# design 1

Figure 1. Cells by drive strength (design 1).
Drawn at 4 px/um.
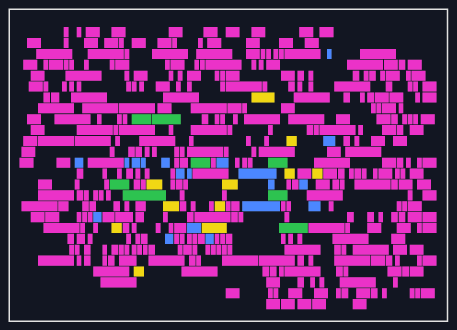

==> src/rtl/ula_ncl_sequencer.sv <==
// ula_ncl_sequencer
// -----------------
// Clocked front-end for a self-timed (NCL) ALU stage. It arbitrates between two
// clocked requesters, drives one complete DATA/NULL wavefront cycle through the
// stage per operation, and returns the captured result tagged with the
// requester index. A per-phase watchdog keeps a stuck stage from hanging the
// system.
//
// Handshake semantics (all clocked interfaces):
//   req*_ready is a one-cycle registered pulse. It means "your operands were
//   latched on the previous edge". The requester may drop or change
//   req*_valid/operands from that cycle on.
//   resp_valid stays high, with every resp_* field stable, until resp_ready is
//   seen high on a rising edge. That edge completes the transfer.
//
// Ports:
//   clk, rst                  clock, asynchronous active-high reset
//   req{0,1}_valid/ready      requester handshakes
//   req{0,1}_a/_b/_op         requester operands and operation select
//   resp_valid/ready          response handshake
//   resp_id                   index of the requester that issued the operation
//   resp_result/of/neg/zero   captured result and decoded flags
//   resp_err                  this operation's DATA phase timed out
//   busy                      state is not IDLE
//   fault                     sticky; NULL phase timed out (only rst clears it)
//   ula_a/_b/_opr             dual-rail-encoded operands to the stage (0 = NULL)
//   ula_ack_in                1 = request-for-data, 0 = request-for-null
//   ula_ack_out, ula_soma,
//   ula_of/_neg/_zero         asynchronous returns from the stage
//   state_dbg                 current FSM state, for observation only
module ula_ncl_sequencer #(
    parameter int WIDTH       = 8,
    parameter int SYNC_STAGES = 2,
    parameter int TIMEOUT     = 255
) (
    input  logic             clk,
    input  logic             rst,
    input  logic             req0_valid,
    output logic             req0_ready,
    input  logic [WIDTH-1:0] req0_a,
    input  logic [WIDTH-1:0] req0_b,
    input  logic             req0_op,
    input  logic             req1_valid,
    output logic             req1_ready,
    input  logic [WIDTH-1:0] req1_a,
    input  logic [WIDTH-1:0] req1_b,
    input  logic             req1_op,
    output logic             resp_valid,
    input  logic             resp_ready,
    output logic             resp_id,
    output logic [WIDTH-1:0] resp_result,
    output logic             resp_of,
    output logic             resp_neg,
    output logic             resp_zero,
    output logic             resp_err,
    output logic             busy,
    output logic             fault,
    output logic [WIDTH-1:0] ula_a,
    output logic [WIDTH-1:0] ula_b,
    output logic [1:0]       ula_opr,
    output logic             ula_ack_in,
    input  logic             ula_ack_out,
    input  logic [WIDTH-1:0] ula_soma,
    input  logic [1:0]       ula_of,
    input  logic [1:0]       ula_neg,
    input  logic [1:0]       ula_zero,
    output logic [2:0]       state_dbg
);

    localparam int TW = $clog2(TIMEOUT + 1);
    localparam logic [TW-1:0] TMAX = TW'(TIMEOUT);

    typedef enum logic [2:0] {
        S_IDLE    = 3'd0,
        S_DATA    = 3'd1,
        S_CAPTURE = 3'd2,
        S_NULL    = 3'd3,
        S_RESP    = 3'd4,
        S_FAULT   = 3'd5
    } state_t;

    state_t state, state_d;

    logic [TW-1:0] timer, timer_d, timer_inc;
    logic          last_id, last_id_d;   // requester granted most recently
    logic          cur_id, cur_id_d;     // requester owning the in-flight operation

    logic             req0_ready_d, req1_ready_d;
    logic             resp_valid_d, resp_id_d;
    logic [WIDTH-1:0] resp_result_d;
    logic             resp_of_d, resp_neg_d, resp_zero_d, resp_err_d;
    logic             fault_d;
    logic [WIDTH-1:0] ula_a_d, ula_b_d;
    logic [1:0]       ula_opr_d;
    logic             ula_ack_in_d;

    // Completion detection on the raw dual-rail flags, then synchronized.
    logic compl_data, compl_null;
    assign compl_data = (ula_of != 2'b00) && (ula_neg != 2'b00) && (ula_zero != 2'b00);
    assign compl_null = (ula_of == 2'b00) && (ula_neg == 2'b00) && (ula_zero == 2'b00);

    logic [SYNC_STAGES-1:0] ack_sync, cd_sync, cn_sync;
    logic                   ack_s, cd_s, cn_s;

    always_ff @(posedge clk or posedge rst) begin
        if (rst) begin
            ack_sync <= '0;
            cd_sync  <= '0;
            cn_sync  <= '0;
        end else begin
            ack_sync <= {ack_sync[SYNC_STAGES-2:0], ula_ack_out};
            cd_sync  <= {cd_sync[SYNC_STAGES-2:0], compl_data};
            cn_sync  <= {cn_sync[SYNC_STAGES-2:0], compl_null};
        end
    end

    assign ack_s = ack_sync[SYNC_STAGES-1];
    assign cd_s  = cd_sync[SYNC_STAGES-1];
    assign cn_s  = cn_sync[SYNC_STAGES-1];

    // Grant selection: with both valid, the one not granted last wins.
    logic             grant1;
    logic [WIDTH-1:0] sel_a, sel_b;
    logic             sel_op;
    assign grant1 = req1_valid && (!req0_valid || !last_id);
    assign sel_a  = grant1 ? req1_a  : req0_a;
    assign sel_b  = grant1 ? req1_b  : req0_b;
    assign sel_op = grant1 ? req1_op : req0_op;

    assign timer_inc = (timer == TMAX) ? timer : timer + 1'b1;

    always_comb begin
        state_d       = state;
        timer_d       = timer;
        last_id_d     = last_id;
        cur_id_d      = cur_id;
        req0_ready_d  = 1'b0;
        req1_ready_d  = 1'b0;
        resp_valid_d  = resp_valid;
        resp_id_d     = resp_id;
        resp_result_d = resp_result;
        resp_of_d     = resp_of;
        resp_neg_d    = resp_neg;
        resp_zero_d   = resp_zero;
        resp_err_d    = resp_err;
        fault_d       = fault;
        ula_a_d       = ula_a;
        ula_b_d       = ula_b;
        ula_opr_d     = ula_opr;
        ula_ack_in_d  = ula_ack_in;

        case (state)
            S_IDLE: begin
                if (req0_valid || req1_valid) begin
                    req0_ready_d = !grant1;
                    req1_ready_d = grant1;
                    last_id_d    = grant1;
                    cur_id_d     = grant1;
                    ula_a_d      = sel_a;
                    ula_b_d      = sel_b;
                    ula_opr_d    = {sel_op, ~sel_op};
                    ula_ack_in_d = 1'b1;
                    timer_d      = '0;
                    state_d      = S_DATA;
                end
            end

            S_DATA: begin
                timer_d = timer_inc;
                if (!ack_s && cd_s) begin
                    state_d = S_CAPTURE;
                end else if (timer == TMAX) begin
                    // Abandon the wavefront: push NULL and report an error result.
                    resp_id_d     = cur_id;
                    resp_result_d = '0;
                    resp_of_d     = 1'b0;
                    resp_neg_d    = 1'b0;
                    resp_zero_d   = 1'b0;
                    resp_err_d    = 1'b1;
                    ula_a_d       = '0;
                    ula_b_d       = '0;
                    ula_opr_d     = 2'b00;
                    ula_ack_in_d  = 1'b0;
                    timer_d       = '0;
                    state_d       = S_NULL;
                end
            end

            S_CAPTURE: begin
                // Stage outputs are held stable by monotonicity until NULL is requested.
                resp_id_d     = cur_id;
                resp_result_d = ula_soma;
                resp_of_d     = ula_of[1];
                resp_neg_d    = ula_neg[1];
                resp_zero_d   = ula_zero[1];
                resp_err_d    = 1'b0;
                ula_a_d       = '0;
                ula_b_d       = '0;
                ula_opr_d     = 2'b00;
                ula_ack_in_d  = 1'b0;
                timer_d       = '0;
                state_d       = S_NULL;
            end

            S_NULL: begin
                timer_d = timer_inc;
                if (cn_s && ack_s) begin
                    ula_ack_in_d = 1'b1;
                    resp_valid_d = 1'b1;
                    state_d      = S_RESP;
                end else if (timer == TMAX) begin
                    fault_d      = 1'b1;
                    ula_ack_in_d = 1'b1;
                    state_d      = S_FAULT;
                end
            end

            S_RESP: begin
                if (resp_ready) begin
                    resp_valid_d = 1'b0;
                    state_d      = S_IDLE;
                end
            end

            S_FAULT: begin
                // Terminal until reset; outputs already hold NULL with ack_in = 1.
                state_d = S_FAULT;
            end

            default: begin
                state_d = S_IDLE;
            end
        endcase
    end

    always_ff @(posedge clk or posedge rst) begin
        if (rst) begin
            state       <= S_IDLE;
            timer       <= '0;
            last_id     <= 1'b1;     // so requester 0 is favoured first
            cur_id      <= 1'b0;
            req0_ready  <= 1'b0;
            req1_ready  <= 1'b0;
            resp_valid  <= 1'b0;
            resp_id     <= 1'b0;
            resp_result <= '0;
            resp_of     <= 1'b0;
            resp_neg    <= 1'b0;
            resp_zero   <= 1'b0;
            resp_err    <= 1'b0;
            busy        <= 1'b0;
            fault       <= 1'b0;
            ula_a       <= '0;
            ula_b       <= '0;
            ula_opr     <= 2'b00;
            ula_ack_in  <= 1'b1;
        end else begin
            state       <= state_d;
            timer       <= timer_d;
            last_id     <= last_id_d;
            cur_id      <= cur_id_d;
            req0_ready  <= req0_ready_d;
            req1_ready  <= req1_ready_d;
            resp_valid  <= resp_valid_d;
            resp_id     <= resp_id_d;
            resp_result <= resp_result_d;
            resp_of     <= resp_of_d;
            resp_neg    <= resp_neg_d;
            resp_zero   <= resp_zero_d;
            resp_err    <= resp_err_d;
            busy        <= (state_d != S_IDLE);
            fault       <= fault_d;
            ula_a       <= ula_a_d;
            ula_b       <= ula_b_d;
            ula_opr     <= ula_opr_d;
            ula_ack_in  <= ula_ack_in_d;
        end
    end

    assign state_dbg = state;

endmodule

==> config.mk <==
export PLATFORM = sky130hd
export DESIGN_NAME = ula_ncl_sequencer
export DESIGN_NICKNAME = d
export VERILOG_FILES = /design/src/rtl/ula_ncl_sequencer.sv
export SDC_FILE = /design/constraint.sdc
export NUM_CORES = 1
export LEC_CHECK = 0
export ABC_AREA = 1
export CORE_ASPECT_RATIO = 0.7
export CORE_MARGIN = 2
export CORE_UTILIZATION = 35
export CTS_CLUSTER_DIAMETER = 120
export DETAILED_ROUTE_END_ITERATION = 8
export PLACE_DENSITY_LB_ADDON = 0.08
export SLEW_MARGIN = 10
export SYNTH_ARGS = -nofsm -noshare
export SYNTH_HDL_FRONTEND = slang
export SYNTH_SLANG_ARGS = --single-unit
==> constraint.sdc <==
create_clock -name clk -period 2.48 [get_ports clk]
set_input_delay 0.62 -clock clk [delete_from_list [all_inputs] [get_ports clk]]
set_output_delay 0.62 -clock clk [all_outputs]
set_load 0.005 [all_outputs]
# design 2

File: src/rtl/uart_freq_pkg.sv
// rtl/uart_freq_pkg.sv - shared types and constants for the UART frequency-word receiver
package uart_freq_pkg;

    typedef enum logic [2:0] {
        RX_IDLE,
        RX_START,
        RX_DATA,
        RX_STOP,
        RX_WAIT_HIGH
    } rx_state_t;

    typedef enum logic [1:0] {
        P_SYNC,
        P_CHAN,
        P_DATA,
        P_CHK
    } parse_state_t;

    localparam int ERR_FRAME   = 0;
    localparam int ERR_CHK     = 1;
    localparam int ERR_CHAN    = 2;
    localparam int ERR_TIMEOUT = 3;

    function automatic int bytes_for(input int word_w);
        return (word_w + 7) / 8;
    endfunction

endpackage

File: src/rtl/uart_byte_rx.sv
// rtl/uart_byte_rx.sv - 2-FF synchronised 8N1 byte receiver with framing-error and break handling
module uart_byte_rx
    import uart_freq_pkg::*;
#(
    parameter int CLK_CYCLES_PER_BIT = 521
) (
    input  logic       clk,
    input  logic       rst,
    input  logic       i_rx,
    output logic [7:0] o_byte,
    output logic       o_byte_valid,
    output logic       o_frame_err
);

    localparam int CNT_W = (CLK_CYCLES_PER_BIT > 2) ? $clog2(CLK_CYCLES_PER_BIT) : 1;
    localparam logic [CNT_W-1:0] CNT_MID  = CNT_W'((CLK_CYCLES_PER_BIT - 1) / 2);
    localparam logic [CNT_W-1:0] CNT_LAST = CNT_W'(CLK_CYCLES_PER_BIT - 1);

    logic             r_sync1;
    logic             r_sync2;
    rx_state_t        r_state;
    logic [CNT_W-1:0] r_cnt;
    logic [2:0]       r_bit_idx;
    logic [7:0]       r_shift;
    logic             r_byte_valid;
    logic             r_frame_err;

    rx_state_t        w_state_nxt;
    logic [CNT_W-1:0] w_cnt_nxt;
    logic [2:0]       w_bit_idx_nxt;
    logic [7:0]       w_shift_nxt;
    logic             w_valid_nxt;
    logic             w_ferr_nxt;

    always_comb begin
        w_state_nxt   = r_state;
        w_cnt_nxt     = r_cnt + 1'b1;
        w_bit_idx_nxt = r_bit_idx;
        w_shift_nxt   = r_shift;
        w_valid_nxt   = 1'b0;
        w_ferr_nxt    = 1'b0;
        case (r_state)
            RX_IDLE: begin
                w_cnt_nxt = '0;
                if (!r_sync2) w_state_nxt = RX_START;
            end
            RX_START: begin
                if (r_cnt == CNT_MID) begin
                    w_cnt_nxt     = '0;
                    w_bit_idx_nxt = '0;
                    w_state_nxt   = r_sync2 ? RX_IDLE : RX_DATA;
                end
            end
            RX_DATA: begin
                if (r_cnt == CNT_LAST) begin
                    w_cnt_nxt     = '0;
                    w_shift_nxt   = {r_sync2, r_shift[7:1]};
                    w_bit_idx_nxt = r_bit_idx + 1'b1;
                    if (r_bit_idx == 3'd7) w_state_nxt = RX_STOP;
                end
            end
            RX_STOP: begin
                if (r_cnt == CNT_LAST) begin
                    w_cnt_nxt = '0;
                    if (r_sync2) begin
                        w_valid_nxt = 1'b1;
                        w_state_nxt = RX_IDLE;
                    end else begin
                        w_ferr_nxt  = 1'b1;
                        w_state_nxt = RX_WAIT_HIGH;
                    end
                end
            end
            RX_WAIT_HIGH: begin
                // a held-low line (break) must not be decoded as a stream of zero bytes
                w_cnt_nxt = '0;
                if (r_sync2) w_state_nxt = RX_IDLE;
            end
            default: w_state_nxt = RX_IDLE;
        endcase
    end

    always_ff @(posedge clk) begin
        if (!rst) begin
            r_sync1      <= 1'b1;
            r_sync2      <= 1'b1;
            r_state      <= RX_IDLE;
            r_cnt        <= '0;
            r_bit_idx    <= '0;
            r_shift      <= '0;
            r_byte_valid <= 1'b0;
            r_frame_err  <= 1'b0;
        end else begin
            r_sync1      <= i_rx;
            r_sync2      <= r_sync1;
            r_state      <= w_state_nxt;
            r_cnt        <= w_cnt_nxt;
            r_bit_idx    <= w_bit_idx_nxt;
            r_shift      <= w_shift_nxt;
            r_byte_valid <= w_valid_nxt;
            r_frame_err  <= w_ferr_nxt;
        end
    end

    assign o_byte       = r_shift;
    assign o_byte_valid = r_byte_valid;
    assign o_frame_err  = r_frame_err;

endmodule

File: src/rtl/uart_freq_rx.sv
// rtl/uart_freq_rx.sv - framed, checksummed, channel-addressed frequency word loader over UART
module uart_freq_rx
    import uart_freq_pkg::*;
#(
    parameter int         CLK_CYCLES_PER_BIT = 521,
    parameter int         NUM_CH             = 2,
    parameter int         WORD_W             = 16,
    parameter logic [7:0] SYNC_BYTE          = 8'hA5,
    parameter int         TIMEOUT_BITS       = 32
) (
    input  logic                     clk,
    input  logic                     rst,
    input  logic                     rx,
    output logic [NUM_CH*WORD_W-1:0] freq,
    output logic [NUM_CH-1:0]        update,
    output logic [3:0]               err
);

    localparam int BYTES    = bytes_for(WORD_W);
    localparam int IDX_W    = (BYTES > 1) ? $clog2(BYTES) : 1;
    localparam int TO_LIMIT = TIMEOUT_BITS * CLK_CYCLES_PER_BIT;
    localparam int TO_W     = $clog2(TO_LIMIT + 1);

    parse_state_t             r_state;
    logic [7:0]               r_ch;
    logic [7:0]               r_xor;
    logic [IDX_W-1:0]         r_idx;
    logic [BYTES*8-1:0]       r_shadow;
    logic [TO_W-1:0]          r_to;
    logic [NUM_CH*WORD_W-1:0] r_freq;
    logic [NUM_CH-1:0]        r_update;
    logic [3:0]               r_err;

    logic [7:0]   w_byte;
    logic         w_bv;
    logic         w_ferr;
    parse_state_t w_state_nxt;
    logic [3:0]   w_err_nxt;
    logic         w_commit;
    logic         w_timeout;
    logic         w_chan_ok;

    uart_byte_rx #(
        .CLK_CYCLES_PER_BIT(CLK_CYCLES_PER_BIT)
    ) u_byte_rx (
        .clk          (clk),
        .rst          (rst),
        .i_rx         (rx),
        .o_byte       (w_byte),
        .o_byte_valid (w_bv),
        .o_frame_err  (w_ferr)
    );

    assign w_timeout = (r_state != P_SYNC) && (r_to == TO_W'(TO_LIMIT));
    assign w_chan_ok = ({1'b0, r_ch} < 9'(NUM_CH));

    always_comb begin
        w_state_nxt            = r_state;
        w_err_nxt              = '0;
        w_commit               = 1'b0;
        w_err_nxt[ERR_FRAME]   = w_ferr;
        if (w_ferr) begin
            w_state_nxt = P_SYNC;
        end else if (w_bv) begin
            case (r_state)
                P_SYNC: if (w_byte == SYNC_BYTE) w_state_nxt = P_CHAN;
                P_CHAN: w_state_nxt = P_DATA;
                P_DATA: if (r_idx == IDX_W'(BYTES - 1)) w_state_nxt = P_CHK;
                P_CHK: begin
                    w_state_nxt = P_SYNC;
                    if (w_byte != r_xor)  w_err_nxt[ERR_CHK]  = 1'b1;
                    else if (!w_chan_ok)  w_err_nxt[ERR_CHAN] = 1'b1;
                    else                  w_commit            = 1'b1;
                end
                default: w_state_nxt = P_SYNC;
            endcase
        end else if (w_timeout) begin
            w_err_nxt[ERR_TIMEOUT] = 1'b1;
            w_state_nxt            = P_SYNC;
        end
    end

    always_ff @(posedge clk) begin
        if (!rst) begin
            r_state  <= P_SYNC;
            r_ch     <= '0;
            r_xor    <= '0;
            r_idx    <= '0;
            r_shadow <= '0;
            r_to     <= '0;
            r_freq   <= '0;
            r_update <= '0;
            r_err    <= '0;
        end else begin
            r_state <= w_state_nxt;
            r_err   <= w_err_nxt;
            r_to    <= (w_bv || w_state_nxt == P_SYNC) ? '0 : r_to + 1'b1;
            if (w_bv) begin
                case (r_state)
                    P_CHAN: begin
                        r_ch  <= w_byte;
                        r_xor <= w_byte;
                        r_idx <= '0;
                    end
                    P_DATA: begin
                        r_shadow[r_idx*8 +: 8] <= w_byte;
                        r_xor                  <= r_xor ^ w_byte;
                        r_idx                  <= r_idx + 1'b1;
                    end
                    default: ;
                endcase
            end
            // the addressed word and its strobe change together; all others hold
            r_update <= '0;
            for (int c = 0; c < NUM_CH; c++) begin
                if (w_commit && r_ch == 8'(c)) begin
                    r_update[c]                  <= 1'b1;
                    r_freq[c*WORD_W +: WORD_W]   <= r_shadow[WORD_W-1:0];
                end
            end
        end
    end

    assign freq   = r_freq;
    assign update = r_update;
    assign err    = r_err;

endmodule

File: config.mk
export PLATFORM = sky130hd
export DESIGN_NAME = uart_freq_rx
export DESIGN_NICKNAME = d
export VERILOG_FILES = /design/src/rtl/uart_freq_pkg.sv /design/src/rtl/uart_byte_rx.sv /design/src/rtl/uart_freq_rx.sv
export SDC_FILE = /design/constraint.sdc
export NUM_CORES = 1
export LEC_CHECK = 0
export ABC_CLOCK_PERIOD_IN_PS = 2550
export CELL_PAD_IN_SITES_DETAIL_PLACEMENT = 1
export CELL_PAD_IN_SITES_GLOBAL_PLACEMENT = 1
export CORE_ASPECT_RATIO = 0.6
export CORE_UTILIZATION = 35
export DETAILED_ROUTE_END_ITERATION = 8
export GPL_TIMING_DRIVEN = 0
export HOLD_SLACK_MARGIN = 0.03
export PLACE_DENSITY_LB_ADDON = 0.08
export SLEW_MARGIN = 20
export SYNTH_ARGS = -nofsm -noshare
export SYNTH_HDL_FRONTEND = slang
export SYNTH_SLANG_ARGS = --single-unit
File: constraint.sdc
create_clock -name clk -period 2.55 [get_ports clk]
set_clock_uncertainty 0.2 [all_clocks]
set_input_delay 0.765 -clock clk [delete_from_list [all_inputs] [get_ports clk]]
set_output_delay 0.765 -clock clk [all_outputs]
set_load 0.02 [all_outputs]
# design 3

--- config.mk ---
export PLATFORM = sky130hd
export DESIGN_NAME = alu_share_arbiter
export DESIGN_NICKNAME = d
export VERILOG_FILES = /design/src/rtl/alu_share_arbiter.sv
export SDC_FILE = /design/constraint.sdc
export NUM_CORES = 1
export LEC_CHECK = 0
export CELL_PAD_IN_SITES_DETAIL_PLACEMENT = 0
export CELL_PAD_IN_SITES_GLOBAL_PLACEMENT = 1
export CORE_AREA = 2 2 140 142
export DETAILED_ROUTE_END_ITERATION = 6
export DIE_AREA = 0 0 142 144
export GPL_TIMING_DRIVEN = 0
export PLACE_DENSITY = 0.83
export SYNTH_ARGS = -nofsm -noshare
export SYNTH_HDL_FRONTEND = slang
export SYNTH_SLANG_ARGS = --single-unit
--- constraint.sdc ---
create_clock -name clk -period 3.07 [get_ports clk]
set_clock_uncertainty 0.05 [all_clocks]
set_input_delay 0.307 -clock clk [delete_from_list [all_inputs] [get_ports clk]]
set_output_delay 0.307 -clock clk [all_outputs]
set_load 0.02 [all_outputs]
--- src/rtl/alu_share_arbiter.sv ---
// alu_share_arbiter: round-robin share of one combinational ALU between two
// requesters (0 = EX stage, 1 = address/aux unit). It has two registered stages:
// issue (drives the ALU) and response (result, status, owner id).
// Optional macro ALU_ARB_FLAGS_EN: keeps an architectural {Z,C,N,V} flags
// register that ops with s=1 update and that supplies the ALU carry-in.
module alu_share_arbiter #(
  parameter int WORD_WIDTH = 32,
  parameter bit RESET_PTR  = 1'b0
) (
  input  logic                  clk,
  input  logic                  rst,
  input  logic                  req_valid_0,
  output logic                  req_ready_0,
  input  logic [WORD_WIDTH-1:0] req_val1_0,
  input  logic [WORD_WIDTH-1:0] req_val2_0,
  input  logic [3:0]            req_cmd_0,
  input  logic                  req_carry_0,
  input  logic                  req_s_0,
  input  logic                  req_valid_1,
  output logic                  req_ready_1,
  input  logic [WORD_WIDTH-1:0] req_val1_1,
  input  logic [WORD_WIDTH-1:0] req_val2_1,
  input  logic [3:0]            req_cmd_1,
  input  logic                  req_carry_1,
  input  logic                  req_s_1,
  output logic [WORD_WIDTH-1:0] alu_val1,
  output logic [WORD_WIDTH-1:0] alu_val2,
  output logic [3:0]            alu_cmd,
  output logic                  alu_carry,
  input  logic [WORD_WIDTH-1:0] alu_res,
  input  logic [3:0]            alu_sr,
  output logic                  resp_valid,
  input  logic                  resp_ready,
  output logic                  resp_id,
  output logic [WORD_WIDTH-1:0] resp_res,
  output logic [3:0]            resp_sr
`ifdef ALU_ARB_FLAGS_EN
  ,
  output logic [3:0]            flags
`endif
);

  // ptr holds the last granted requester
  logic                  ptr_q, ptr_d;
  logic                  iss_valid_q, iss_valid_d;
  logic                  iss_id_q, iss_id_d;
  logic [WORD_WIDTH-1:0] iss_val1_q, iss_val1_d;
  logic [WORD_WIDTH-1:0] iss_val2_q, iss_val2_d;
  logic [3:0]            iss_cmd_q, iss_cmd_d;
  logic                  iss_carry_q, iss_carry_d;
  logic                  iss_s_q, iss_s_d;
  logic                  resp_valid_q, resp_valid_d;
  logic                  resp_id_q, resp_id_d;
  logic [WORD_WIDTH-1:0] resp_res_q, resp_res_d;
  logic [3:0]            resp_sr_q, resp_sr_d;
  logic [3:0]            flags_q, flags_d;

  logic adv_resp, adv_iss, gnt0, gnt1, accept, resp_load;

  // Next-state: grant, issue-stage load/drain, response-stage load/drain
  always_comb begin
    adv_resp = ~resp_valid_q | resp_ready;
    adv_iss  = ~iss_valid_q | adv_resp;
    // on contention the requester that did not win last time goes first
    gnt1     = req_valid_1 & (~req_valid_0 | ~ptr_q);
    gnt0     = req_valid_0 & ~gnt1;
    accept   = (gnt0 | gnt1) & adv_iss;
    resp_load = iss_valid_q & adv_resp;

    ptr_d        = ptr_q;
    iss_valid_d  = iss_valid_q;
    iss_id_d     = iss_id_q;
    iss_val1_d   = iss_val1_q;
    iss_val2_d   = iss_val2_q;
    iss_cmd_d    = iss_cmd_q;
    iss_carry_d  = iss_carry_q;
    iss_s_d      = iss_s_q;
    resp_valid_d = resp_valid_q;
    resp_id_d    = resp_id_q;
    resp_res_d   = resp_res_q;
    resp_sr_d    = resp_sr_q;
    flags_d      = flags_q;

    if (accept) begin
      ptr_d       = gnt1;
      iss_valid_d = 1'b1;
      iss_id_d    = gnt1;
      iss_val1_d  = gnt1 ? req_val1_1  : req_val1_0;
      iss_val2_d  = gnt1 ? req_val2_1  : req_val2_0;
      iss_cmd_d   = gnt1 ? req_cmd_1   : req_cmd_0;
      iss_carry_d = gnt1 ? req_carry_1 : req_carry_0;
      iss_s_d     = gnt1 ? req_s_1     : req_s_0;
    end else if (adv_resp) begin
      // payload is kept so the ALU inputs do not toggle needlessly
      iss_valid_d = 1'b0;
    end

    if (resp_load) begin
      resp_valid_d = 1'b1;
      resp_id_d    = iss_id_q;
      resp_res_d   = alu_res;
      resp_sr_d    = alu_sr;
      if (iss_s_q) flags_d = alu_sr;
    end else if (resp_ready) begin
      resp_valid_d = 1'b0;
    end
  end

  // State registers; reset drops any in-flight op without a response
  always_ff @(posedge clk or posedge rst) begin
    if (rst) begin
      ptr_q        <= ~RESET_PTR;
      iss_valid_q  <= 1'b0;
      iss_id_q     <= 1'b0;
      iss_val1_q   <= '0;
      iss_val2_q   <= '0;
      iss_cmd_q    <= '0;
      iss_carry_q  <= 1'b0;
      iss_s_q      <= 1'b0;
      resp_valid_q <= 1'b0;
      resp_id_q    <= 1'b0;
      resp_res_q   <= '0;
      resp_sr_q    <= '0;
      flags_q      <= '0;
    end else begin
      ptr_q        <= ptr_d;
      iss_valid_q  <= iss_valid_d;
      iss_id_q     <= iss_id_d;
      iss_val1_q   <= iss_val1_d;
      iss_val2_q   <= iss_val2_d;
      iss_cmd_q    <= iss_cmd_d;
      iss_carry_q  <= iss_carry_d;
      iss_s_q      <= iss_s_d;
      resp_valid_q <= resp_valid_d;
      resp_id_q    <= resp_id_d;
      resp_res_q   <= resp_res_d;
      resp_sr_q    <= resp_sr_d;
      flags_q      <= flags_d;
    end
  end

  assign req_ready_0 = gnt0 & adv_iss;
  assign req_ready_1 = gnt1 & adv_iss;
  assign alu_val1    = iss_val1_q;
  assign alu_val2    = iss_val2_q;
  assign alu_cmd     = iss_cmd_q;
  assign resp_valid  = resp_valid_q;
  assign resp_id     = resp_id_q;
  assign resp_res    = resp_res_q;
  assign resp_sr     = resp_sr_q;

`ifdef ALU_ARB_FLAGS_EN
  // carry comes from the architectural flags, updated on the response edge,
  // so a dependent op right behind a flag-setting op sees the new carry
  assign alu_carry = flags_q[2];
  assign flags     = flags_q;
  logic unused_carry;
  assign unused_carry = iss_carry_q;
`else
  // per-request carry; s and the flags register have no effect here
  assign alu_carry = iss_carry_q;
  logic unused_flags;
  assign unused_flags = ^{iss_s_q, flags_q};
`endif

endmodule
Figure 2. The metal 3 layer (design 3).
Drawn at 3 px/um.
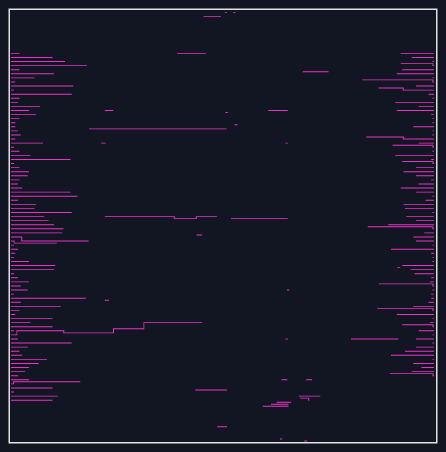
main direction = horizontal
wire length on this layer = 1,500 um
share of all routed wire = 9.0%

==> impl_metrics.ini, design 3 <==
; physical design summary
[global_route]
gr-usage-met3_pct = 5.23
grt_use_met2_pct = 27.8
grt_pass1_vias = 4646
grtUsageTotal_pct = 15.9

[placed_design]
dp_cells = 871
hpwl_mm = 13.0
port_buffers = 287

[timing]
maxSlewViolCount = 0
fin_setup_tns_ns = 0
finalCritPeriodShare_pct = 86.2

[status]
status = finished, final reports clean

[synth]
syn_area_um2 = 4840
ys_sh_simple_pct = 1.58
top_cell = dfrtp_1
largest_area_cell = dfrtp_1

[cts]
cts.htree.levels = 3
insertion_delay_ns = 0.34

[cells_and_area]
drive_above_1_share_pct = 15.9
ff_latch_area_um2 = 2750
inv_count = 2

[worst_setup_path]
r2r-end = alu_val1[18]
slowest_stage = clkdlybuf4s50_1
r2r_cells = 5
crit_end = req_ready_0

[route]
num_vias = 4414

[floorplanning]
fp.dieH_um = 144
initial_core_util_pct = 25.4

[power_and_ir_drop]
finalPower_mw = 4.78
p_seq_share_pct = 38.4
intPower_mw = 3.30

[job]
tool_warnings = 28
## design 3: power groups by stage
| stage | clock network, mW | logic, mW | registers [mW] |
|---|---|---|---|
| global route | 1.32 | 1.84 | 1.87 |
| global placement | 0 | 1.72 | 1.86 |
| detailed placement | 0 | 1.75 | 1.87 |
| floorplan | 0 | 0.563 | 2.15 |
| CTS | 1.25 | 1.76 | 1.84 |
| finish | 1.20 | 1.74 | 1.84 |
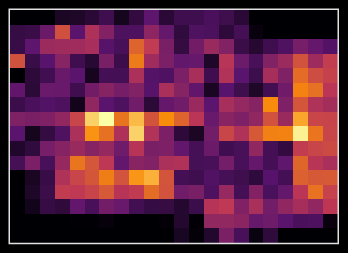
Figure 3: design 1, wiring heat map.
Drawn at 3 px/um. 22 x 16 tiles, from black (low) to pale yellow (high), scaled to the fullest tile. Values are wire area over tile area, all layers added.
emptiest ninth of the die = lower left
tiles over half the peak = 18%
mean over tiles = 0.13
densest ninth of the die = middle right
nearly empty tiles = 13%

About Figure 1:
drive 6 and up -> green  # cells 8
drive 3 to 4 -> yellow  # cells 11
drive 1 or less -> magenta  # cells 394
drive 2 -> blue  # cells 19
Layout area overhead: 42.6%
fin worst setup slack: 0.471 ns
Final Cell Area: 3860 um2
Non-clk bufs: 101

==> impl_metrics.ini, design 1 <==
; physical design summary
[status]
status = finished, final reports clean

[timing]
fmax_ghz = 0.498
skew_ns = 0.00768
worst_pin_slew_ns = 0.446
finalCritPeriodShare_pct = 81.0
rsz0062_at_grt = false

[synth]
synthesis.nets = 390
yosys.area.top_type_share_pct = 49.9
async_flop_share_pct = 100
synthFlopType = dfrtp_1

[cts]
cts_tree = yes
cts_hold_buf = 0
cts_buffers = 5

[worst_setup_path]
required_ns = 1.86
ff2ff_setup_slack_ns = 0.71
r2r_cells = 8

[route]
ant_nets = 0

[global_route]
grt_pass1_vias = 2234
use_met1_pct = 24.0
grtUsageTotal_pct = 16.4
antenna_found_initial = 0
gr-usage-met3_pct = 4.45

[floorplanning]
num_tap_cells = 98

[job]
drv_cap = 0

[cells_and_area]
nets = 487
inv_count = 30
comb_area_um2 = 1100
comb_area_share_pct = 28.5

[power_and_ir_drop]
p_comb_mw = 0.161
maxPowerGroup = sequential cells

[placed_design]
dp_cells = 522
-- design 1: routing by layer --
layer,wire [um],vias up
li1,-,1250
met1,3400,1101
met2,2680,91
met3,681,4
met4,44,0
met5,0,-
-- design 1: state kept, by name, summed over array words and instances (netlist names), 2 cells and up --
signal       count
resp_result      8
timer            8
ula_a            8
ula_b            8
state_dbg        3
ack_sync         2
cd_sync          2
cn_sync          2
ula_opr          2
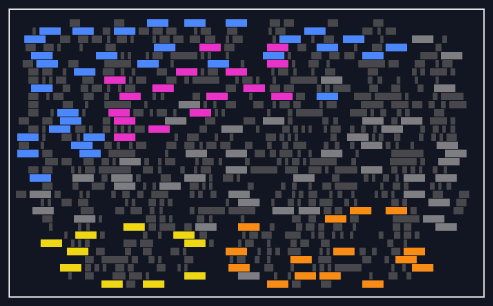
Figure 4: design 2, sequential cells grouped by signal name.
Drawn at 3 px/um.
`r_to` -> orange  # sequential cells 15
`r_shadow` -> magenta  # sequential cells 16
`u_byte_rx.r_cnt` -> yellow  # sequential cells 10, where lower left
`freq` -> blue  # sequential cells 32
not coloured = 43

==> impl_metrics.ini, design 2 <==
; physical design summary
[status]
status = finished, final reports clean

[cts]
cts.htree.levels = 4
cts.sinks = 116
ctsLongestPathBuffers = 2
cts_setup_buffers = 0
post_cts_resize_count = 1

[worst_setup_path]
required_ns = 1.59
cp-startpoint = freq[16]
worst-path-max-fanout = 2
r2r-end = r_to[3]
cp.depth = 1
crit_family = buffers and inverters

[global_route]
grt.overflow.total = 0
antenna_found_initial = 0
grt-busiest-layer = met2
grt_pass1_vias = 4130
grt_pass1_wl_mm = 21.8
use_met1_pct = 27.6

[cells_and_area]
comb_area_share_pct = 40.2
flop-count = 116
layout_top_cells = dfxtp_1, nand2_1, mux2i_1
comb_area_um2 = 2570
syn2layout_area_growth_pct = 25.4
largest_register_ff_count = 32

[placed_design]
port_buffers = 39
gp_congestion = 0.746
dp_cells = 773
hpwl_mm = 9.64

[power_and_ir_drop]
p_seq_share_pct = 43.0
comb_power_share_pct = 1.3

[synth]
ys_sh_simple_pct = 23.0
ys_sh_xor_pct = 5.82
ys_sh_mux_pct = 13.4
synthFlopType = dfxtp_1
logic_family = simple AND/OR/NAND/NOR gates
top_cell = dfxtp_1
ys_cells = 542

[route]
drcViolationCount = 0
dr.pass1.iters = 4
drt-initial-drc-count = 254

[timing]
fin_setup_tns_ns = 0

[job]
drv_cap = 0

[floorplanning]
num_tap_cells = 192
io_pins = 41
initial_core_util_pct = 36.6
design 2: through the flow:
| step | utilization, % | power, mW | area [um2] |
|---|---|---|---|
| after global routing | 45.9 | 4.37 | 6390 |
| after global placement | 41.1 | 1.91 | 5720 |
| after floorplan | - | 1.89 | 5090 |
| final | 45.9 | 4.23 | 6390 |
| after CTS | 45.3 | 4.29 | 6310 |
| after detailed placement | 41.1 | 1.91 | 5720 |

# design 4

Figure 5. The metal 3 layer (design 4).
Drawn at 3 px/um.
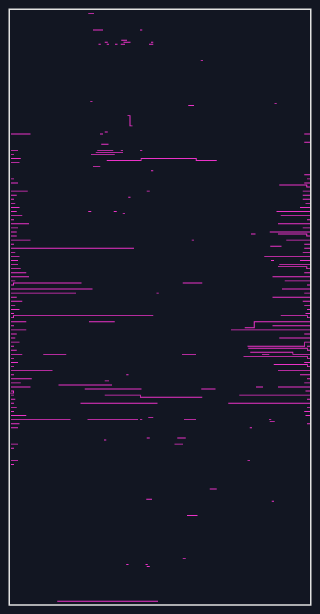

## src/rtl/mem_arbiter.sv

```systemverilog
// mem_arbiter: multi-channel arbiter that serialises byte/half/word requests onto a byte-wide memory port.
// Optional macro MEM_ARB_ROUND_ROBIN_EN selects round-robin arbitration; undefined gives fixed priority.
module mem_arbiter #(
    parameter int NUM_CH = 2,
    parameter int ADDR_W = 32,
    parameter int RD_LAT = 1
) (
    input  logic                     clk_in,
    input  logic                     rst_in,
    input  logic                     rdy_in,
    input  logic [NUM_CH-1:0]        req_valid,
    input  logic [NUM_CH-1:0]        req_we,
    input  logic [2*NUM_CH-1:0]      req_len,
    input  logic [ADDR_W*NUM_CH-1:0] req_addr,
    input  logic [32*NUM_CH-1:0]     req_wdata,
    output logic [NUM_CH-1:0]        req_ready,
    output logic [NUM_CH-1:0]        resp_valid,
    output logic [31:0]              resp_rdata,
    input  logic [7:0]               mem_din,
    output logic [7:0]               mem_dout,
    output logic [ADDR_W-1:0]        mem_a,
    output logic                     mem_wr
);
    localparam int         IW  = (NUM_CH > 1) ? $clog2(NUM_CH) : 1;
    localparam logic [2:0] LAT = 3'(RD_LAT);

    typedef enum logic [1:0] {
        IDLE  = 2'd0,
        ISSUE = 2'd1,
        WAIT  = 2'd2
    } state_t;

    state_t            state_q, state_d;
    logic [ADDR_W-1:0] addr_q, addr_d;
    logic [31:0]       wdata_q, wdata_d;
    logic [31:0]       rdata_q, rdata_d;
    logic              we_q, we_d;
    logic [2:0]        nbytes_q, nbytes_d;
    logic [2:0]        cnt_q, cnt_d;
    logic              resp_q, resp_d;
    logic [IW-1:0]     own_q, own_d;

    logic              found;
    logic              grant;
    logic [IW-1:0]     win;
    logic [2:0]        cnt_inc;
    logic [2:0]        last_cnt;
    logic [1:0]        rd_idx;

    assign found = |req_valid;
    assign grant = (state_q == IDLE) && rdy_in && !rst_in && found;

`ifdef MEM_ARB_ROUND_ROBIN_EN
    // ptr_q holds the channel searched first on the next grant (last winner + 1).
    logic [IW-1:0] ptr_q, ptr_d;
    logic          hi_found, lo_found;
    logic [IW-1:0] hi_win, lo_win;

    always_comb begin
        hi_found = 1'b0;
        lo_found = 1'b0;
        hi_win   = '0;
        lo_win   = '0;
        for (int i = NUM_CH - 1; i >= 0; i--) begin
            if (req_valid[i]) begin
                if (i >= int'(ptr_q)) begin
                    hi_found = 1'b1;
                    hi_win   = IW'(i);
                end else begin
                    lo_found = 1'b1;
                    lo_win   = IW'(i);
                end
            end
        end
        win = hi_found ? hi_win : lo_win;
    end

    always_comb begin
        ptr_d = ptr_q;
        if (grant) begin
            ptr_d = (int'(win) == NUM_CH - 1) ? '0 : win + 1'b1;
        end
    end

    always_ff @(posedge clk_in or posedge rst_in) begin
        if (rst_in) begin
            ptr_q <= '0;
        end else if (rdy_in) begin
            ptr_q <= ptr_d;
        end
    end
`else
    always_comb begin
        win = '0;
        for (int i = NUM_CH - 1; i >= 0; i--) begin
            if (req_valid[i]) begin
                win = IW'(i);
            end
        end
    end
`endif

    always_comb begin
        req_ready = '0;
        for (int i = 0; i < NUM_CH; i++) begin
            req_ready[i] = grant && (win == IW'(i));
        end
    end

    // Reads run RD_LAT cycles past the last issued byte so the final byte can land.
    assign cnt_inc  = cnt_q + 3'd1;
    assign last_cnt = we_q ? (nbytes_q - 3'd1) : (nbytes_q + LAT - 3'd1);
    assign rd_idx   = 2'(cnt_q - LAT);

    always_comb begin
        state_d  = state_q;
        addr_d   = addr_q;
        wdata_d  = wdata_q;
        rdata_d  = rdata_q;
        we_d     = we_q;
        nbytes_d = nbytes_q;
        cnt_d    = cnt_q;
        own_d    = own_q;
        resp_d   = 1'b0;
        case (state_q)
            IDLE: begin
                if (grant) begin
                    state_d = ISSUE;
                    cnt_d   = '0;
                    rdata_d = '0;
                    own_d   = win;
                    for (int i = 0; i < NUM_CH; i++) begin
                        if (req_ready[i]) begin
                            addr_d  = req_addr[i*ADDR_W +: ADDR_W];
                            wdata_d = req_wdata[i*32 +: 32];
                            we_d    = req_we[i];
                            case (req_len[2*i +: 2])
                                2'b00:   nbytes_d = 3'd1;
                                2'b01:   nbytes_d = 3'd2;
                                default: nbytes_d = 3'd4;
                            endcase
                        end
                    end
                end
            end
            ISSUE, WAIT: begin
                if (!we_q && (cnt_q >= LAT)) begin
                    for (int b = 0; b < 4; b++) begin
                        if (rd_idx == 2'(b)) begin
                            rdata_d[8*b +: 8] = mem_din;
                        end
                    end
                end
                if (cnt_q == last_cnt) begin
                    state_d = IDLE;
                    resp_d  = 1'b1;
                end else begin
                    cnt_d   = cnt_inc;
                    state_d = (cnt_inc < nbytes_q) ? ISSUE : WAIT;
                end
            end
            default: state_d = IDLE;
        endcase
    end

    always_ff @(posedge clk_in or posedge rst_in) begin
        if (rst_in) begin
            state_q  <= IDLE;
            addr_q   <= '0;
            wdata_q  <= '0;
            rdata_q  <= '0;
            we_q     <= 1'b0;
            nbytes_q <= '0;
            cnt_q    <= '0;
            resp_q   <= 1'b0;
            own_q    <= '0;
        end else if (rdy_in) begin
            state_q  <= state_d;
            addr_q   <= addr_d;
            wdata_q  <= wdata_d;
            rdata_q  <= rdata_d;
            we_q     <= we_d;
            nbytes_q <= nbytes_d;
            cnt_q    <= cnt_d;
            resp_q   <= resp_d;
            own_q    <= own_d;
        end
    end

    // Memory outputs derive from frozen state, so a stall holds them with only mem_wr dropped.
    always_comb begin
        mem_a    = '0;
        mem_wr   = 1'b0;
        mem_dout = '0;
        if (state_q == ISSUE) begin
            mem_a  = addr_q + ADDR_W'(cnt_q);
            mem_wr = we_q && rdy_in;
            if (we_q) begin
                for (int b = 0; b < 4; b++) begin
                    if (cnt_q[1:0] == 2'(b)) begin
                        mem_dout = wdata_q[8*b +: 8];
                    end
                end
            end
        end
    end

    always_comb begin
        resp_valid = '0;
        for (int i = 0; i < NUM_CH; i++) begin
            resp_valid[i] = resp_q && rdy_in && (own_q == IW'(i));
        end
    end

    assign resp_rdata = (resp_q && rdy_in) ? rdata_q : '0;

endmodule
```

## config.mk

```make
export PLATFORM = sky130hd
export DESIGN_NAME = mem_arbiter
export DESIGN_NICKNAME = d
export VERILOG_FILES = /design/src/rtl/mem_arbiter.sv
export SDC_FILE = /design/constraint.sdc
export NUM_CORES = 1
export LEC_CHECK = 0
export ABC_AREA = 1
export ABC_CLOCK_PERIOD_IN_PS = 14400
export CELL_PAD_IN_SITES_DETAIL_PLACEMENT = 1
export CELL_PAD_IN_SITES_GLOBAL_PLACEMENT = 1
export CORE_ASPECT_RATIO = 2
export CORE_UTILIZATION = 34
export DETAILED_ROUTE_END_ITERATION = 8
export PLACE_DENSITY = 0.86
export SLEW_MARGIN = 5
export SYNTH_ARGS = -nofsm -noshare
export SYNTH_HDL_FRONTEND = slang
export SYNTH_SLANG_ARGS = --single-unit
```

## constraint.sdc

```tcl
create_clock -name clk_in -period 14.4 [get_ports clk_in]
set_input_delay 3.6 -clock clk_in [delete_from_list [all_inputs] [get_ports clk_in]]
set_output_delay 3.6 -clock clk_in [all_outputs]
set_load 0.1 [all_outputs]
```

# design 5

**config.mk**
```make
export PLATFORM = sky130hd
export DESIGN_NAME = booth_skip_controller
export DESIGN_NICKNAME = d
export VERILOG_FILES = /design/src/rtl/booth_skip_controller_pkg.sv /design/src/rtl/booth_skip_finder.sv /design/src/rtl/booth_skip_controller.sv
export SDC_FILE = /design/constraint.sdc
export NUM_CORES = 1
export LEC_CHECK = 0
export ABC_AREA = 1
export CORE_MARGIN = 4
export CORE_UTILIZATION = 30
export CTS_CLUSTER_DIAMETER = 50
export DETAILED_ROUTE_END_ITERATION = 10
export HOLD_SLACK_MARGIN = 0.12
export PLACE_DENSITY = 0.61
export SLEW_MARGIN = 10
export SYNTH_ARGS = -nofsm -noshare
export SYNTH_HDL_FRONTEND = slang
export SYNTH_SLANG_ARGS = --single-unit
```
**constraint.sdc**
```tcl
create_clock -name clk -period 7.65 [get_ports clk]
set_input_delay 0.765 -clock clk [delete_from_list [all_inputs] [get_ports clk]]
set_output_delay 0.765 -clock clk [all_outputs]
set_load 0.02 [all_outputs]
```
**src/rtl/booth_skip_controller_pkg.sv**
```systemverilog
// Shared constants and types for the Booth skip controller and its bit-transition finder.
// The optional op counter is enabled by defining BOOTH_OPCNT_EN (see booth_skip_controller.sv).
package booth_skip_controller_pkg;

  localparam int WIDTH_DEF = 4;
  localparam int SHW_DEF   = 3;

  typedef enum logic [1:0] {
    IDLE = 2'd0,
    LOAD = 2'd1,
    RUN  = 2'd2,
    DONE = 2'd3
  } state_t;

  localparam logic OP_ADD = 1'b1;
  localparam logic OP_SUB = 1'b0;

endpackage

```
**src/rtl/booth_skip_finder.sv**
```systemverilog
// Combinational search for the lowest bit transition of the live B register within the
// remaining (unconsumed) bit window; prev stands in for the bit just below B[0].
module booth_skip_finder
  import booth_skip_controller_pkg::*;
#(
  parameter int WIDTH = WIDTH_DEF,
  parameter int SHW   = SHW_DEF
) (
  input  logic [WIDTH-1:0] b,
  input  logic             prev,
  input  logic [SHW-1:0]   rem,
  output logic             found,
  output logic [SHW-1:0]   k,
  output logic             new_bit
);

  logic [WIDTH-1:0] lower;
  logic [WIDTH-1:0] diff;

  assign lower = {b[WIDTH-2:0], prev};
  assign diff  = b ^ lower;

  // NOTE: every output gets a default before the loop so no latch is inferred.
  always_comb begin
    found   = 1'b0;
    k       = '0;
    new_bit = 1'b0;
    // Scan downward so the lowest qualifying index is the one that sticks.
    for (int i = WIDTH - 1; i >= 0; i--) begin
      if (diff[i] && (SHW'(i) < rem)) begin
        found   = 1'b1;
        k       = SHW'(i);
        new_bit = b[i];
      end
    end
  end

endmodule

```
**src/rtl/booth_skip_controller.sv**
```systemverilog
// Booth-recoding skip controller: issues one non-zero partial product per RUN cycle to the
// shift/accumulate datapath. Define BOOTH_OPCNT_EN to add the op_cnt output.
module booth_skip_controller
  import booth_skip_controller_pkg::*;
#(
  parameter int WIDTH = WIDTH_DEF,
  parameter int SHW   = SHW_DEF
) (
  input  logic             clk,
  input  logic             rst,
  input  logic             start,
  input  logic [WIDTH-1:0] B,
  output logic             dp_rstN,
  output logic [SHW-1:0]   A_shft_amt,
  output logic [SHW-1:0]   B_shft_amt,
  output logic             op,
  output logic             done,
  output logic             busy,
  output logic             result_valid
`ifdef BOOTH_OPCNT_EN
  ,
  output logic [SHW-1:0]   op_cnt
`endif
);

  state_t         state;
  state_t         next_state;
  logic [SHW-1:0] pos;
  logic           prev;
  logic [SHW-1:0] rem;
  logic           found;
  logic [SHW-1:0] k;
  logic           new_bit;
  logic           accept;
  logic           issue;

  // pos counts consumed bits; it never exceeds WIDTH, so rem cannot wrap.
  assign rem    = SHW'(WIDTH) - pos;
  assign accept = (state == IDLE) && start;
  assign issue  = (state == RUN) && found;

  booth_skip_finder #(
    .WIDTH (WIDTH),
    .SHW   (SHW)
  ) u_finder (
    .b       (B),
    .prev    (prev),
    .rem     (rem),
    .found   (found),
    .k       (k),
    .new_bit (new_bit)
  );

  always_comb begin
    next_state = state;
    done       = 1'b1;
    busy       = 1'b0;
    op         = OP_SUB;
    A_shft_amt = '0;
    B_shft_amt = '0;
    case (state)
      IDLE: if (start) next_state = LOAD;
      LOAD: begin
        busy       = 1'b1;
        next_state = RUN;
      end
      RUN: begin
        busy = 1'b1;
        if (found) begin
          done       = 1'b0;
          op         = new_bit ? OP_SUB : OP_ADD;
          A_shft_amt = pos + k;
          B_shft_amt = k + SHW'(1);
        end else begin
          next_state = DONE;
        end
      end
      DONE:    next_state = IDLE;
      default: next_state = IDLE;
    endcase
  end

  // NOTE: sequential state uses non-blocking assignments so every flop samples pre-edge values.
  always_ff @(posedge clk or posedge rst) begin
    if (rst) state <= IDLE;
    else     state <= next_state;
  end

  always_ff @(posedge clk or posedge rst) begin
    if (rst) begin
      pos          <= '0;
      prev         <= 1'b0;
      dp_rstN      <= 1'b1;
      result_valid <= 1'b0;
    end else begin
      // Strobe is low exactly for the LOAD cycle following an accepted start.
      dp_rstN      <= !accept;
      result_valid <= (next_state == DONE);
      if (accept) begin
        pos  <= '0;
        prev <= 1'b0;
      end else if (issue) begin
        pos  <= pos + k + SHW'(1);
        prev <= new_bit;
      end
    end
  end

`ifdef BOOTH_OPCNT_EN
  always_ff @(posedge clk or posedge rst) begin
    if (rst)                 op_cnt <= '0;
    else if (state == LOAD)  op_cnt <= '0;
    else if (issue)          op_cnt <= op_cnt + SHW'(1);
  end
`endif

  a_pos_bounded: assert property (@(posedge clk) disable iff (rst) pos <= SHW'(WIDTH));
  a_rv_in_done:  assert property (@(posedge clk) disable iff (rst) result_valid |-> state == DONE);
  a_bshift_ok:   assert property (@(posedge clk) disable iff (rst)
                                  !done |-> (B_shft_amt != '0) && (B_shft_amt <= SHW'(WIDTH)));

endmodule
```
# design 6

File: config.mk
export PLATFORM = sky130hd
export DESIGN_NAME = mips_multicycle_ctrl_flat
export DESIGN_NICKNAME = d
export VERILOG_FILES = /design/src/rtl/mips_multicycle_ctrl_if.sv /design/src/rtl/mips_multicycle_ctrl.sv /design/src/flat_wrapper.sv
export SDC_FILE = /design/constraint.sdc
export NUM_CORES = 1
export LEC_CHECK = 0
export ABC_AREA = 1
export CORE_ASPECT_RATIO = 0.6
export CORE_UTILIZATION = 38
export CTS_CLUSTER_DIAMETER = 50
export DETAILED_ROUTE_END_ITERATION = 8
export GPL_TIMING_DRIVEN = 0
export PLACE_DENSITY = 0.79
export SETUP_SLACK_MARGIN = 0.5
export SYNTH_ARGS = -nofsm -noshare
export SYNTH_HDL_FRONTEND = slang
export SYNTH_SLANG_ARGS = --single-unit
File: constraint.sdc
create_clock -name clk -period 1.59 [get_ports clk]
set_input_delay 0.2385 -clock clk [delete_from_list [all_inputs] [get_ports clk]]
set_output_delay 0.2385 -clock clk [all_outputs]
set_load 0.03 [all_outputs]
File: src/rtl/mips_multicycle_ctrl_if.sv
// Control bundle between the multicycle controller and its datapath.
// master = controller side, slave = datapath / fetch side.
interface mips_multicycle_ctrl_if;
    logic        inst_valid;
    logic [5:0]  opcode;
    logic [5:0]  funct;
    logic        alu_zero;
    logic        mem_ready;
    logic        ir_write;
    logic        pc_write;
    logic [1:0]  pc_src;
    logic        mem_read;
    logic        mem_write;
    logic        reg_write;
    logic        reg_dst;
    logic        mem_to_reg;
    logic        alu_src_b;
    logic [3:0]  alu_ctrl;
    logic        ext_sign;
    logic        illegal;
    logic        busy;
    logic [31:0] retired_cnt;

    modport master (
        input  inst_valid, opcode, funct, alu_zero, mem_ready,
        output ir_write, pc_write, pc_src, mem_read, mem_write,
        output reg_write, reg_dst, mem_to_reg, alu_src_b, alu_ctrl,
        output ext_sign, illegal, busy, retired_cnt
    );

    modport slave (
        output inst_valid, opcode, funct, alu_zero, mem_ready,
        input  ir_write, pc_write, pc_src, mem_read, mem_write,
        input  reg_write, reg_dst, mem_to_reg, alu_src_b, alu_ctrl,
        input  ext_sign, illegal, busy, retired_cnt
    );
endinterface

File: src/rtl/mips_multicycle_ctrl.sv
// Multicycle MIPS control FSM (FETCH/DECODE/EXEC/MEM/WB).
// Define MIPS_CTRL_RETIRE_CNT_EN to build the retired-instruction counter.
module mips_multicycle_ctrl (
    input logic                   clk,
    input logic                   rst_n,
    mips_multicycle_ctrl_if.master bus
);

    typedef enum logic [2:0] {
        S_FETCH,
        S_DECODE,
        S_EXEC,
        S_MEM,
        S_WB
    } state_e;

    localparam logic [3:0] ALU_AND = 4'b0000;
    localparam logic [3:0] ALU_OR  = 4'b0001;
    localparam logic [3:0] ALU_ADD = 4'b0010;
    localparam logic [3:0] ALU_SUB = 4'b0110;
    localparam logic [3:0] ALU_SLT = 4'b0111;

    state_e     state_q, state_d;
    logic [5:0] op_q, op_d;
    logic [5:0] fn_q, fn_d;

    logic       legal;
    logic       is_r;
    logic       is_imm;
    logic       is_lw;
    logic       is_sw;
    logic       is_beq;
    logic       is_bne;
    logic       is_j;
    logic [3:0] alu_op;
    logic       zext_q;
    logic       zext_in;

    always_ff @(posedge clk) begin
        if (!rst_n) begin
            state_q <= S_FETCH;
            op_q    <= '0;
            fn_q    <= '0;
        end else begin
            state_q <= state_d;
            op_q    <= op_d;
            fn_q    <= fn_d;
        end
    end

    always_comb begin
        legal  = 1'b0;
        is_r   = 1'b0;
        is_imm = 1'b0;
        is_lw  = 1'b0;
        is_sw  = 1'b0;
        is_beq = 1'b0;
        is_bne = 1'b0;
        is_j   = 1'b0;
        alu_op = ALU_AND;
        case (op_q)
            6'h00: begin
                is_r = 1'b1;
                case (fn_q)
                    6'h20: begin legal = 1'b1; alu_op = ALU_ADD; end
                    6'h22: begin legal = 1'b1; alu_op = ALU_SUB; end
                    6'h24: begin legal = 1'b1; alu_op = ALU_AND; end
                    6'h25: begin legal = 1'b1; alu_op = ALU_OR;  end
                    6'h2A: begin legal = 1'b1; alu_op = ALU_SLT; end
                    default: legal = 1'b0;
                endcase
            end
            6'h08: begin legal = 1'b1; is_imm = 1'b1; alu_op = ALU_ADD; end
            6'h0A: begin legal = 1'b1; is_imm = 1'b1; alu_op = ALU_SLT; end
            6'h0C: begin legal = 1'b1; is_imm = 1'b1; alu_op = ALU_AND; end
            6'h0D: begin legal = 1'b1; is_imm = 1'b1; alu_op = ALU_OR;  end
            6'h23: begin legal = 1'b1; is_lw  = 1'b1; alu_op = ALU_ADD; end
            6'h2B: begin legal = 1'b1; is_sw  = 1'b1; alu_op = ALU_ADD; end
            6'h04: begin legal = 1'b1; is_beq = 1'b1; alu_op = ALU_SUB; end
            6'h05: begin legal = 1'b1; is_bne = 1'b1; alu_op = ALU_SUB; end
            6'h02: begin legal = 1'b1; is_j   = 1'b1; end
            default: legal = 1'b0;
        endcase
    end

    // andi/ori zero-extend; everything else sign-extends
    assign zext_q  = (op_q == 6'h0C) || (op_q == 6'h0D);
    assign zext_in = (bus.opcode == 6'h0C) || (bus.opcode == 6'h0D);

    always_comb begin
        state_d        = state_q;
        op_d           = op_q;
        fn_d           = fn_q;
        bus.ir_write   = 1'b0;
        bus.pc_write   = 1'b0;
        bus.pc_src     = 2'b00;
        bus.mem_read   = 1'b0;
        bus.mem_write  = 1'b0;
        bus.reg_write  = 1'b0;
        bus.reg_dst    = 1'b0;
        bus.mem_to_reg = 1'b0;
        bus.alu_src_b  = 1'b0;
        bus.alu_ctrl   = 4'b0000;
        bus.ext_sign   = 1'b0;
        bus.illegal    = 1'b0;
        bus.busy       = 1'b1;
        unique case (state_q)
            S_FETCH: begin
                bus.busy = 1'b0;
                if (bus.inst_valid) begin
                    bus.ir_write = 1'b1;
                    bus.pc_write = 1'b1;
                    bus.ext_sign = !zext_in;
                    op_d         = bus.opcode;
                    fn_d         = bus.funct;
                    state_d      = S_DECODE;
                end
            end
            S_DECODE: begin
                bus.ext_sign = !zext_q;
                if (legal) begin
                    state_d = S_EXEC;
                end else begin
                    bus.illegal = 1'b1;
                    state_d     = S_FETCH;
                end
            end
            S_EXEC: begin
                bus.ext_sign  = !zext_q;
                bus.alu_src_b = is_imm || is_lw || is_sw;
                bus.alu_ctrl  = alu_op;
                if (is_beq || is_bne) begin
                    bus.pc_src   = 2'b01;
                    bus.pc_write = is_beq ? bus.alu_zero : !bus.alu_zero;
                    state_d      = S_FETCH;
                end else if (is_j) begin
                    bus.pc_src   = 2'b10;
                    bus.pc_write = 1'b1;
                    state_d      = S_FETCH;
                end else if (is_lw || is_sw) begin
                    state_d = S_MEM;
                end else begin
                    state_d = S_WB;
                end
            end
            S_MEM: begin
                bus.ext_sign  = !zext_q;
                bus.mem_read  = is_lw;
                bus.mem_write = is_sw;
                if (bus.mem_ready) begin
                    state_d = is_lw ? S_WB : S_FETCH;
                end
            end
            S_WB: begin
                bus.ext_sign   = !zext_q;
                bus.reg_write  = 1'b1;
                bus.reg_dst    = is_r;
                bus.mem_to_reg = is_lw;
                state_d        = S_FETCH;
            end
            default: begin
                bus.busy = 1'b0;
                state_d  = S_FETCH;
            end
        endcase
    end

`ifdef MIPS_CTRL_RETIRE_CNT_EN
    logic [31:0] cnt_q, cnt_d;
    logic        retire;

    // a return to FETCH from DECODE is an illegal op, not a retirement
    assign retire = (state_d == S_FETCH) &&
                    ((state_q == S_EXEC) || (state_q == S_MEM) ||
                     (state_q == S_WB));
    assign cnt_d  = cnt_q + 32'(retire);

    always_ff @(posedge clk) begin
        if (!rst_n) cnt_q <= '0;
        else        cnt_q <= cnt_d;
    end

    assign bus.retired_cnt = cnt_q;
`else
    assign bus.retired_cnt = '0;
`endif

endmodule

File: src/flat_wrapper.sv
// flat-port wrapper written by rule: the top's interface ports become plain ports
module mips_multicycle_ctrl_flat 
  (clk, rst_n, bus_inst_valid, bus_opcode, bus_funct, bus_alu_zero, bus_mem_ready, bus_ir_write, bus_pc_write, bus_pc_src, bus_mem_read, bus_mem_write, bus_reg_write, bus_reg_dst, bus_mem_to_reg, bus_alu_src_b, bus_alu_ctrl, bus_ext_sign, bus_illegal, bus_busy, bus_retired_cnt);
  mips_multicycle_ctrl_if bus_i ();
  input logic clk;
  input logic rst_n;
  input wire logic [$bits(bus_i.inst_valid)-1:0] bus_inst_valid;
  input wire logic [$bits(bus_i.opcode)-1:0] bus_opcode;
  input wire logic [$bits(bus_i.funct)-1:0] bus_funct;
  input wire logic [$bits(bus_i.alu_zero)-1:0] bus_alu_zero;
  input wire logic [$bits(bus_i.mem_ready)-1:0] bus_mem_ready;
  output wire logic [$bits(bus_i.ir_write)-1:0] bus_ir_write;
  output wire logic [$bits(bus_i.pc_write)-1:0] bus_pc_write;
  output wire logic [$bits(bus_i.pc_src)-1:0] bus_pc_src;
  output wire logic [$bits(bus_i.mem_read)-1:0] bus_mem_read;
  output wire logic [$bits(bus_i.mem_write)-1:0] bus_mem_write;
  output wire logic [$bits(bus_i.reg_write)-1:0] bus_reg_write;
  output wire logic [$bits(bus_i.reg_dst)-1:0] bus_reg_dst;
  output wire logic [$bits(bus_i.mem_to_reg)-1:0] bus_mem_to_reg;
  output wire logic [$bits(bus_i.alu_src_b)-1:0] bus_alu_src_b;
  output wire logic [$bits(bus_i.alu_ctrl)-1:0] bus_alu_ctrl;
  output wire logic [$bits(bus_i.ext_sign)-1:0] bus_ext_sign;
  output wire logic [$bits(bus_i.illegal)-1:0] bus_illegal;
  output wire logic [$bits(bus_i.busy)-1:0] bus_busy;
  output wire logic [$bits(bus_i.retired_cnt)-1:0] bus_retired_cnt;
  assign bus_i.inst_valid = bus_inst_valid;
  assign bus_i.opcode = bus_opcode;
  assign bus_i.funct = bus_funct;
  assign bus_i.alu_zero = bus_alu_zero;
  assign bus_i.mem_ready = bus_mem_ready;
  assign bus_ir_write = bus_i.ir_write;
  assign bus_pc_write = bus_i.pc_write;
  assign bus_pc_src = bus_i.pc_src;
  assign bus_mem_read = bus_i.mem_read;
  assign bus_mem_write = bus_i.mem_write;
  assign bus_reg_write = bus_i.reg_write;
  assign bus_reg_dst = bus_i.reg_dst;
  assign bus_mem_to_reg = bus_i.mem_to_reg;
  assign bus_alu_src_b = bus_i.alu_src_b;
  assign bus_alu_ctrl = bus_i.alu_ctrl;
  assign bus_ext_sign = bus_i.ext_sign;
  assign bus_illegal = bus_i.illegal;
  assign bus_busy = bus_i.busy;
  assign bus_retired_cnt = bus_i.retired_cnt;
  mips_multicycle_ctrl u_core (.clk(clk), .rst_n(rst_n), .bus(bus_i));
endmodule
# design 7

--- config.mk ---
export PLATFORM = sky130hd
export DESIGN_NAME = alu_op_sequencer
export DESIGN_NICKNAME = d
export VERILOG_FILES = /design/src/rtl/alu_op_sequencer.sv
export SDC_FILE = /design/constraint.sdc
export NUM_CORES = 1
export LEC_CHECK = 0
export CAP_MARGIN = 20
export CORE_UTILIZATION = 44
export DETAILED_ROUTE_END_ITERATION = 10
export PLACE_DENSITY_LB_ADDON = 0.1
export SLEW_MARGIN = 20
export SYNTH_ARGS = -nofsm -noshare
export SYNTH_HDL_FRONTEND = slang
export SYNTH_SLANG_ARGS = --single-unit
--- constraint.sdc ---
create_clock -name clk -period 3.4 [get_ports clk]
set_input_delay 0.51 -clock clk [delete_from_list [all_inputs] [get_ports clk]]
set_output_delay 0.51 -clock clk [all_outputs]
set_load 0.01 [all_outputs]
--- src/rtl/alu_op_sequencer.sv ---
// Request/response front end for the 32-bit ALU: registers one operation onto the
// ALU inputs, waits SETTLE cycles, captures the result and returns it on a handshake.
module alu_op_sequencer #(
  parameter int BUS_WIDTH = 32,
  parameter int SETTLE    = 2
) (
  input  logic                 clk,
  input  logic                 rst,
  input  logic                 req_valid,
  output logic                 req_ready,
  input  logic [BUS_WIDTH-1:0] req_a,
  input  logic [BUS_WIDTH-1:0] req_b,
  input  logic [2:0]           req_md,
  input  logic                 req_cin,
  output logic                 rsp_valid,
  input  logic                 rsp_ready,
  output logic [BUS_WIDTH-1:0] rsp_out,
  output logic                 rsp_cout,
  output logic                 rsp_zero,
  output logic [BUS_WIDTH-1:0] alu_a,
  output logic [BUS_WIDTH-1:0] alu_b,
  output logic [2:0]           alu_md,
  output logic                 alu_cin,
  output logic                 alu_en,
  input  logic [BUS_WIDTH-1:0] alu_out,
  input  logic                 alu_cout,
  input  logic                 alu_zero,
  output logic [15:0]          op_count
);

  generate
    if (SETTLE < 1 || SETTLE > 15) begin : g_bad_settle
      $error("alu_op_sequencer: SETTLE must be in 1..15");
    end
  endgenerate

  localparam logic [3:0] SETTLE_M1 = 4'(SETTLE - 1);

  typedef enum logic [1:0] {
    IDLE  = 2'd0,
    DRIVE = 2'd1,
    RESP  = 2'd2
  } state_t;

  state_t               state_reg, state_next;
  logic [3:0]           cnt_reg, cnt_next;
  logic [BUS_WIDTH-1:0] alu_a_reg, alu_a_next;
  logic [BUS_WIDTH-1:0] alu_b_reg, alu_b_next;
  logic [2:0]           alu_md_reg, alu_md_next;
  logic                 alu_cin_reg, alu_cin_next;
  logic                 alu_en_reg, alu_en_next;
  logic                 rsp_valid_reg, rsp_valid_next;
  logic [BUS_WIDTH-1:0] rsp_out_reg, rsp_out_next;
  logic                 rsp_cout_reg, rsp_cout_next;
  logic                 rsp_zero_reg, rsp_zero_next;
  logic [15:0]          op_count_reg, op_count_next;

  always_ff @(posedge clk) begin
    if (rst) begin
      state_reg     <= IDLE;
      cnt_reg       <= '0;
      alu_a_reg     <= '0;
      alu_b_reg     <= '0;
      alu_md_reg    <= '0;
      alu_cin_reg   <= 1'b0;
      alu_en_reg    <= 1'b1;
      rsp_valid_reg <= 1'b0;
      rsp_out_reg   <= '0;
      rsp_cout_reg  <= 1'b0;
      rsp_zero_reg  <= 1'b0;
      op_count_reg  <= '0;
    end else begin
      state_reg     <= state_next;
      cnt_reg       <= cnt_next;
      alu_a_reg     <= alu_a_next;
      alu_b_reg     <= alu_b_next;
      alu_md_reg    <= alu_md_next;
      alu_cin_reg   <= alu_cin_next;
      alu_en_reg    <= alu_en_next;
      rsp_valid_reg <= rsp_valid_next;
      rsp_out_reg   <= rsp_out_next;
      rsp_cout_reg  <= rsp_cout_next;
      rsp_zero_reg  <= rsp_zero_next;
      op_count_reg  <= op_count_next;
    end
  end

  always_comb begin
    state_next     = state_reg;
    cnt_next       = cnt_reg;
    alu_a_next     = alu_a_reg;
    alu_b_next     = alu_b_reg;
    alu_md_next    = alu_md_reg;
    alu_cin_next   = alu_cin_reg;
    alu_en_next    = alu_en_reg;
    rsp_valid_next = rsp_valid_reg;
    rsp_out_next   = rsp_out_reg;
    rsp_cout_next  = rsp_cout_reg;
    rsp_zero_next  = rsp_zero_reg;
    op_count_next  = op_count_reg;

    case (state_reg)
      IDLE: begin
        if (req_valid) begin
          alu_a_next   = req_a;
          alu_b_next   = req_b;
          alu_md_next  = req_md;
          alu_cin_next = req_cin;
          alu_en_next  = 1'b0;
          cnt_next     = SETTLE_M1;
          state_next   = DRIVE;
        end
      end
      DRIVE: begin
        // ALU inputs stay frozen; capture once the settle window has elapsed
        if (cnt_reg != 4'd0) begin
          cnt_next = cnt_reg - 4'd1;
        end else begin
          rsp_out_next   = alu_out;
          rsp_cout_next  = alu_cout;
          rsp_zero_next  = alu_zero;
          rsp_valid_next = 1'b1;
          alu_en_next    = 1'b1;
          state_next     = RESP;
        end
      end
      RESP: begin
        if (rsp_ready) begin
          rsp_valid_next = 1'b0;
          op_count_next  = op_count_reg + 16'd1;
          state_next     = IDLE;
        end
      end
      default: state_next = IDLE;
    endcase
  end

  assign req_ready = (state_reg == IDLE);
  assign rsp_valid = rsp_valid_reg;
  assign rsp_out   = rsp_out_reg;
  assign rsp_cout  = rsp_cout_reg;
  assign rsp_zero  = rsp_zero_reg;
  assign alu_a     = alu_a_reg;
  assign alu_b     = alu_b_reg;
  assign alu_md    = alu_md_reg;
  assign alu_cin   = alu_cin_reg;
  assign alu_en    = alu_en_reg;
  assign op_count  = op_count_reg;

endmodule


==> screenshots <==
Clock wiring as the flow saved it.
(a)
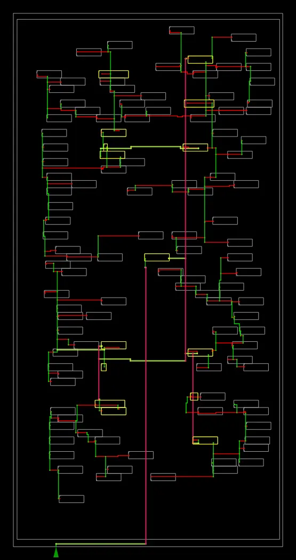
(b)
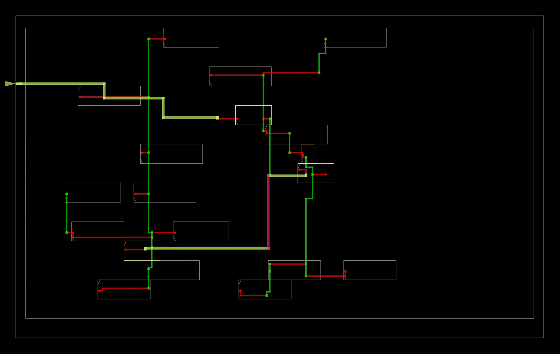
(c)
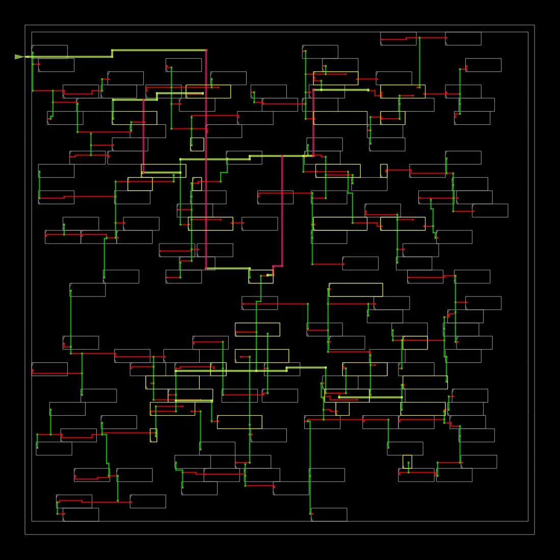
(d)
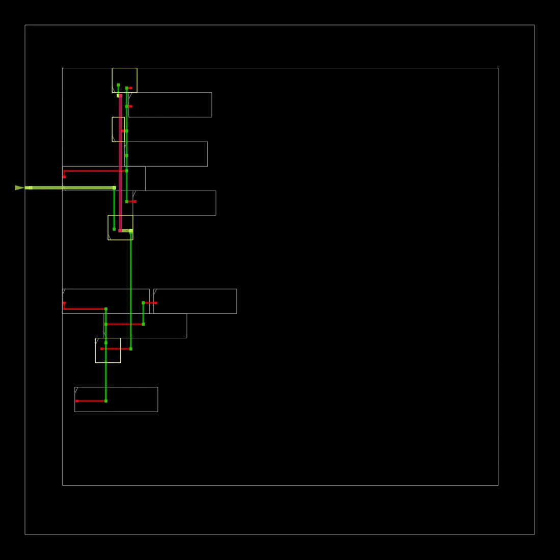
design 6: (b)
design 5: (d)
design 4: (a)
design 7: (c)
The one with the most clock buffers is (c).
The one with the most sequential cells is (c).

Figure 6. Cells by drive strength (design 5).
Drawn at 8 px/um.
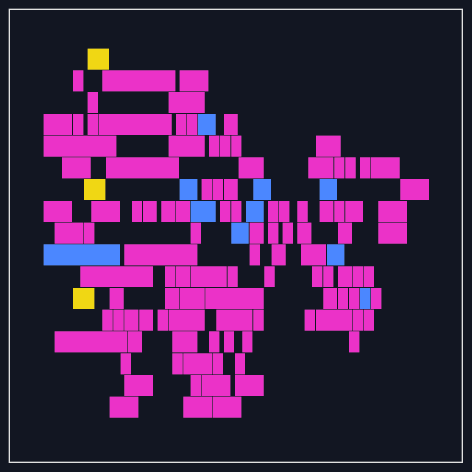
drive 3 to 4 -> yellow  # cells 3
drive 1 or less -> magenta  # cells 108
drive 2 -> blue  # cells 10
fin worst setup slack: 3.61 ns
Non-clk bufs: 17

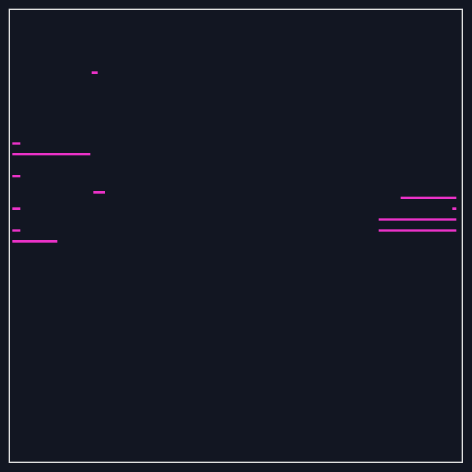
Figure 7: design 5, the metal 3 layer.
Drawn at 8 px/um.
main direction = horizontal
share of all routed wire = 3.1%
nets with wire on the layer = 11
longest straight run = 9.40 um
DRT Wirelength: 1.42 mm
met3 Resource Use GR: 1.15%

==> impl_metrics.ini, design 5 <==
; physical design summary
[placed_design]
port_buffers = 17

[synth]
synthFlopType = dfrtp_1
ys_sh_xor_pct = 7.46
synth_flops = 8

[floorplanning]
io_pins = 18
core_um2 = 2230

[global_route]
grt.overflow.total = 0
grt_max_degree = 12

[cts]
root_buffer = clkbuf_4
path_clk_slew_ns = 0.05
insertion_delay_ns = 0.25
post_cts_resize_count = 0

[timing]
final_hold_viol_count = 0

[route]
wl_met3_um = 44

[worst_setup_path]
required_ns = 6.88

[status]
status = finished, final reports clean
## design 5: metrics by stage
step	setup WS (ns)	hold slack, ns	util (%)	instances	total power, mW
finish	3.61	0.535	41.4	149	0.432
global route	3.44	0.581	41.4	149	0.480
CTS	3.60	0.548	41.4	149	0.439
detailed placement	3.61	0.534	40.2	145	0.402
global placement	3.64	0.529	40.2	145	0.401
floorplan	4.70	0.495	-	101	0.309
## design 5: layout make-up
type / instances / area [um2]
clock buffer: 4 / 26.3
tap: 28 / 35.0
sequential: 8 / 201
fill: 242 / 1310
inverter: 21 / 78.8
timing repair buffer: 17 / 170
multi-input combinational: 71 / 413
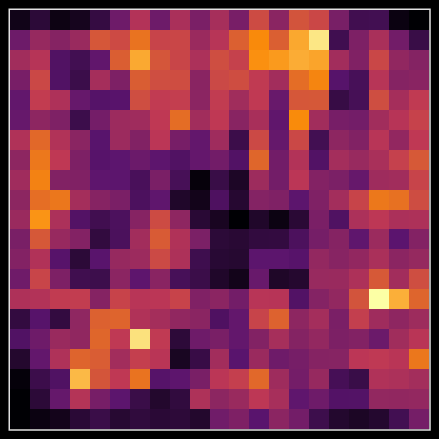
Figure 8: design 7, wiring heat map.
Drawn at 4 px/um. 21 x 21 tiles, from black (low) to pale yellow (high), scaled to the fullest tile. Values are wire area over tile area, all layers added.
nearly empty tiles = 1.4%
emptiest ninth of the die = centre
mean over tiles = 0.20
tiles over half the peak = 23%
fullest tile = 0.54

==> impl_metrics.ini, design 7 <==
; physical design summary
[job]
tool_warnings = 27
drv_cap = 0

[timing]
finalCritPeriodShare_pct = 67.1

[power_and_ir_drop]
sw_frac_of_total_pct = 24.5
comb_power_share_pct = 18.4
clock_power_share_pct = 43.7
intPower_mw = 3.35

[synth]
ys_sh_simple_pct = 24.4
common_cells = nand2_1, dfxtp_1, a21oi_1
synthFlopType = dfxtp_1
syn_area_um2 = 4650
synthesis.nets = 684
syn_avg_cell_area_um2 = 8.09

[route]
drt-initial-drc-count = 205
routed_wl_mm = 13.5
dr.pass1.iters = 7

[floorplanning]
fp.dieH_um = 105
num_tap_cells = 136
rows = 37

[worst_setup_path]
end_kind = output pin
cpPeakStageDelay_ns = 0.59
required_ns = 2.89
r2r-end = alu_a[5]
slowest_stage = clkdlybuf4s50_1
cp.depth = 2
start_kind = flop

[cts]
root_buffer = clkbuf_8

[placed_design]
port_buffers = 226

[cells_and_area]
nets = 894
final_core_util_pct = 73.6
diodes = 0

[worst_hold_path]
worstHoldStart = alu_a[7]

[status]
status = finished, final reports clean
[design 7: layout by cell type (no fill, tap or decap), drive strengths merged, types with 6 or more instances in the layout]
cell type      instances
a21oi                113
buf                    6
clkbuf                22
clkdlybuf4s50        225
dfxtp                126
nand2                211
nand3                  6
nand4                  6
nor2                  20
xor2                   6
[design 7: metrics by stage]
step,setup WS (ns),cells
2_1_floorplan,1.85,575
3_3_place_gp,1.21,902
3_5_place_dp,1.18,902
4_1_cts,1.10,934
5_1_grt,1.02,934
6_report,1.12,934
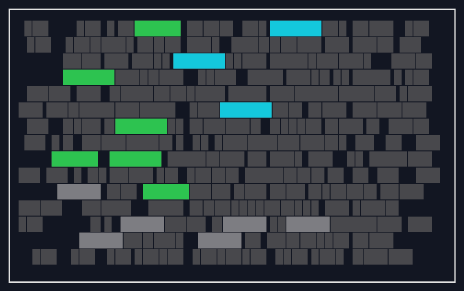
Figure 9: design 6, sequential cells grouped by signal name.
Drawn at 6 px/um.
`u_core.state_q` -> cyan  # sequential cells 3
`u_core.op_q` -> green  # sequential cells 6

==> impl_metrics.ini, design 6 <==
; physical design summary
[status]
status = finished, violations left
violations = negative setup slack

[timing]
period_minus_slack_ns = 1.83
worst_slack_ns = -0.236
skew_ns = 0.00148
final-setup-viol-count = 11

[floorplanning]
core_um2 = 2910
initial_core_util_pct = 40.7
rows = 15
dieArea_um2 = 3350
io_pins = 66

[synth]
yosys.area.top_type_share_pct = 25.4
yosys-top-cells-area = dfxtp_1, buf_4, inv_1
logic_family = buffers and inverters
largest_area_cell = dfxtp_1
yosys.cell_types.count = 22
yosysChipArea_um2 = 1180
ys_sh_mux_pct = 0

[cells_and_area]
buffers_excl_clock = 92
final_core_util_pct = 82.0
drive_above_1_share_pct = 59.8
fillers = 163
num-clock-buffers = 3
inv_count = 27
final_cells = 318
flop-count = 15
post-route-cell-area_um2 = 2390

[global_route]
grt.overflow.total = 0
grt_pass1_wl_mm = 5.55
grt_pass1_vias = 1192
grtUsageTotal_pct = 22.9
grt_max_degree = 11

[cts]
cts_tree = yes
root_buffer = clkbuf_8
insertion_delay_ns = 0.26
ctsLongestPathBuffers = 2
cts_hold_buf = 0
cts.sinks = 15
path_clk_slew_ns = 0.07

[worst_setup_path]
required_ns = 1.35
path_class = flop to output pin
crit_family = simple AND/OR/NAND/NOR gates
start_kind = flop
cp_num_buf_inv = 2

[power_and_ir_drop]
peakVddDrop_uv = 572
p_per_area_nw_per_um2 = 742
p_seq_share_pct = 26.8

[placed_design]
placed_cell_area_um2 = 1850

[route]
dr.pass1.iters = 4
num_vias = 1434
drcViolationCount = 0

[job]
drv_cap = 0

[worst_hold_path]
worstHoldStart = bus_inst_valid
## design 6: tightest hold or removal path, stage by stage
cell and delay [ns]:
dlymetal6s2s_1 0.18, o21ai_4 0.15, nor3_1 0.05
## design 6: layer usage
metal	up-vias	GRT usage, %	routed length [um]	share of wire [%]
met5	-	0	0	0
met4	0	7.69	130	3.0
met3	14	6.03	273	6.4
met2	68	35.6	2070	48
met1	644	30.9	1820	42
li1	708	-	-	-
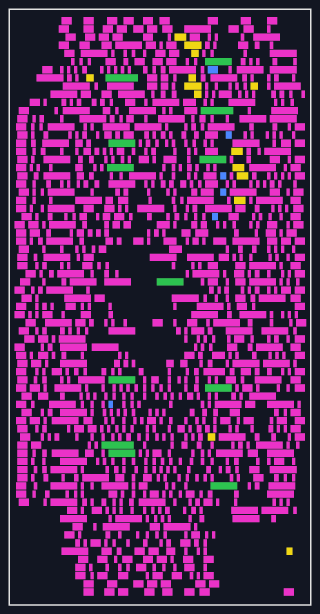
Figure 10: design 4, cells by drive strength.
Drawn at 3 px/um.
drive 6 and up -> green  # cells 12
drive 3 to 4 -> yellow  # cells 14
drive 2 -> blue  # cells 6
drive 1 or less -> magenta  # cells 1,136

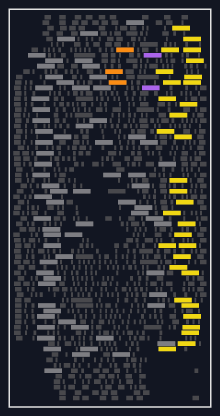
Figure 11: design 4, sequential cells grouped by signal name.
Drawn at 2 px/um.
`rdata_q` -> yellow  # sequential cells 32, where a vertical strip on the right
`nbytes_q` -> orange  # sequential cells 3
`state_q` -> purple  # sequential cells 2
Seq. pwr: 0.568 mW
Flop area: 2680 um2
Seq/total area: 28.9%
fin util: 49.3%

Notes on Figure 5 above:
main direction = horizontal
nets with wire on the layer = 169
wire length on this layer = 1,090 um

==> impl_metrics.ini, design 4 <==
; physical design summary
[status]
status = finished, final reports clean

[timing]
worst_pin_slew_ns = 1.07
finalCritPeriodShare_pct = 72.8
timing.hold.ws_ns = 0.501
period_minus_slack_ns = 10.48
fmax_ghz = 0.0954
skew_ns = 0.00956

[cts]
cts.htree.levels = 3
ctsLongestPathBuffers = 2
insertion_delay_ns = 0.36
cts_setup_buffers = 0
cts_buffers = 9
cts_hold_buf = 0

[worst_setup_path]
path_cells = clkdlybuf4s50_1 -> inv_4 -> nand2_1 -> nor2_1 -> o21ai_4 -> nor2_4 -> buf_4 -> clkdlybuf4s50_1
path_class = input port to output pin
arrival_ns = 6.88
cpPeakStageDelay_ns = 1.26

[synth]
largest_area_cell = dfrtp_1
ys_sh_simple_pct = 39.7
async_flop_share_pct = 100
yosys-top-cells-area = dfrtp_1, nand2_1, nor2_1
logic_family = simple AND/OR/NAND/NOR gates

[power_and_ir_drop]
p_seq_share_pct = 29.2
p_leak_nw = 4.08
p_per_area_nw_per_um2 = 210
p_comb_mw = 1.09
peakVddDrop_uv = 106
maxPowerGroup = combinational logic
finalPower_mw = 1.95

[global_route]
grt_pass1_vias = 7598
grt_pass1_wl_mm = 38.6
antenna_found_initial = 0
grtUsageTotal_pct = 25.6

[cells_and_area]
diodes = 0
nets = 1328
num-multi-input-gates = 735
post-route-cell-area_um2 = 9280
syn2layout_area_growth_pct = 41.9
final_cells = 1423
num-clock-buffers = 10
mostFrequentLayoutCell = nand2_1
largest_registers = addr_q: 32 flops, rdata_q: 32 flops, wdata_q: 32 flops
layout_top_cells = nand2_1, clkdlybuf4s50_1, nor2_1
dominant-cell-class = multi-input combinational cells
drive_above_1_share_pct = 2.74

[floorplanning]
core_um2 = 18800
dieArea_um2 = 19800
fp.dieH_um = 198

[route]
avgRoutedWirePerCell_um = 17.1
drt-initial-drc-count = 226

[worst_hold_path]
holdPathEnd = resp_q
hp-class = flop to flop
==> design 4: synthesized netlist by cell type (all sizes together), types with 10 or more instances <==
library cell and number:
a21oi 25, dfrtp 107, nand2 375, buf 20, clkbuf 19, nand3 87, xor2 10, o21ai 42
nor3b 10, inv 82, ha 16, nor2 137
==> design 4: per-layer routing <==
layer  vias to the layer above  GRT usage [%]  routed length (um)
li1                       3408              -                   -
met1                      3365           25.0                8480
met2                       216           49.0               13400
met3                        65           3.92                1090
met4                         0           15.9                1410
met5                         -              0                   0

# design 8

**config.mk**
```make
export PLATFORM = sky130hd
export DESIGN_NAME = top
export DESIGN_NICKNAME = d
export VERILOG_FILES = /design/src/rtl/led_pkg.sv /design/src/rtl/led_if.sv /design/src/rtl/tick_prescaler.sv /design/src/rtl/top.sv
export SDC_FILE = /design/constraint.sdc
export NUM_CORES = 1
export LEC_CHECK = 0
export CORE_ASPECT_RATIO = 0.6
export CORE_UTILIZATION = 48
export DETAILED_ROUTE_END_ITERATION = 12
export DONT_BUFFER_PORTS = 1
export GPL_ROUTABILITY_DRIVEN = 0
export PLACE_DENSITY = 0.71
export SLEW_MARGIN = 20
export SYNTH_ARGS = -nofsm -noshare
export SYNTH_HDL_FRONTEND = slang
export SYNTH_SLANG_ARGS = --single-unit
```
**constraint.sdc**
```tcl
create_clock -name CLK100MHZ -period 1.8 [get_ports CLK100MHZ]
set_input_delay 0.45 -clock CLK100MHZ [delete_from_list [all_inputs] [get_ports CLK100MHZ]]
set_output_delay 0.45 -clock CLK100MHZ [all_outputs]
set_load 0.01 [all_outputs]
```
**src/rtl/led_pkg.sv**
```systemverilog
// Shared constants and the phase-to-LED pattern lookup for the heartbeat block.
package led_pkg;

  localparam int unsigned MODE_SQUARE    = 0;
  localparam int unsigned MODE_HEARTBEAT = 1;
  localparam int unsigned PHASES         = 8;
  localparam int unsigned PHASE_W        = $clog2(PHASES);

  typedef logic [PHASE_W-1:0] phase_t;

  // Square: upper half of the period lit. Heartbeat: two short pulses at phases 4 and 6.
  function automatic logic pattern(input int unsigned mode, input phase_t p);
    logic lit;
    if (mode == MODE_HEARTBEAT) lit = (p == phase_t'(4)) || (p == phase_t'(6));
    else                        lit = p[PHASE_W-1];
    return lit;
  endfunction

endpackage

```
**src/rtl/led_if.sv**
```systemverilog
// Phase-tick strobe from the prescaler to the phase sequencer.
interface led_if;

  logic tick_c;

  modport master (output tick_c);
  modport slave  (input  tick_c);

endinterface

```
**src/rtl/tick_prescaler.sv**
```systemverilog
// Free-running divider: one-cycle tick every DIVIDE clocks, on the terminal count.
module tick_prescaler #(
  parameter int unsigned DIVIDE = 12_500_000
) (
  input  logic   clk,
  input  logic   rst,
  led_if.master  tick
);

  localparam int unsigned   CW   = (DIVIDE > 1) ? $clog2(DIVIDE) : 1;
  localparam logic [CW-1:0] LAST = CW'(DIVIDE - 1);

  logic [CW-1:0] count;

  assign tick.tick_c = (count == LAST);

  always_ff @(posedge clk or posedge rst) begin
    if (rst)              count <= '0;
    else if (tick.tick_c) count <= '0;
    else                  count <= count + CW'(1);
  end

endmodule

```
**src/rtl/top.sv**
```systemverilog
// Board LED heartbeat: prescaled phase tick drives an 8-phase square or double-pulse pattern.
module top
  import led_pkg::*;
#(
  parameter int unsigned CLK_FREQ_HZ = 100_000_000,
  parameter int unsigned BLINK_HZ    = 1,
  parameter int unsigned MODE        = MODE_SQUARE
) (
  input  logic CLK100MHZ,
  input  logic RST,
  output logic LED
);

  localparam int unsigned PHASE_CYCLES = CLK_FREQ_HZ / (PHASES * BLINK_HZ);

  if (PHASE_CYCLES < 1) begin : g_bad_rate
    $error("top: CLK_FREQ_HZ (%0d) must be at least 8*BLINK_HZ (%0d)", CLK_FREQ_HZ, PHASES * BLINK_HZ);
  end

  if (MODE != MODE_SQUARE && MODE != MODE_HEARTBEAT) begin : g_bad_mode
    $error("top: MODE must be 0 (square) or 1 (heartbeat), got %0d", MODE);
  end

  led_if tick_if ();

  tick_prescaler #(
    .DIVIDE (PHASE_CYCLES)
  ) u_prescaler (
    .clk  (CLK100MHZ),
    .rst  (RST),
    .tick (tick_if.master)
  );

  phase_t phase;
  phase_t phase_nxt;

  assign phase_nxt = phase + phase_t'(1);

  // LED looks up the phase being entered so both change on the same tick edge.
  always_ff @(posedge CLK100MHZ or posedge RST) begin
    if (RST) begin
      phase <= '0;
      LED   <= 1'b0;
    end else if (tick_if.tick_c) begin
      phase <= phase_nxt;
      LED   <= pattern(MODE, phase_nxt);
    end
  end

endmodule

```
# design 9

===== src/rtl/stopwatch_mmss_counter.sv =====
// BCD MM:SS stopwatch counting rising edges of a 1 Hz tick under start/stop/clear.
// Optional latched alarm compare enabled by defining STOPWATCH_ALARM_EN.
module stopwatch_mmss_counter #(
  parameter int         MAX_MIN_TENS = 5,
  parameter logic [7:0] ALARM_MIN    = 8'h01,
  parameter logic [7:0] ALARM_SEC    = 8'h30
) (
  input  logic       Clk,
  input  logic       reset_n,
  input  logic       tick_in,
  input  logic       start_stop,
  input  logic       clear,
  output logic [3:0] sec_ones,
  output logic [3:0] sec_tens,
  output logic [3:0] min_ones,
  output logic [3:0] min_tens,
  output logic       running,
  output logic       rollover,
  output logic       alarm
);

  localparam logic [3:0] MT_MAX = 4'(MAX_MIN_TENS);

  typedef enum logic [1:0] {
    S_IDLE,
    S_RUN,
    S_PAUSE
  } state_e;

  state_e     state_q, state_d;
  logic       tick_d_q;
  logic [3:0] sec_ones_q, sec_ones_d;
  logic [3:0] sec_tens_q, sec_tens_d;
  logic [3:0] min_ones_q, min_ones_d;
  logic [3:0] min_tens_q, min_tens_d;
  logic       running_q, running_d;
  logic       rollover_q, rollover_d;
  logic       sec_tick;
  logic       do_inc;
  logic       so_max, st_max, mo_max, mt_max;

  always_comb begin
    sec_tick = tick_in & ~tick_d_q;
    do_inc   = sec_tick & (state_q == S_RUN) & ~clear;
    so_max   = (sec_ones_q == 4'd9);
    st_max   = (sec_tens_q == 4'd5);
    mo_max   = (min_ones_q == 4'd9);
    mt_max   = (min_tens_q == MT_MAX);
  end

  // Priority: clear, then start_stop, then tick; a RUN tick
  // coinciding with start_stop still counts before pausing.
  always_comb begin
    state_d    = state_q;
    sec_ones_d = sec_ones_q;
    sec_tens_d = sec_tens_q;
    min_ones_d = min_ones_q;
    min_tens_d = min_tens_q;
    rollover_d = 1'b0;
    if (clear) begin
      state_d    = S_IDLE;
      sec_ones_d = 4'd0;
      sec_tens_d = 4'd0;
      min_ones_d = 4'd0;
      min_tens_d = 4'd0;
    end else begin
      if (do_inc) begin
        sec_ones_d = so_max ? 4'd0 : sec_ones_q + 4'd1;
        if (so_max) begin
          sec_tens_d = st_max ? 4'd0 : sec_tens_q + 4'd1;
          if (st_max) begin
            min_ones_d = mo_max ? 4'd0 : min_ones_q + 4'd1;
            if (mo_max) begin
              min_tens_d = mt_max ? 4'd0 : min_tens_q + 4'd1;
              rollover_d = mt_max;
            end
          end
        end
      end
      if (start_stop) begin
        unique case (state_q)
          S_IDLE:  state_d = S_RUN;
          S_RUN:   state_d = S_PAUSE;
          S_PAUSE: state_d = S_RUN;
          default: state_d = S_IDLE;
        endcase
      end
    end
    running_d = (state_d == S_RUN);
  end

  always_ff @(posedge Clk or negedge reset_n) begin
    if (!reset_n) begin
      state_q    <= S_IDLE;
      tick_d_q   <= 1'b0;
      sec_ones_q <= 4'd0;
      sec_tens_q <= 4'd0;
      min_ones_q <= 4'd0;
      min_tens_q <= 4'd0;
      running_q  <= 1'b0;
      rollover_q <= 1'b0;
    end else begin
      state_q    <= state_d;
      tick_d_q   <= tick_in;
      sec_ones_q <= sec_ones_d;
      sec_tens_q <= sec_tens_d;
      min_ones_q <= min_ones_d;
      min_tens_q <= min_tens_d;
      running_q  <= running_d;
      rollover_q <= rollover_d;
    end
  end

`ifdef STOPWATCH_ALARM_EN
  // inc_q marks the cycle whose displayed digits came from an increment.
  logic inc_q, inc_d;
  logic alarm_q, alarm_d;
  logic hit;

  always_comb begin
    inc_d   = do_inc;
    hit     = ({min_tens_q, min_ones_q} == ALARM_MIN) &&
              ({sec_tens_q, sec_ones_q} == ALARM_SEC);
    alarm_d = alarm_q | (inc_q & hit);
    if (clear) begin
      alarm_d = 1'b0;
    end
  end

  always_ff @(posedge Clk or negedge reset_n) begin
    if (!reset_n) begin
      inc_q   <= 1'b0;
      alarm_q <= 1'b0;
    end else begin
      inc_q   <= inc_d;
      alarm_q <= alarm_d;
    end
  end

  assign alarm = alarm_q;
`else
  assign alarm = 1'b0;
`endif

  assign sec_ones = sec_ones_q;
  assign sec_tens = sec_tens_q;
  assign min_ones = min_ones_q;
  assign min_tens = min_tens_q;
  assign running  = running_q;
  assign rollover = rollover_q;

endmodule


===== config.mk =====
export PLATFORM = sky130hd
export DESIGN_NAME = stopwatch_mmss_counter
export DESIGN_NICKNAME = d
export VERILOG_FILES = /design/src/rtl/stopwatch_mmss_counter.sv
export SDC_FILE = /design/constraint.sdc
export NUM_CORES = 1
export LEC_CHECK = 0
export CAP_MARGIN = 40
export CORE_MARGIN = 3
export CORE_UTILIZATION = 40
export CTS_BUF_LIST = sky130_fd_sc_hd__clkbuf_4 sky130_fd_sc_hd__clkbuf_8
export DETAILED_ROUTE_END_ITERATION = 12
export GPL_TIMING_DRIVEN = 0
export HOLD_SLACK_MARGIN = 0.1
export PLACE_DENSITY = 0.71
export RECOVER_POWER = 100
export REMOVE_ABC_BUFFERS = 1
export SYNTH_ARGS = -nofsm -noshare
export SYNTH_HDL_FRONTEND = slang
export SYNTH_SLANG_ARGS = --single-unit

===== constraint.sdc =====
create_clock -name Clk -period 2.27 [get_ports Clk]
set_input_delay 0.454 -clock Clk [delete_from_list [all_inputs] [get_ports Clk]]
set_output_delay 0.454 -clock Clk [all_outputs]
set_load 0.05 [all_outputs]

# design 10

--- src/rtl/call_latch.sv ---
// Hall and car call latches for an 8-floor elevator: each raw button is synchronized,
// debounced, and latched until the controller services that floor or power drops.
module call_latch #(
  parameter int DEB_CYCLES = 4
) (
  input  logic       clk,
  input  logic       rst,
  input  logic       power,
  input  logic [7:0] up_btn,
  input  logic [7:0] down_btn,
  input  logic [7:0] car_btn,
  input  logic [3:0] status,
  input  logic [2:0] floor,
  input  logic       nextup,
  input  logic       nextdown,
  output logic [7:0] upcall,
  output logic [7:0] downcall,
  output logic [7:0] floor_btn,
  output logic       pending,
  output logic       req_above,
  output logic       req_below
);

  localparam logic [3:0] DEB = 4'(DEB_CYCLES);
  localparam logic [3:0] ST_SHUTDOWN = 4'd0;
  localparam logic [3:0] ST_OPENING  = 4'd6;

  // Bit order of the 24 raw inputs: [7:0] up, [15:8] down, [23:16] car.
  logic [23:0] raw;
  logic [23:0] sync1_q, sync1_d, sync2_q, sync2_d;
  logic [3:0]  cnt_q [24];
  logic [3:0]  cnt_d [24];
  logic [23:0] press;

  logic [7:0] up_q, up_d, down_q, down_d, car_q, car_d;
  logic [7:0] floor_hot, clr_up, clr_down, clr_car;
  logic       svc, kill;

  assign raw = {car_btn, down_btn, up_btn};

  // Counter saturates at DEB, so the press fires only on the cycle it first gets there.
  always_comb begin
    sync1_d = raw;
    sync2_d = sync1_q;
    press   = '0;
    for (int i = 0; i < 24; i++) begin
      cnt_d[i] = '0;
      if (sync2_q[i]) begin
        cnt_d[i] = (cnt_q[i] == DEB) ? cnt_q[i] : cnt_q[i] + 4'd1;
        press[i] = (cnt_q[i] == DEB - 4'd1);
      end
    end
  end

  always_comb begin
    kill      = !power || (status == ST_SHUTDOWN);
    svc       = power && (status == ST_OPENING);
    floor_hot = 8'b1 << floor;
    clr_car   = svc ? floor_hot : 8'h00;
    clr_up    = (svc && (nextup || !nextdown)) ? floor_hot : 8'h00;
    clr_down  = (svc && (nextdown || !nextup)) ? floor_hot : 8'h00;
    // Clear is applied after the press OR so a same-edge press on a serviced bit loses.
    up_d   = (up_q   | press[7:0])   & ~clr_up   & 8'h7F;
    down_d = (down_q | press[15:8])  & ~clr_down & 8'hFE;
    car_d  = (car_q  | press[23:16]) & ~clr_car;
    if (kill) begin
      up_d   = 8'h00;
      down_d = 8'h00;
      car_d  = 8'h00;
    end
  end

  always_ff @(posedge clk) begin
    if (rst) begin
      sync1_q <= '0;
      sync2_q <= '0;
      up_q    <= '0;
      down_q  <= '0;
      car_q   <= '0;
      for (int i = 0; i < 24; i++) cnt_q[i] <= '0;
    end else begin
      sync1_q <= sync1_d;
      sync2_q <= sync2_d;
      up_q    <= up_d;
      down_q  <= down_d;
      car_q   <= car_d;
      for (int i = 0; i < 24; i++) cnt_q[i] <= cnt_d[i];
    end
  end

  // Outputs are forced low for the whole time rst is held, not only after its first edge.
  assign upcall    = up_q   & {8{~rst}};
  assign downcall  = down_q & {8{~rst}};
  assign floor_btn = car_q  & {8{~rst}};

  always_comb begin
    pending   = |{upcall, downcall, floor_btn};
    req_above = 1'b0;
    req_below = 1'b0;
    for (int f = 0; f < 8; f++) begin
      if (upcall[f] || downcall[f] || floor_btn[f]) begin
        if (f > int'(floor)) req_above = 1'b1;
        if (f < int'(floor)) req_below = 1'b1;
      end
    end
  end

endmodule

--- config.mk ---
export PLATFORM = sky130hd
export DESIGN_NAME = call_latch
export DESIGN_NICKNAME = d
export VERILOG_FILES = /design/src/rtl/call_latch.sv
export SDC_FILE = /design/constraint.sdc
export NUM_CORES = 1
export LEC_CHECK = 0
export CORE_ASPECT_RATIO = 1.25
export CORE_UTILIZATION = 57
export DETAILED_ROUTE_END_ITERATION = 10
export PLACE_DENSITY = 0.8
export SYNTH_ARGS = -nofsm -noshare
export SYNTH_HDL_FRONTEND = slang
export SYNTH_SLANG_ARGS = --single-unit
--- constraint.sdc ---
create_clock -name clk -period 1.6 [get_ports clk]
set_input_delay 0.24 -clock clk [delete_from_list [all_inputs] [get_ports clk]]
set_output_delay 0.24 -clock clk [all_outputs]
set_load 0.005 [all_outputs]
# design 11

### src/rtl/imem_fetch_ctrl.sv
// Instruction-fetch controller: sequential word fetches over the imem handshake,
// a 2-entry decode queue of {instr, pc}, and branch redirect with flush.
module imem_fetch_ctrl #(
  parameter int                   PC_WIDTH    = 16,
  parameter int                   INSTR_WIDTH = 16,
  parameter logic [PC_WIDTH-1:0]  RESET_PC    = 16'h3000,
  parameter int                   QDEPTH      = 2
) (
  input  logic                   clock,
  input  logic                   reset,
  output logic [PC_WIDTH-1:0]    PC,
  output logic                   instrmem_rd,
  input  logic [INSTR_WIDTH-1:0] Instr_dout,
  input  logic                   complete_instr,
  input  logic                   redirect_valid,
  input  logic [PC_WIDTH-1:0]    redirect_pc,
  output logic                   dec_valid,
  output logic [INSTR_WIDTH-1:0] dec_instr,
  output logic [PC_WIDTH-1:0]    dec_pc,
  input  logic                   dec_ready
);

  typedef enum logic [1:0] {REDIR, FETCH, HOLD} state_t;

  localparam logic [1:0] FULL = 2'(QDEPTH);

  state_t                 state;
  logic [1:0]             count;
  logic [1:0]             count_nxt;
  logic                   push;
  logic                   pop;
  logic [INSTR_WIDTH-1:0] q_instr_p0, q_instr_p1;
  logic [PC_WIDTH-1:0]    q_pc_p0, q_pc_p1;

  // Redirect and reset suppress both queue operations; the flush wins.
  always_comb begin
    push      = reset && !redirect_valid && (state == FETCH) && complete_instr;
    pop       = reset && !redirect_valid && dec_valid && dec_ready;
    count_nxt = count;
    case ({push, pop})
      2'b10:   count_nxt = count + 2'd1;
      2'b01:   count_nxt = count - 2'd1;
      default: count_nxt = count;
    endcase
  end

  always_ff @(posedge clock) begin
    if (!reset) begin
      state       <= REDIR;
      PC          <= RESET_PC;
      instrmem_rd <= 1'b0;
      count       <= 2'd0;
    end else if (redirect_valid) begin
      state       <= REDIR;
      PC          <= redirect_pc;
      instrmem_rd <= 1'b0;
      count       <= 2'd0;
    end else begin
      count <= count_nxt;
      case (state)
        REDIR: begin
          state       <= FETCH;
          instrmem_rd <= 1'b1;
        end
        FETCH: begin
          if (push) begin
            PC <= PC + PC_WIDTH'(1);
            if (count_nxt == FULL) begin
              state       <= HOLD;
              instrmem_rd <= 1'b0;
            end
          end
        end
        HOLD: begin
          if (count_nxt != FULL) begin
            state       <= FETCH;
            instrmem_rd <= 1'b1;
          end
        end
        default: begin
          state       <= REDIR;
          instrmem_rd <= 1'b0;
        end
      endcase
    end
  end

  // Head entry: loads when the new word lands at the front, else shifts up on pop.
  always_ff @(posedge clock) begin
    if (!reset) begin
      q_instr_p0 <= '0;
      q_pc_p0    <= '0;
    end else if (push && ((count == 2'd0) || ((count == 2'd1) && pop))) begin
      q_instr_p0 <= Instr_dout;
      q_pc_p0    <= PC;
    end else if (pop && (count == FULL)) begin
      q_instr_p0 <= q_instr_p1;
      q_pc_p0    <= q_pc_p1;
    end
  end

  always_ff @(posedge clock) begin
    if (push && (count == 2'd1) && !pop) begin
      q_instr_p1 <= Instr_dout;
      q_pc_p1    <= PC;
    end
  end

  assign dec_valid = (count != 2'd0);
  assign dec_instr = q_instr_p0;
  assign dec_pc    = q_pc_p0;

endmodule

### config.mk
export PLATFORM = sky130hd
export DESIGN_NAME = imem_fetch_ctrl
export DESIGN_NICKNAME = d
export VERILOG_FILES = /design/src/rtl/imem_fetch_ctrl.sv
export SDC_FILE = /design/constraint.sdc
export NUM_CORES = 1
export LEC_CHECK = 0
export CAP_MARGIN = 20
export CELL_PAD_IN_SITES_DETAIL_PLACEMENT = 0
export CELL_PAD_IN_SITES_GLOBAL_PLACEMENT = 1
export CORE_ASPECT_RATIO = 0.9
export CORE_UTILIZATION = 39
export DETAILED_ROUTE_END_ITERATION = 12
export HOLD_SLACK_MARGIN = 0.12
export PLACE_DENSITY = 0.82
export SLEW_MARGIN = 5
export SYNTH_ARGS = -nofsm -noshare
export SYNTH_HDL_FRONTEND = slang
export SYNTH_SLANG_ARGS = --single-unit
### constraint.sdc
create_clock -name clock -period 2.75 [get_ports clock]
set_clock_uncertainty 0.15 [all_clocks]
set_input_delay 0.4125 -clock clock [delete_from_list [all_inputs] [get_ports clock]]
set_output_delay 0.4125 -clock clock [all_outputs]
set_load 0.01 [all_outputs]

==> layout pictures side by side <==
Cells by drive strength.
image #1
Drawn at 8 px/um.
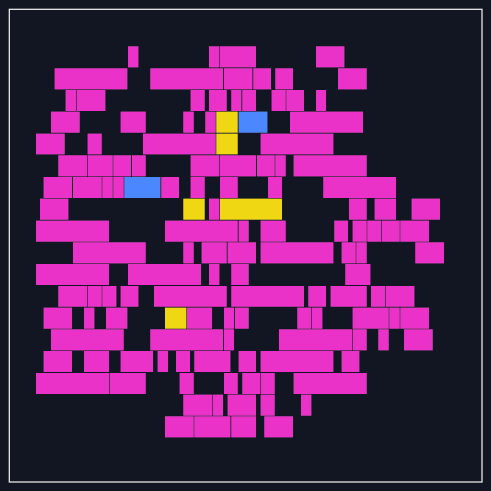
image #2
Drawn at 4 px/um.
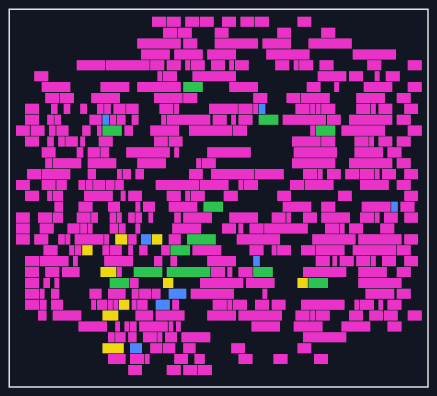
image #3
Drawn at 4 px/um.
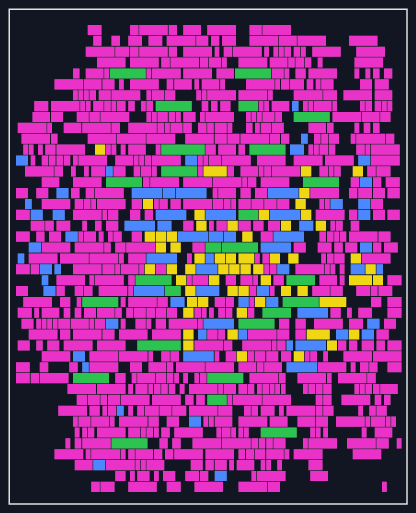
image #4
Drawn at 10 px/um.
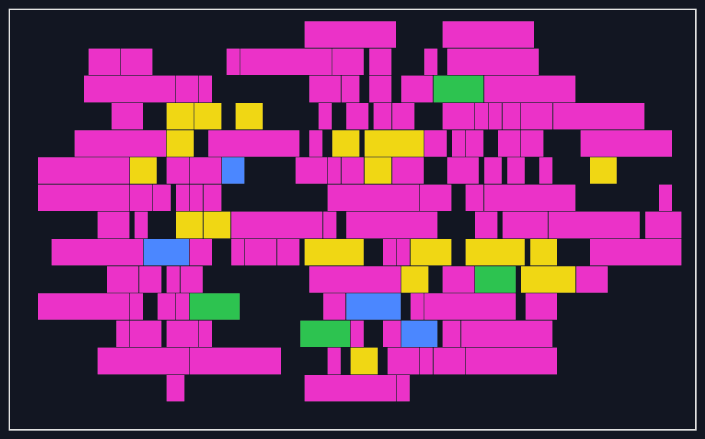
- design 10 = image #3
- design 8 = image #4
- design 9 = image #1
- design 11 = image #2
- largest die: image #3
- smallest die: image #4

Key to image #3:
drive 3 to 4 -> yellow  # cells 59
drive 1 or less -> magenta  # cells 703
drive 6 and up -> green  # cells 26
drive 2 -> blue  # cells 68

Figure 12. Wiring heat map (design 10).
Drawn at 3 px/um. 20 x 25 tiles, from black (low) to pale yellow (high), scaled to the fullest tile. Values are wire area over tile area, all layers added.
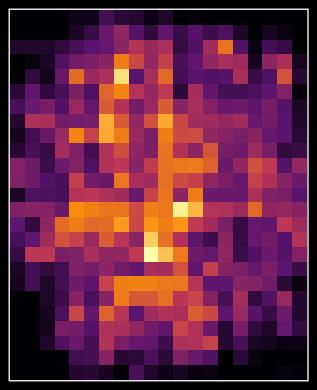
mean over tiles = 0.20
nearly empty tiles = 9.6%
densest ninth of the die = centre
tiles over half the peak = 19%
fullest tile = 0.63

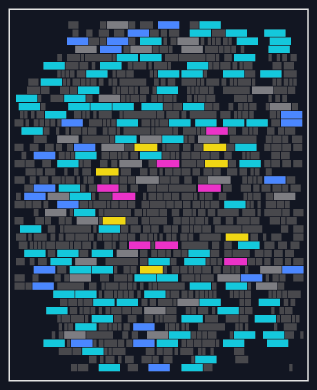
Figure 13: design 10, sequential cells grouped by signal name.
Drawn at 3 px/um.
`sync1_q` -> blue  # sequential cells 22, where spread over the die
`cnt_q` -> cyan  # sequential cells 88, where spread over the die
`up_q` -> yellow  # sequential cells 7, where centre
`car_q` -> magenta  # sequential cells 8, where centre
not coloured = 29

==> impl_metrics.ini, design 10 <==
; physical design summary
[route]
drt-initial-drc-count = 286
wl_met2_mm = 7.65
dr.pass1.iters = 5
top_layer = met4
wl_met3_um = 884

[cells_and_area]
flop-count = 154
diodes = 0
comb_area_um2 = 3430
ff_latch_area_um2 = 3100
final_core_util_pct = 74.6
buffers_excl_clock = 115
num-clock-buffers = 21
final-clk-cell-share_pct = 6.74

[power_and_ir_drop]
comb_power_share_pct = 4.4
peakVddDrop_uv = 635
p_leak_nw = 3.42
clock_power_share_pct = 47.3

[placed_design]
placed_cell_area_um2 = 7770
port_buffers = 58

[synth]
ys_sh_simple_pct = 24.5
ys_sh_xor_pct = 5.74
synthCells = 727
logic_family = simple AND/OR/NAND/NOR gates
synthAoiAreaFrac_pct = 9.57
synth_flops = 154
async_flop_share_pct = 0
ys_sh_adder_pct = 8.20
top_cell = dfxtp_1
ys_cells = 727
yosys_warnings = 0

[worst_hold_path]
holdPathEnd = sync1_q[6]
worstHoldStart = rst

[floorplanning]
core_um2 = 11300
io_pins = 63
initial_core_util_pct = 59.4
num_tap_cells = 135
fp.dieH_um = 123

[worst_setup_path]
path_class = flop to output pin
worstReg2RegStart = cnt_q[1][24]
r2r-end = cnt_q[1][25]
start_kind = flop

[global_route]
gr-usage-met3_pct = 6.33
grt_max_degree = 33
grt_pass1_vias = 5506
grt.overflow.total = 0

[cts]
cts_setup_buffers = 5
ctsLongestPathBuffers = 2
cts_buffers = 17

[timing]
skew_ns = 0.00450
fin_setup_tns_ns = -0.958
worst_slack_ns = -0.349
final-setup-viol-count = 3
fmax_ghz = 0.513

[status]
status = finished, violations left
violations = negative setup slack

[job]
tool_warnings = 52
[design 10: worst max-delay path, stage by stage, from the launching register on]
cell and delay (ns):
dfxtp_2 0.33, nor3_4 0.21, and3b_1 0.20, nor3_2 0.05
o311ai_2 0.31, buf_2 0.19
[design 10: power by group through the flow]
| stage | Combinational (mW) | Sequential, mW | Clock [mW] |
|---|---|---|---|
| floorplan | 0.194 | 4.02 | 0 |
| global placement | 0.334 | 4.02 | 0 |
| detailed placement | 0.348 | 4.03 | 0 |
| CTS | 0.356 | 3.94 | 3.90 |
| global route | 0.392 | 3.95 | 4.06 |
| finish | 0.357 | 3.94 | 3.86 |
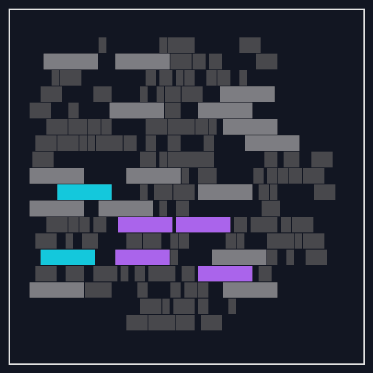
Figure 14: design 9, sequential cells grouped by signal name.
Drawn at 6 px/um.
`state_q` -> cyan  # sequential cells 2
`sec_ones` -> purple  # sequential cells 4
not coloured = 15
Flop area: 526 um2
Seq. pwr: 0.389 mW
fin util: 53.4%

==> impl_metrics.ini, design 9 <==
; physical design summary
[global_route]
antenna_found_initial = 0

[placed_design]
place_ws_ns = -0.00951
hpwl_mm = 1.52
gp_congestion = 0.710

[timing]
timing.hold.ws_ns = 0.448
maxSlewViolCount = 0
fmax_ghz = 0.467
worst_slack_ns = 0.128
finalCritPeriodShare_pct = 94.3

[synth]
yosysChipArea_um2 = 1120
top_cell = dfrtp_1
yosys-top-cells-area = dfrtp_1, ha_1, a21oi_1
logic_family = simple AND/OR/NAND/NOR gates
largest_area_cell = dfrtp_1

[cts]
root_buffer = clkbuf_4
cts_tree = yes
cts_buffers = 3

[route]
avgRoutedWirePerCell_um = 12.7
wl_met3_um = 92

[worst_hold_path]
hp-class = input port to async pin

[worst_setup_path]
worstReg2RegStart = sec_ones[1]
crit_end = sec_tens[2]
crit_family = buffers and inverters
path_cells = dlygate4sd3_1
start_kind = flop

[power_and_ir_drop]
peakVddDrop_uv = 382
intPower_mw = 0.469

[status]
status = finished, final reports clean

[cells_and_area]
layout_top_cells = dlygate4sd3_1, dfrtp_1, a21oi_1
==> design 9: state kept, by name, indices dropped and copies added (netlist names) <==
signal / cells
min_tens: 4
min_ones: 4
tick_d_q: 1
sec_tens: 4
state_q: 2
running: 1
rollover: 1
sec_ones: 4
==> design 9: cell type report <==
cell class,count,area (um2),share of cell area [%]
clock buffer,3,22.5,1.64
clock inverter,1,7.51,0.547
inverter,4,15.0,1.09
multi-input combinational,81,539,39.3
sequential,21,526,38.3
tap,30,37.5,2.74
timing repair buffer,23,224,16.3
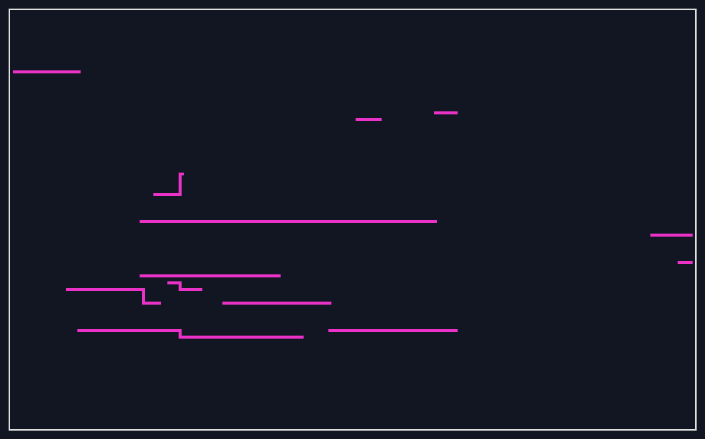
Figure 15: design 8, the metal 3 layer.
Drawn at 10 px/um.
wire length on this layer = 125 um
longest straight run = 29.4 um
main direction = horizontal
nets with wire on the layer = 10
share of all routed wire = 5.3%

==> impl_metrics.ini, design 8 <==
; physical design summary
[route]
dr.pass1.iters = 4
wl_met1_mm = 1.12
wl_met3_um = 124

[worst_setup_path]
path_cells = ha_2 -> inv_1 -> or3_4 -> nor3_4 -> mux2_4
end_kind = flop

[cts]
cts.sinks = 27
cts_tree = yes
path_clk_slew_ns = 0.09
root_buffer = clkbuf_8
ctsLongestPathBuffers = 2

[status]
status = finished, final reports clean

[floorplanning]
dieArea_um2 = 2870

[global_route]
grt_max_degree = 25
grt_pass1_vias = 876
antenna_found_initial = 0
gr-usage-met3_pct = 7.14

[synth]
yosys.area.top_type_share_pct = 53.0
syn_area_um2 = 1270
synthAoiAreaFrac_pct = 1.96
synthCells = 118

[cells_and_area]
ff_latch_area_um2 = 676
final_cells = 168
layout_top_cells = dfrtp_1, xor2_1, nor2_1
drive_above_1_share_pct = 19.1

[worst_hold_path]
hp-class = input port to async pin

[timing]
final_hold_viol_count = 0
final-setup-viol-count = 0
finalCritPeriodShare_pct = 96.3
skew_ns = 0.00243

[power_and_ir_drop]
pg_clk_mw = 0.339
maxPowerGroup = sequential cells
switching_power_mw = 0.192
intPower_mw = 0.768

[placed_design]
placed_cell_area_um2 = 1400
==> design 8: registers in the layout (all words and copies together), names as in the netlist <==
signal,flops
LED,1
u_prescaler.count,24
phase,2
==> design 8: path summary, 6_finish.rpt <==
path,cells past startpoint,slack (ns),end,start
max in group asynchronous,3,0.80,u_prescaler.count[13],RST
worst min register to register,1,0.50,phase[0],phase[0]
worst max register to register,5,0.07,phase[1],u_prescaler.count[1]
worst max-delay path,5,0.07,phase[1],u_prescaler.count[1]
min in group CLK100MHZ,1,0.50,phase[0],phase[0]
worst min-delay path,2,0.48,phase[1],RST
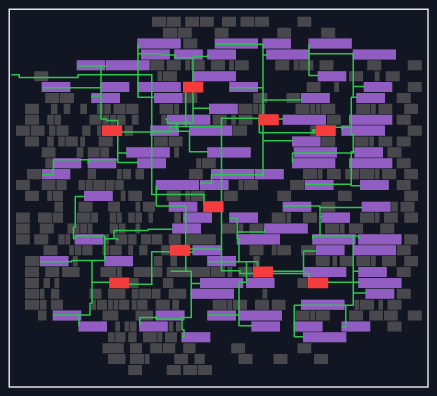
Figure 16: design 11, routed clock nets over the placement.
Drawn at 4 px/um.
cells driving clock nets -> red  # count 9
clock wires -> green  # length 985 um
flip-flops -> purple  # count 84
flops lie = spread over the die
routed clock nets = 10
Late-Pin Clk Latency: 0.35 ns
Clk power: 0.838 mW
clock share of power: 33.7%

==> impl_metrics.ini, design 11 <==
; physical design summary
[power_and_ir_drop]
p_leak_nw = 2.31

[worst_setup_path]
r2r-end = state[1]

[synth]
logic_family = AND-OR/OR-AND gates
synthesis.nets = 363
ys_sh_xor_pct = 3.10

[placed_design]
gp_congestion = 0.810

[route]
dr.pass1.iters = 4
avgViaCountPerCell = 5.00
avgRoutedWirePerCell_um = 15.3

[global_route]
antenna_found_initial = 0

[cells_and_area]
final_core_util_pct = 52.7
layout_top_cells = clkdlybuf4s50_1, dfxtp_1, nand2_1
flop-count = 84
final_cells = 532
ff_latch_area_um2 = 2000

[timing]
period_minus_slack_ns = 2.37

[floorplanning]
initial_core_util_pct = 40.3
die_w_um = 104

[status]
status = finished, final reports clean
==> design 11: layer usage <==
metal	share of wire (%)	wire length (um)
met1	52	4230
met2	42	3440
met3	4.6	372
met4	0.94	76
met5	0	0
==> design 11: worst max-delay path, cell delays in order (launching register included) <==
cell and delay [ns]:
dfxtp_1 0.43, inv_1 0.14, ha_1 0.26, nor2b_1 0.34, nand2_1 0.15, mux2_4 0.30, or3_1 0.33, a211oi_2 0.21
==> design 11: sequential cells by signal, indices dropped and copies added, names as in the netlist <==
register    flops
PC             16
count           2
q_instr_p1     16
state           2
dec_instr      16
q_pc_p1        16
dec_pc         16

# design 12

Figure 17. Cells by drive strength (design 12).
Drawn at 4 px/um.
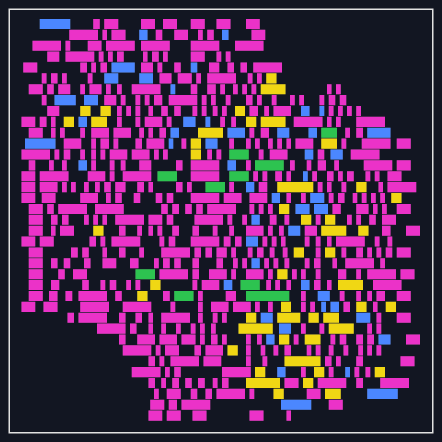

`src/rtl/index_gen_2d.sv`:
```
// Two-level (row x column) index generator with configurable strides,
// start/abort control and a valid/ready output handshake.
module index_gen_2d #(
    parameter int ROW_WIDTH = 16,
    parameter int COL_WIDTH = 10,
    parameter int ROW_INCR  = 1,
    parameter int COL_INCR  = 1
) (
    input  logic                 clk,
    input  logic                 rst_n,
    input  logic                 start,
    input  logic                 abort,
    input  logic [ROW_WIDTH-1:0] num_rows,
    input  logic [COL_WIDTH-1:0] num_cols,
    input  logic                 out_ready,
    output logic                 out_valid,
    output logic [ROW_WIDTH-1:0] row_idx,
    output logic [COL_WIDTH-1:0] col_idx,
    output logic                 last_col,
    output logic                 last_row,
    output logic                 busy,
    output logic                 done
);

    typedef enum logic [1:0] {
        IDLE = 2'd0,
        RUN  = 2'd1,
        DONE = 2'd2
    } state_t;

    localparam logic [ROW_WIDTH:0]   ROW_STEP_W = (ROW_WIDTH + 1)'(ROW_INCR);
    localparam logic [COL_WIDTH:0]   COL_STEP_W = (COL_WIDTH + 1)'(COL_INCR);
    localparam logic [ROW_WIDTH-1:0] ROW_STEP   = ROW_WIDTH'(ROW_INCR);
    localparam logic [COL_WIDTH-1:0] COL_STEP   = COL_WIDTH'(COL_INCR);

    state_t               state;
    logic [ROW_WIDTH-1:0] rows_q;
    logic [COL_WIDTH-1:0] cols_q;
    logic                 col_end;
    logic                 row_end;
    logic                 handshake;

    // One extra bit keeps idx + stride from wrapping past the latched count.
    assign col_end   = (({1'b0, col_idx} + COL_STEP_W) >= {1'b0, cols_q});
    assign row_end   = (({1'b0, row_idx} + ROW_STEP_W) >= {1'b0, rows_q});
    assign handshake = out_valid & out_ready;

    assign last_col = out_valid & col_end;
    assign last_row = out_valid & row_end;
    assign busy     = (state != IDLE);

    always_ff @(posedge clk) begin
        if (!rst_n) begin
            state     <= IDLE;
            rows_q    <= '0;
            cols_q    <= '0;
            row_idx   <= '0;
            col_idx   <= '0;
            out_valid <= 1'b0;
            done      <= 1'b0;
        end else if (abort) begin
            state     <= IDLE;
            row_idx   <= '0;
            col_idx   <= '0;
            out_valid <= 1'b0;
            done      <= 1'b0;
        end else begin
            case (state)
                IDLE: begin
                    done <= 1'b0;
                    if (start) begin
                        rows_q  <= num_rows;
                        cols_q  <= num_cols;
                        row_idx <= '0;
                        col_idx <= '0;
                        if ((num_rows == '0) || (num_cols == '0)) begin
                            state <= DONE;
                            done  <= 1'b1;
                        end else begin
                            state     <= RUN;
                            out_valid <= 1'b1;
                        end
                    end
                end
                RUN: begin
                    if (handshake) begin
                        if (!col_end) begin
                            col_idx <= col_idx + COL_STEP;
                        end else begin
                            col_idx <= '0;
                            if (row_end) begin
                                state     <= DONE;
                                out_valid <= 1'b0;
                                done      <= 1'b1;
                            end else begin
                                row_idx <= row_idx + ROW_STEP;
                            end
                        end
                    end
                end
                DONE: begin
                    state   <= IDLE;
                    done    <= 1'b0;
                    row_idx <= '0;
                    col_idx <= '0;
                end
                default: begin
                    state     <= IDLE;
                    out_valid <= 1'b0;
                    done      <= 1'b0;
                end
            endcase
        end
    end

endmodule

```
`config.mk`:
```
export PLATFORM = sky130hd
export DESIGN_NAME = index_gen_2d
export DESIGN_NICKNAME = d
export VERILOG_FILES = /design/src/rtl/index_gen_2d.sv
export SDC_FILE = /design/constraint.sdc
export NUM_CORES = 1
export LEC_CHECK = 0
export ABC_AREA = 1
export ABC_CLOCK_PERIOD_IN_PS = 3500
export CELL_PAD_IN_SITES_DETAIL_PLACEMENT = 1
export CELL_PAD_IN_SITES_GLOBAL_PLACEMENT = 1
export CORE_MARGIN = 2
export CORE_UTILIZATION = 34
export DETAILED_ROUTE_END_ITERATION = 12
export PLACE_DENSITY = 0.83
export SLEW_MARGIN = 25
export SYNTH_ARGS = -nofsm -noshare
export SYNTH_HDL_FRONTEND = slang
export SYNTH_SLANG_ARGS = --single-unit
```
`constraint.sdc`:
```
create_clock -name clk -period 3.5 [get_ports clk]
set_clock_uncertainty 0.2 [all_clocks]
set_input_delay 0.525 -clock clk [delete_from_list [all_inputs] [get_ports clk]]
set_output_delay 0.525 -clock clk [all_outputs]
set_load 0.005 [all_outputs]
```
# design 13

## src/rtl/neuron_core_scheduler.sv

```systemverilog
// Time-multiplexes one external 4-input neuron MAC core across NUM_NEURONS neurons of a layer.
// Latency: neuron k result is valid 2+2k cycles after the input handshake; one result per 2 cycles.
// Backpressure: out_ready low holds the result stable and stalls the sequence; in_ready low while busy.
//
// Ports:
//   clk, rst              - clock and synchronous active-high reset
//   cfg_we/addr/data      - weight/bias register file write port ({neuron, field}; field 4 = bias)
//   in_valid/ready, in_x* - 4-element signed input vector handshake
//   core_x*/w*/bias       - operands driven to the shared combinational core (non-zero only in COMPUTE)
//   core_sum              - 18-bit signed result returned by the core
//   out_valid/ready/idx/data/last - post-ReLU result stream, one beat per neuron
//   busy                  - high whenever the scheduler is not idle
// Build option: define NEURON_SAT_EN to clamp the post-ReLU result to 127.
module neuron_core_scheduler #(
  parameter int NUM_NEURONS = 4,
  parameter int IDX_W       = 2
) (
  input  logic               clk,
  input  logic               rst,
  input  logic               cfg_we,
  input  logic [IDX_W+2:0]   cfg_addr,
  input  logic [7:0]         cfg_data,
  input  logic               in_valid,
  output logic               in_ready,
  input  logic [7:0]         in_x0,
  input  logic [7:0]         in_x1,
  input  logic [7:0]         in_x2,
  input  logic [7:0]         in_x3,
  output logic [7:0]         core_x0,
  output logic [7:0]         core_x1,
  output logic [7:0]         core_x2,
  output logic [7:0]         core_x3,
  output logic [7:0]         core_w0,
  output logic [7:0]         core_w1,
  output logic [7:0]         core_w2,
  output logic [7:0]         core_w3,
  output logic [7:0]         core_bias,
  input  logic [17:0]        core_sum,
  output logic               out_valid,
  input  logic               out_ready,
  output logic [IDX_W-1:0]   out_idx,
  output logic [17:0]        out_data,
  output logic               out_last,
  output logic               busy
);

  localparam logic [IDX_W-1:0] LAST_IDX = IDX_W'(NUM_NEURONS - 1);

  typedef enum logic [1:0] {
    S_IDLE    = 2'd0,
    S_COMPUTE = 2'd1,
    S_EMIT    = 2'd2
  } state_t;

  state_t           r_state;
  state_t           w_state_nxt;

  logic [IDX_W-1:0] r_idx;
  logic [7:0]       r_x0, r_x1, r_x2, r_x3;
  logic [7:0]       r_w [NUM_NEURONS][4];
  logic [7:0]       r_b [NUM_NEURONS];
  logic [17:0]      r_out_data;
  logic [IDX_W-1:0] r_out_idx;
  logic             r_out_last;

  logic [IDX_W-1:0] w_cfg_idx;
  logic [2:0]       w_cfg_fld;
  logic             w_cfg_wr;
  logic             w_is_last;
  logic [17:0]      w_relu;
  logic [17:0]      w_act;

  assign w_cfg_idx = cfg_addr[IDX_W+2:3];
  assign w_cfg_fld = cfg_addr[2:0];
  // Writes land only while idle; fields 5-7 and out-of-range neurons are discarded.
  assign w_cfg_wr  = cfg_we && (r_state == S_IDLE) && (w_cfg_fld < 3'd5) &&
                     ({{(32-IDX_W){1'b0}}, w_cfg_idx} < NUM_NEURONS);
  assign w_is_last = (r_idx == LAST_IDX);

  // ReLU: bit 17 is the sign of the core result; zero passes through unchanged.
  assign w_relu = core_sum[17] ? 18'd0 : core_sum;

`ifdef NEURON_SAT_EN
  assign w_act = (w_relu > 18'd127) ? 18'd127 : w_relu;
`else
  assign w_act = w_relu;
`endif

  // State register
  always_ff @(posedge clk) begin
    if (rst) begin
      r_state <= S_IDLE;
    end else begin
      r_state <= w_state_nxt;
    end
  end

  // Next state and state-decoded outputs
  always_comb begin
    w_state_nxt = r_state;
    in_ready    = 1'b0;
    out_valid   = 1'b0;
    busy        = 1'b1;
    core_x0     = 8'd0;
    core_x1     = 8'd0;
    core_x2     = 8'd0;
    core_x3     = 8'd0;
    core_w0     = 8'd0;
    core_w1     = 8'd0;
    core_w2     = 8'd0;
    core_w3     = 8'd0;
    core_bias   = 8'd0;
    case (r_state)
      S_IDLE: begin
        in_ready = 1'b1;
        busy     = 1'b0;
        if (in_valid) begin
          w_state_nxt = S_COMPUTE;
        end
      end
      S_COMPUTE: begin
        core_x0     = r_x0;
        core_x1     = r_x1;
        core_x2     = r_x2;
        core_x3     = r_x3;
        core_w0     = r_w[r_idx][0];
        core_w1     = r_w[r_idx][1];
        core_w2     = r_w[r_idx][2];
        core_w3     = r_w[r_idx][3];
        core_bias   = r_b[r_idx];
        w_state_nxt = S_EMIT;
      end
      S_EMIT: begin
        out_valid = 1'b1;
        if (out_ready) begin
          w_state_nxt = w_is_last ? S_IDLE : S_COMPUTE;
        end
      end
      default: begin
        w_state_nxt = S_IDLE;
      end
    endcase
  end

  // Datapath: register file, latched inputs, neuron index and result registers
  always_ff @(posedge clk) begin
    if (rst) begin
      r_idx      <= '0;
      r_x0       <= 8'd0;
      r_x1       <= 8'd0;
      r_x2       <= 8'd0;
      r_x3       <= 8'd0;
      r_out_data <= 18'd0;
      r_out_idx  <= '0;
      r_out_last <= 1'b0;
      for (int n = 0; n < NUM_NEURONS; n++) begin
        r_b[n] <= 8'd0;
        for (int j = 0; j < 4; j++) begin
          r_w[n][j] <= 8'd0;
        end
      end
    end else begin
      // The register file is read only in COMPUTE, so a write on the accepting
      // edge is already visible to the vector just taken.
      if (w_cfg_wr) begin
        if (w_cfg_fld == 3'd4) begin
          r_b[w_cfg_idx] <= cfg_data;
        end else begin
          r_w[w_cfg_idx][w_cfg_fld[1:0]] <= cfg_data;
        end
      end
      case (r_state)
        S_IDLE: begin
          if (in_valid) begin
            r_x0  <= in_x0;
            r_x1  <= in_x1;
            r_x2  <= in_x2;
            r_x3  <= in_x3;
            r_idx <= '0;
          end
        end
        S_COMPUTE: begin
          r_out_data <= w_act;
          r_out_idx  <= r_idx;
          r_out_last <= w_is_last;
        end
        S_EMIT: begin
          if (out_ready && !w_is_last) begin
            r_idx <= r_idx + IDX_W'(1);
          end
        end
        default: begin
        end
      endcase
    end
  end

  assign out_data = r_out_data;
  assign out_idx  = r_out_idx;
  assign out_last = r_out_last;

endmodule
```

## config.mk

```make
export PLATFORM = sky130hd
export DESIGN_NAME = neuron_core_scheduler
export DESIGN_NICKNAME = d
export VERILOG_FILES = /design/src/rtl/neuron_core_scheduler.sv
export SDC_FILE = /design/constraint.sdc
export NUM_CORES = 1
export LEC_CHECK = 0
export ABC_AREA = 0
export CAP_MARGIN = 20
export CORE_ASPECT_RATIO = 0.6
export CORE_MARGIN = 2
export CORE_UTILIZATION = 49
export DETAILED_ROUTE_END_ITERATION = 6
export HOLD_SLACK_MARGIN = 0.02
export PLACE_DENSITY = 0.8
export SKIP_CTS_REPAIR_TIMING = 1
export SYNTH_ARGS = -nofsm -noshare
export SYNTH_HDL_FRONTEND = slang
export SYNTH_SLANG_ARGS = --single-unit
```

## constraint.sdc

```tcl
create_clock -name clk -period 4.1 [get_ports clk]
set_input_delay 0.82 -clock clk [delete_from_list [all_inputs] [get_ports clk]]
set_output_delay 0.82 -clock clk [all_outputs]
set_load 0.005 [all_outputs]
```

# design 14

`src/rtl/ex_mem_pkg.sv`:
```
// Shared definitions for the EX->MEM pipeline boundary: default sizes,
// FSM state encoding and the packed bundle width.
package ex_mem_pkg;

  localparam int unsigned XLEN_D   = 32;
  localparam int unsigned NUM_FU_D = 3;
  localparam int unsigned OP_W_D   = 4;

  typedef enum logic [1:0] {
    ST_EMPTY = 2'd0,
    ST_ONE   = 2'd1,
    ST_TWO   = 2'd2
  } state_e;

  // Bundle layout, MSB first: tunnel, rd_result, pc, op_write, op_read, op.
  function automatic int unsigned bundle_w(input int unsigned num_fu, input int unsigned xlen,
                                           input int unsigned op_w);
    return num_fu + 2 * num_fu * xlen + 2 + op_w;
  endfunction

  localparam int unsigned BUNDLE_W = bundle_w(NUM_FU_D, XLEN_D, OP_W_D);

endpackage

```
`src/rtl/ex_mem_slot.sv`:
```
// One bundle-wide storage slot with load enable, synchronous clear and lane
// gating (results/PCs of lanes without their tunnel bit are stored as zero).
module ex_mem_slot
  import ex_mem_pkg::*;
#(
  parameter int unsigned NUM_FU = NUM_FU_D,
  parameter int unsigned XLEN   = XLEN_D,
  parameter int unsigned OP_W   = OP_W_D,
  localparam int unsigned BW    = bundle_w(NUM_FU, XLEN, OP_W)
) (
  input  logic          clk,
  input  logic          rstn,
  input  logic          load,
  input  logic          clear,
  input  logic [BW-1:0] d,
  output logic [BW-1:0] q
);

  localparam int unsigned PcLsb  = OP_W + 2;
  localparam int unsigned ResLsb = PcLsb + NUM_FU * XLEN;
  localparam int unsigned TunLsb = ResLsb + NUM_FU * XLEN;

  logic [BW-1:0] gated;

  always_comb begin
    gated = d;
    for (int i = 0; i < int'(NUM_FU); i++) begin
      if (!d[TunLsb+i]) begin
        gated[PcLsb+i*XLEN +: XLEN]  = '0;
        gated[ResLsb+i*XLEN +: XLEN] = '0;
      end
    end
  end

  always_ff @(posedge clk or negedge rstn) begin
    if (!rstn) begin
      q <= '0;
    end else if (clear) begin
      q <= '0;
    end else if (load) begin
      q <= gated;
    end
  end

endmodule

```
`src/rtl/ex_mem_pipe_reg.sv`:
```
// EX->MEM pipeline boundary: valid/ready register with a 2-entry skid buffer,
// registered in_ready and synchronous flush.
module ex_mem_pipe_reg
  import ex_mem_pkg::*;
#(
  parameter int unsigned NUM_FU = NUM_FU_D,
  parameter int unsigned XLEN   = XLEN_D,
  parameter int unsigned OP_W   = OP_W_D
) (
  input  logic                   clk,
  input  logic                   rstn,
  input  logic                   flush,
  input  logic                   in_valid,
  output logic                   in_ready,
  input  logic [NUM_FU-1:0]      tunnel_in,
  input  logic [NUM_FU*XLEN-1:0] rd_result_in,
  input  logic [NUM_FU*XLEN-1:0] pc_in,
  input  logic                   op_write_in,
  input  logic                   op_read_in,
  input  logic [OP_W-1:0]        op_in,
  output logic                   out_valid,
  input  logic                   out_ready,
  output logic [NUM_FU-1:0]      tunnel_out,
  output logic [NUM_FU*XLEN-1:0] rd_result_out,
  output logic [NUM_FU*XLEN-1:0] pc_out,
  output logic                   op_write_out,
  output logic                   op_read_out,
  output logic [OP_W-1:0]        op_out
);

  localparam int unsigned BW = bundle_w(NUM_FU, XLEN, OP_W);

  state_e        state_q, state_d;
  logic          in_ready_q;
  logic          accept, drain;
  logic          main_load, main_clear, main_from_skid, skid_load, skid_clear;
  logic [BW-1:0] in_bundle, main_d, main_q, skid_q;

  assign in_bundle = {tunnel_in, rd_result_in, pc_in, op_write_in, op_read_in, op_in};
  assign in_ready  = in_ready_q;
  assign out_valid = (state_q != ST_EMPTY);
  assign accept    = in_valid & in_ready_q;
  assign drain     = out_valid & out_ready;
  assign main_d    = main_from_skid ? skid_q : in_bundle;

  always_comb begin
    state_d        = state_q;
    main_load      = 1'b0;
    main_clear     = 1'b0;
    main_from_skid = 1'b0;
    skid_load      = 1'b0;
    skid_clear     = 1'b0;
    unique case (state_q)
      ST_EMPTY: begin
        if (accept) begin
          state_d   = ST_ONE;
          main_load = 1'b1;
        end
      end
      ST_ONE: begin
        if (accept && drain) begin
          main_load = 1'b1;
        end else if (accept) begin
          state_d   = ST_TWO;
          skid_load = 1'b1;
        end else if (drain) begin
          state_d    = ST_EMPTY;
          main_clear = 1'b1;
        end
      end
      ST_TWO: begin
        if (drain) begin
          state_d        = ST_ONE;
          main_load      = 1'b1;
          main_from_skid = 1'b1;
          skid_clear     = 1'b1;
        end
      end
      default: state_d = ST_EMPTY;
    endcase
    // Flush wins over any accept/drain bookkeeping this cycle.
    if (flush) begin
      state_d    = ST_EMPTY;
      main_load  = 1'b0;
      skid_load  = 1'b0;
      main_clear = 1'b1;
      skid_clear = 1'b1;
    end
  end

  always_ff @(posedge clk or negedge rstn) begin
    if (!rstn) begin
      state_q    <= ST_EMPTY;
      in_ready_q <= 1'b1;
    end else begin
      state_q    <= state_d;
      in_ready_q <= (state_d != ST_TWO);
    end
  end

  ex_mem_slot #(
    .NUM_FU(NUM_FU),
    .XLEN  (XLEN),
    .OP_W  (OP_W)
  ) u_main (
    .clk  (clk),
    .rstn (rstn),
    .load (main_load),
    .clear(main_clear),
    .d    (main_d),
    .q    (main_q)
  );

  ex_mem_slot #(
    .NUM_FU(NUM_FU),
    .XLEN  (XLEN),
    .OP_W  (OP_W)
  ) u_skid (
    .clk  (clk),
    .rstn (rstn),
    .load (skid_load),
    .clear(skid_clear),
    .d    (in_bundle),
    .q    (skid_q)
  );

  assign {tunnel_out, rd_result_out, pc_out, op_write_out, op_read_out, op_out} = main_q;

endmodule

```
`config.mk`:
```
export PLATFORM = sky130hd
export DESIGN_NAME = ex_mem_pipe_reg
export DESIGN_NICKNAME = d
export VERILOG_FILES = /design/src/rtl/ex_mem_pkg.sv /design/src/rtl/ex_mem_slot.sv /design/src/rtl/ex_mem_pipe_reg.sv
export SDC_FILE = /design/constraint.sdc
export NUM_CORES = 1
export LEC_CHECK = 0
export ABC_AREA = 1
export ABC_CLOCK_PERIOD_IN_PS = 1600
export CORE_MARGIN = 5
export CORE_UTILIZATION = 52
export DETAILED_ROUTE_END_ITERATION = 16
export HOLD_SLACK_MARGIN = 0.15
export MAX_ROUTING_LAYER = met4
export PLACE_DENSITY = 0.81
export SYNTH_ARGS = -nofsm -noshare
export SYNTH_HDL_FRONTEND = slang
export SYNTH_SLANG_ARGS = --single-unit
```
`constraint.sdc`:
```
create_clock -name clk -period 1.6 [get_ports clk]
set_input_delay 0.4 -clock clk [delete_from_list [all_inputs] [get_ports clk]]
set_output_delay 0.4 -clock clk [all_outputs]
set_load 0.03 [all_outputs]
```
# design 15

File: src/rtl/pattern_detect.sv
// pattern_detect: masked 48-bit pattern / complement-pattern detector for the slice result
// Define PATTERN_DETECT_PAST_EN to add registered previous-cycle match flags.
module pattern_detect #(
    parameter logic [47:0] pattern_input = 48'd2,
    parameter logic [47:0] mask_input    = 48'd0
) (
    input  logic        CLK,
    input  logic        RST,
    input  logic [47:0] P,
    input  logic [47:0] C,
    input  logic        SEL_PATTERN,
    input  logic        SEL_MASK,
`ifdef PATTERN_DETECT_PAST_EN
    output logic        PATTERN_DETECT_PAST,
    output logic        PATTERNB_DETECT_PAST,
`endif
    output logic        PATTERN_DETECT,
    output logic        PATTERNB_DETECT
);
    logic [47:0] pat;
    logic [47:0] msk;
    logic [47:0] diff;
    always_comb begin
        pat  = SEL_PATTERN ? pattern_input : C;
        msk  = SEL_MASK ? mask_input : C;
        diff = P ^ pat;
        PATTERN_DETECT  = &(~diff | msk);
        PATTERNB_DETECT = &(diff | msk);
    end
`ifdef PATTERN_DETECT_PAST_EN
    always_ff @(posedge CLK) begin
        PATTERN_DETECT_PAST  <= RST ? 1'b0 : PATTERN_DETECT;
        PATTERNB_DETECT_PAST <= RST ? 1'b0 : PATTERNB_DETECT;
    end
`else
    // Clock and reset are kept as ports so both builds share one footprint.
    logic unused_clk_rst;
    assign unused_clk_rst = CLK ^ RST;
`endif
endmodule

File: config.mk
export PLATFORM = sky130hd
export DESIGN_NAME = pattern_detect
export DESIGN_NICKNAME = d
export VERILOG_FILES = /design/src/rtl/pattern_detect.sv
export SDC_FILE = /design/constraint.sdc
export NUM_CORES = 1
export LEC_CHECK = 0
export CAP_MARGIN = 5
export CORE_AREA = 5 5 73 75
export DETAILED_ROUTE_END_ITERATION = 8
export DIE_AREA = 0 0 78 80
export MAX_ROUTING_LAYER = met4
export PLACE_DENSITY = 0.78
export SLEW_MARGIN = 10
export SYNTH_ARGS = -nofsm -noshare
export SYNTH_HDL_FRONTEND = slang
export SYNTH_SLANG_ARGS = --single-unit
File: constraint.sdc
create_clock -name vclk -period 1.2
set_input_delay 0.12 -clock vclk [all_inputs]
set_output_delay 0.12 -clock vclk [all_outputs]
set_load 0.01 [all_outputs]

==> gallery <==
Sequential cells grouped by signal name.
picture 1
Drawn at 2 px/um.
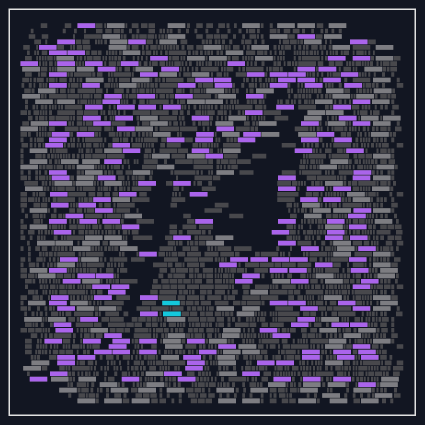
picture 2
Drawn at 3 px/um.
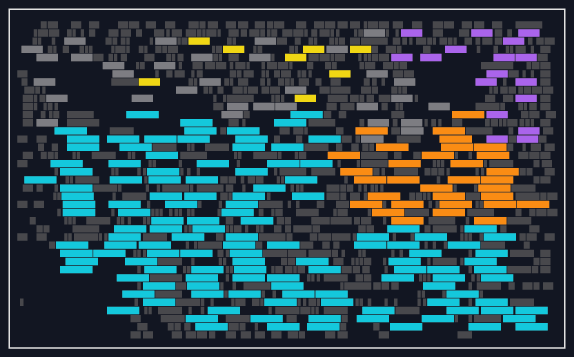
picture 3
Drawn at 4 px/um.
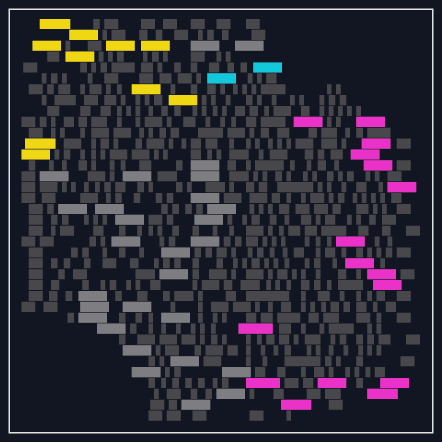
Design 12 is picture 3.
Design 14 is picture 1.
Design 13 is picture 2.
Of these, most cells: picture 1
Of these, smallest die: picture 3

Figure 18. The metal 3 layer (design 13).
Drawn at 3 px/um.
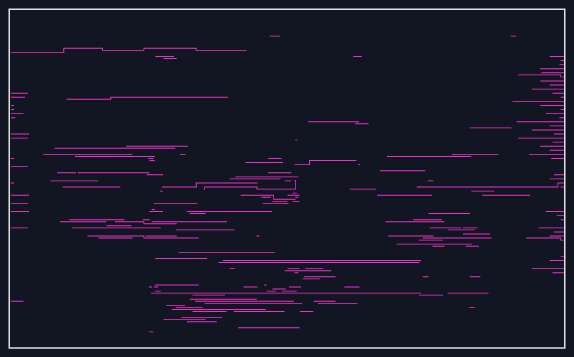
wire length on this layer = 2,070 um
nets with wire on the layer = 133
longest straight run = 89.7 um
main direction = horizontal

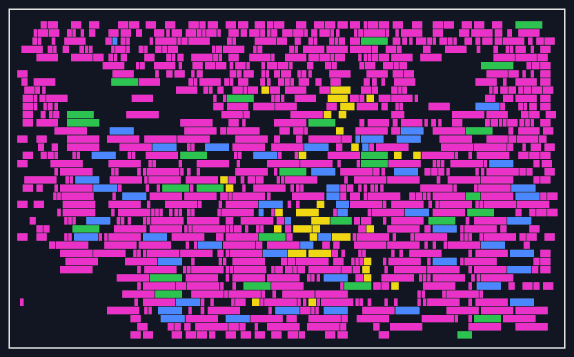
Figure 19: design 13, cells by drive strength.
Drawn at 3 px/um.
drive 2 -> blue  # cells 53
drive 1 or less -> magenta  # cells 858
drive 6 and up -> green  # cells 27
drive 3 to 4 -> yellow  # cells 32
Non-clk bufs: 185
Layout area overhead: 26.9%
fin worst setup slack: 0.501 ns
Final Cell Area: 12,200 um2

==> impl_metrics.ini, design 13 <==
; physical design summary
[synth]
logic_family = simple AND/OR/NAND/NOR gates
synthAoiAreaFrac_pct = 4.25
synthesis.nets = 873
yosysChipArea_um2 = 9600

[cts]
root_buffer = clkbuf_16
cts.htree.levels = 1

[worst_setup_path]
arrival_ns = 2.78
path_cells = buf_4 -> mux4_2 -> and2_1 -> clkdlybuf4s50_1

[timing]
maxSlewViolCount = 0
fin_setup_tns_ns = 0
period_minus_slack_ns = 3.60

[worst_hold_path]
worstHoldStart = r_x3[1]

[global_route]
gr-usage-met3_pct = 5.35
use_met1_pct = 34.3

[floorplanning]
dieArea_um2 = 20800
io_pins = 164

[cells_and_area]
regMostFlops = r_w
diodes = 0

[status]
status = finished, final reports clean
[design 13: final timing paths]
kind	end	slack, ns
max	core_bias[7]	0.50
min	r_x3[1]	0.45
max reg2reg	r_w[0][12]	1.61
min reg2reg	r_x3[1]	0.45
[design 13: stage by stage]
stage | std cells | instance area (um2)
detailed placement | 1200 | 11500
CTS | 1236 | 12200
global placement | 1200 | 11500
finish | 1236 | 12200
floorplan | 804 | 9600
global route | 1236 | 12200
[design 13: power breakdown]
group | internal, mW | total (mW) | switching (mW)
Combinational | 0.199 | 0.426 | 0.227
Sequential | 2.44 | 2.48 | 0.0362
Clock | 1.16 | 1.96 | 0.801
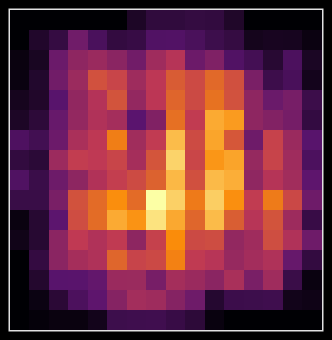
Figure 20: design 15, wiring heat map.
Drawn at 4 px/um. 16 x 16 tiles, from black (low) to pale yellow (high), scaled to the fullest tile. Values are wire area over tile area, all layers added.
densest ninth of the die = centre
tiles over half the peak = 28%
fullest tile = 1.0
mean over tiles = 0.36
nearly empty tiles = 8.2%
drt wl/cell: 24.0 um
DRT Wirelength: 12.5 mm
gr usage total: 38.1%
DR vias: 3,453

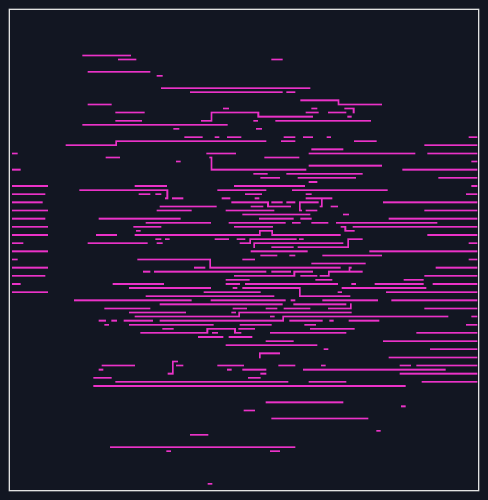
Figure 21: design 15, the metal 3 layer.
Drawn at 6 px/um.
main direction = horizontal
nets with wire on the layer = 164
share of all routed wire = 13%

==> impl_metrics.ini, design 15 <==
; physical design summary
[synth]
ys_seq_share_pct = 0
yosys-top-cells-area = o22ai_1, nor2b_1, inv_1
yosys_warnings = 0

[timing]
timing.hold.ws_ns = 0.832
final-setup-viol-count = 2
worst_slack_ns = -0.623

[route]
dr.pass1.iters = 8

[cells_and_area]
mostFrequentLayoutCell = buf_4
fillers = 318

[worst_hold_path]
holdPathEnd = PATTERN_DETECT
worstHoldStart = P[45]

[worst_setup_path]
cp.depth = 9
start_kind = input port
crit_end = PATTERNB_DETECT

[status]
status = finished, violations left
violations = negative setup slack

[floorplanning]
dieArea_um2 = 6240

[global_route]
antenna_found_initial = 0
grt_max_degree = 9
## design 15: metal layers
metal	up-vias	global-route usage, %	share of wire, %
met5	-	-	0
met3	108	7.79	13
met4	0	16.2	6.9
met1	1551	44.7	35
met2	344	63.3	45
li1	1450	-	-
## design 15: where the power goes
part / switching, mW / total (mW) / leakage, nW / internal [mW]
combinational: 0.668 / 1.40 / 1.77 / 0.732
sequential: 0 / 0 / 0 / 0
clock: 0 / 0 / 0 / 0
## design 15: area by class of cell
cell class,instances,area [um2],share of cell area (%)
well taps,54,67.6,1.75
repair buffers,228,1960,50.8
multi-input cells,196,1670,43.3
inverters,43,161,4.18
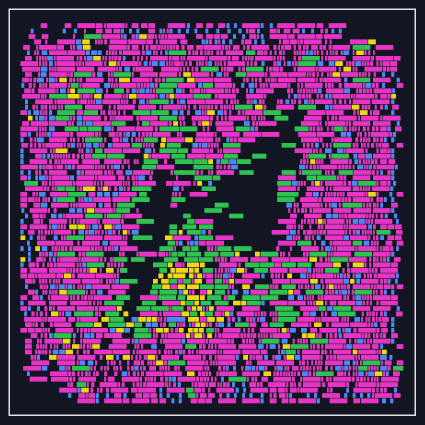
Figure 22: design 14, cells by drive strength.
Drawn at 2 px/um.
drive 2 -> blue  # cells 417
drive 3 to 4 -> yellow  # cells 146
drive 1 or less -> magenta  # cells 2,137
drive 6 and up -> green  # cells 213
Layout area overhead: 44.0%
fin worst setup slack: -0.187 ns
Non-clk bufs: 601

==> impl_metrics.ini, design 14 <==
; physical design summary
[timing]
maxSlewViolCount = 0
worst_slack_ns = -0.187
final-setup-viol-count = 397
fin_setup_tns_ns = -33.49

[status]
status = finished, violations left
violations = negative setup slack

[placed_design]
hpwl_mm = 41.6

[worst_setup_path]
slowest_stage = dfstp_2
crit_end = u_main.q[71]
r2r_cells = 9
ff2ff_setup_slack_ns = -0.19

[synth]
ys_sh_simple_pct = 30.5
yosys.cell_types.count = 22

[floorplanning]
initial_core_util_pct = 52.6

[power_and_ir_drop]
p_comb_mw = 4.41
maxPowerGroup = sequential cells
p_leak_nw = 15.6
## design 14: repair_timing
| action | CTS | global route |
|---|---|---|
| setup buffers | 16 | 11 |
| hold buffers | 1 | 0 |
| endpoints found under the hold margin | 220 | 0 |
| endpoints found under the setup margin | 571 | 405 |
| resized | 1005 | 338 |
| pin swaps | 8 | 15 |
| cloned | 8 | 41 |
## design 14: registers in the layout (all words and copies together), names as in the netlist
register  flops
u_main.q    201
u_skid.q    201
state_q       2
in_ready      1
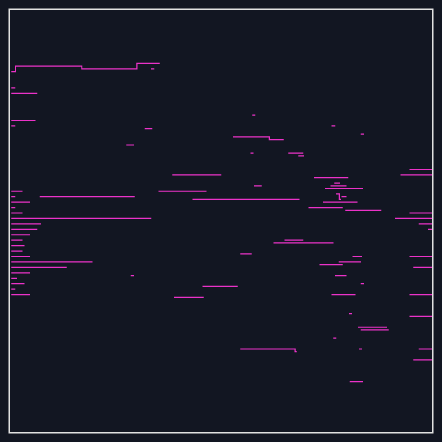
Figure 23: design 12, the metal 3 layer.
Drawn at 4 px/um.
wire length on this layer = 474 um
share of all routed wire = 4.0%
DR vias: 3,801
met3 Resource Use GR: 3.71%
DRT Wirelength: 11.8 mm

Notes on Figure 17 above:
drive 1 or less -> magenta  # cells 509
drive 2 -> blue  # cells 51
drive 3 to 4 -> yellow  # cells 48
drive 6 and up -> green  # cells 10
Non-clk bufs: 94
Final Cell Area: 4830 um2

==> impl_metrics.ini, design 12 <==
; physical design summary
[cts]
cts_buffers = 5
cts.htree.levels = 2

[timing]
worst_slack_ns = -0.0486
rsz0062_at_grt = true
worst_pin_slew_ns = 0.591
final-setup-viol-count = 1

[worst_setup_path]
worst-path-max-fanout = 5
crit_end = last_row
arrival_ns = 2.82
cpPeakStageDelay_ns = 0.39
end_kind = output pin
slowest_stage = dfxtp_4

[status]
violations = negative setup slack
status = finished, violations left

[floorplanning]
io_pins = 62
die_w_um = 105
rows = 37

[placed_design]
hpwl_mm = 8.51
dp_cells = 738

[synth]
yosys-top-cells-area = dfxtp_1, nand2_1, ha_1
ys_sh_xor_pct = 3.00
ys_seq_share_pct = 32.0
common_cells = nand2_1, inv_1, nor2_1
syn_area_um2 = 3500
ys_sh_simple_pct = 28.9
synthFlopType = dfxtp_1

[power_and_ir_drop]
p_per_area_nw_per_um2 = 443
finalPower_mw = 2.14

[global_route]
grt.overflow.total = 0
grt_max_degree = 34

[route]
dr.pass1.iters = 4
avgViaCountPerCell = 5.04

[cells_and_area]
nets = 676
design 12: per-layer routing:
layer	vias to the layer above	share of wire, %	routed length (um)	global-route usage, %
met3	30	4.0	473	3.71
met2	97	53	6220	38.7
met5	-	0	0	0
li1	1861	-	-	-
met1	1813	41	4800	23.2
met4	0	2.8	333	6.39
design 12: cell type report:
class | instances | area [um2] | share of cell area, %
sequential | 56 | 1130 | 23.5
multi-input combinational | 368 | 2200 | 45.6
timing repair buffer | 94 | 852 | 17.6
clock inverter | 1 | 30.0 | 0.622
inverter | 92 | 345 | 7.15
clock buffer | 7 | 96.3 | 1.99
tap | 136 | 170 | 3.52

# design 16

Figure 24. Wiring heat map (design 16).
Drawn at 4 px/um. 16 x 20 tiles, from black (low) to pale yellow (high), scaled to the fullest tile. Values are wire area over tile area, all layers added.
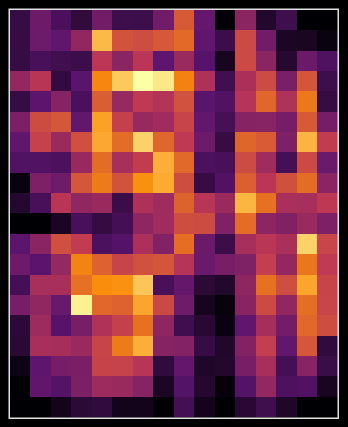

**src/rtl/riscv_boot_pkg.sv**
```systemverilog
// ---------------------------------------------------------------------------
// riscv_boot_pkg
// Shared definitions for the riscv boot/run sequencer.
//   state_t        : controller state encoding (IDLE, LOAD, FLUSH, RUN, DONE)
//   BYTES_PER_WORD : bytes streamed per instruction word
//   lenWidth()     : width of the word-count field for a given address width
// ---------------------------------------------------------------------------
package riscv_boot_pkg;

    typedef logic [2:0] state_t;

    localparam state_t ST_IDLE  = 3'd0;
    localparam state_t ST_LOAD  = 3'd1;
    localparam state_t ST_FLUSH = 3'd2;
    localparam state_t ST_RUN   = 3'd3;
    localparam state_t ST_DONE  = 3'd4;

    localparam int BYTES_PER_WORD = 4;

    // One extra bit so a full memory (2^addrW words) is representable.
    function automatic int lenWidth(input int addrW);
        return addrW + 1;
    endfunction

endpackage

```
**src/rtl/riscv_boot_ctrl_byte_packer.sv**
```systemverilog
// ---------------------------------------------------------------------------
// byte_packer
// Assembles a byte stream into 32-bit little-endian words.
//   clk_i       : clock, rising edge
//   rst_i       : synchronous active-high reset
//   clr_i       : drops any partial word and restarts at byte lane 0
//   push_i      : accept byte_in_i into the current lane
//   byte_in_i   : byte data
//   word_out_o  : assembled word (valid while word_done_o is high)
//   word_done_o : registered pulse, high the cycle after the 4th byte
//   last_lane_o : the next push completes a word
// ---------------------------------------------------------------------------
module byte_packer
    import riscv_boot_pkg::*;
(
    input  logic        clk_i,
    input  logic        rst_i,
    input  logic        clr_i,
    input  logic        push_i,
    input  logic [7:0]  byte_in_i,
    output logic [31:0] word_out_o,
    output logic        word_done_o,
    output logic        last_lane_o
);

    localparam logic [1:0] LAST_LANE = 2'(BYTES_PER_WORD - 1);

    logic [1:0]  byteCnt_q, byteCnt_d;
    logic [31:0] word_q, word_d;
    logic        done_q, done_d;

    // Next-state for the lane counter and assembly register. The byte lands
    // in the lane given by the counter, so byte 0 ends up in [7:0]. The
    // done pulse is raised together with the final lane write so that the
    // word and its strobe appear on the same following cycle.
    always_comb begin
        byteCnt_d = byteCnt_q;
        word_d    = word_q;
        done_d    = 1'b0;
        if (clr_i) begin
            byteCnt_d = '0;
            word_d    = '0;
        end else if (push_i) begin
            word_d[8*byteCnt_q +: 8] = byte_in_i;
            byteCnt_d                = byteCnt_q + 2'd1;
            done_d                   = (byteCnt_q == LAST_LANE);
        end
    end

    // State registers with synchronous reset.
    always_ff @(posedge clk_i) begin
        if (rst_i) begin
            byteCnt_q <= '0;
            word_q    <= '0;
            done_q    <= 1'b0;
        end else begin
            byteCnt_q <= byteCnt_d;
            word_q    <= word_d;
            done_q    <= done_d;
        end
    end

    assign word_out_o  = word_q;
    assign word_done_o = done_q;
    assign last_lane_o = (byteCnt_q == LAST_LANE);

endmodule

```
**src/rtl/riscv_boot_ctrl.sv**
```systemverilog
// ---------------------------------------------------------------------------
// riscv_boot_ctrl
// Boot and run sequencer for the single-cycle riscv core: holds the core in
// reset, streams bytes into instruction memory as little-endian words, then
// releases the core for RUN_CYCLES cycles and reports completion.
//   clk_i, rst_i : clock and synchronous active-high reset
//   start_i      : start pulse, accepted in IDLE or DONE
//   len_i        : number of words to load, sampled on start
//   abort_i      : terminates LOAD, FLUSH or RUN
//   s_valid_i / s_data_i / s_ready_o : byte stream handshake
//   mem_we_o / mem_addr_o / mem_wdata_o : instruction memory write port
//   core_rst_o   : active-high reset to the core
//   busy_o       : in LOAD, FLUSH or RUN
//   done_o       : in DONE
//   err_o        : sticky error, cleared by the next accepted start
//   cycles_o     : RUN cycles elapsed in the current or last run
// ---------------------------------------------------------------------------
module riscv_boot_ctrl
    import riscv_boot_pkg::*;
#(
    parameter int ADDR_W     = 8,
    parameter int RUN_CYCLES = 100
) (
    input  logic              clk_i,
    input  logic              rst_i,
    input  logic              start_i,
    input  logic [ADDR_W:0]   len_i,
    input  logic              abort_i,
    input  logic              s_valid_i,
    input  logic [7:0]        s_data_i,
    output logic              s_ready_o,
    output logic              mem_we_o,
    output logic [ADDR_W-1:0] mem_addr_o,
    output logic [31:0]       mem_wdata_o,
    output logic              core_rst_o,
    output logic              busy_o,
    output logic              done_o,
    output logic              err_o,
    output logic [15:0]       cycles_o
);

    localparam int              LEN_W   = lenWidth(ADDR_W);
    localparam logic [LEN_W-1:0] MAX_LEN = {1'b1, {ADDR_W{1'b0}}};

    state_t            state_q, state_d;
    logic [LEN_W-1:0]  len_q, len_d;
    logic [ADDR_W-1:0] wordCnt_q, wordCnt_d;
    logic [ADDR_W-1:0] memAddr_q, memAddr_d;
    logic              coreRst_q, coreRst_d;
    logic              done_q, done_d;
    logic              err_q, err_d;
    logic [15:0]       cycles_q, cycles_d;

    logic              abortNow;
    logic              startNow;
    logic              push;
    logic              lastLane;
    logic              wordHs;

    // Decoded handshakes. Abort only matters while busy, so a simultaneous
    // start in IDLE/DONE is handled normally. A byte offered in the abort
    // cycle is dropped so no new write gets scheduled behind the abort.
    assign s_ready_o = (state_q == ST_LOAD);
    assign busy_o    = (state_q == ST_LOAD) || (state_q == ST_FLUSH) || (state_q == ST_RUN);
    assign abortNow  = abort_i && busy_o;
    assign startNow  = start_i && ((state_q == ST_IDLE) || (state_q == ST_DONE));
    assign push      = s_ready_o && s_valid_i && !abortNow;
    assign wordHs    = push && lastLane;

    byte_packer uPacker (
        .clk_i       (clk_i),
        .rst_i       (rst_i),
        .clr_i       (abortNow || startNow),
        .push_i      (push),
        .byte_in_i   (s_data_i),
        .word_out_o  (mem_wdata_o),
        .word_done_o (mem_we_o),
        .last_lane_o (lastLane)
    );

    // Controller next-state. The cycle counter advances on every RUN cycle,
    // including one that is being aborted, so the held value equals the
    // number of cycles the core actually ran. The write address is captured
    // on the word-completing handshake so it lines up with the packer's
    // registered strobe; an abort leaves it alone so a pending write lands.
    always_comb begin
        state_d   = state_q;
        len_d     = len_q;
        wordCnt_d = wordCnt_q;
        memAddr_d = memAddr_q;
        err_d     = err_q;
        cycles_d  = cycles_q;

        if (state_q == ST_RUN && cycles_q != 16'hFFFF) begin
            cycles_d = cycles_q + 16'd1;
        end

        if (abortNow) begin
            state_d = ST_IDLE;
            err_d   = 1'b1;
        end else begin
            case (state_q)
                ST_IDLE, ST_DONE: begin
                    if (start_i) begin
                        if (len_i > MAX_LEN) begin
                            err_d   = 1'b1;
                            state_d = ST_IDLE;
                        end else begin
                            err_d     = 1'b0;
                            cycles_d  = '0;
                            wordCnt_d = '0;
                            len_d     = len_i;
                            state_d   = (len_i == '0) ? ST_RUN : ST_LOAD;
                        end
                    end
                end
                ST_LOAD: begin
                    if (wordHs) begin
                        memAddr_d = wordCnt_q;
                        wordCnt_d = wordCnt_q + 1'b1;
                        if ({1'b0, wordCnt_q} == len_q - 1'b1) begin
                            state_d = ST_FLUSH;
                        end
                    end
                end
                ST_FLUSH: begin
                    state_d = ST_RUN;
                end
                ST_RUN: begin
                    if (int'(cycles_q) + 1 >= RUN_CYCLES) begin
                        state_d = ST_DONE;
                    end
                end
                default: begin
                    state_d = ST_IDLE;
                end
            endcase
        end

        coreRst_d = (state_d != ST_RUN);
        done_d    = (state_d == ST_DONE);
    end

    // State and registered outputs, synchronous reset overriding everything.
    always_ff @(posedge clk_i) begin
        if (rst_i) begin
            state_q   <= ST_IDLE;
            len_q     <= '0;
            wordCnt_q <= '0;
            memAddr_q <= '0;
            coreRst_q <= 1'b1;
            done_q    <= 1'b0;
            err_q     <= 1'b0;
            cycles_q  <= '0;
        end else begin
            state_q   <= state_d;
            len_q     <= len_d;
            wordCnt_q <= wordCnt_d;
            memAddr_q <= memAddr_d;
            coreRst_q <= coreRst_d;
            done_q    <= done_d;
            err_q     <= err_d;
            cycles_q  <= cycles_d;
        end
    end

    assign mem_addr_o = memAddr_q;
    assign core_rst_o = coreRst_q;
    assign done_o     = done_q;
    assign err_o      = err_q;
    assign cycles_o   = cycles_q;

endmodule

```
**config.mk**
```make
export PLATFORM = sky130hd
export DESIGN_NAME = riscv_boot_ctrl
export DESIGN_NICKNAME = d
export VERILOG_FILES = /design/src/rtl/riscv_boot_pkg.sv /design/src/rtl/riscv_boot_ctrl_byte_packer.sv /design/src/rtl/riscv_boot_ctrl.sv
export SDC_FILE = /design/constraint.sdc
export NUM_CORES = 1
export LEC_CHECK = 0
export CORE_ASPECT_RATIO = 1.25
export CORE_MARGIN = 1
export CORE_UTILIZATION = 50
export DETAILED_ROUTE_END_ITERATION = 10
export DONT_BUFFER_PORTS = 1
export SLEW_MARGIN = 15
export SYNTH_ARGS = -nofsm -noshare
export SYNTH_HDL_FRONTEND = slang
export SYNTH_SLANG_ARGS = --single-unit
export TNS_END_PERCENT = 100
```
**constraint.sdc**
```tcl
create_clock -name clk_i -period 2.8 [get_ports clk_i]
set_clock_uncertainty 0.15 [all_clocks]
set_input_delay 0.56 -clock clk_i [delete_from_list [all_inputs] [get_ports clk_i]]
set_output_delay 0.56 -clock clk_i [all_outputs]
set_load 0.005 [all_outputs]
```
# design 17

## src/rtl/car_dispatch_pkg.sv

```systemverilog
// car_dispatch_pkg: shared FSM states, floor count, default tick period and the state-code helper
package car_dispatch_pkg;
  typedef enum logic [1:0] {IDLE, MOVE, DOOR} fsm_t;
  localparam int NUM_FLOORS = 4;
  localparam int TICK_MAX_DEF = 100_000_000;
  function automatic logic [4:0] code(input logic [1:0] target, input logic [1:0] cur);
    return {1'b0, target, 2'b00} + {3'b000, cur} + 5'd1;
  endfunction
endpackage

```

## src/rtl/car_dispatch_floor_tick.sv

```systemverilog
// floor_tick: prescaler; clk, rst (async high), en counts, clr zeroes, tick pulses on count TICK_MAX-1
module floor_tick
  import car_dispatch_pkg::*;
#(
  parameter int TICK_MAX = TICK_MAX_DEF
) (
  input  logic clk,
  input  logic rst,
  input  logic en,
  input  logic clr,
  output logic tick
);
  localparam int W = TICK_MAX > 1 ? $clog2(TICK_MAX) : 1;
  logic [W-1:0] cnt;
  assign tick = en && cnt == W'(TICK_MAX - 1);
  always_ff @(posedge clk or posedge rst)
    if (rst) cnt <= '0;
    else if (clr || tick) cnt <= '0;
    else if (en) cnt <= cnt + 1'b1;
endmodule

```

## src/rtl/car_dispatch.sv

```systemverilog
// car_dispatch: elevator scheduler; req in, state code / cur_floor / dir_up / moving / door_open / served out
module car_dispatch
  import car_dispatch_pkg::*;
#(
  parameter int TICK_MAX   = TICK_MAX_DEF,
  parameter int DOOR_TICKS = 2
) (
  input  logic       clk,
  input  logic       rst,
  input  logic [3:0] req,
  output logic [4:0] state,
  output logic [1:0] cur_floor,
  output logic       dir_up,
  output logic       moving,
  output logic       door_open,
  output logic [3:0] served
);
  localparam int DW = $clog2(DOOR_TICKS);
  fsm_t fsm;
  logic [1:0] target, nxt;
  logic [DW-1:0] dcnt;
  logic tick;
  logic [3:0] sel_cur, sel_nxt;
  // returns {found, dir_up, target}; the nearest request in the travel direction wins, else nearest behind
  function automatic logic [3:0] pick(input logic [3:0] r, input logic [1:0] f, input logic up);
    logic [2:0] hi, lo;
    logic [3:0] a, b;
    a = '0;
    b = '0;
    for (int d = 3; d >= 1; d--) begin
      hi = {1'b0, f} + 3'(d);
      lo = {1'b0, f} - 3'(d);
      if (!hi[2] && r[hi[1:0]]) begin
        if (up) a = {2'b11, hi[1:0]};
        else b = {2'b11, hi[1:0]};
      end
      if (!lo[2] && r[lo[1:0]]) begin
        if (up) b = {2'b10, lo[1:0]};
        else a = {2'b10, lo[1:0]};
      end
    end
    return a[3] ? a : b;
  endfunction
  floor_tick #(.TICK_MAX(TICK_MAX)) u_tick (
    .clk (clk),
    .rst (rst),
    .en  (fsm != IDLE),
    .clr (fsm == IDLE),
    .tick(tick)
  );
  // the floor reached by the step in progress; saturates so no step leaves the shaft
  assign nxt = dir_up ? (cur_floor == 2'd3 ? 2'd3 : cur_floor + 2'd1)
                      : (cur_floor == 2'd0 ? 2'd0 : cur_floor - 2'd1);
  assign sel_cur = pick(req, cur_floor, dir_up);
  assign sel_nxt = pick(req, nxt, dir_up);
  always_ff @(posedge clk or posedge rst) begin
    if (rst) begin
      fsm       <= IDLE;
      cur_floor <= '0;
      target    <= '0;
      dir_up    <= 1'b1;
      moving    <= 1'b0;
      door_open <= 1'b0;
      served    <= '0;
      dcnt      <= '0;
      state     <= '0;
    end else begin
      served <= '0;
      case (fsm)
        IDLE:
          if (req[cur_floor]) begin
            fsm       <= DOOR;
            door_open <= 1'b1;
            served    <= 4'b1 << cur_floor;
            target    <= cur_floor;
            state     <= code(cur_floor, cur_floor);
          end else if (sel_cur[3]) begin
            fsm    <= MOVE;
            moving <= 1'b1;
            dir_up <= sel_cur[2];
            target <= sel_cur[1:0];
            state  <= code(sel_cur[1:0], cur_floor);
          end
        MOVE:
          if (tick) begin
            cur_floor <= nxt;
            if (req[nxt]) begin
              fsm       <= DOOR;
              moving    <= 1'b0;
              door_open <= 1'b1;
              served    <= 4'b1 << nxt;
              target    <= nxt;
              state     <= code(nxt, nxt);
            end else if (sel_nxt[3]) begin
              dir_up <= sel_nxt[2];
              target <= sel_nxt[1:0];
              state  <= code(sel_nxt[1:0], nxt);
            end else begin
              fsm    <= IDLE;
              moving <= 1'b0;
              state  <= '0;
            end
          end
        DOOR:
          if (tick) begin
            dcnt <= dcnt + 1'b1;
            if (dcnt == DW'(DOOR_TICKS - 1)) begin
              fsm       <= IDLE;
              door_open <= 1'b0;
              state     <= '0;
              dcnt      <= '0;
            end
          end
        default: fsm <= IDLE;
      endcase
    end
  end
endmodule

```

## config.mk

```make
export PLATFORM = sky130hd
export DESIGN_NAME = car_dispatch
export DESIGN_NICKNAME = d
export VERILOG_FILES = /design/src/rtl/car_dispatch_pkg.sv /design/src/rtl/car_dispatch_floor_tick.sv /design/src/rtl/car_dispatch.sv
export SDC_FILE = /design/constraint.sdc
export NUM_CORES = 1
export LEC_CHECK = 0
export ABC_AREA = 1
export CAP_MARGIN = 5
export CORE_MARGIN = 1.5
export CORE_UTILIZATION = 45
export DETAILED_ROUTE_END_ITERATION = 12
export PLACE_DENSITY = 0.73
export SYNTH_ARGS = -nofsm -noshare
export SYNTH_HDL_FRONTEND = slang
export SYNTH_SLANG_ARGS = --single-unit
export TNS_END_PERCENT = 100
```

## constraint.sdc

```tcl
create_clock -name clk -period 3.29 [get_ports clk]
set_input_delay 0.658 -clock clk [delete_from_list [all_inputs] [get_ports clk]]
set_output_delay 0.658 -clock clk [all_outputs]
set_load 0.01 [all_outputs]
```

# design 18

File: src/rtl/rx_frame_fifo_writer.sv
// rx_frame_fifo_writer: tags a non-stallable MAC RX byte stream with frame
// delimiters and pushes it into the async frame FIFO through a one-entry
// holding register. Frames that overflow, exceed MAX_LEN or break protocol
// are closed with an abort word, and the rest of the frame is discarded.
module rx_frame_fifo_writer #(
    parameter int unsigned DATA_WIDTH = 11,
    parameter int unsigned MAX_LEN    = 1518,
    parameter int unsigned LEN_W      = 16
) (
    input  logic                  wclk,
    input  logic                  wrst_n,
    input  logic                  rx_valid,
    input  logic [7:0]            rx_data,
    input  logic                  rx_sof,
    input  logic                  rx_eof,
    input  logic                  rx_err,
    output logic                  fifo_w_en,
    output logic [DATA_WIDTH-1:0] fifo_w_data,
    input  logic                  fifo_w_full,
    output logic [15:0]           good_cnt,
    output logic [15:0]           abort_cnt,
    output logic                  busy
);

    localparam int unsigned CNT_W = 16;

    localparam logic [1:0] S_IDLE  = 2'd0;
    localparam logic [1:0] S_PASS  = 2'd1;
    localparam logic [1:0] S_ABORT = 2'd2;
    localparam logic [1:0] S_DROP  = 2'd3;

    localparam logic [10:0] ABORT_WORD = 11'h600;

    logic [1:0]            state_q,      state_d;
    logic                  hold_valid_q, hold_valid_d;
    logic [DATA_WIDTH-1:0] hold_word_q,  hold_word_d;
    logic [LEN_W-1:0]      len_q,        len_d;
    logic                  eof_seen_q,   eof_seen_d;
    logic [CNT_W-1:0]      good_q,       good_d;
    logic [CNT_W-1:0]      abort_q,      abort_d;
    logic                  busy_q,       busy_d;

    logic slot_free;
    logic eof_now;
    logic good_inc;
    logic abort_inc;

    // Zero-extend an 11-bit tagged word {err, eof, sof, data} to the FIFO width.
    function automatic logic [DATA_WIDTH-1:0] mk_word(input logic [10:0] w);
        return DATA_WIDTH'(w);
    endfunction

    // State and holding-register flops.
    always_ff @(posedge wclk or negedge wrst_n) begin
        if (!wrst_n) begin
            state_q      <= S_IDLE;
            hold_valid_q <= 1'b0;
            hold_word_q  <= '0;
            len_q        <= '0;
            eof_seen_q   <= 1'b0;
            good_q       <= '0;
            abort_q      <= '0;
            busy_q       <= 1'b0;
        end else begin
            state_q      <= state_d;
            hold_valid_q <= hold_valid_d;
            hold_word_q  <= hold_word_d;
            len_q        <= len_d;
            eof_seen_q   <= eof_seen_d;
            good_q       <= good_d;
            abort_q      <= abort_d;
            busy_q       <= busy_d;
        end
    end

    // Next-state, holding-register load and frame counters.
    always_comb begin
        state_d      = state_q;
        hold_valid_d = hold_valid_q && fifo_w_full;
        hold_word_d  = hold_word_q;
        len_d        = len_q;
        eof_seen_d   = eof_seen_q;
        good_inc     = 1'b0;
        abort_inc    = 1'b0;
        slot_free    = !hold_valid_q || !fifo_w_full;
        eof_now      = eof_seen_q || (rx_valid && rx_eof);

        case (state_q)
            S_IDLE: begin
                if (rx_valid && rx_sof) begin
                    if (slot_free) begin
                        hold_valid_d = 1'b1;
                        hold_word_d  = mk_word({rx_err && rx_eof, rx_eof, 1'b1, rx_data});
                        len_d        = LEN_W'(1);
                        if (rx_eof) begin
                            good_inc  = !rx_err;
                            abort_inc = rx_err;
                        end else begin
                            state_d = S_PASS;
                        end
                    end else begin
                        // No room for the first byte: drop the whole frame.
                        abort_inc = 1'b1;
                        if (!rx_eof) state_d = S_DROP;
                    end
                end
            end
            S_PASS: begin
                if (rx_valid) begin
                    if (rx_sof || (len_q == LEN_W'(MAX_LEN)) ||
                        (rx_err && !rx_eof) || !slot_free) begin
                        state_d    = S_ABORT;
                        abort_inc  = 1'b1;
                        eof_seen_d = rx_eof;
                    end else begin
                        hold_valid_d = 1'b1;
                        hold_word_d  = mk_word({rx_err && rx_eof, rx_eof, 1'b0, rx_data});
                        len_d        = len_q + LEN_W'(1);
                        if (rx_eof) begin
                            state_d   = S_IDLE;
                            good_inc  = !rx_err;
                            abort_inc = rx_err;
                        end
                    end
                end
            end
            S_ABORT: begin
                eof_seen_d = eof_now;
                if (slot_free) begin
                    hold_valid_d = 1'b1;
                    hold_word_d  = mk_word(ABORT_WORD);
                    eof_seen_d   = 1'b0;
                    state_d      = eof_now ? S_IDLE : S_DROP;
                end
            end
            S_DROP: begin
                if (rx_valid && rx_eof) state_d = S_IDLE;
            end
            default: state_d = S_IDLE;
        endcase

        good_d  = (good_inc && (good_q != '1))   ? good_q  + CNT_W'(1) : good_q;
        abort_d = (abort_inc && (abort_q != '1)) ? abort_q + CNT_W'(1) : abort_q;
        busy_d  = (state_d != S_IDLE) || hold_valid_d;
    end

    assign fifo_w_en   = hold_valid_q;
    assign fifo_w_data = hold_word_q;
    assign good_cnt    = good_q;
    assign abort_cnt   = abort_q;
    assign busy        = busy_q;

endmodule

File: config.mk
export PLATFORM = sky130hd
export DESIGN_NAME = rx_frame_fifo_writer
export DESIGN_NICKNAME = d
export VERILOG_FILES = /design/src/rtl/rx_frame_fifo_writer.sv
export SDC_FILE = /design/constraint.sdc
export NUM_CORES = 1
export LEC_CHECK = 0
export ABC_AREA = 1
export CAP_MARGIN = 15
export CORE_MARGIN = 1.5
export CORE_UTILIZATION = 57
export CTS_BUF_LIST = sky130_fd_sc_hd__clkbuf_4
export DETAILED_ROUTE_END_ITERATION = 6
export HOLD_SLACK_MARGIN = 0.15
export PLACE_DENSITY = 0.83
export SLEW_MARGIN = 15
export SYNTH_ARGS = -nofsm -noshare
export SYNTH_HDL_FRONTEND = slang
export SYNTH_SLANG_ARGS = --single-unit
File: constraint.sdc
create_clock -name wclk -period 2 [get_ports wclk]
set_input_delay 0.6 -clock wclk [delete_from_list [all_inputs] [get_ports wclk]]
set_output_delay 0.6 -clock wclk [all_outputs]
set_load 0.02 [all_outputs]
# design 19

$ cat src/rtl/sr04_pkg.sv
// Shared constants for the HC-SR04 ranging controller: state encoding,
// echo result width and the saturating increment used by the width counter.
package sr04_pkg;

    localparam int ECHO_W = 16;
    localparam logic [ECHO_W-1:0] ECHO_SAT = 16'hFFFF;

    localparam logic [2:0] ST_IDLE      = 3'd0;
    localparam logic [2:0] ST_TRIG      = 3'd1;
    localparam logic [2:0] ST_WAIT_RISE = 3'd2;
    localparam logic [2:0] ST_MEAS      = 3'd3;
    localparam logic [2:0] ST_HOLDOFF   = 3'd4;

    function automatic logic [ECHO_W-1:0] sat_inc(input logic [ECHO_W-1:0] v);
        return (v == ECHO_SAT) ? v : v + ECHO_W'(1);
    endfunction

endpackage

$ cat src/rtl/sr04_ranger_if.sv
// Control/result handshake plus the s1 sensor pins of the ranging controller.
interface sr04_ranger_if;
    import sr04_pkg::*;

    logic              start;
    logic              cont;
    logic              s1_trig;
    logic              s1_echo;
    logic              busy;
    logic              done;
    logic [ECHO_W-1:0] echo_us;
    logic              timeout;

    modport slave (
        input  start, cont, s1_echo,
        output s1_trig, busy, done, echo_us, timeout
    );

    modport master (
        output start, cont, s1_echo,
        input  s1_trig, busy, done, echo_us, timeout
    );

endinterface

$ cat src/rtl/sr04_us_tick.sv
// Microsecond prescaler: counts 0..TICK_DIV-1, tick on terminal count,
// synchronous clear restarts the count so a timer can start aligned.
module sr04_us_tick #(
    parameter int TICK_DIV = 50
) (
    input  logic clk_sys,
    input  logic rst_n,
    input  logic clr,
    output logic tick
);
    localparam int CW = (TICK_DIV > 1) ? $clog2(TICK_DIV) : 1;
    localparam logic [CW-1:0] TERM = CW'(TICK_DIV - 1);

    logic [CW-1:0] cnt;

    assign tick = (cnt == TERM);

    always_ff @(posedge clk_sys or negedge rst_n) begin
        if (!rst_n) begin
            cnt <= '0;
        end else if (clr || cnt == TERM) begin
            cnt <= '0;
        end else begin
            cnt <= cnt + CW'(1);
        end
    end

endmodule

$ cat src/rtl/sr04_ranger.sv
// HC-SR04 controller: drives the trigger pulse, times the synchronized echo
// in microseconds and reports the width (or a timeout) with a done pulse.
module sr04_ranger
    import sr04_pkg::*;
#(
    parameter int TICK_DIV   = 50,
    parameter int TRIG_US    = 10,
    parameter int TIMEOUT_US = 30000,
    parameter int PERIOD_US  = 60000
) (
    input  logic          clk_sys,
    input  logic          rst_n,
    sr04_ranger_if.slave  bus
);
    localparam int TRIG_CYC = TRIG_US * TICK_DIV;
    localparam int TCW = $clog2(TRIG_CYC + 1);
    localparam int PW  = $clog2(PERIOD_US + 1);
    localparam int TW  = $clog2(TIMEOUT_US + 1);
    localparam logic [TCW-1:0] TRIG_LAST   = TCW'(TRIG_CYC - 1);
    localparam logic [PW-1:0]  PERIOD_END  = PW'(PERIOD_US);
    localparam logic [TW-1:0]  TIMEOUT_END = TW'(TIMEOUT_US);

    logic [2:0]        state, state_nxt;
    logic [2:0]        echo_sync;
    logic              echo_rise, echo_fall;
    logic              tick, ptick;
    logic              xfer, trig_entry, meas_entry;
    logic              to_hit, period_done, timing;
    logic [TCW-1:0]    trig_cnt;
    logic [PW-1:0]     period_cnt;
    logic [TW-1:0]     timeout_cnt;
    logic [ECHO_W-1:0] width_cnt;
    logic [ECHO_W-1:0] echo_us_q;
    logic              s1_trig_q, done_q, timeout_q;

    // [0] metastable stage, [1] synchronized echo, [2] previous synchronized value
    always_ff @(posedge clk_sys or negedge rst_n) begin
        if (!rst_n) echo_sync <= '0;
        else        echo_sync <= {echo_sync[1:0], bus.s1_echo};
    end

    assign echo_rise = echo_sync[1] & ~echo_sync[2];
    assign echo_fall = ~echo_sync[1] & echo_sync[2];

    assign timing      = (state == ST_WAIT_RISE) || (state == ST_MEAS);
    assign to_hit      = (timeout_cnt == TIMEOUT_END);
    assign period_done = (period_cnt == PERIOD_END);

    always_comb begin
        state_nxt = state;
        case (state)
            ST_IDLE:      if (bus.start || bus.cont) state_nxt = ST_TRIG;
            ST_TRIG:      if (trig_cnt == TRIG_LAST) state_nxt = ST_WAIT_RISE;
            ST_WAIT_RISE: begin
                if (to_hit)         state_nxt = ST_HOLDOFF;
                else if (echo_rise) state_nxt = ST_MEAS;
            end
            ST_MEAS:      if (echo_fall || to_hit) state_nxt = ST_HOLDOFF;
            ST_HOLDOFF:   if (period_done) state_nxt = bus.cont ? ST_TRIG : ST_IDLE;
            default:      state_nxt = ST_IDLE;
        endcase
    end

    assign xfer       = (state_nxt != state);
    assign trig_entry = xfer && (state_nxt == ST_TRIG);
    assign meas_entry = xfer && (state_nxt == ST_MEAS);

    // Width timer restarts on every state change; period/timeout share a
    // prescaler aligned to trigger rise, which TRIG exit also lands on.
    sr04_us_tick #(.TICK_DIV(TICK_DIV)) u_tick (
        .clk_sys (clk_sys),
        .rst_n   (rst_n),
        .clr     (xfer),
        .tick    (tick)
    );

    sr04_us_tick #(.TICK_DIV(TICK_DIV)) u_ptick (
        .clk_sys (clk_sys),
        .rst_n   (rst_n),
        .clr     (trig_entry),
        .tick    (ptick)
    );

    always_ff @(posedge clk_sys or negedge rst_n) begin
        if (!rst_n) begin
            state       <= ST_IDLE;
            s1_trig_q   <= 1'b0;
            trig_cnt    <= '0;
            period_cnt  <= '0;
            timeout_cnt <= '0;
            width_cnt   <= '0;
        end else begin
            state     <= state_nxt;
            s1_trig_q <= (state_nxt == ST_TRIG);

            if (trig_entry)             trig_cnt <= '0;
            else if (state == ST_TRIG)  trig_cnt <= trig_cnt + TCW'(1);

            if (trig_entry)                  period_cnt <= '0;
            else if (ptick && !period_done)  period_cnt <= period_cnt + PW'(1);

            if (state == ST_TRIG)                  timeout_cnt <= '0;
            else if (timing && ptick && !to_hit)   timeout_cnt <= timeout_cnt + TW'(1);

            if (meas_entry)                    width_cnt <= '0;
            else if (state == ST_MEAS && tick) width_cnt <= sat_inc(width_cnt);
        end
    end

    // A falling edge beats a coincident timeout; the tick in the exit cycle
    // is folded into the captured width.
    always_ff @(posedge clk_sys or negedge rst_n) begin
        if (!rst_n) begin
            done_q    <= 1'b0;
            timeout_q <= 1'b0;
            echo_us_q <= '0;
        end else begin
            done_q <= 1'b0;
            if (state == ST_MEAS && echo_fall) begin
                echo_us_q <= tick ? sat_inc(width_cnt) : width_cnt;
                timeout_q <= 1'b0;
                done_q    <= 1'b1;
            end else if (timing && to_hit) begin
                echo_us_q <= ECHO_SAT;
                timeout_q <= 1'b1;
                done_q    <= 1'b1;
            end
        end
    end

    assign bus.s1_trig = s1_trig_q;
    assign bus.busy    = (state != ST_IDLE);
    assign bus.done    = done_q;
    assign bus.echo_us = echo_us_q;
    assign bus.timeout = timeout_q;

endmodule

$ cat src/flat_wrapper.sv
// flat-port wrapper written by rule: the top's interface ports become plain ports
module sr04_ranger_flat import sr04_pkg::*;
#(
    parameter int TICK_DIV   = 50,
    parameter int TRIG_US    = 10,
    parameter int TIMEOUT_US = 30000,
    parameter int PERIOD_US  = 60000
)
  (clk_sys, rst_n, bus_start, bus_cont, bus_s1_echo, bus_s1_trig, bus_busy, bus_done, bus_echo_us, bus_timeout);
  sr04_ranger_if bus_i ();
  input  logic clk_sys;
  input  logic rst_n;
  input wire logic [$bits(bus_i.start)-1:0] bus_start;
  input wire logic [$bits(bus_i.cont)-1:0] bus_cont;
  input wire logic [$bits(bus_i.s1_echo)-1:0] bus_s1_echo;
  output wire logic [$bits(bus_i.s1_trig)-1:0] bus_s1_trig;
  output wire logic [$bits(bus_i.busy)-1:0] bus_busy;
  output wire logic [$bits(bus_i.done)-1:0] bus_done;
  output wire logic [$bits(bus_i.echo_us)-1:0] bus_echo_us;
  output wire logic [$bits(bus_i.timeout)-1:0] bus_timeout;
  assign bus_i.start = bus_start;
  assign bus_i.cont = bus_cont;
  assign bus_i.s1_echo = bus_s1_echo;
  assign bus_s1_trig = bus_i.s1_trig;
  assign bus_busy = bus_i.busy;
  assign bus_done = bus_i.done;
  assign bus_echo_us = bus_i.echo_us;
  assign bus_timeout = bus_i.timeout;
  sr04_ranger #(.TICK_DIV(TICK_DIV), .TRIG_US(TRIG_US), .TIMEOUT_US(TIMEOUT_US), .PERIOD_US(PERIOD_US)) u_core (.clk_sys(clk_sys), .rst_n(rst_n), .bus(bus_i));
endmodule
$ cat config.mk
export PLATFORM = sky130hd
export DESIGN_NAME = sr04_ranger_flat
export DESIGN_NICKNAME = d
export VERILOG_FILES = /design/src/rtl/sr04_pkg.sv /design/src/rtl/sr04_ranger_if.sv /design/src/rtl/sr04_us_tick.sv /design/src/rtl/sr04_ranger.sv /design/src/flat_wrapper.sv
export SDC_FILE = /design/constraint.sdc
export NUM_CORES = 1
export LEC_CHECK = 0
export CORE_MARGIN = 2
export CORE_UTILIZATION = 45
export CTS_BUF_LIST = sky130_fd_sc_hd__clkbuf_4
export CTS_CLUSTER_DIAMETER = 80
export DETAILED_ROUTE_END_ITERATION = 12
export PLACE_DENSITY = 0.74
export SLEW_MARGIN = 20
export SYNTH_ARGS = -nofsm -noshare
export SYNTH_HDL_FRONTEND = slang
export SYNTH_SLANG_ARGS = --single-unit
$ cat constraint.sdc
create_clock -name clk_sys -period 5.89 [get_ports clk_sys]
set_input_delay 1.178 -clock clk_sys [delete_from_list [all_inputs] [get_ports clk_sys]]
set_output_delay 1.178 -clock clk_sys [all_outputs]
set_load 0.05 [all_outputs]
Figure 25. Clock wiring as the flow saved it (design 16).
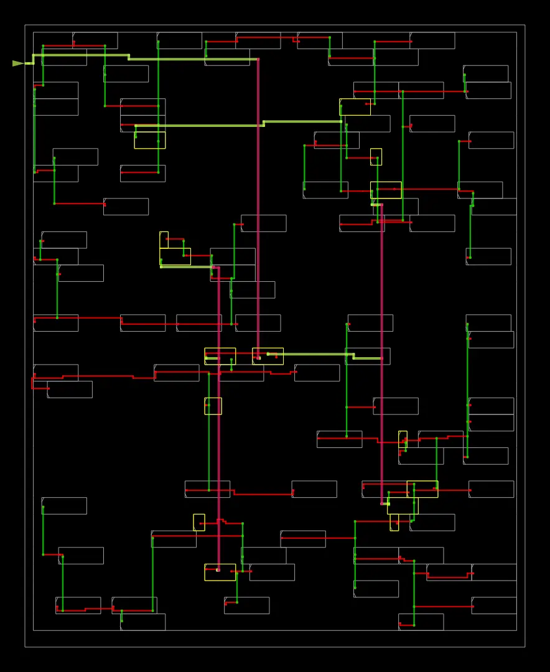
Late-Pin Clk Latency: 0.36 ns
Seq cells: 82

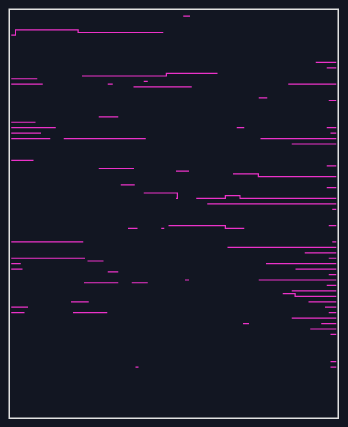
Figure 26: design 16, the metal 3 layer.
Drawn at 4 px/um.
main direction = horizontal
share of all routed wire = 6.5%
longest straight run = 32.0 um
wire length on this layer = 597 um
nets with wire on the layer = 63

Notes on Figure 24 above:
tiles over half the peak = 31%
emptiest ninth of the die = bottom centre
nearly empty tiles = 4.1%
fullest tile = 0.47
gr usage total: 23.1%
DRT Wirelength: 9.14 mm
DR vias: 3,229
drt wl/cell: 16.0 um

==> impl_metrics.ini, design 16 <==
; physical design summary
[status]
status = finished, final reports clean

[worst_setup_path]
worstReg2RegStart = cycles_o[0]
crit_family = AND-OR/OR-AND gates
cp-startpoint = cycles_o[0]
path_class = flop to flop
slowest_stage = dfxtp_1
end_kind = flop
crit_end = core_rst_o
required_ns = 2.91

[floorplanning]
initial_core_util_pct = 51.5
fp.dieH_um = 102
io_pins = 84
core_um2 = 7750
rows = 36

[synth]
yosys-top-cells-area = dfxtp_1, nand3_1, mux2i_1
synthesis.nets = 505
synth_flops = 82
yosys.area.top_type_share_pct = 41.2
largest_area_cell = dfxtp_1
synthCells = 473
async_flop_share_pct = 0
ys_seq_share_pct = 41.2

[power_and_ir_drop]
peakVddDrop_uv = 255
finalPower_mw = 2.06
clock_power_share_pct = 35.2
sw_frac_of_total_pct = 25.0
p_comb_mw = 0.149
switching_power_mw = 0.515
pg_clk_mw = 0.726

[cts]
cts_buffers = 9
post_cts_resize_count = 0
path_clk_slew_ns = 0.08
cts_setup_buffers = 0
cts.sinks = 82
ctsLongestPathBuffers = 2
cts_hold_buf = 0

[placed_design]
dp_cells = 557

[cells_and_area]
num-multi-input-gates = 361
final_core_util_pct = 54.6
num-clock-buffers = 12
layout_top_cells = dfxtp_1, nor2_1, nand2_1
comb_area_um2 = 2200
ff_latch_area_um2 = 1640
drive_above_1_share_pct = 7.34
mostFrequentLayoutCell = dfxtp_1

[global_route]
grt_pass1_vias = 2986
grt_use_met2_pct = 39.3

[timing]
rsz0062_at_grt = false
timing.hold.ws_ns = 0.110
worst_slack_ns = 0.385
fmax_ghz = 0.414
worst_pin_slew_ns = 0.645

[route]
drcViolationCount = 0
dr.pass1.iters = 4
ant_nets = 0
drt-initial-drc-count = 72

[worst_hold_path]
hp-class = input port to flop
[design 16: metal layers]
metal | vias up | routed length, um
li1 | 1643 | -
met1 | 1479 | 3750
met2 | 94 | 4570
met3 | 13 | 597
met4 | 0 | 224
met5 | - | 0
[design 16: cells by family (layout without fill, tap and decap cells)]
logic type      after synthesis  in the layout  share of synthesized area, %
simple gates                226            226                          28.1
flops                        82             82                          41.2
compound gates               71             71                          11.4
xor+xnor                     32             32                          7.03
buf+inv                      30             34                          3.70
mux                          22             22                          5.52
fa+ha+maj                    10             10                          3.14
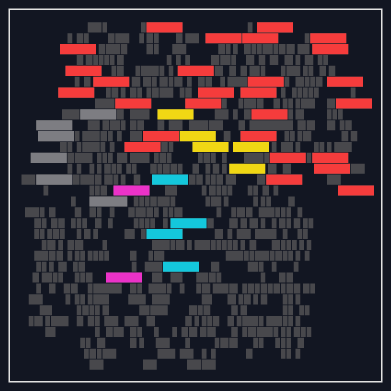
Figure 27: design 17, sequential cells grouped by signal name.
Drawn at 4 px/um.
`served` -> cyan  # sequential cells 4, where centre
`state` -> yellow  # sequential cells 5
`cur_floor` -> magenta  # sequential cells 2
`u_tick.cnt` -> red  # sequential cells 27
not coloured = 6

==> impl_metrics.ini, design 17 <==
; physical design summary
[status]
status = finished, final reports clean

[cells_and_area]
fillers = 778
drive_above_1_share_pct = 12.2
flop-count = 44
largest_register_ff_count = 27
final-clk-cell-share_pct = 2.97
num-multi-input-gates = 423
largest_registers = u_tick.cnt: 27 flops, state: 5 flops, served: 4 flops
syn2layout_area_growth_pct = 12.7

[floorplanning]
dieArea_um2 = 8600
num_tap_cells = 102
core_um2 = 7770

[timing]
final-setup-viol-count = 0
worst_pin_slew_ns = 0.919
fin_setup_tns_ns = 0
worst_slack_ns = 0.256
skew_ns = 0.00959
timing.hold.ws_ns = 0.465

[worst_hold_path]
holdPathEnd = u_tick.cnt[0]
hp-class = flop to flop

[synth]
syn_area_um2 = 3620
ys_sh_simple_pct = 42.7
async_flop_share_pct = 100
top_cell = nand2_1
yosysChipArea_um2 = 3620
edf_count = 0
syn_avg_cell_area_um2 = 6.62

[worst_setup_path]
cp.depth = 21
crit_family = simple AND/OR/NAND/NOR gates
cp-startpoint = dir_up
r2r-end = state[2]
r2r_cells = 21
ff2ff_setup_slack_ns = 0.26
required_ns = 3.51

[global_route]
grtUsageTotal_pct = 22.9

[power_and_ir_drop]
seq_cell_power_mw = 0.546
finalPower_mw = 1.16
p_comb_mw = 0.178
sw_frac_of_total_pct = 27.1
p_leak_nw = 1.92
p_per_area_nw_per_um2 = 285

[placed_design]
hpwl_mm = 7.34
dp_cells = 669
port_buffers = 19

[route]
avgViaCountPerCell = 5.42
avgRoutedWirePerCell_um = 13.9

[cts]
cts.htree.levels = 2
path_clk_slew_ns = 0.08
[design 17: routing by layer]
| metal | GRT usage [%] | routed length (um) | part of all wire (%) | vias up |
|---|---|---|---|---|
| met5 | 0 | 0 | 0 | - |
| met2 | 37.9 | 4350 | 46 | 106 |
| met1 | 31.4 | 4520 | 48 | 1710 |
| met4 | 5.93 | 126 | 1.3 | 0 |
| li1 | - | - | - | 1842 |
| met3 | 2.96 | 419 | 4.5 | 10 |
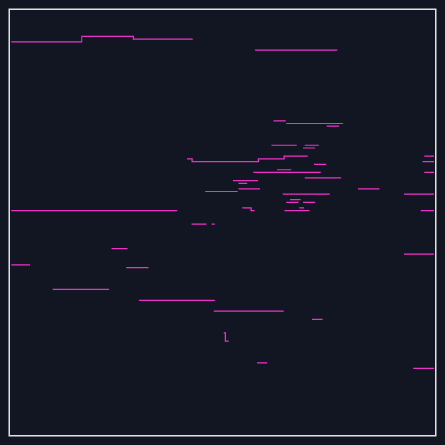
Figure 28: design 19, the metal 3 layer.
Drawn at 4 px/um.
share of all routed wire = 3.8%
nets with wire on the layer = 35
wire length on this layer = 362 um
met3 Resource Use GR: 4.17%
DR vias: 3,600
DRT Wirelength: 9.64 mm

==> impl_metrics.ini, design 19 <==
; physical design summary
[status]
status = finished, final reports clean

[cells_and_area]
final_core_util_pct = 51.1
inv_count = 11
diodes = 0
buffers_excl_clock = 27
final_cells = 661
syn2layout_area_growth_pct = 11.1
flop-count = 93
dominant-cell-class = registers
layout_top_cells = nor2_1, dfrtp_1, nand2_1
sh_seq_area_pct = 44.5
mostFrequentLayoutCell = nor2_1
nets = 535

[synth]
ys_seq_share_pct = 49.5
async_flop_share_pct = 100
synthCells = 500
ys_sh_simple_pct = 26.3
synth_flops = 93
ys_sh_adder_pct = 2.87
yosys.area.top_type_share_pct = 49.5
yosys-top-cells-area = dfrtp_1, nor2_1, xnor2_1
ys_sh_mux_pct = 0.851
yosys.cell_types.count = 46
largest_area_cell = dfrtp_1

[timing]
final-setup-viol-count = 0
timing.hold.ws_ns = 0.366
final_hold_viol_count = 0
finalCritPeriodShare_pct = 55.1
worst_pin_slew_ns = 0.766

[worst_setup_path]
worstReg2RegStart = u_core.period_cnt[0]
path_class = flop to output pin
start_kind = flop
path_cells = inv_1 -> nand2_1 -> clkdlybuf4s50_1
ff2ff_setup_slack_ns = 3.04
required_ns = 4.71

[placed_design]
dp_cells = 645

[job]
tool_warnings = 30
drv_cap = 0

[power_and_ir_drop]
clock_power_share_pct = 24.6
pg_clk_mw = 0.394
seq_cell_power_mw = 0.851

[cts]
cts.htree.levels = 3
root_buffer = clkbuf_4
cts_hold_buf = 0

[route]
avgRoutedWirePerCell_um = 14.6
wl_met1_mm = 4.43
dr.pass1.iters = 4

[global_route]
grt_use_met2_pct = 30.3
grtUsageTotal_pct = 18.4
use_met1_pct = 24.5

[worst_hold_path]
holdPathEnd = u_core.echo_sync[1]

[floorplanning]
rows = 37
-- design 19: Yosys cell counts (2+ instances only) --
library cell  count
nor2_1          110
mux2i_1           4
or3_1             3
a31oi_1           4
a311oi_1          2
nand4b_1          3
and4_1            9
buf_4             2
clkbuf_1         13
nor3b_1           2
inv_1            11
o21ai_0           5
nand3_1          28
nor2b_1           2
buf_2             3
o22ai_1           2
nand4_1          16
nor4b_1           2
nor4_1            2
nand2_1          38
o211ai_2          2
nor3_1           15
dfrtp_1          93
and2_1            4
and3_1           11
xnor2_1          37
or4_1             4
xor2_1           25
or2_2             2
a21oi_1          21
ha_1             10
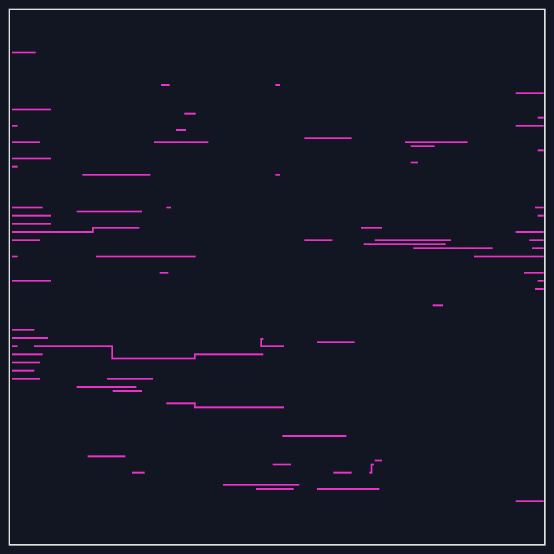
Figure 29: design 18, the metal 3 layer.
Drawn at 6 px/um.
nets with wire on the layer = 59
share of all routed wire = 4.2%
longest straight run = 16.3 um
wire length on this layer = 410 um
met3 Resource Use GR: 3.51%
DRT Wirelength: 9.74 mm
DR vias: 4,005

==> impl_metrics.ini, design 18 <==
; physical design summary
[route]
avgViaCountPerCell = 5.27
wl_met1_mm = 4.26
drt-initial-drc-count = 241
wl_met3_um = 410

[worst_setup_path]
worstReg2RegStart = state_q[1]
arrival_ns = 1.27
path_class = flop to output pin
end_kind = output pin
cp.depth = 1
cp-startpoint = good_cnt[2]
r2r-end = len_q[3]
cp_num_buf_inv = 1
crit_family = flip-flops

[cells_and_area]
comb_area_share_pct = 43.2
syn2layout_area_growth_pct = 21.5
final_cells = 760
comb_area_um2 = 2220
mostFrequentLayoutCell = nand2_1

[synth]
ys_seq_share_pct = 38.0
async_flop_share_pct = 100
yosys_warnings = 0

[cts]
post_cts_resize_count = 44
ctsLongestPathBuffers = 2
cts.htree.levels = 3
cts.sinks = 64

[global_route]
use_met1_pct = 33.7

[timing]
fmax_ghz = 0.534
skew_ns = 0.0122
fin_setup_tns_ns = 0
final-setup-viol-count = 0

[floorplanning]
fp.dieH_um = 89.0
initial_core_util_pct = 58.4

[placed_design]
dp_cells = 743

[status]
status = finished, final reports clean
-- design 18: state kept, by name, summed over array words and instances, names as in the netlist --
| register | count |
|---|---|
| abort_cnt | 16 |
| len_q | 16 |
| fifo_w_data | 11 |
| state_q | 2 |
| fifo_w_en | 1 |
| busy | 1 |
| good_cnt | 16 |
| eof_seen_q | 1 |
-- design 18: power by group --
group	switching (mW)	total [mW]	internal [mW]
clock network	0.487	0.876	0.389
registers	0.239	1.78	1.54
logic	1.61	2.53	0.923


==> gallery <==
Clock wiring as the flow saved it.
Plate I
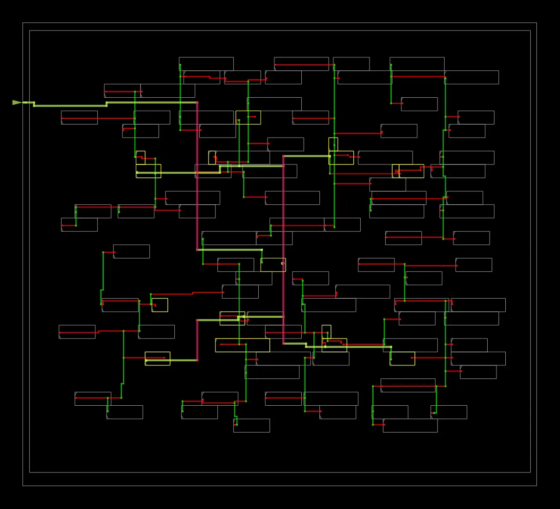
Plate II
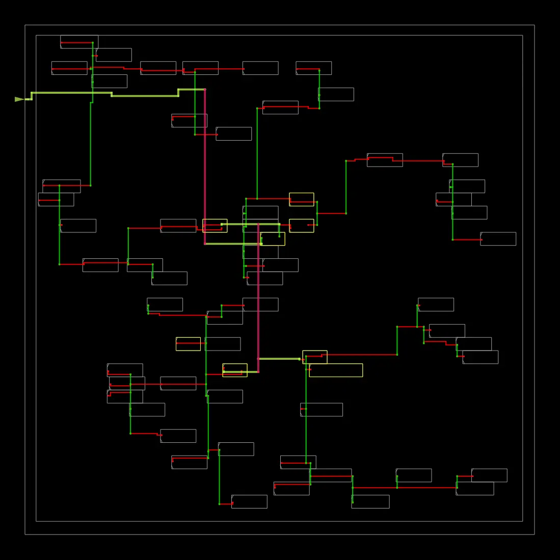
Plate III
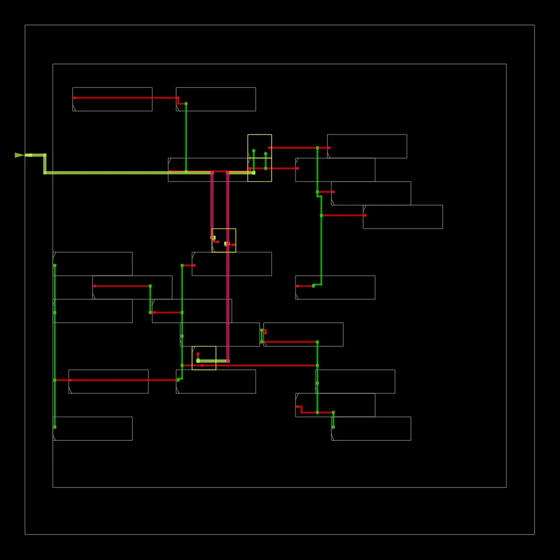
Plate IV
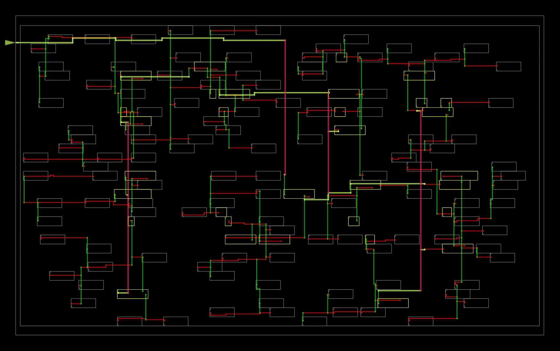
Plate V
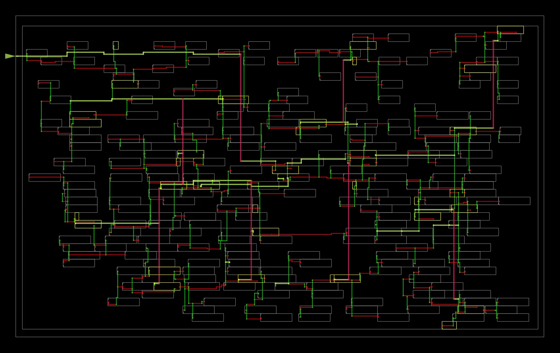
Plate VI
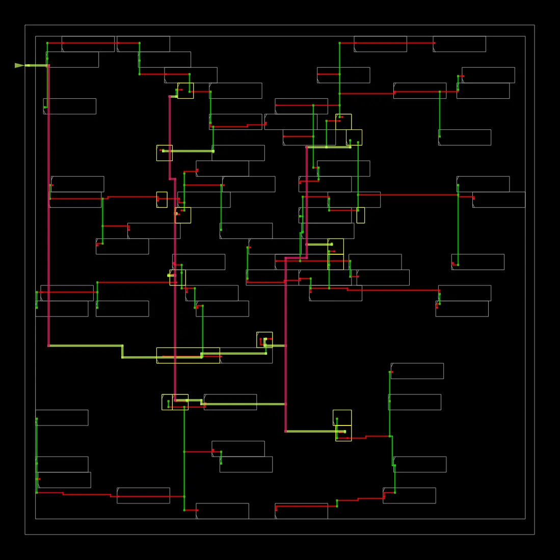
Plate II is design 12.
Plate V is design 13.
Plate VI is design 18.
Plate III is design 9.
Plate IV is design 2.
Plate I is design 11.
Of these, fewest clock buffers: Plate III
Of these, fewest sequential cells: Plate III


==> notes/layouts.md <==
Pictures saved along the way, in no particular order.

Sequential cells grouped by signal name.
shot_01.png
Drawn at 2 px/um.
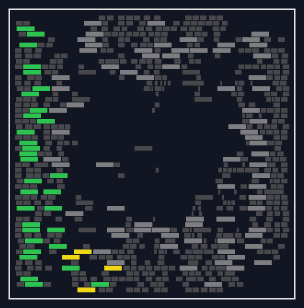
shot_02.png
Drawn at 4 px/um.
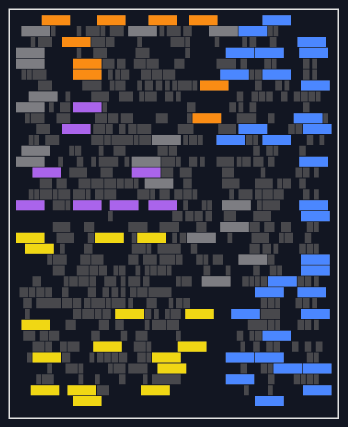
shot_03.png
Drawn at 6 px/um.
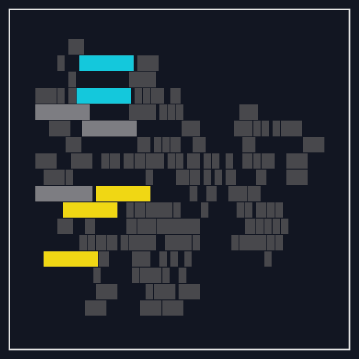
shot_04.png
Drawn at 8 px/um.
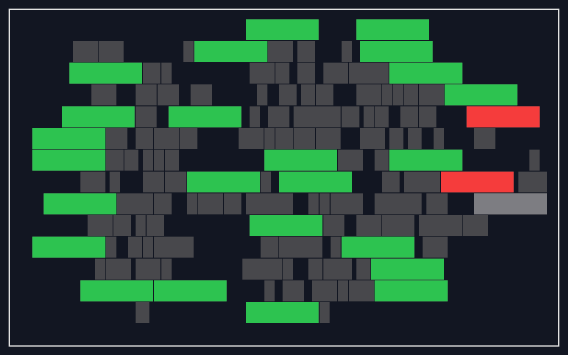
shot_05.png
Drawn at 4 px/um.
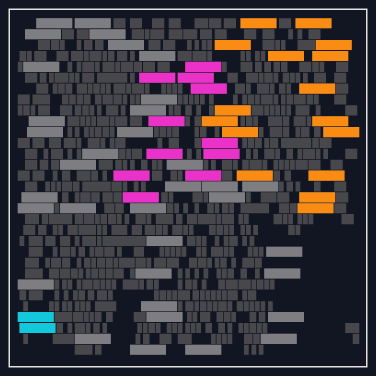
shot_06.png
Drawn at 4 px/um.
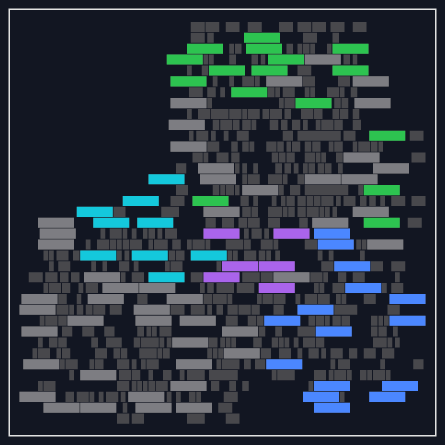
| picture | from |
|---|---|
| shot_06.png | design 19 |
| shot_02.png | design 16 |
| shot_03.png | design 5 |
| shot_05.png | design 18 |
| shot_01.png | design 3 |
| shot_04.png | design 8 |
Of these, most sequential cells: shot_01.png
Of these, fewest sequential cells: shot_03.png

Power figures rest on the tool's default switching activity, not on a simulated workload.
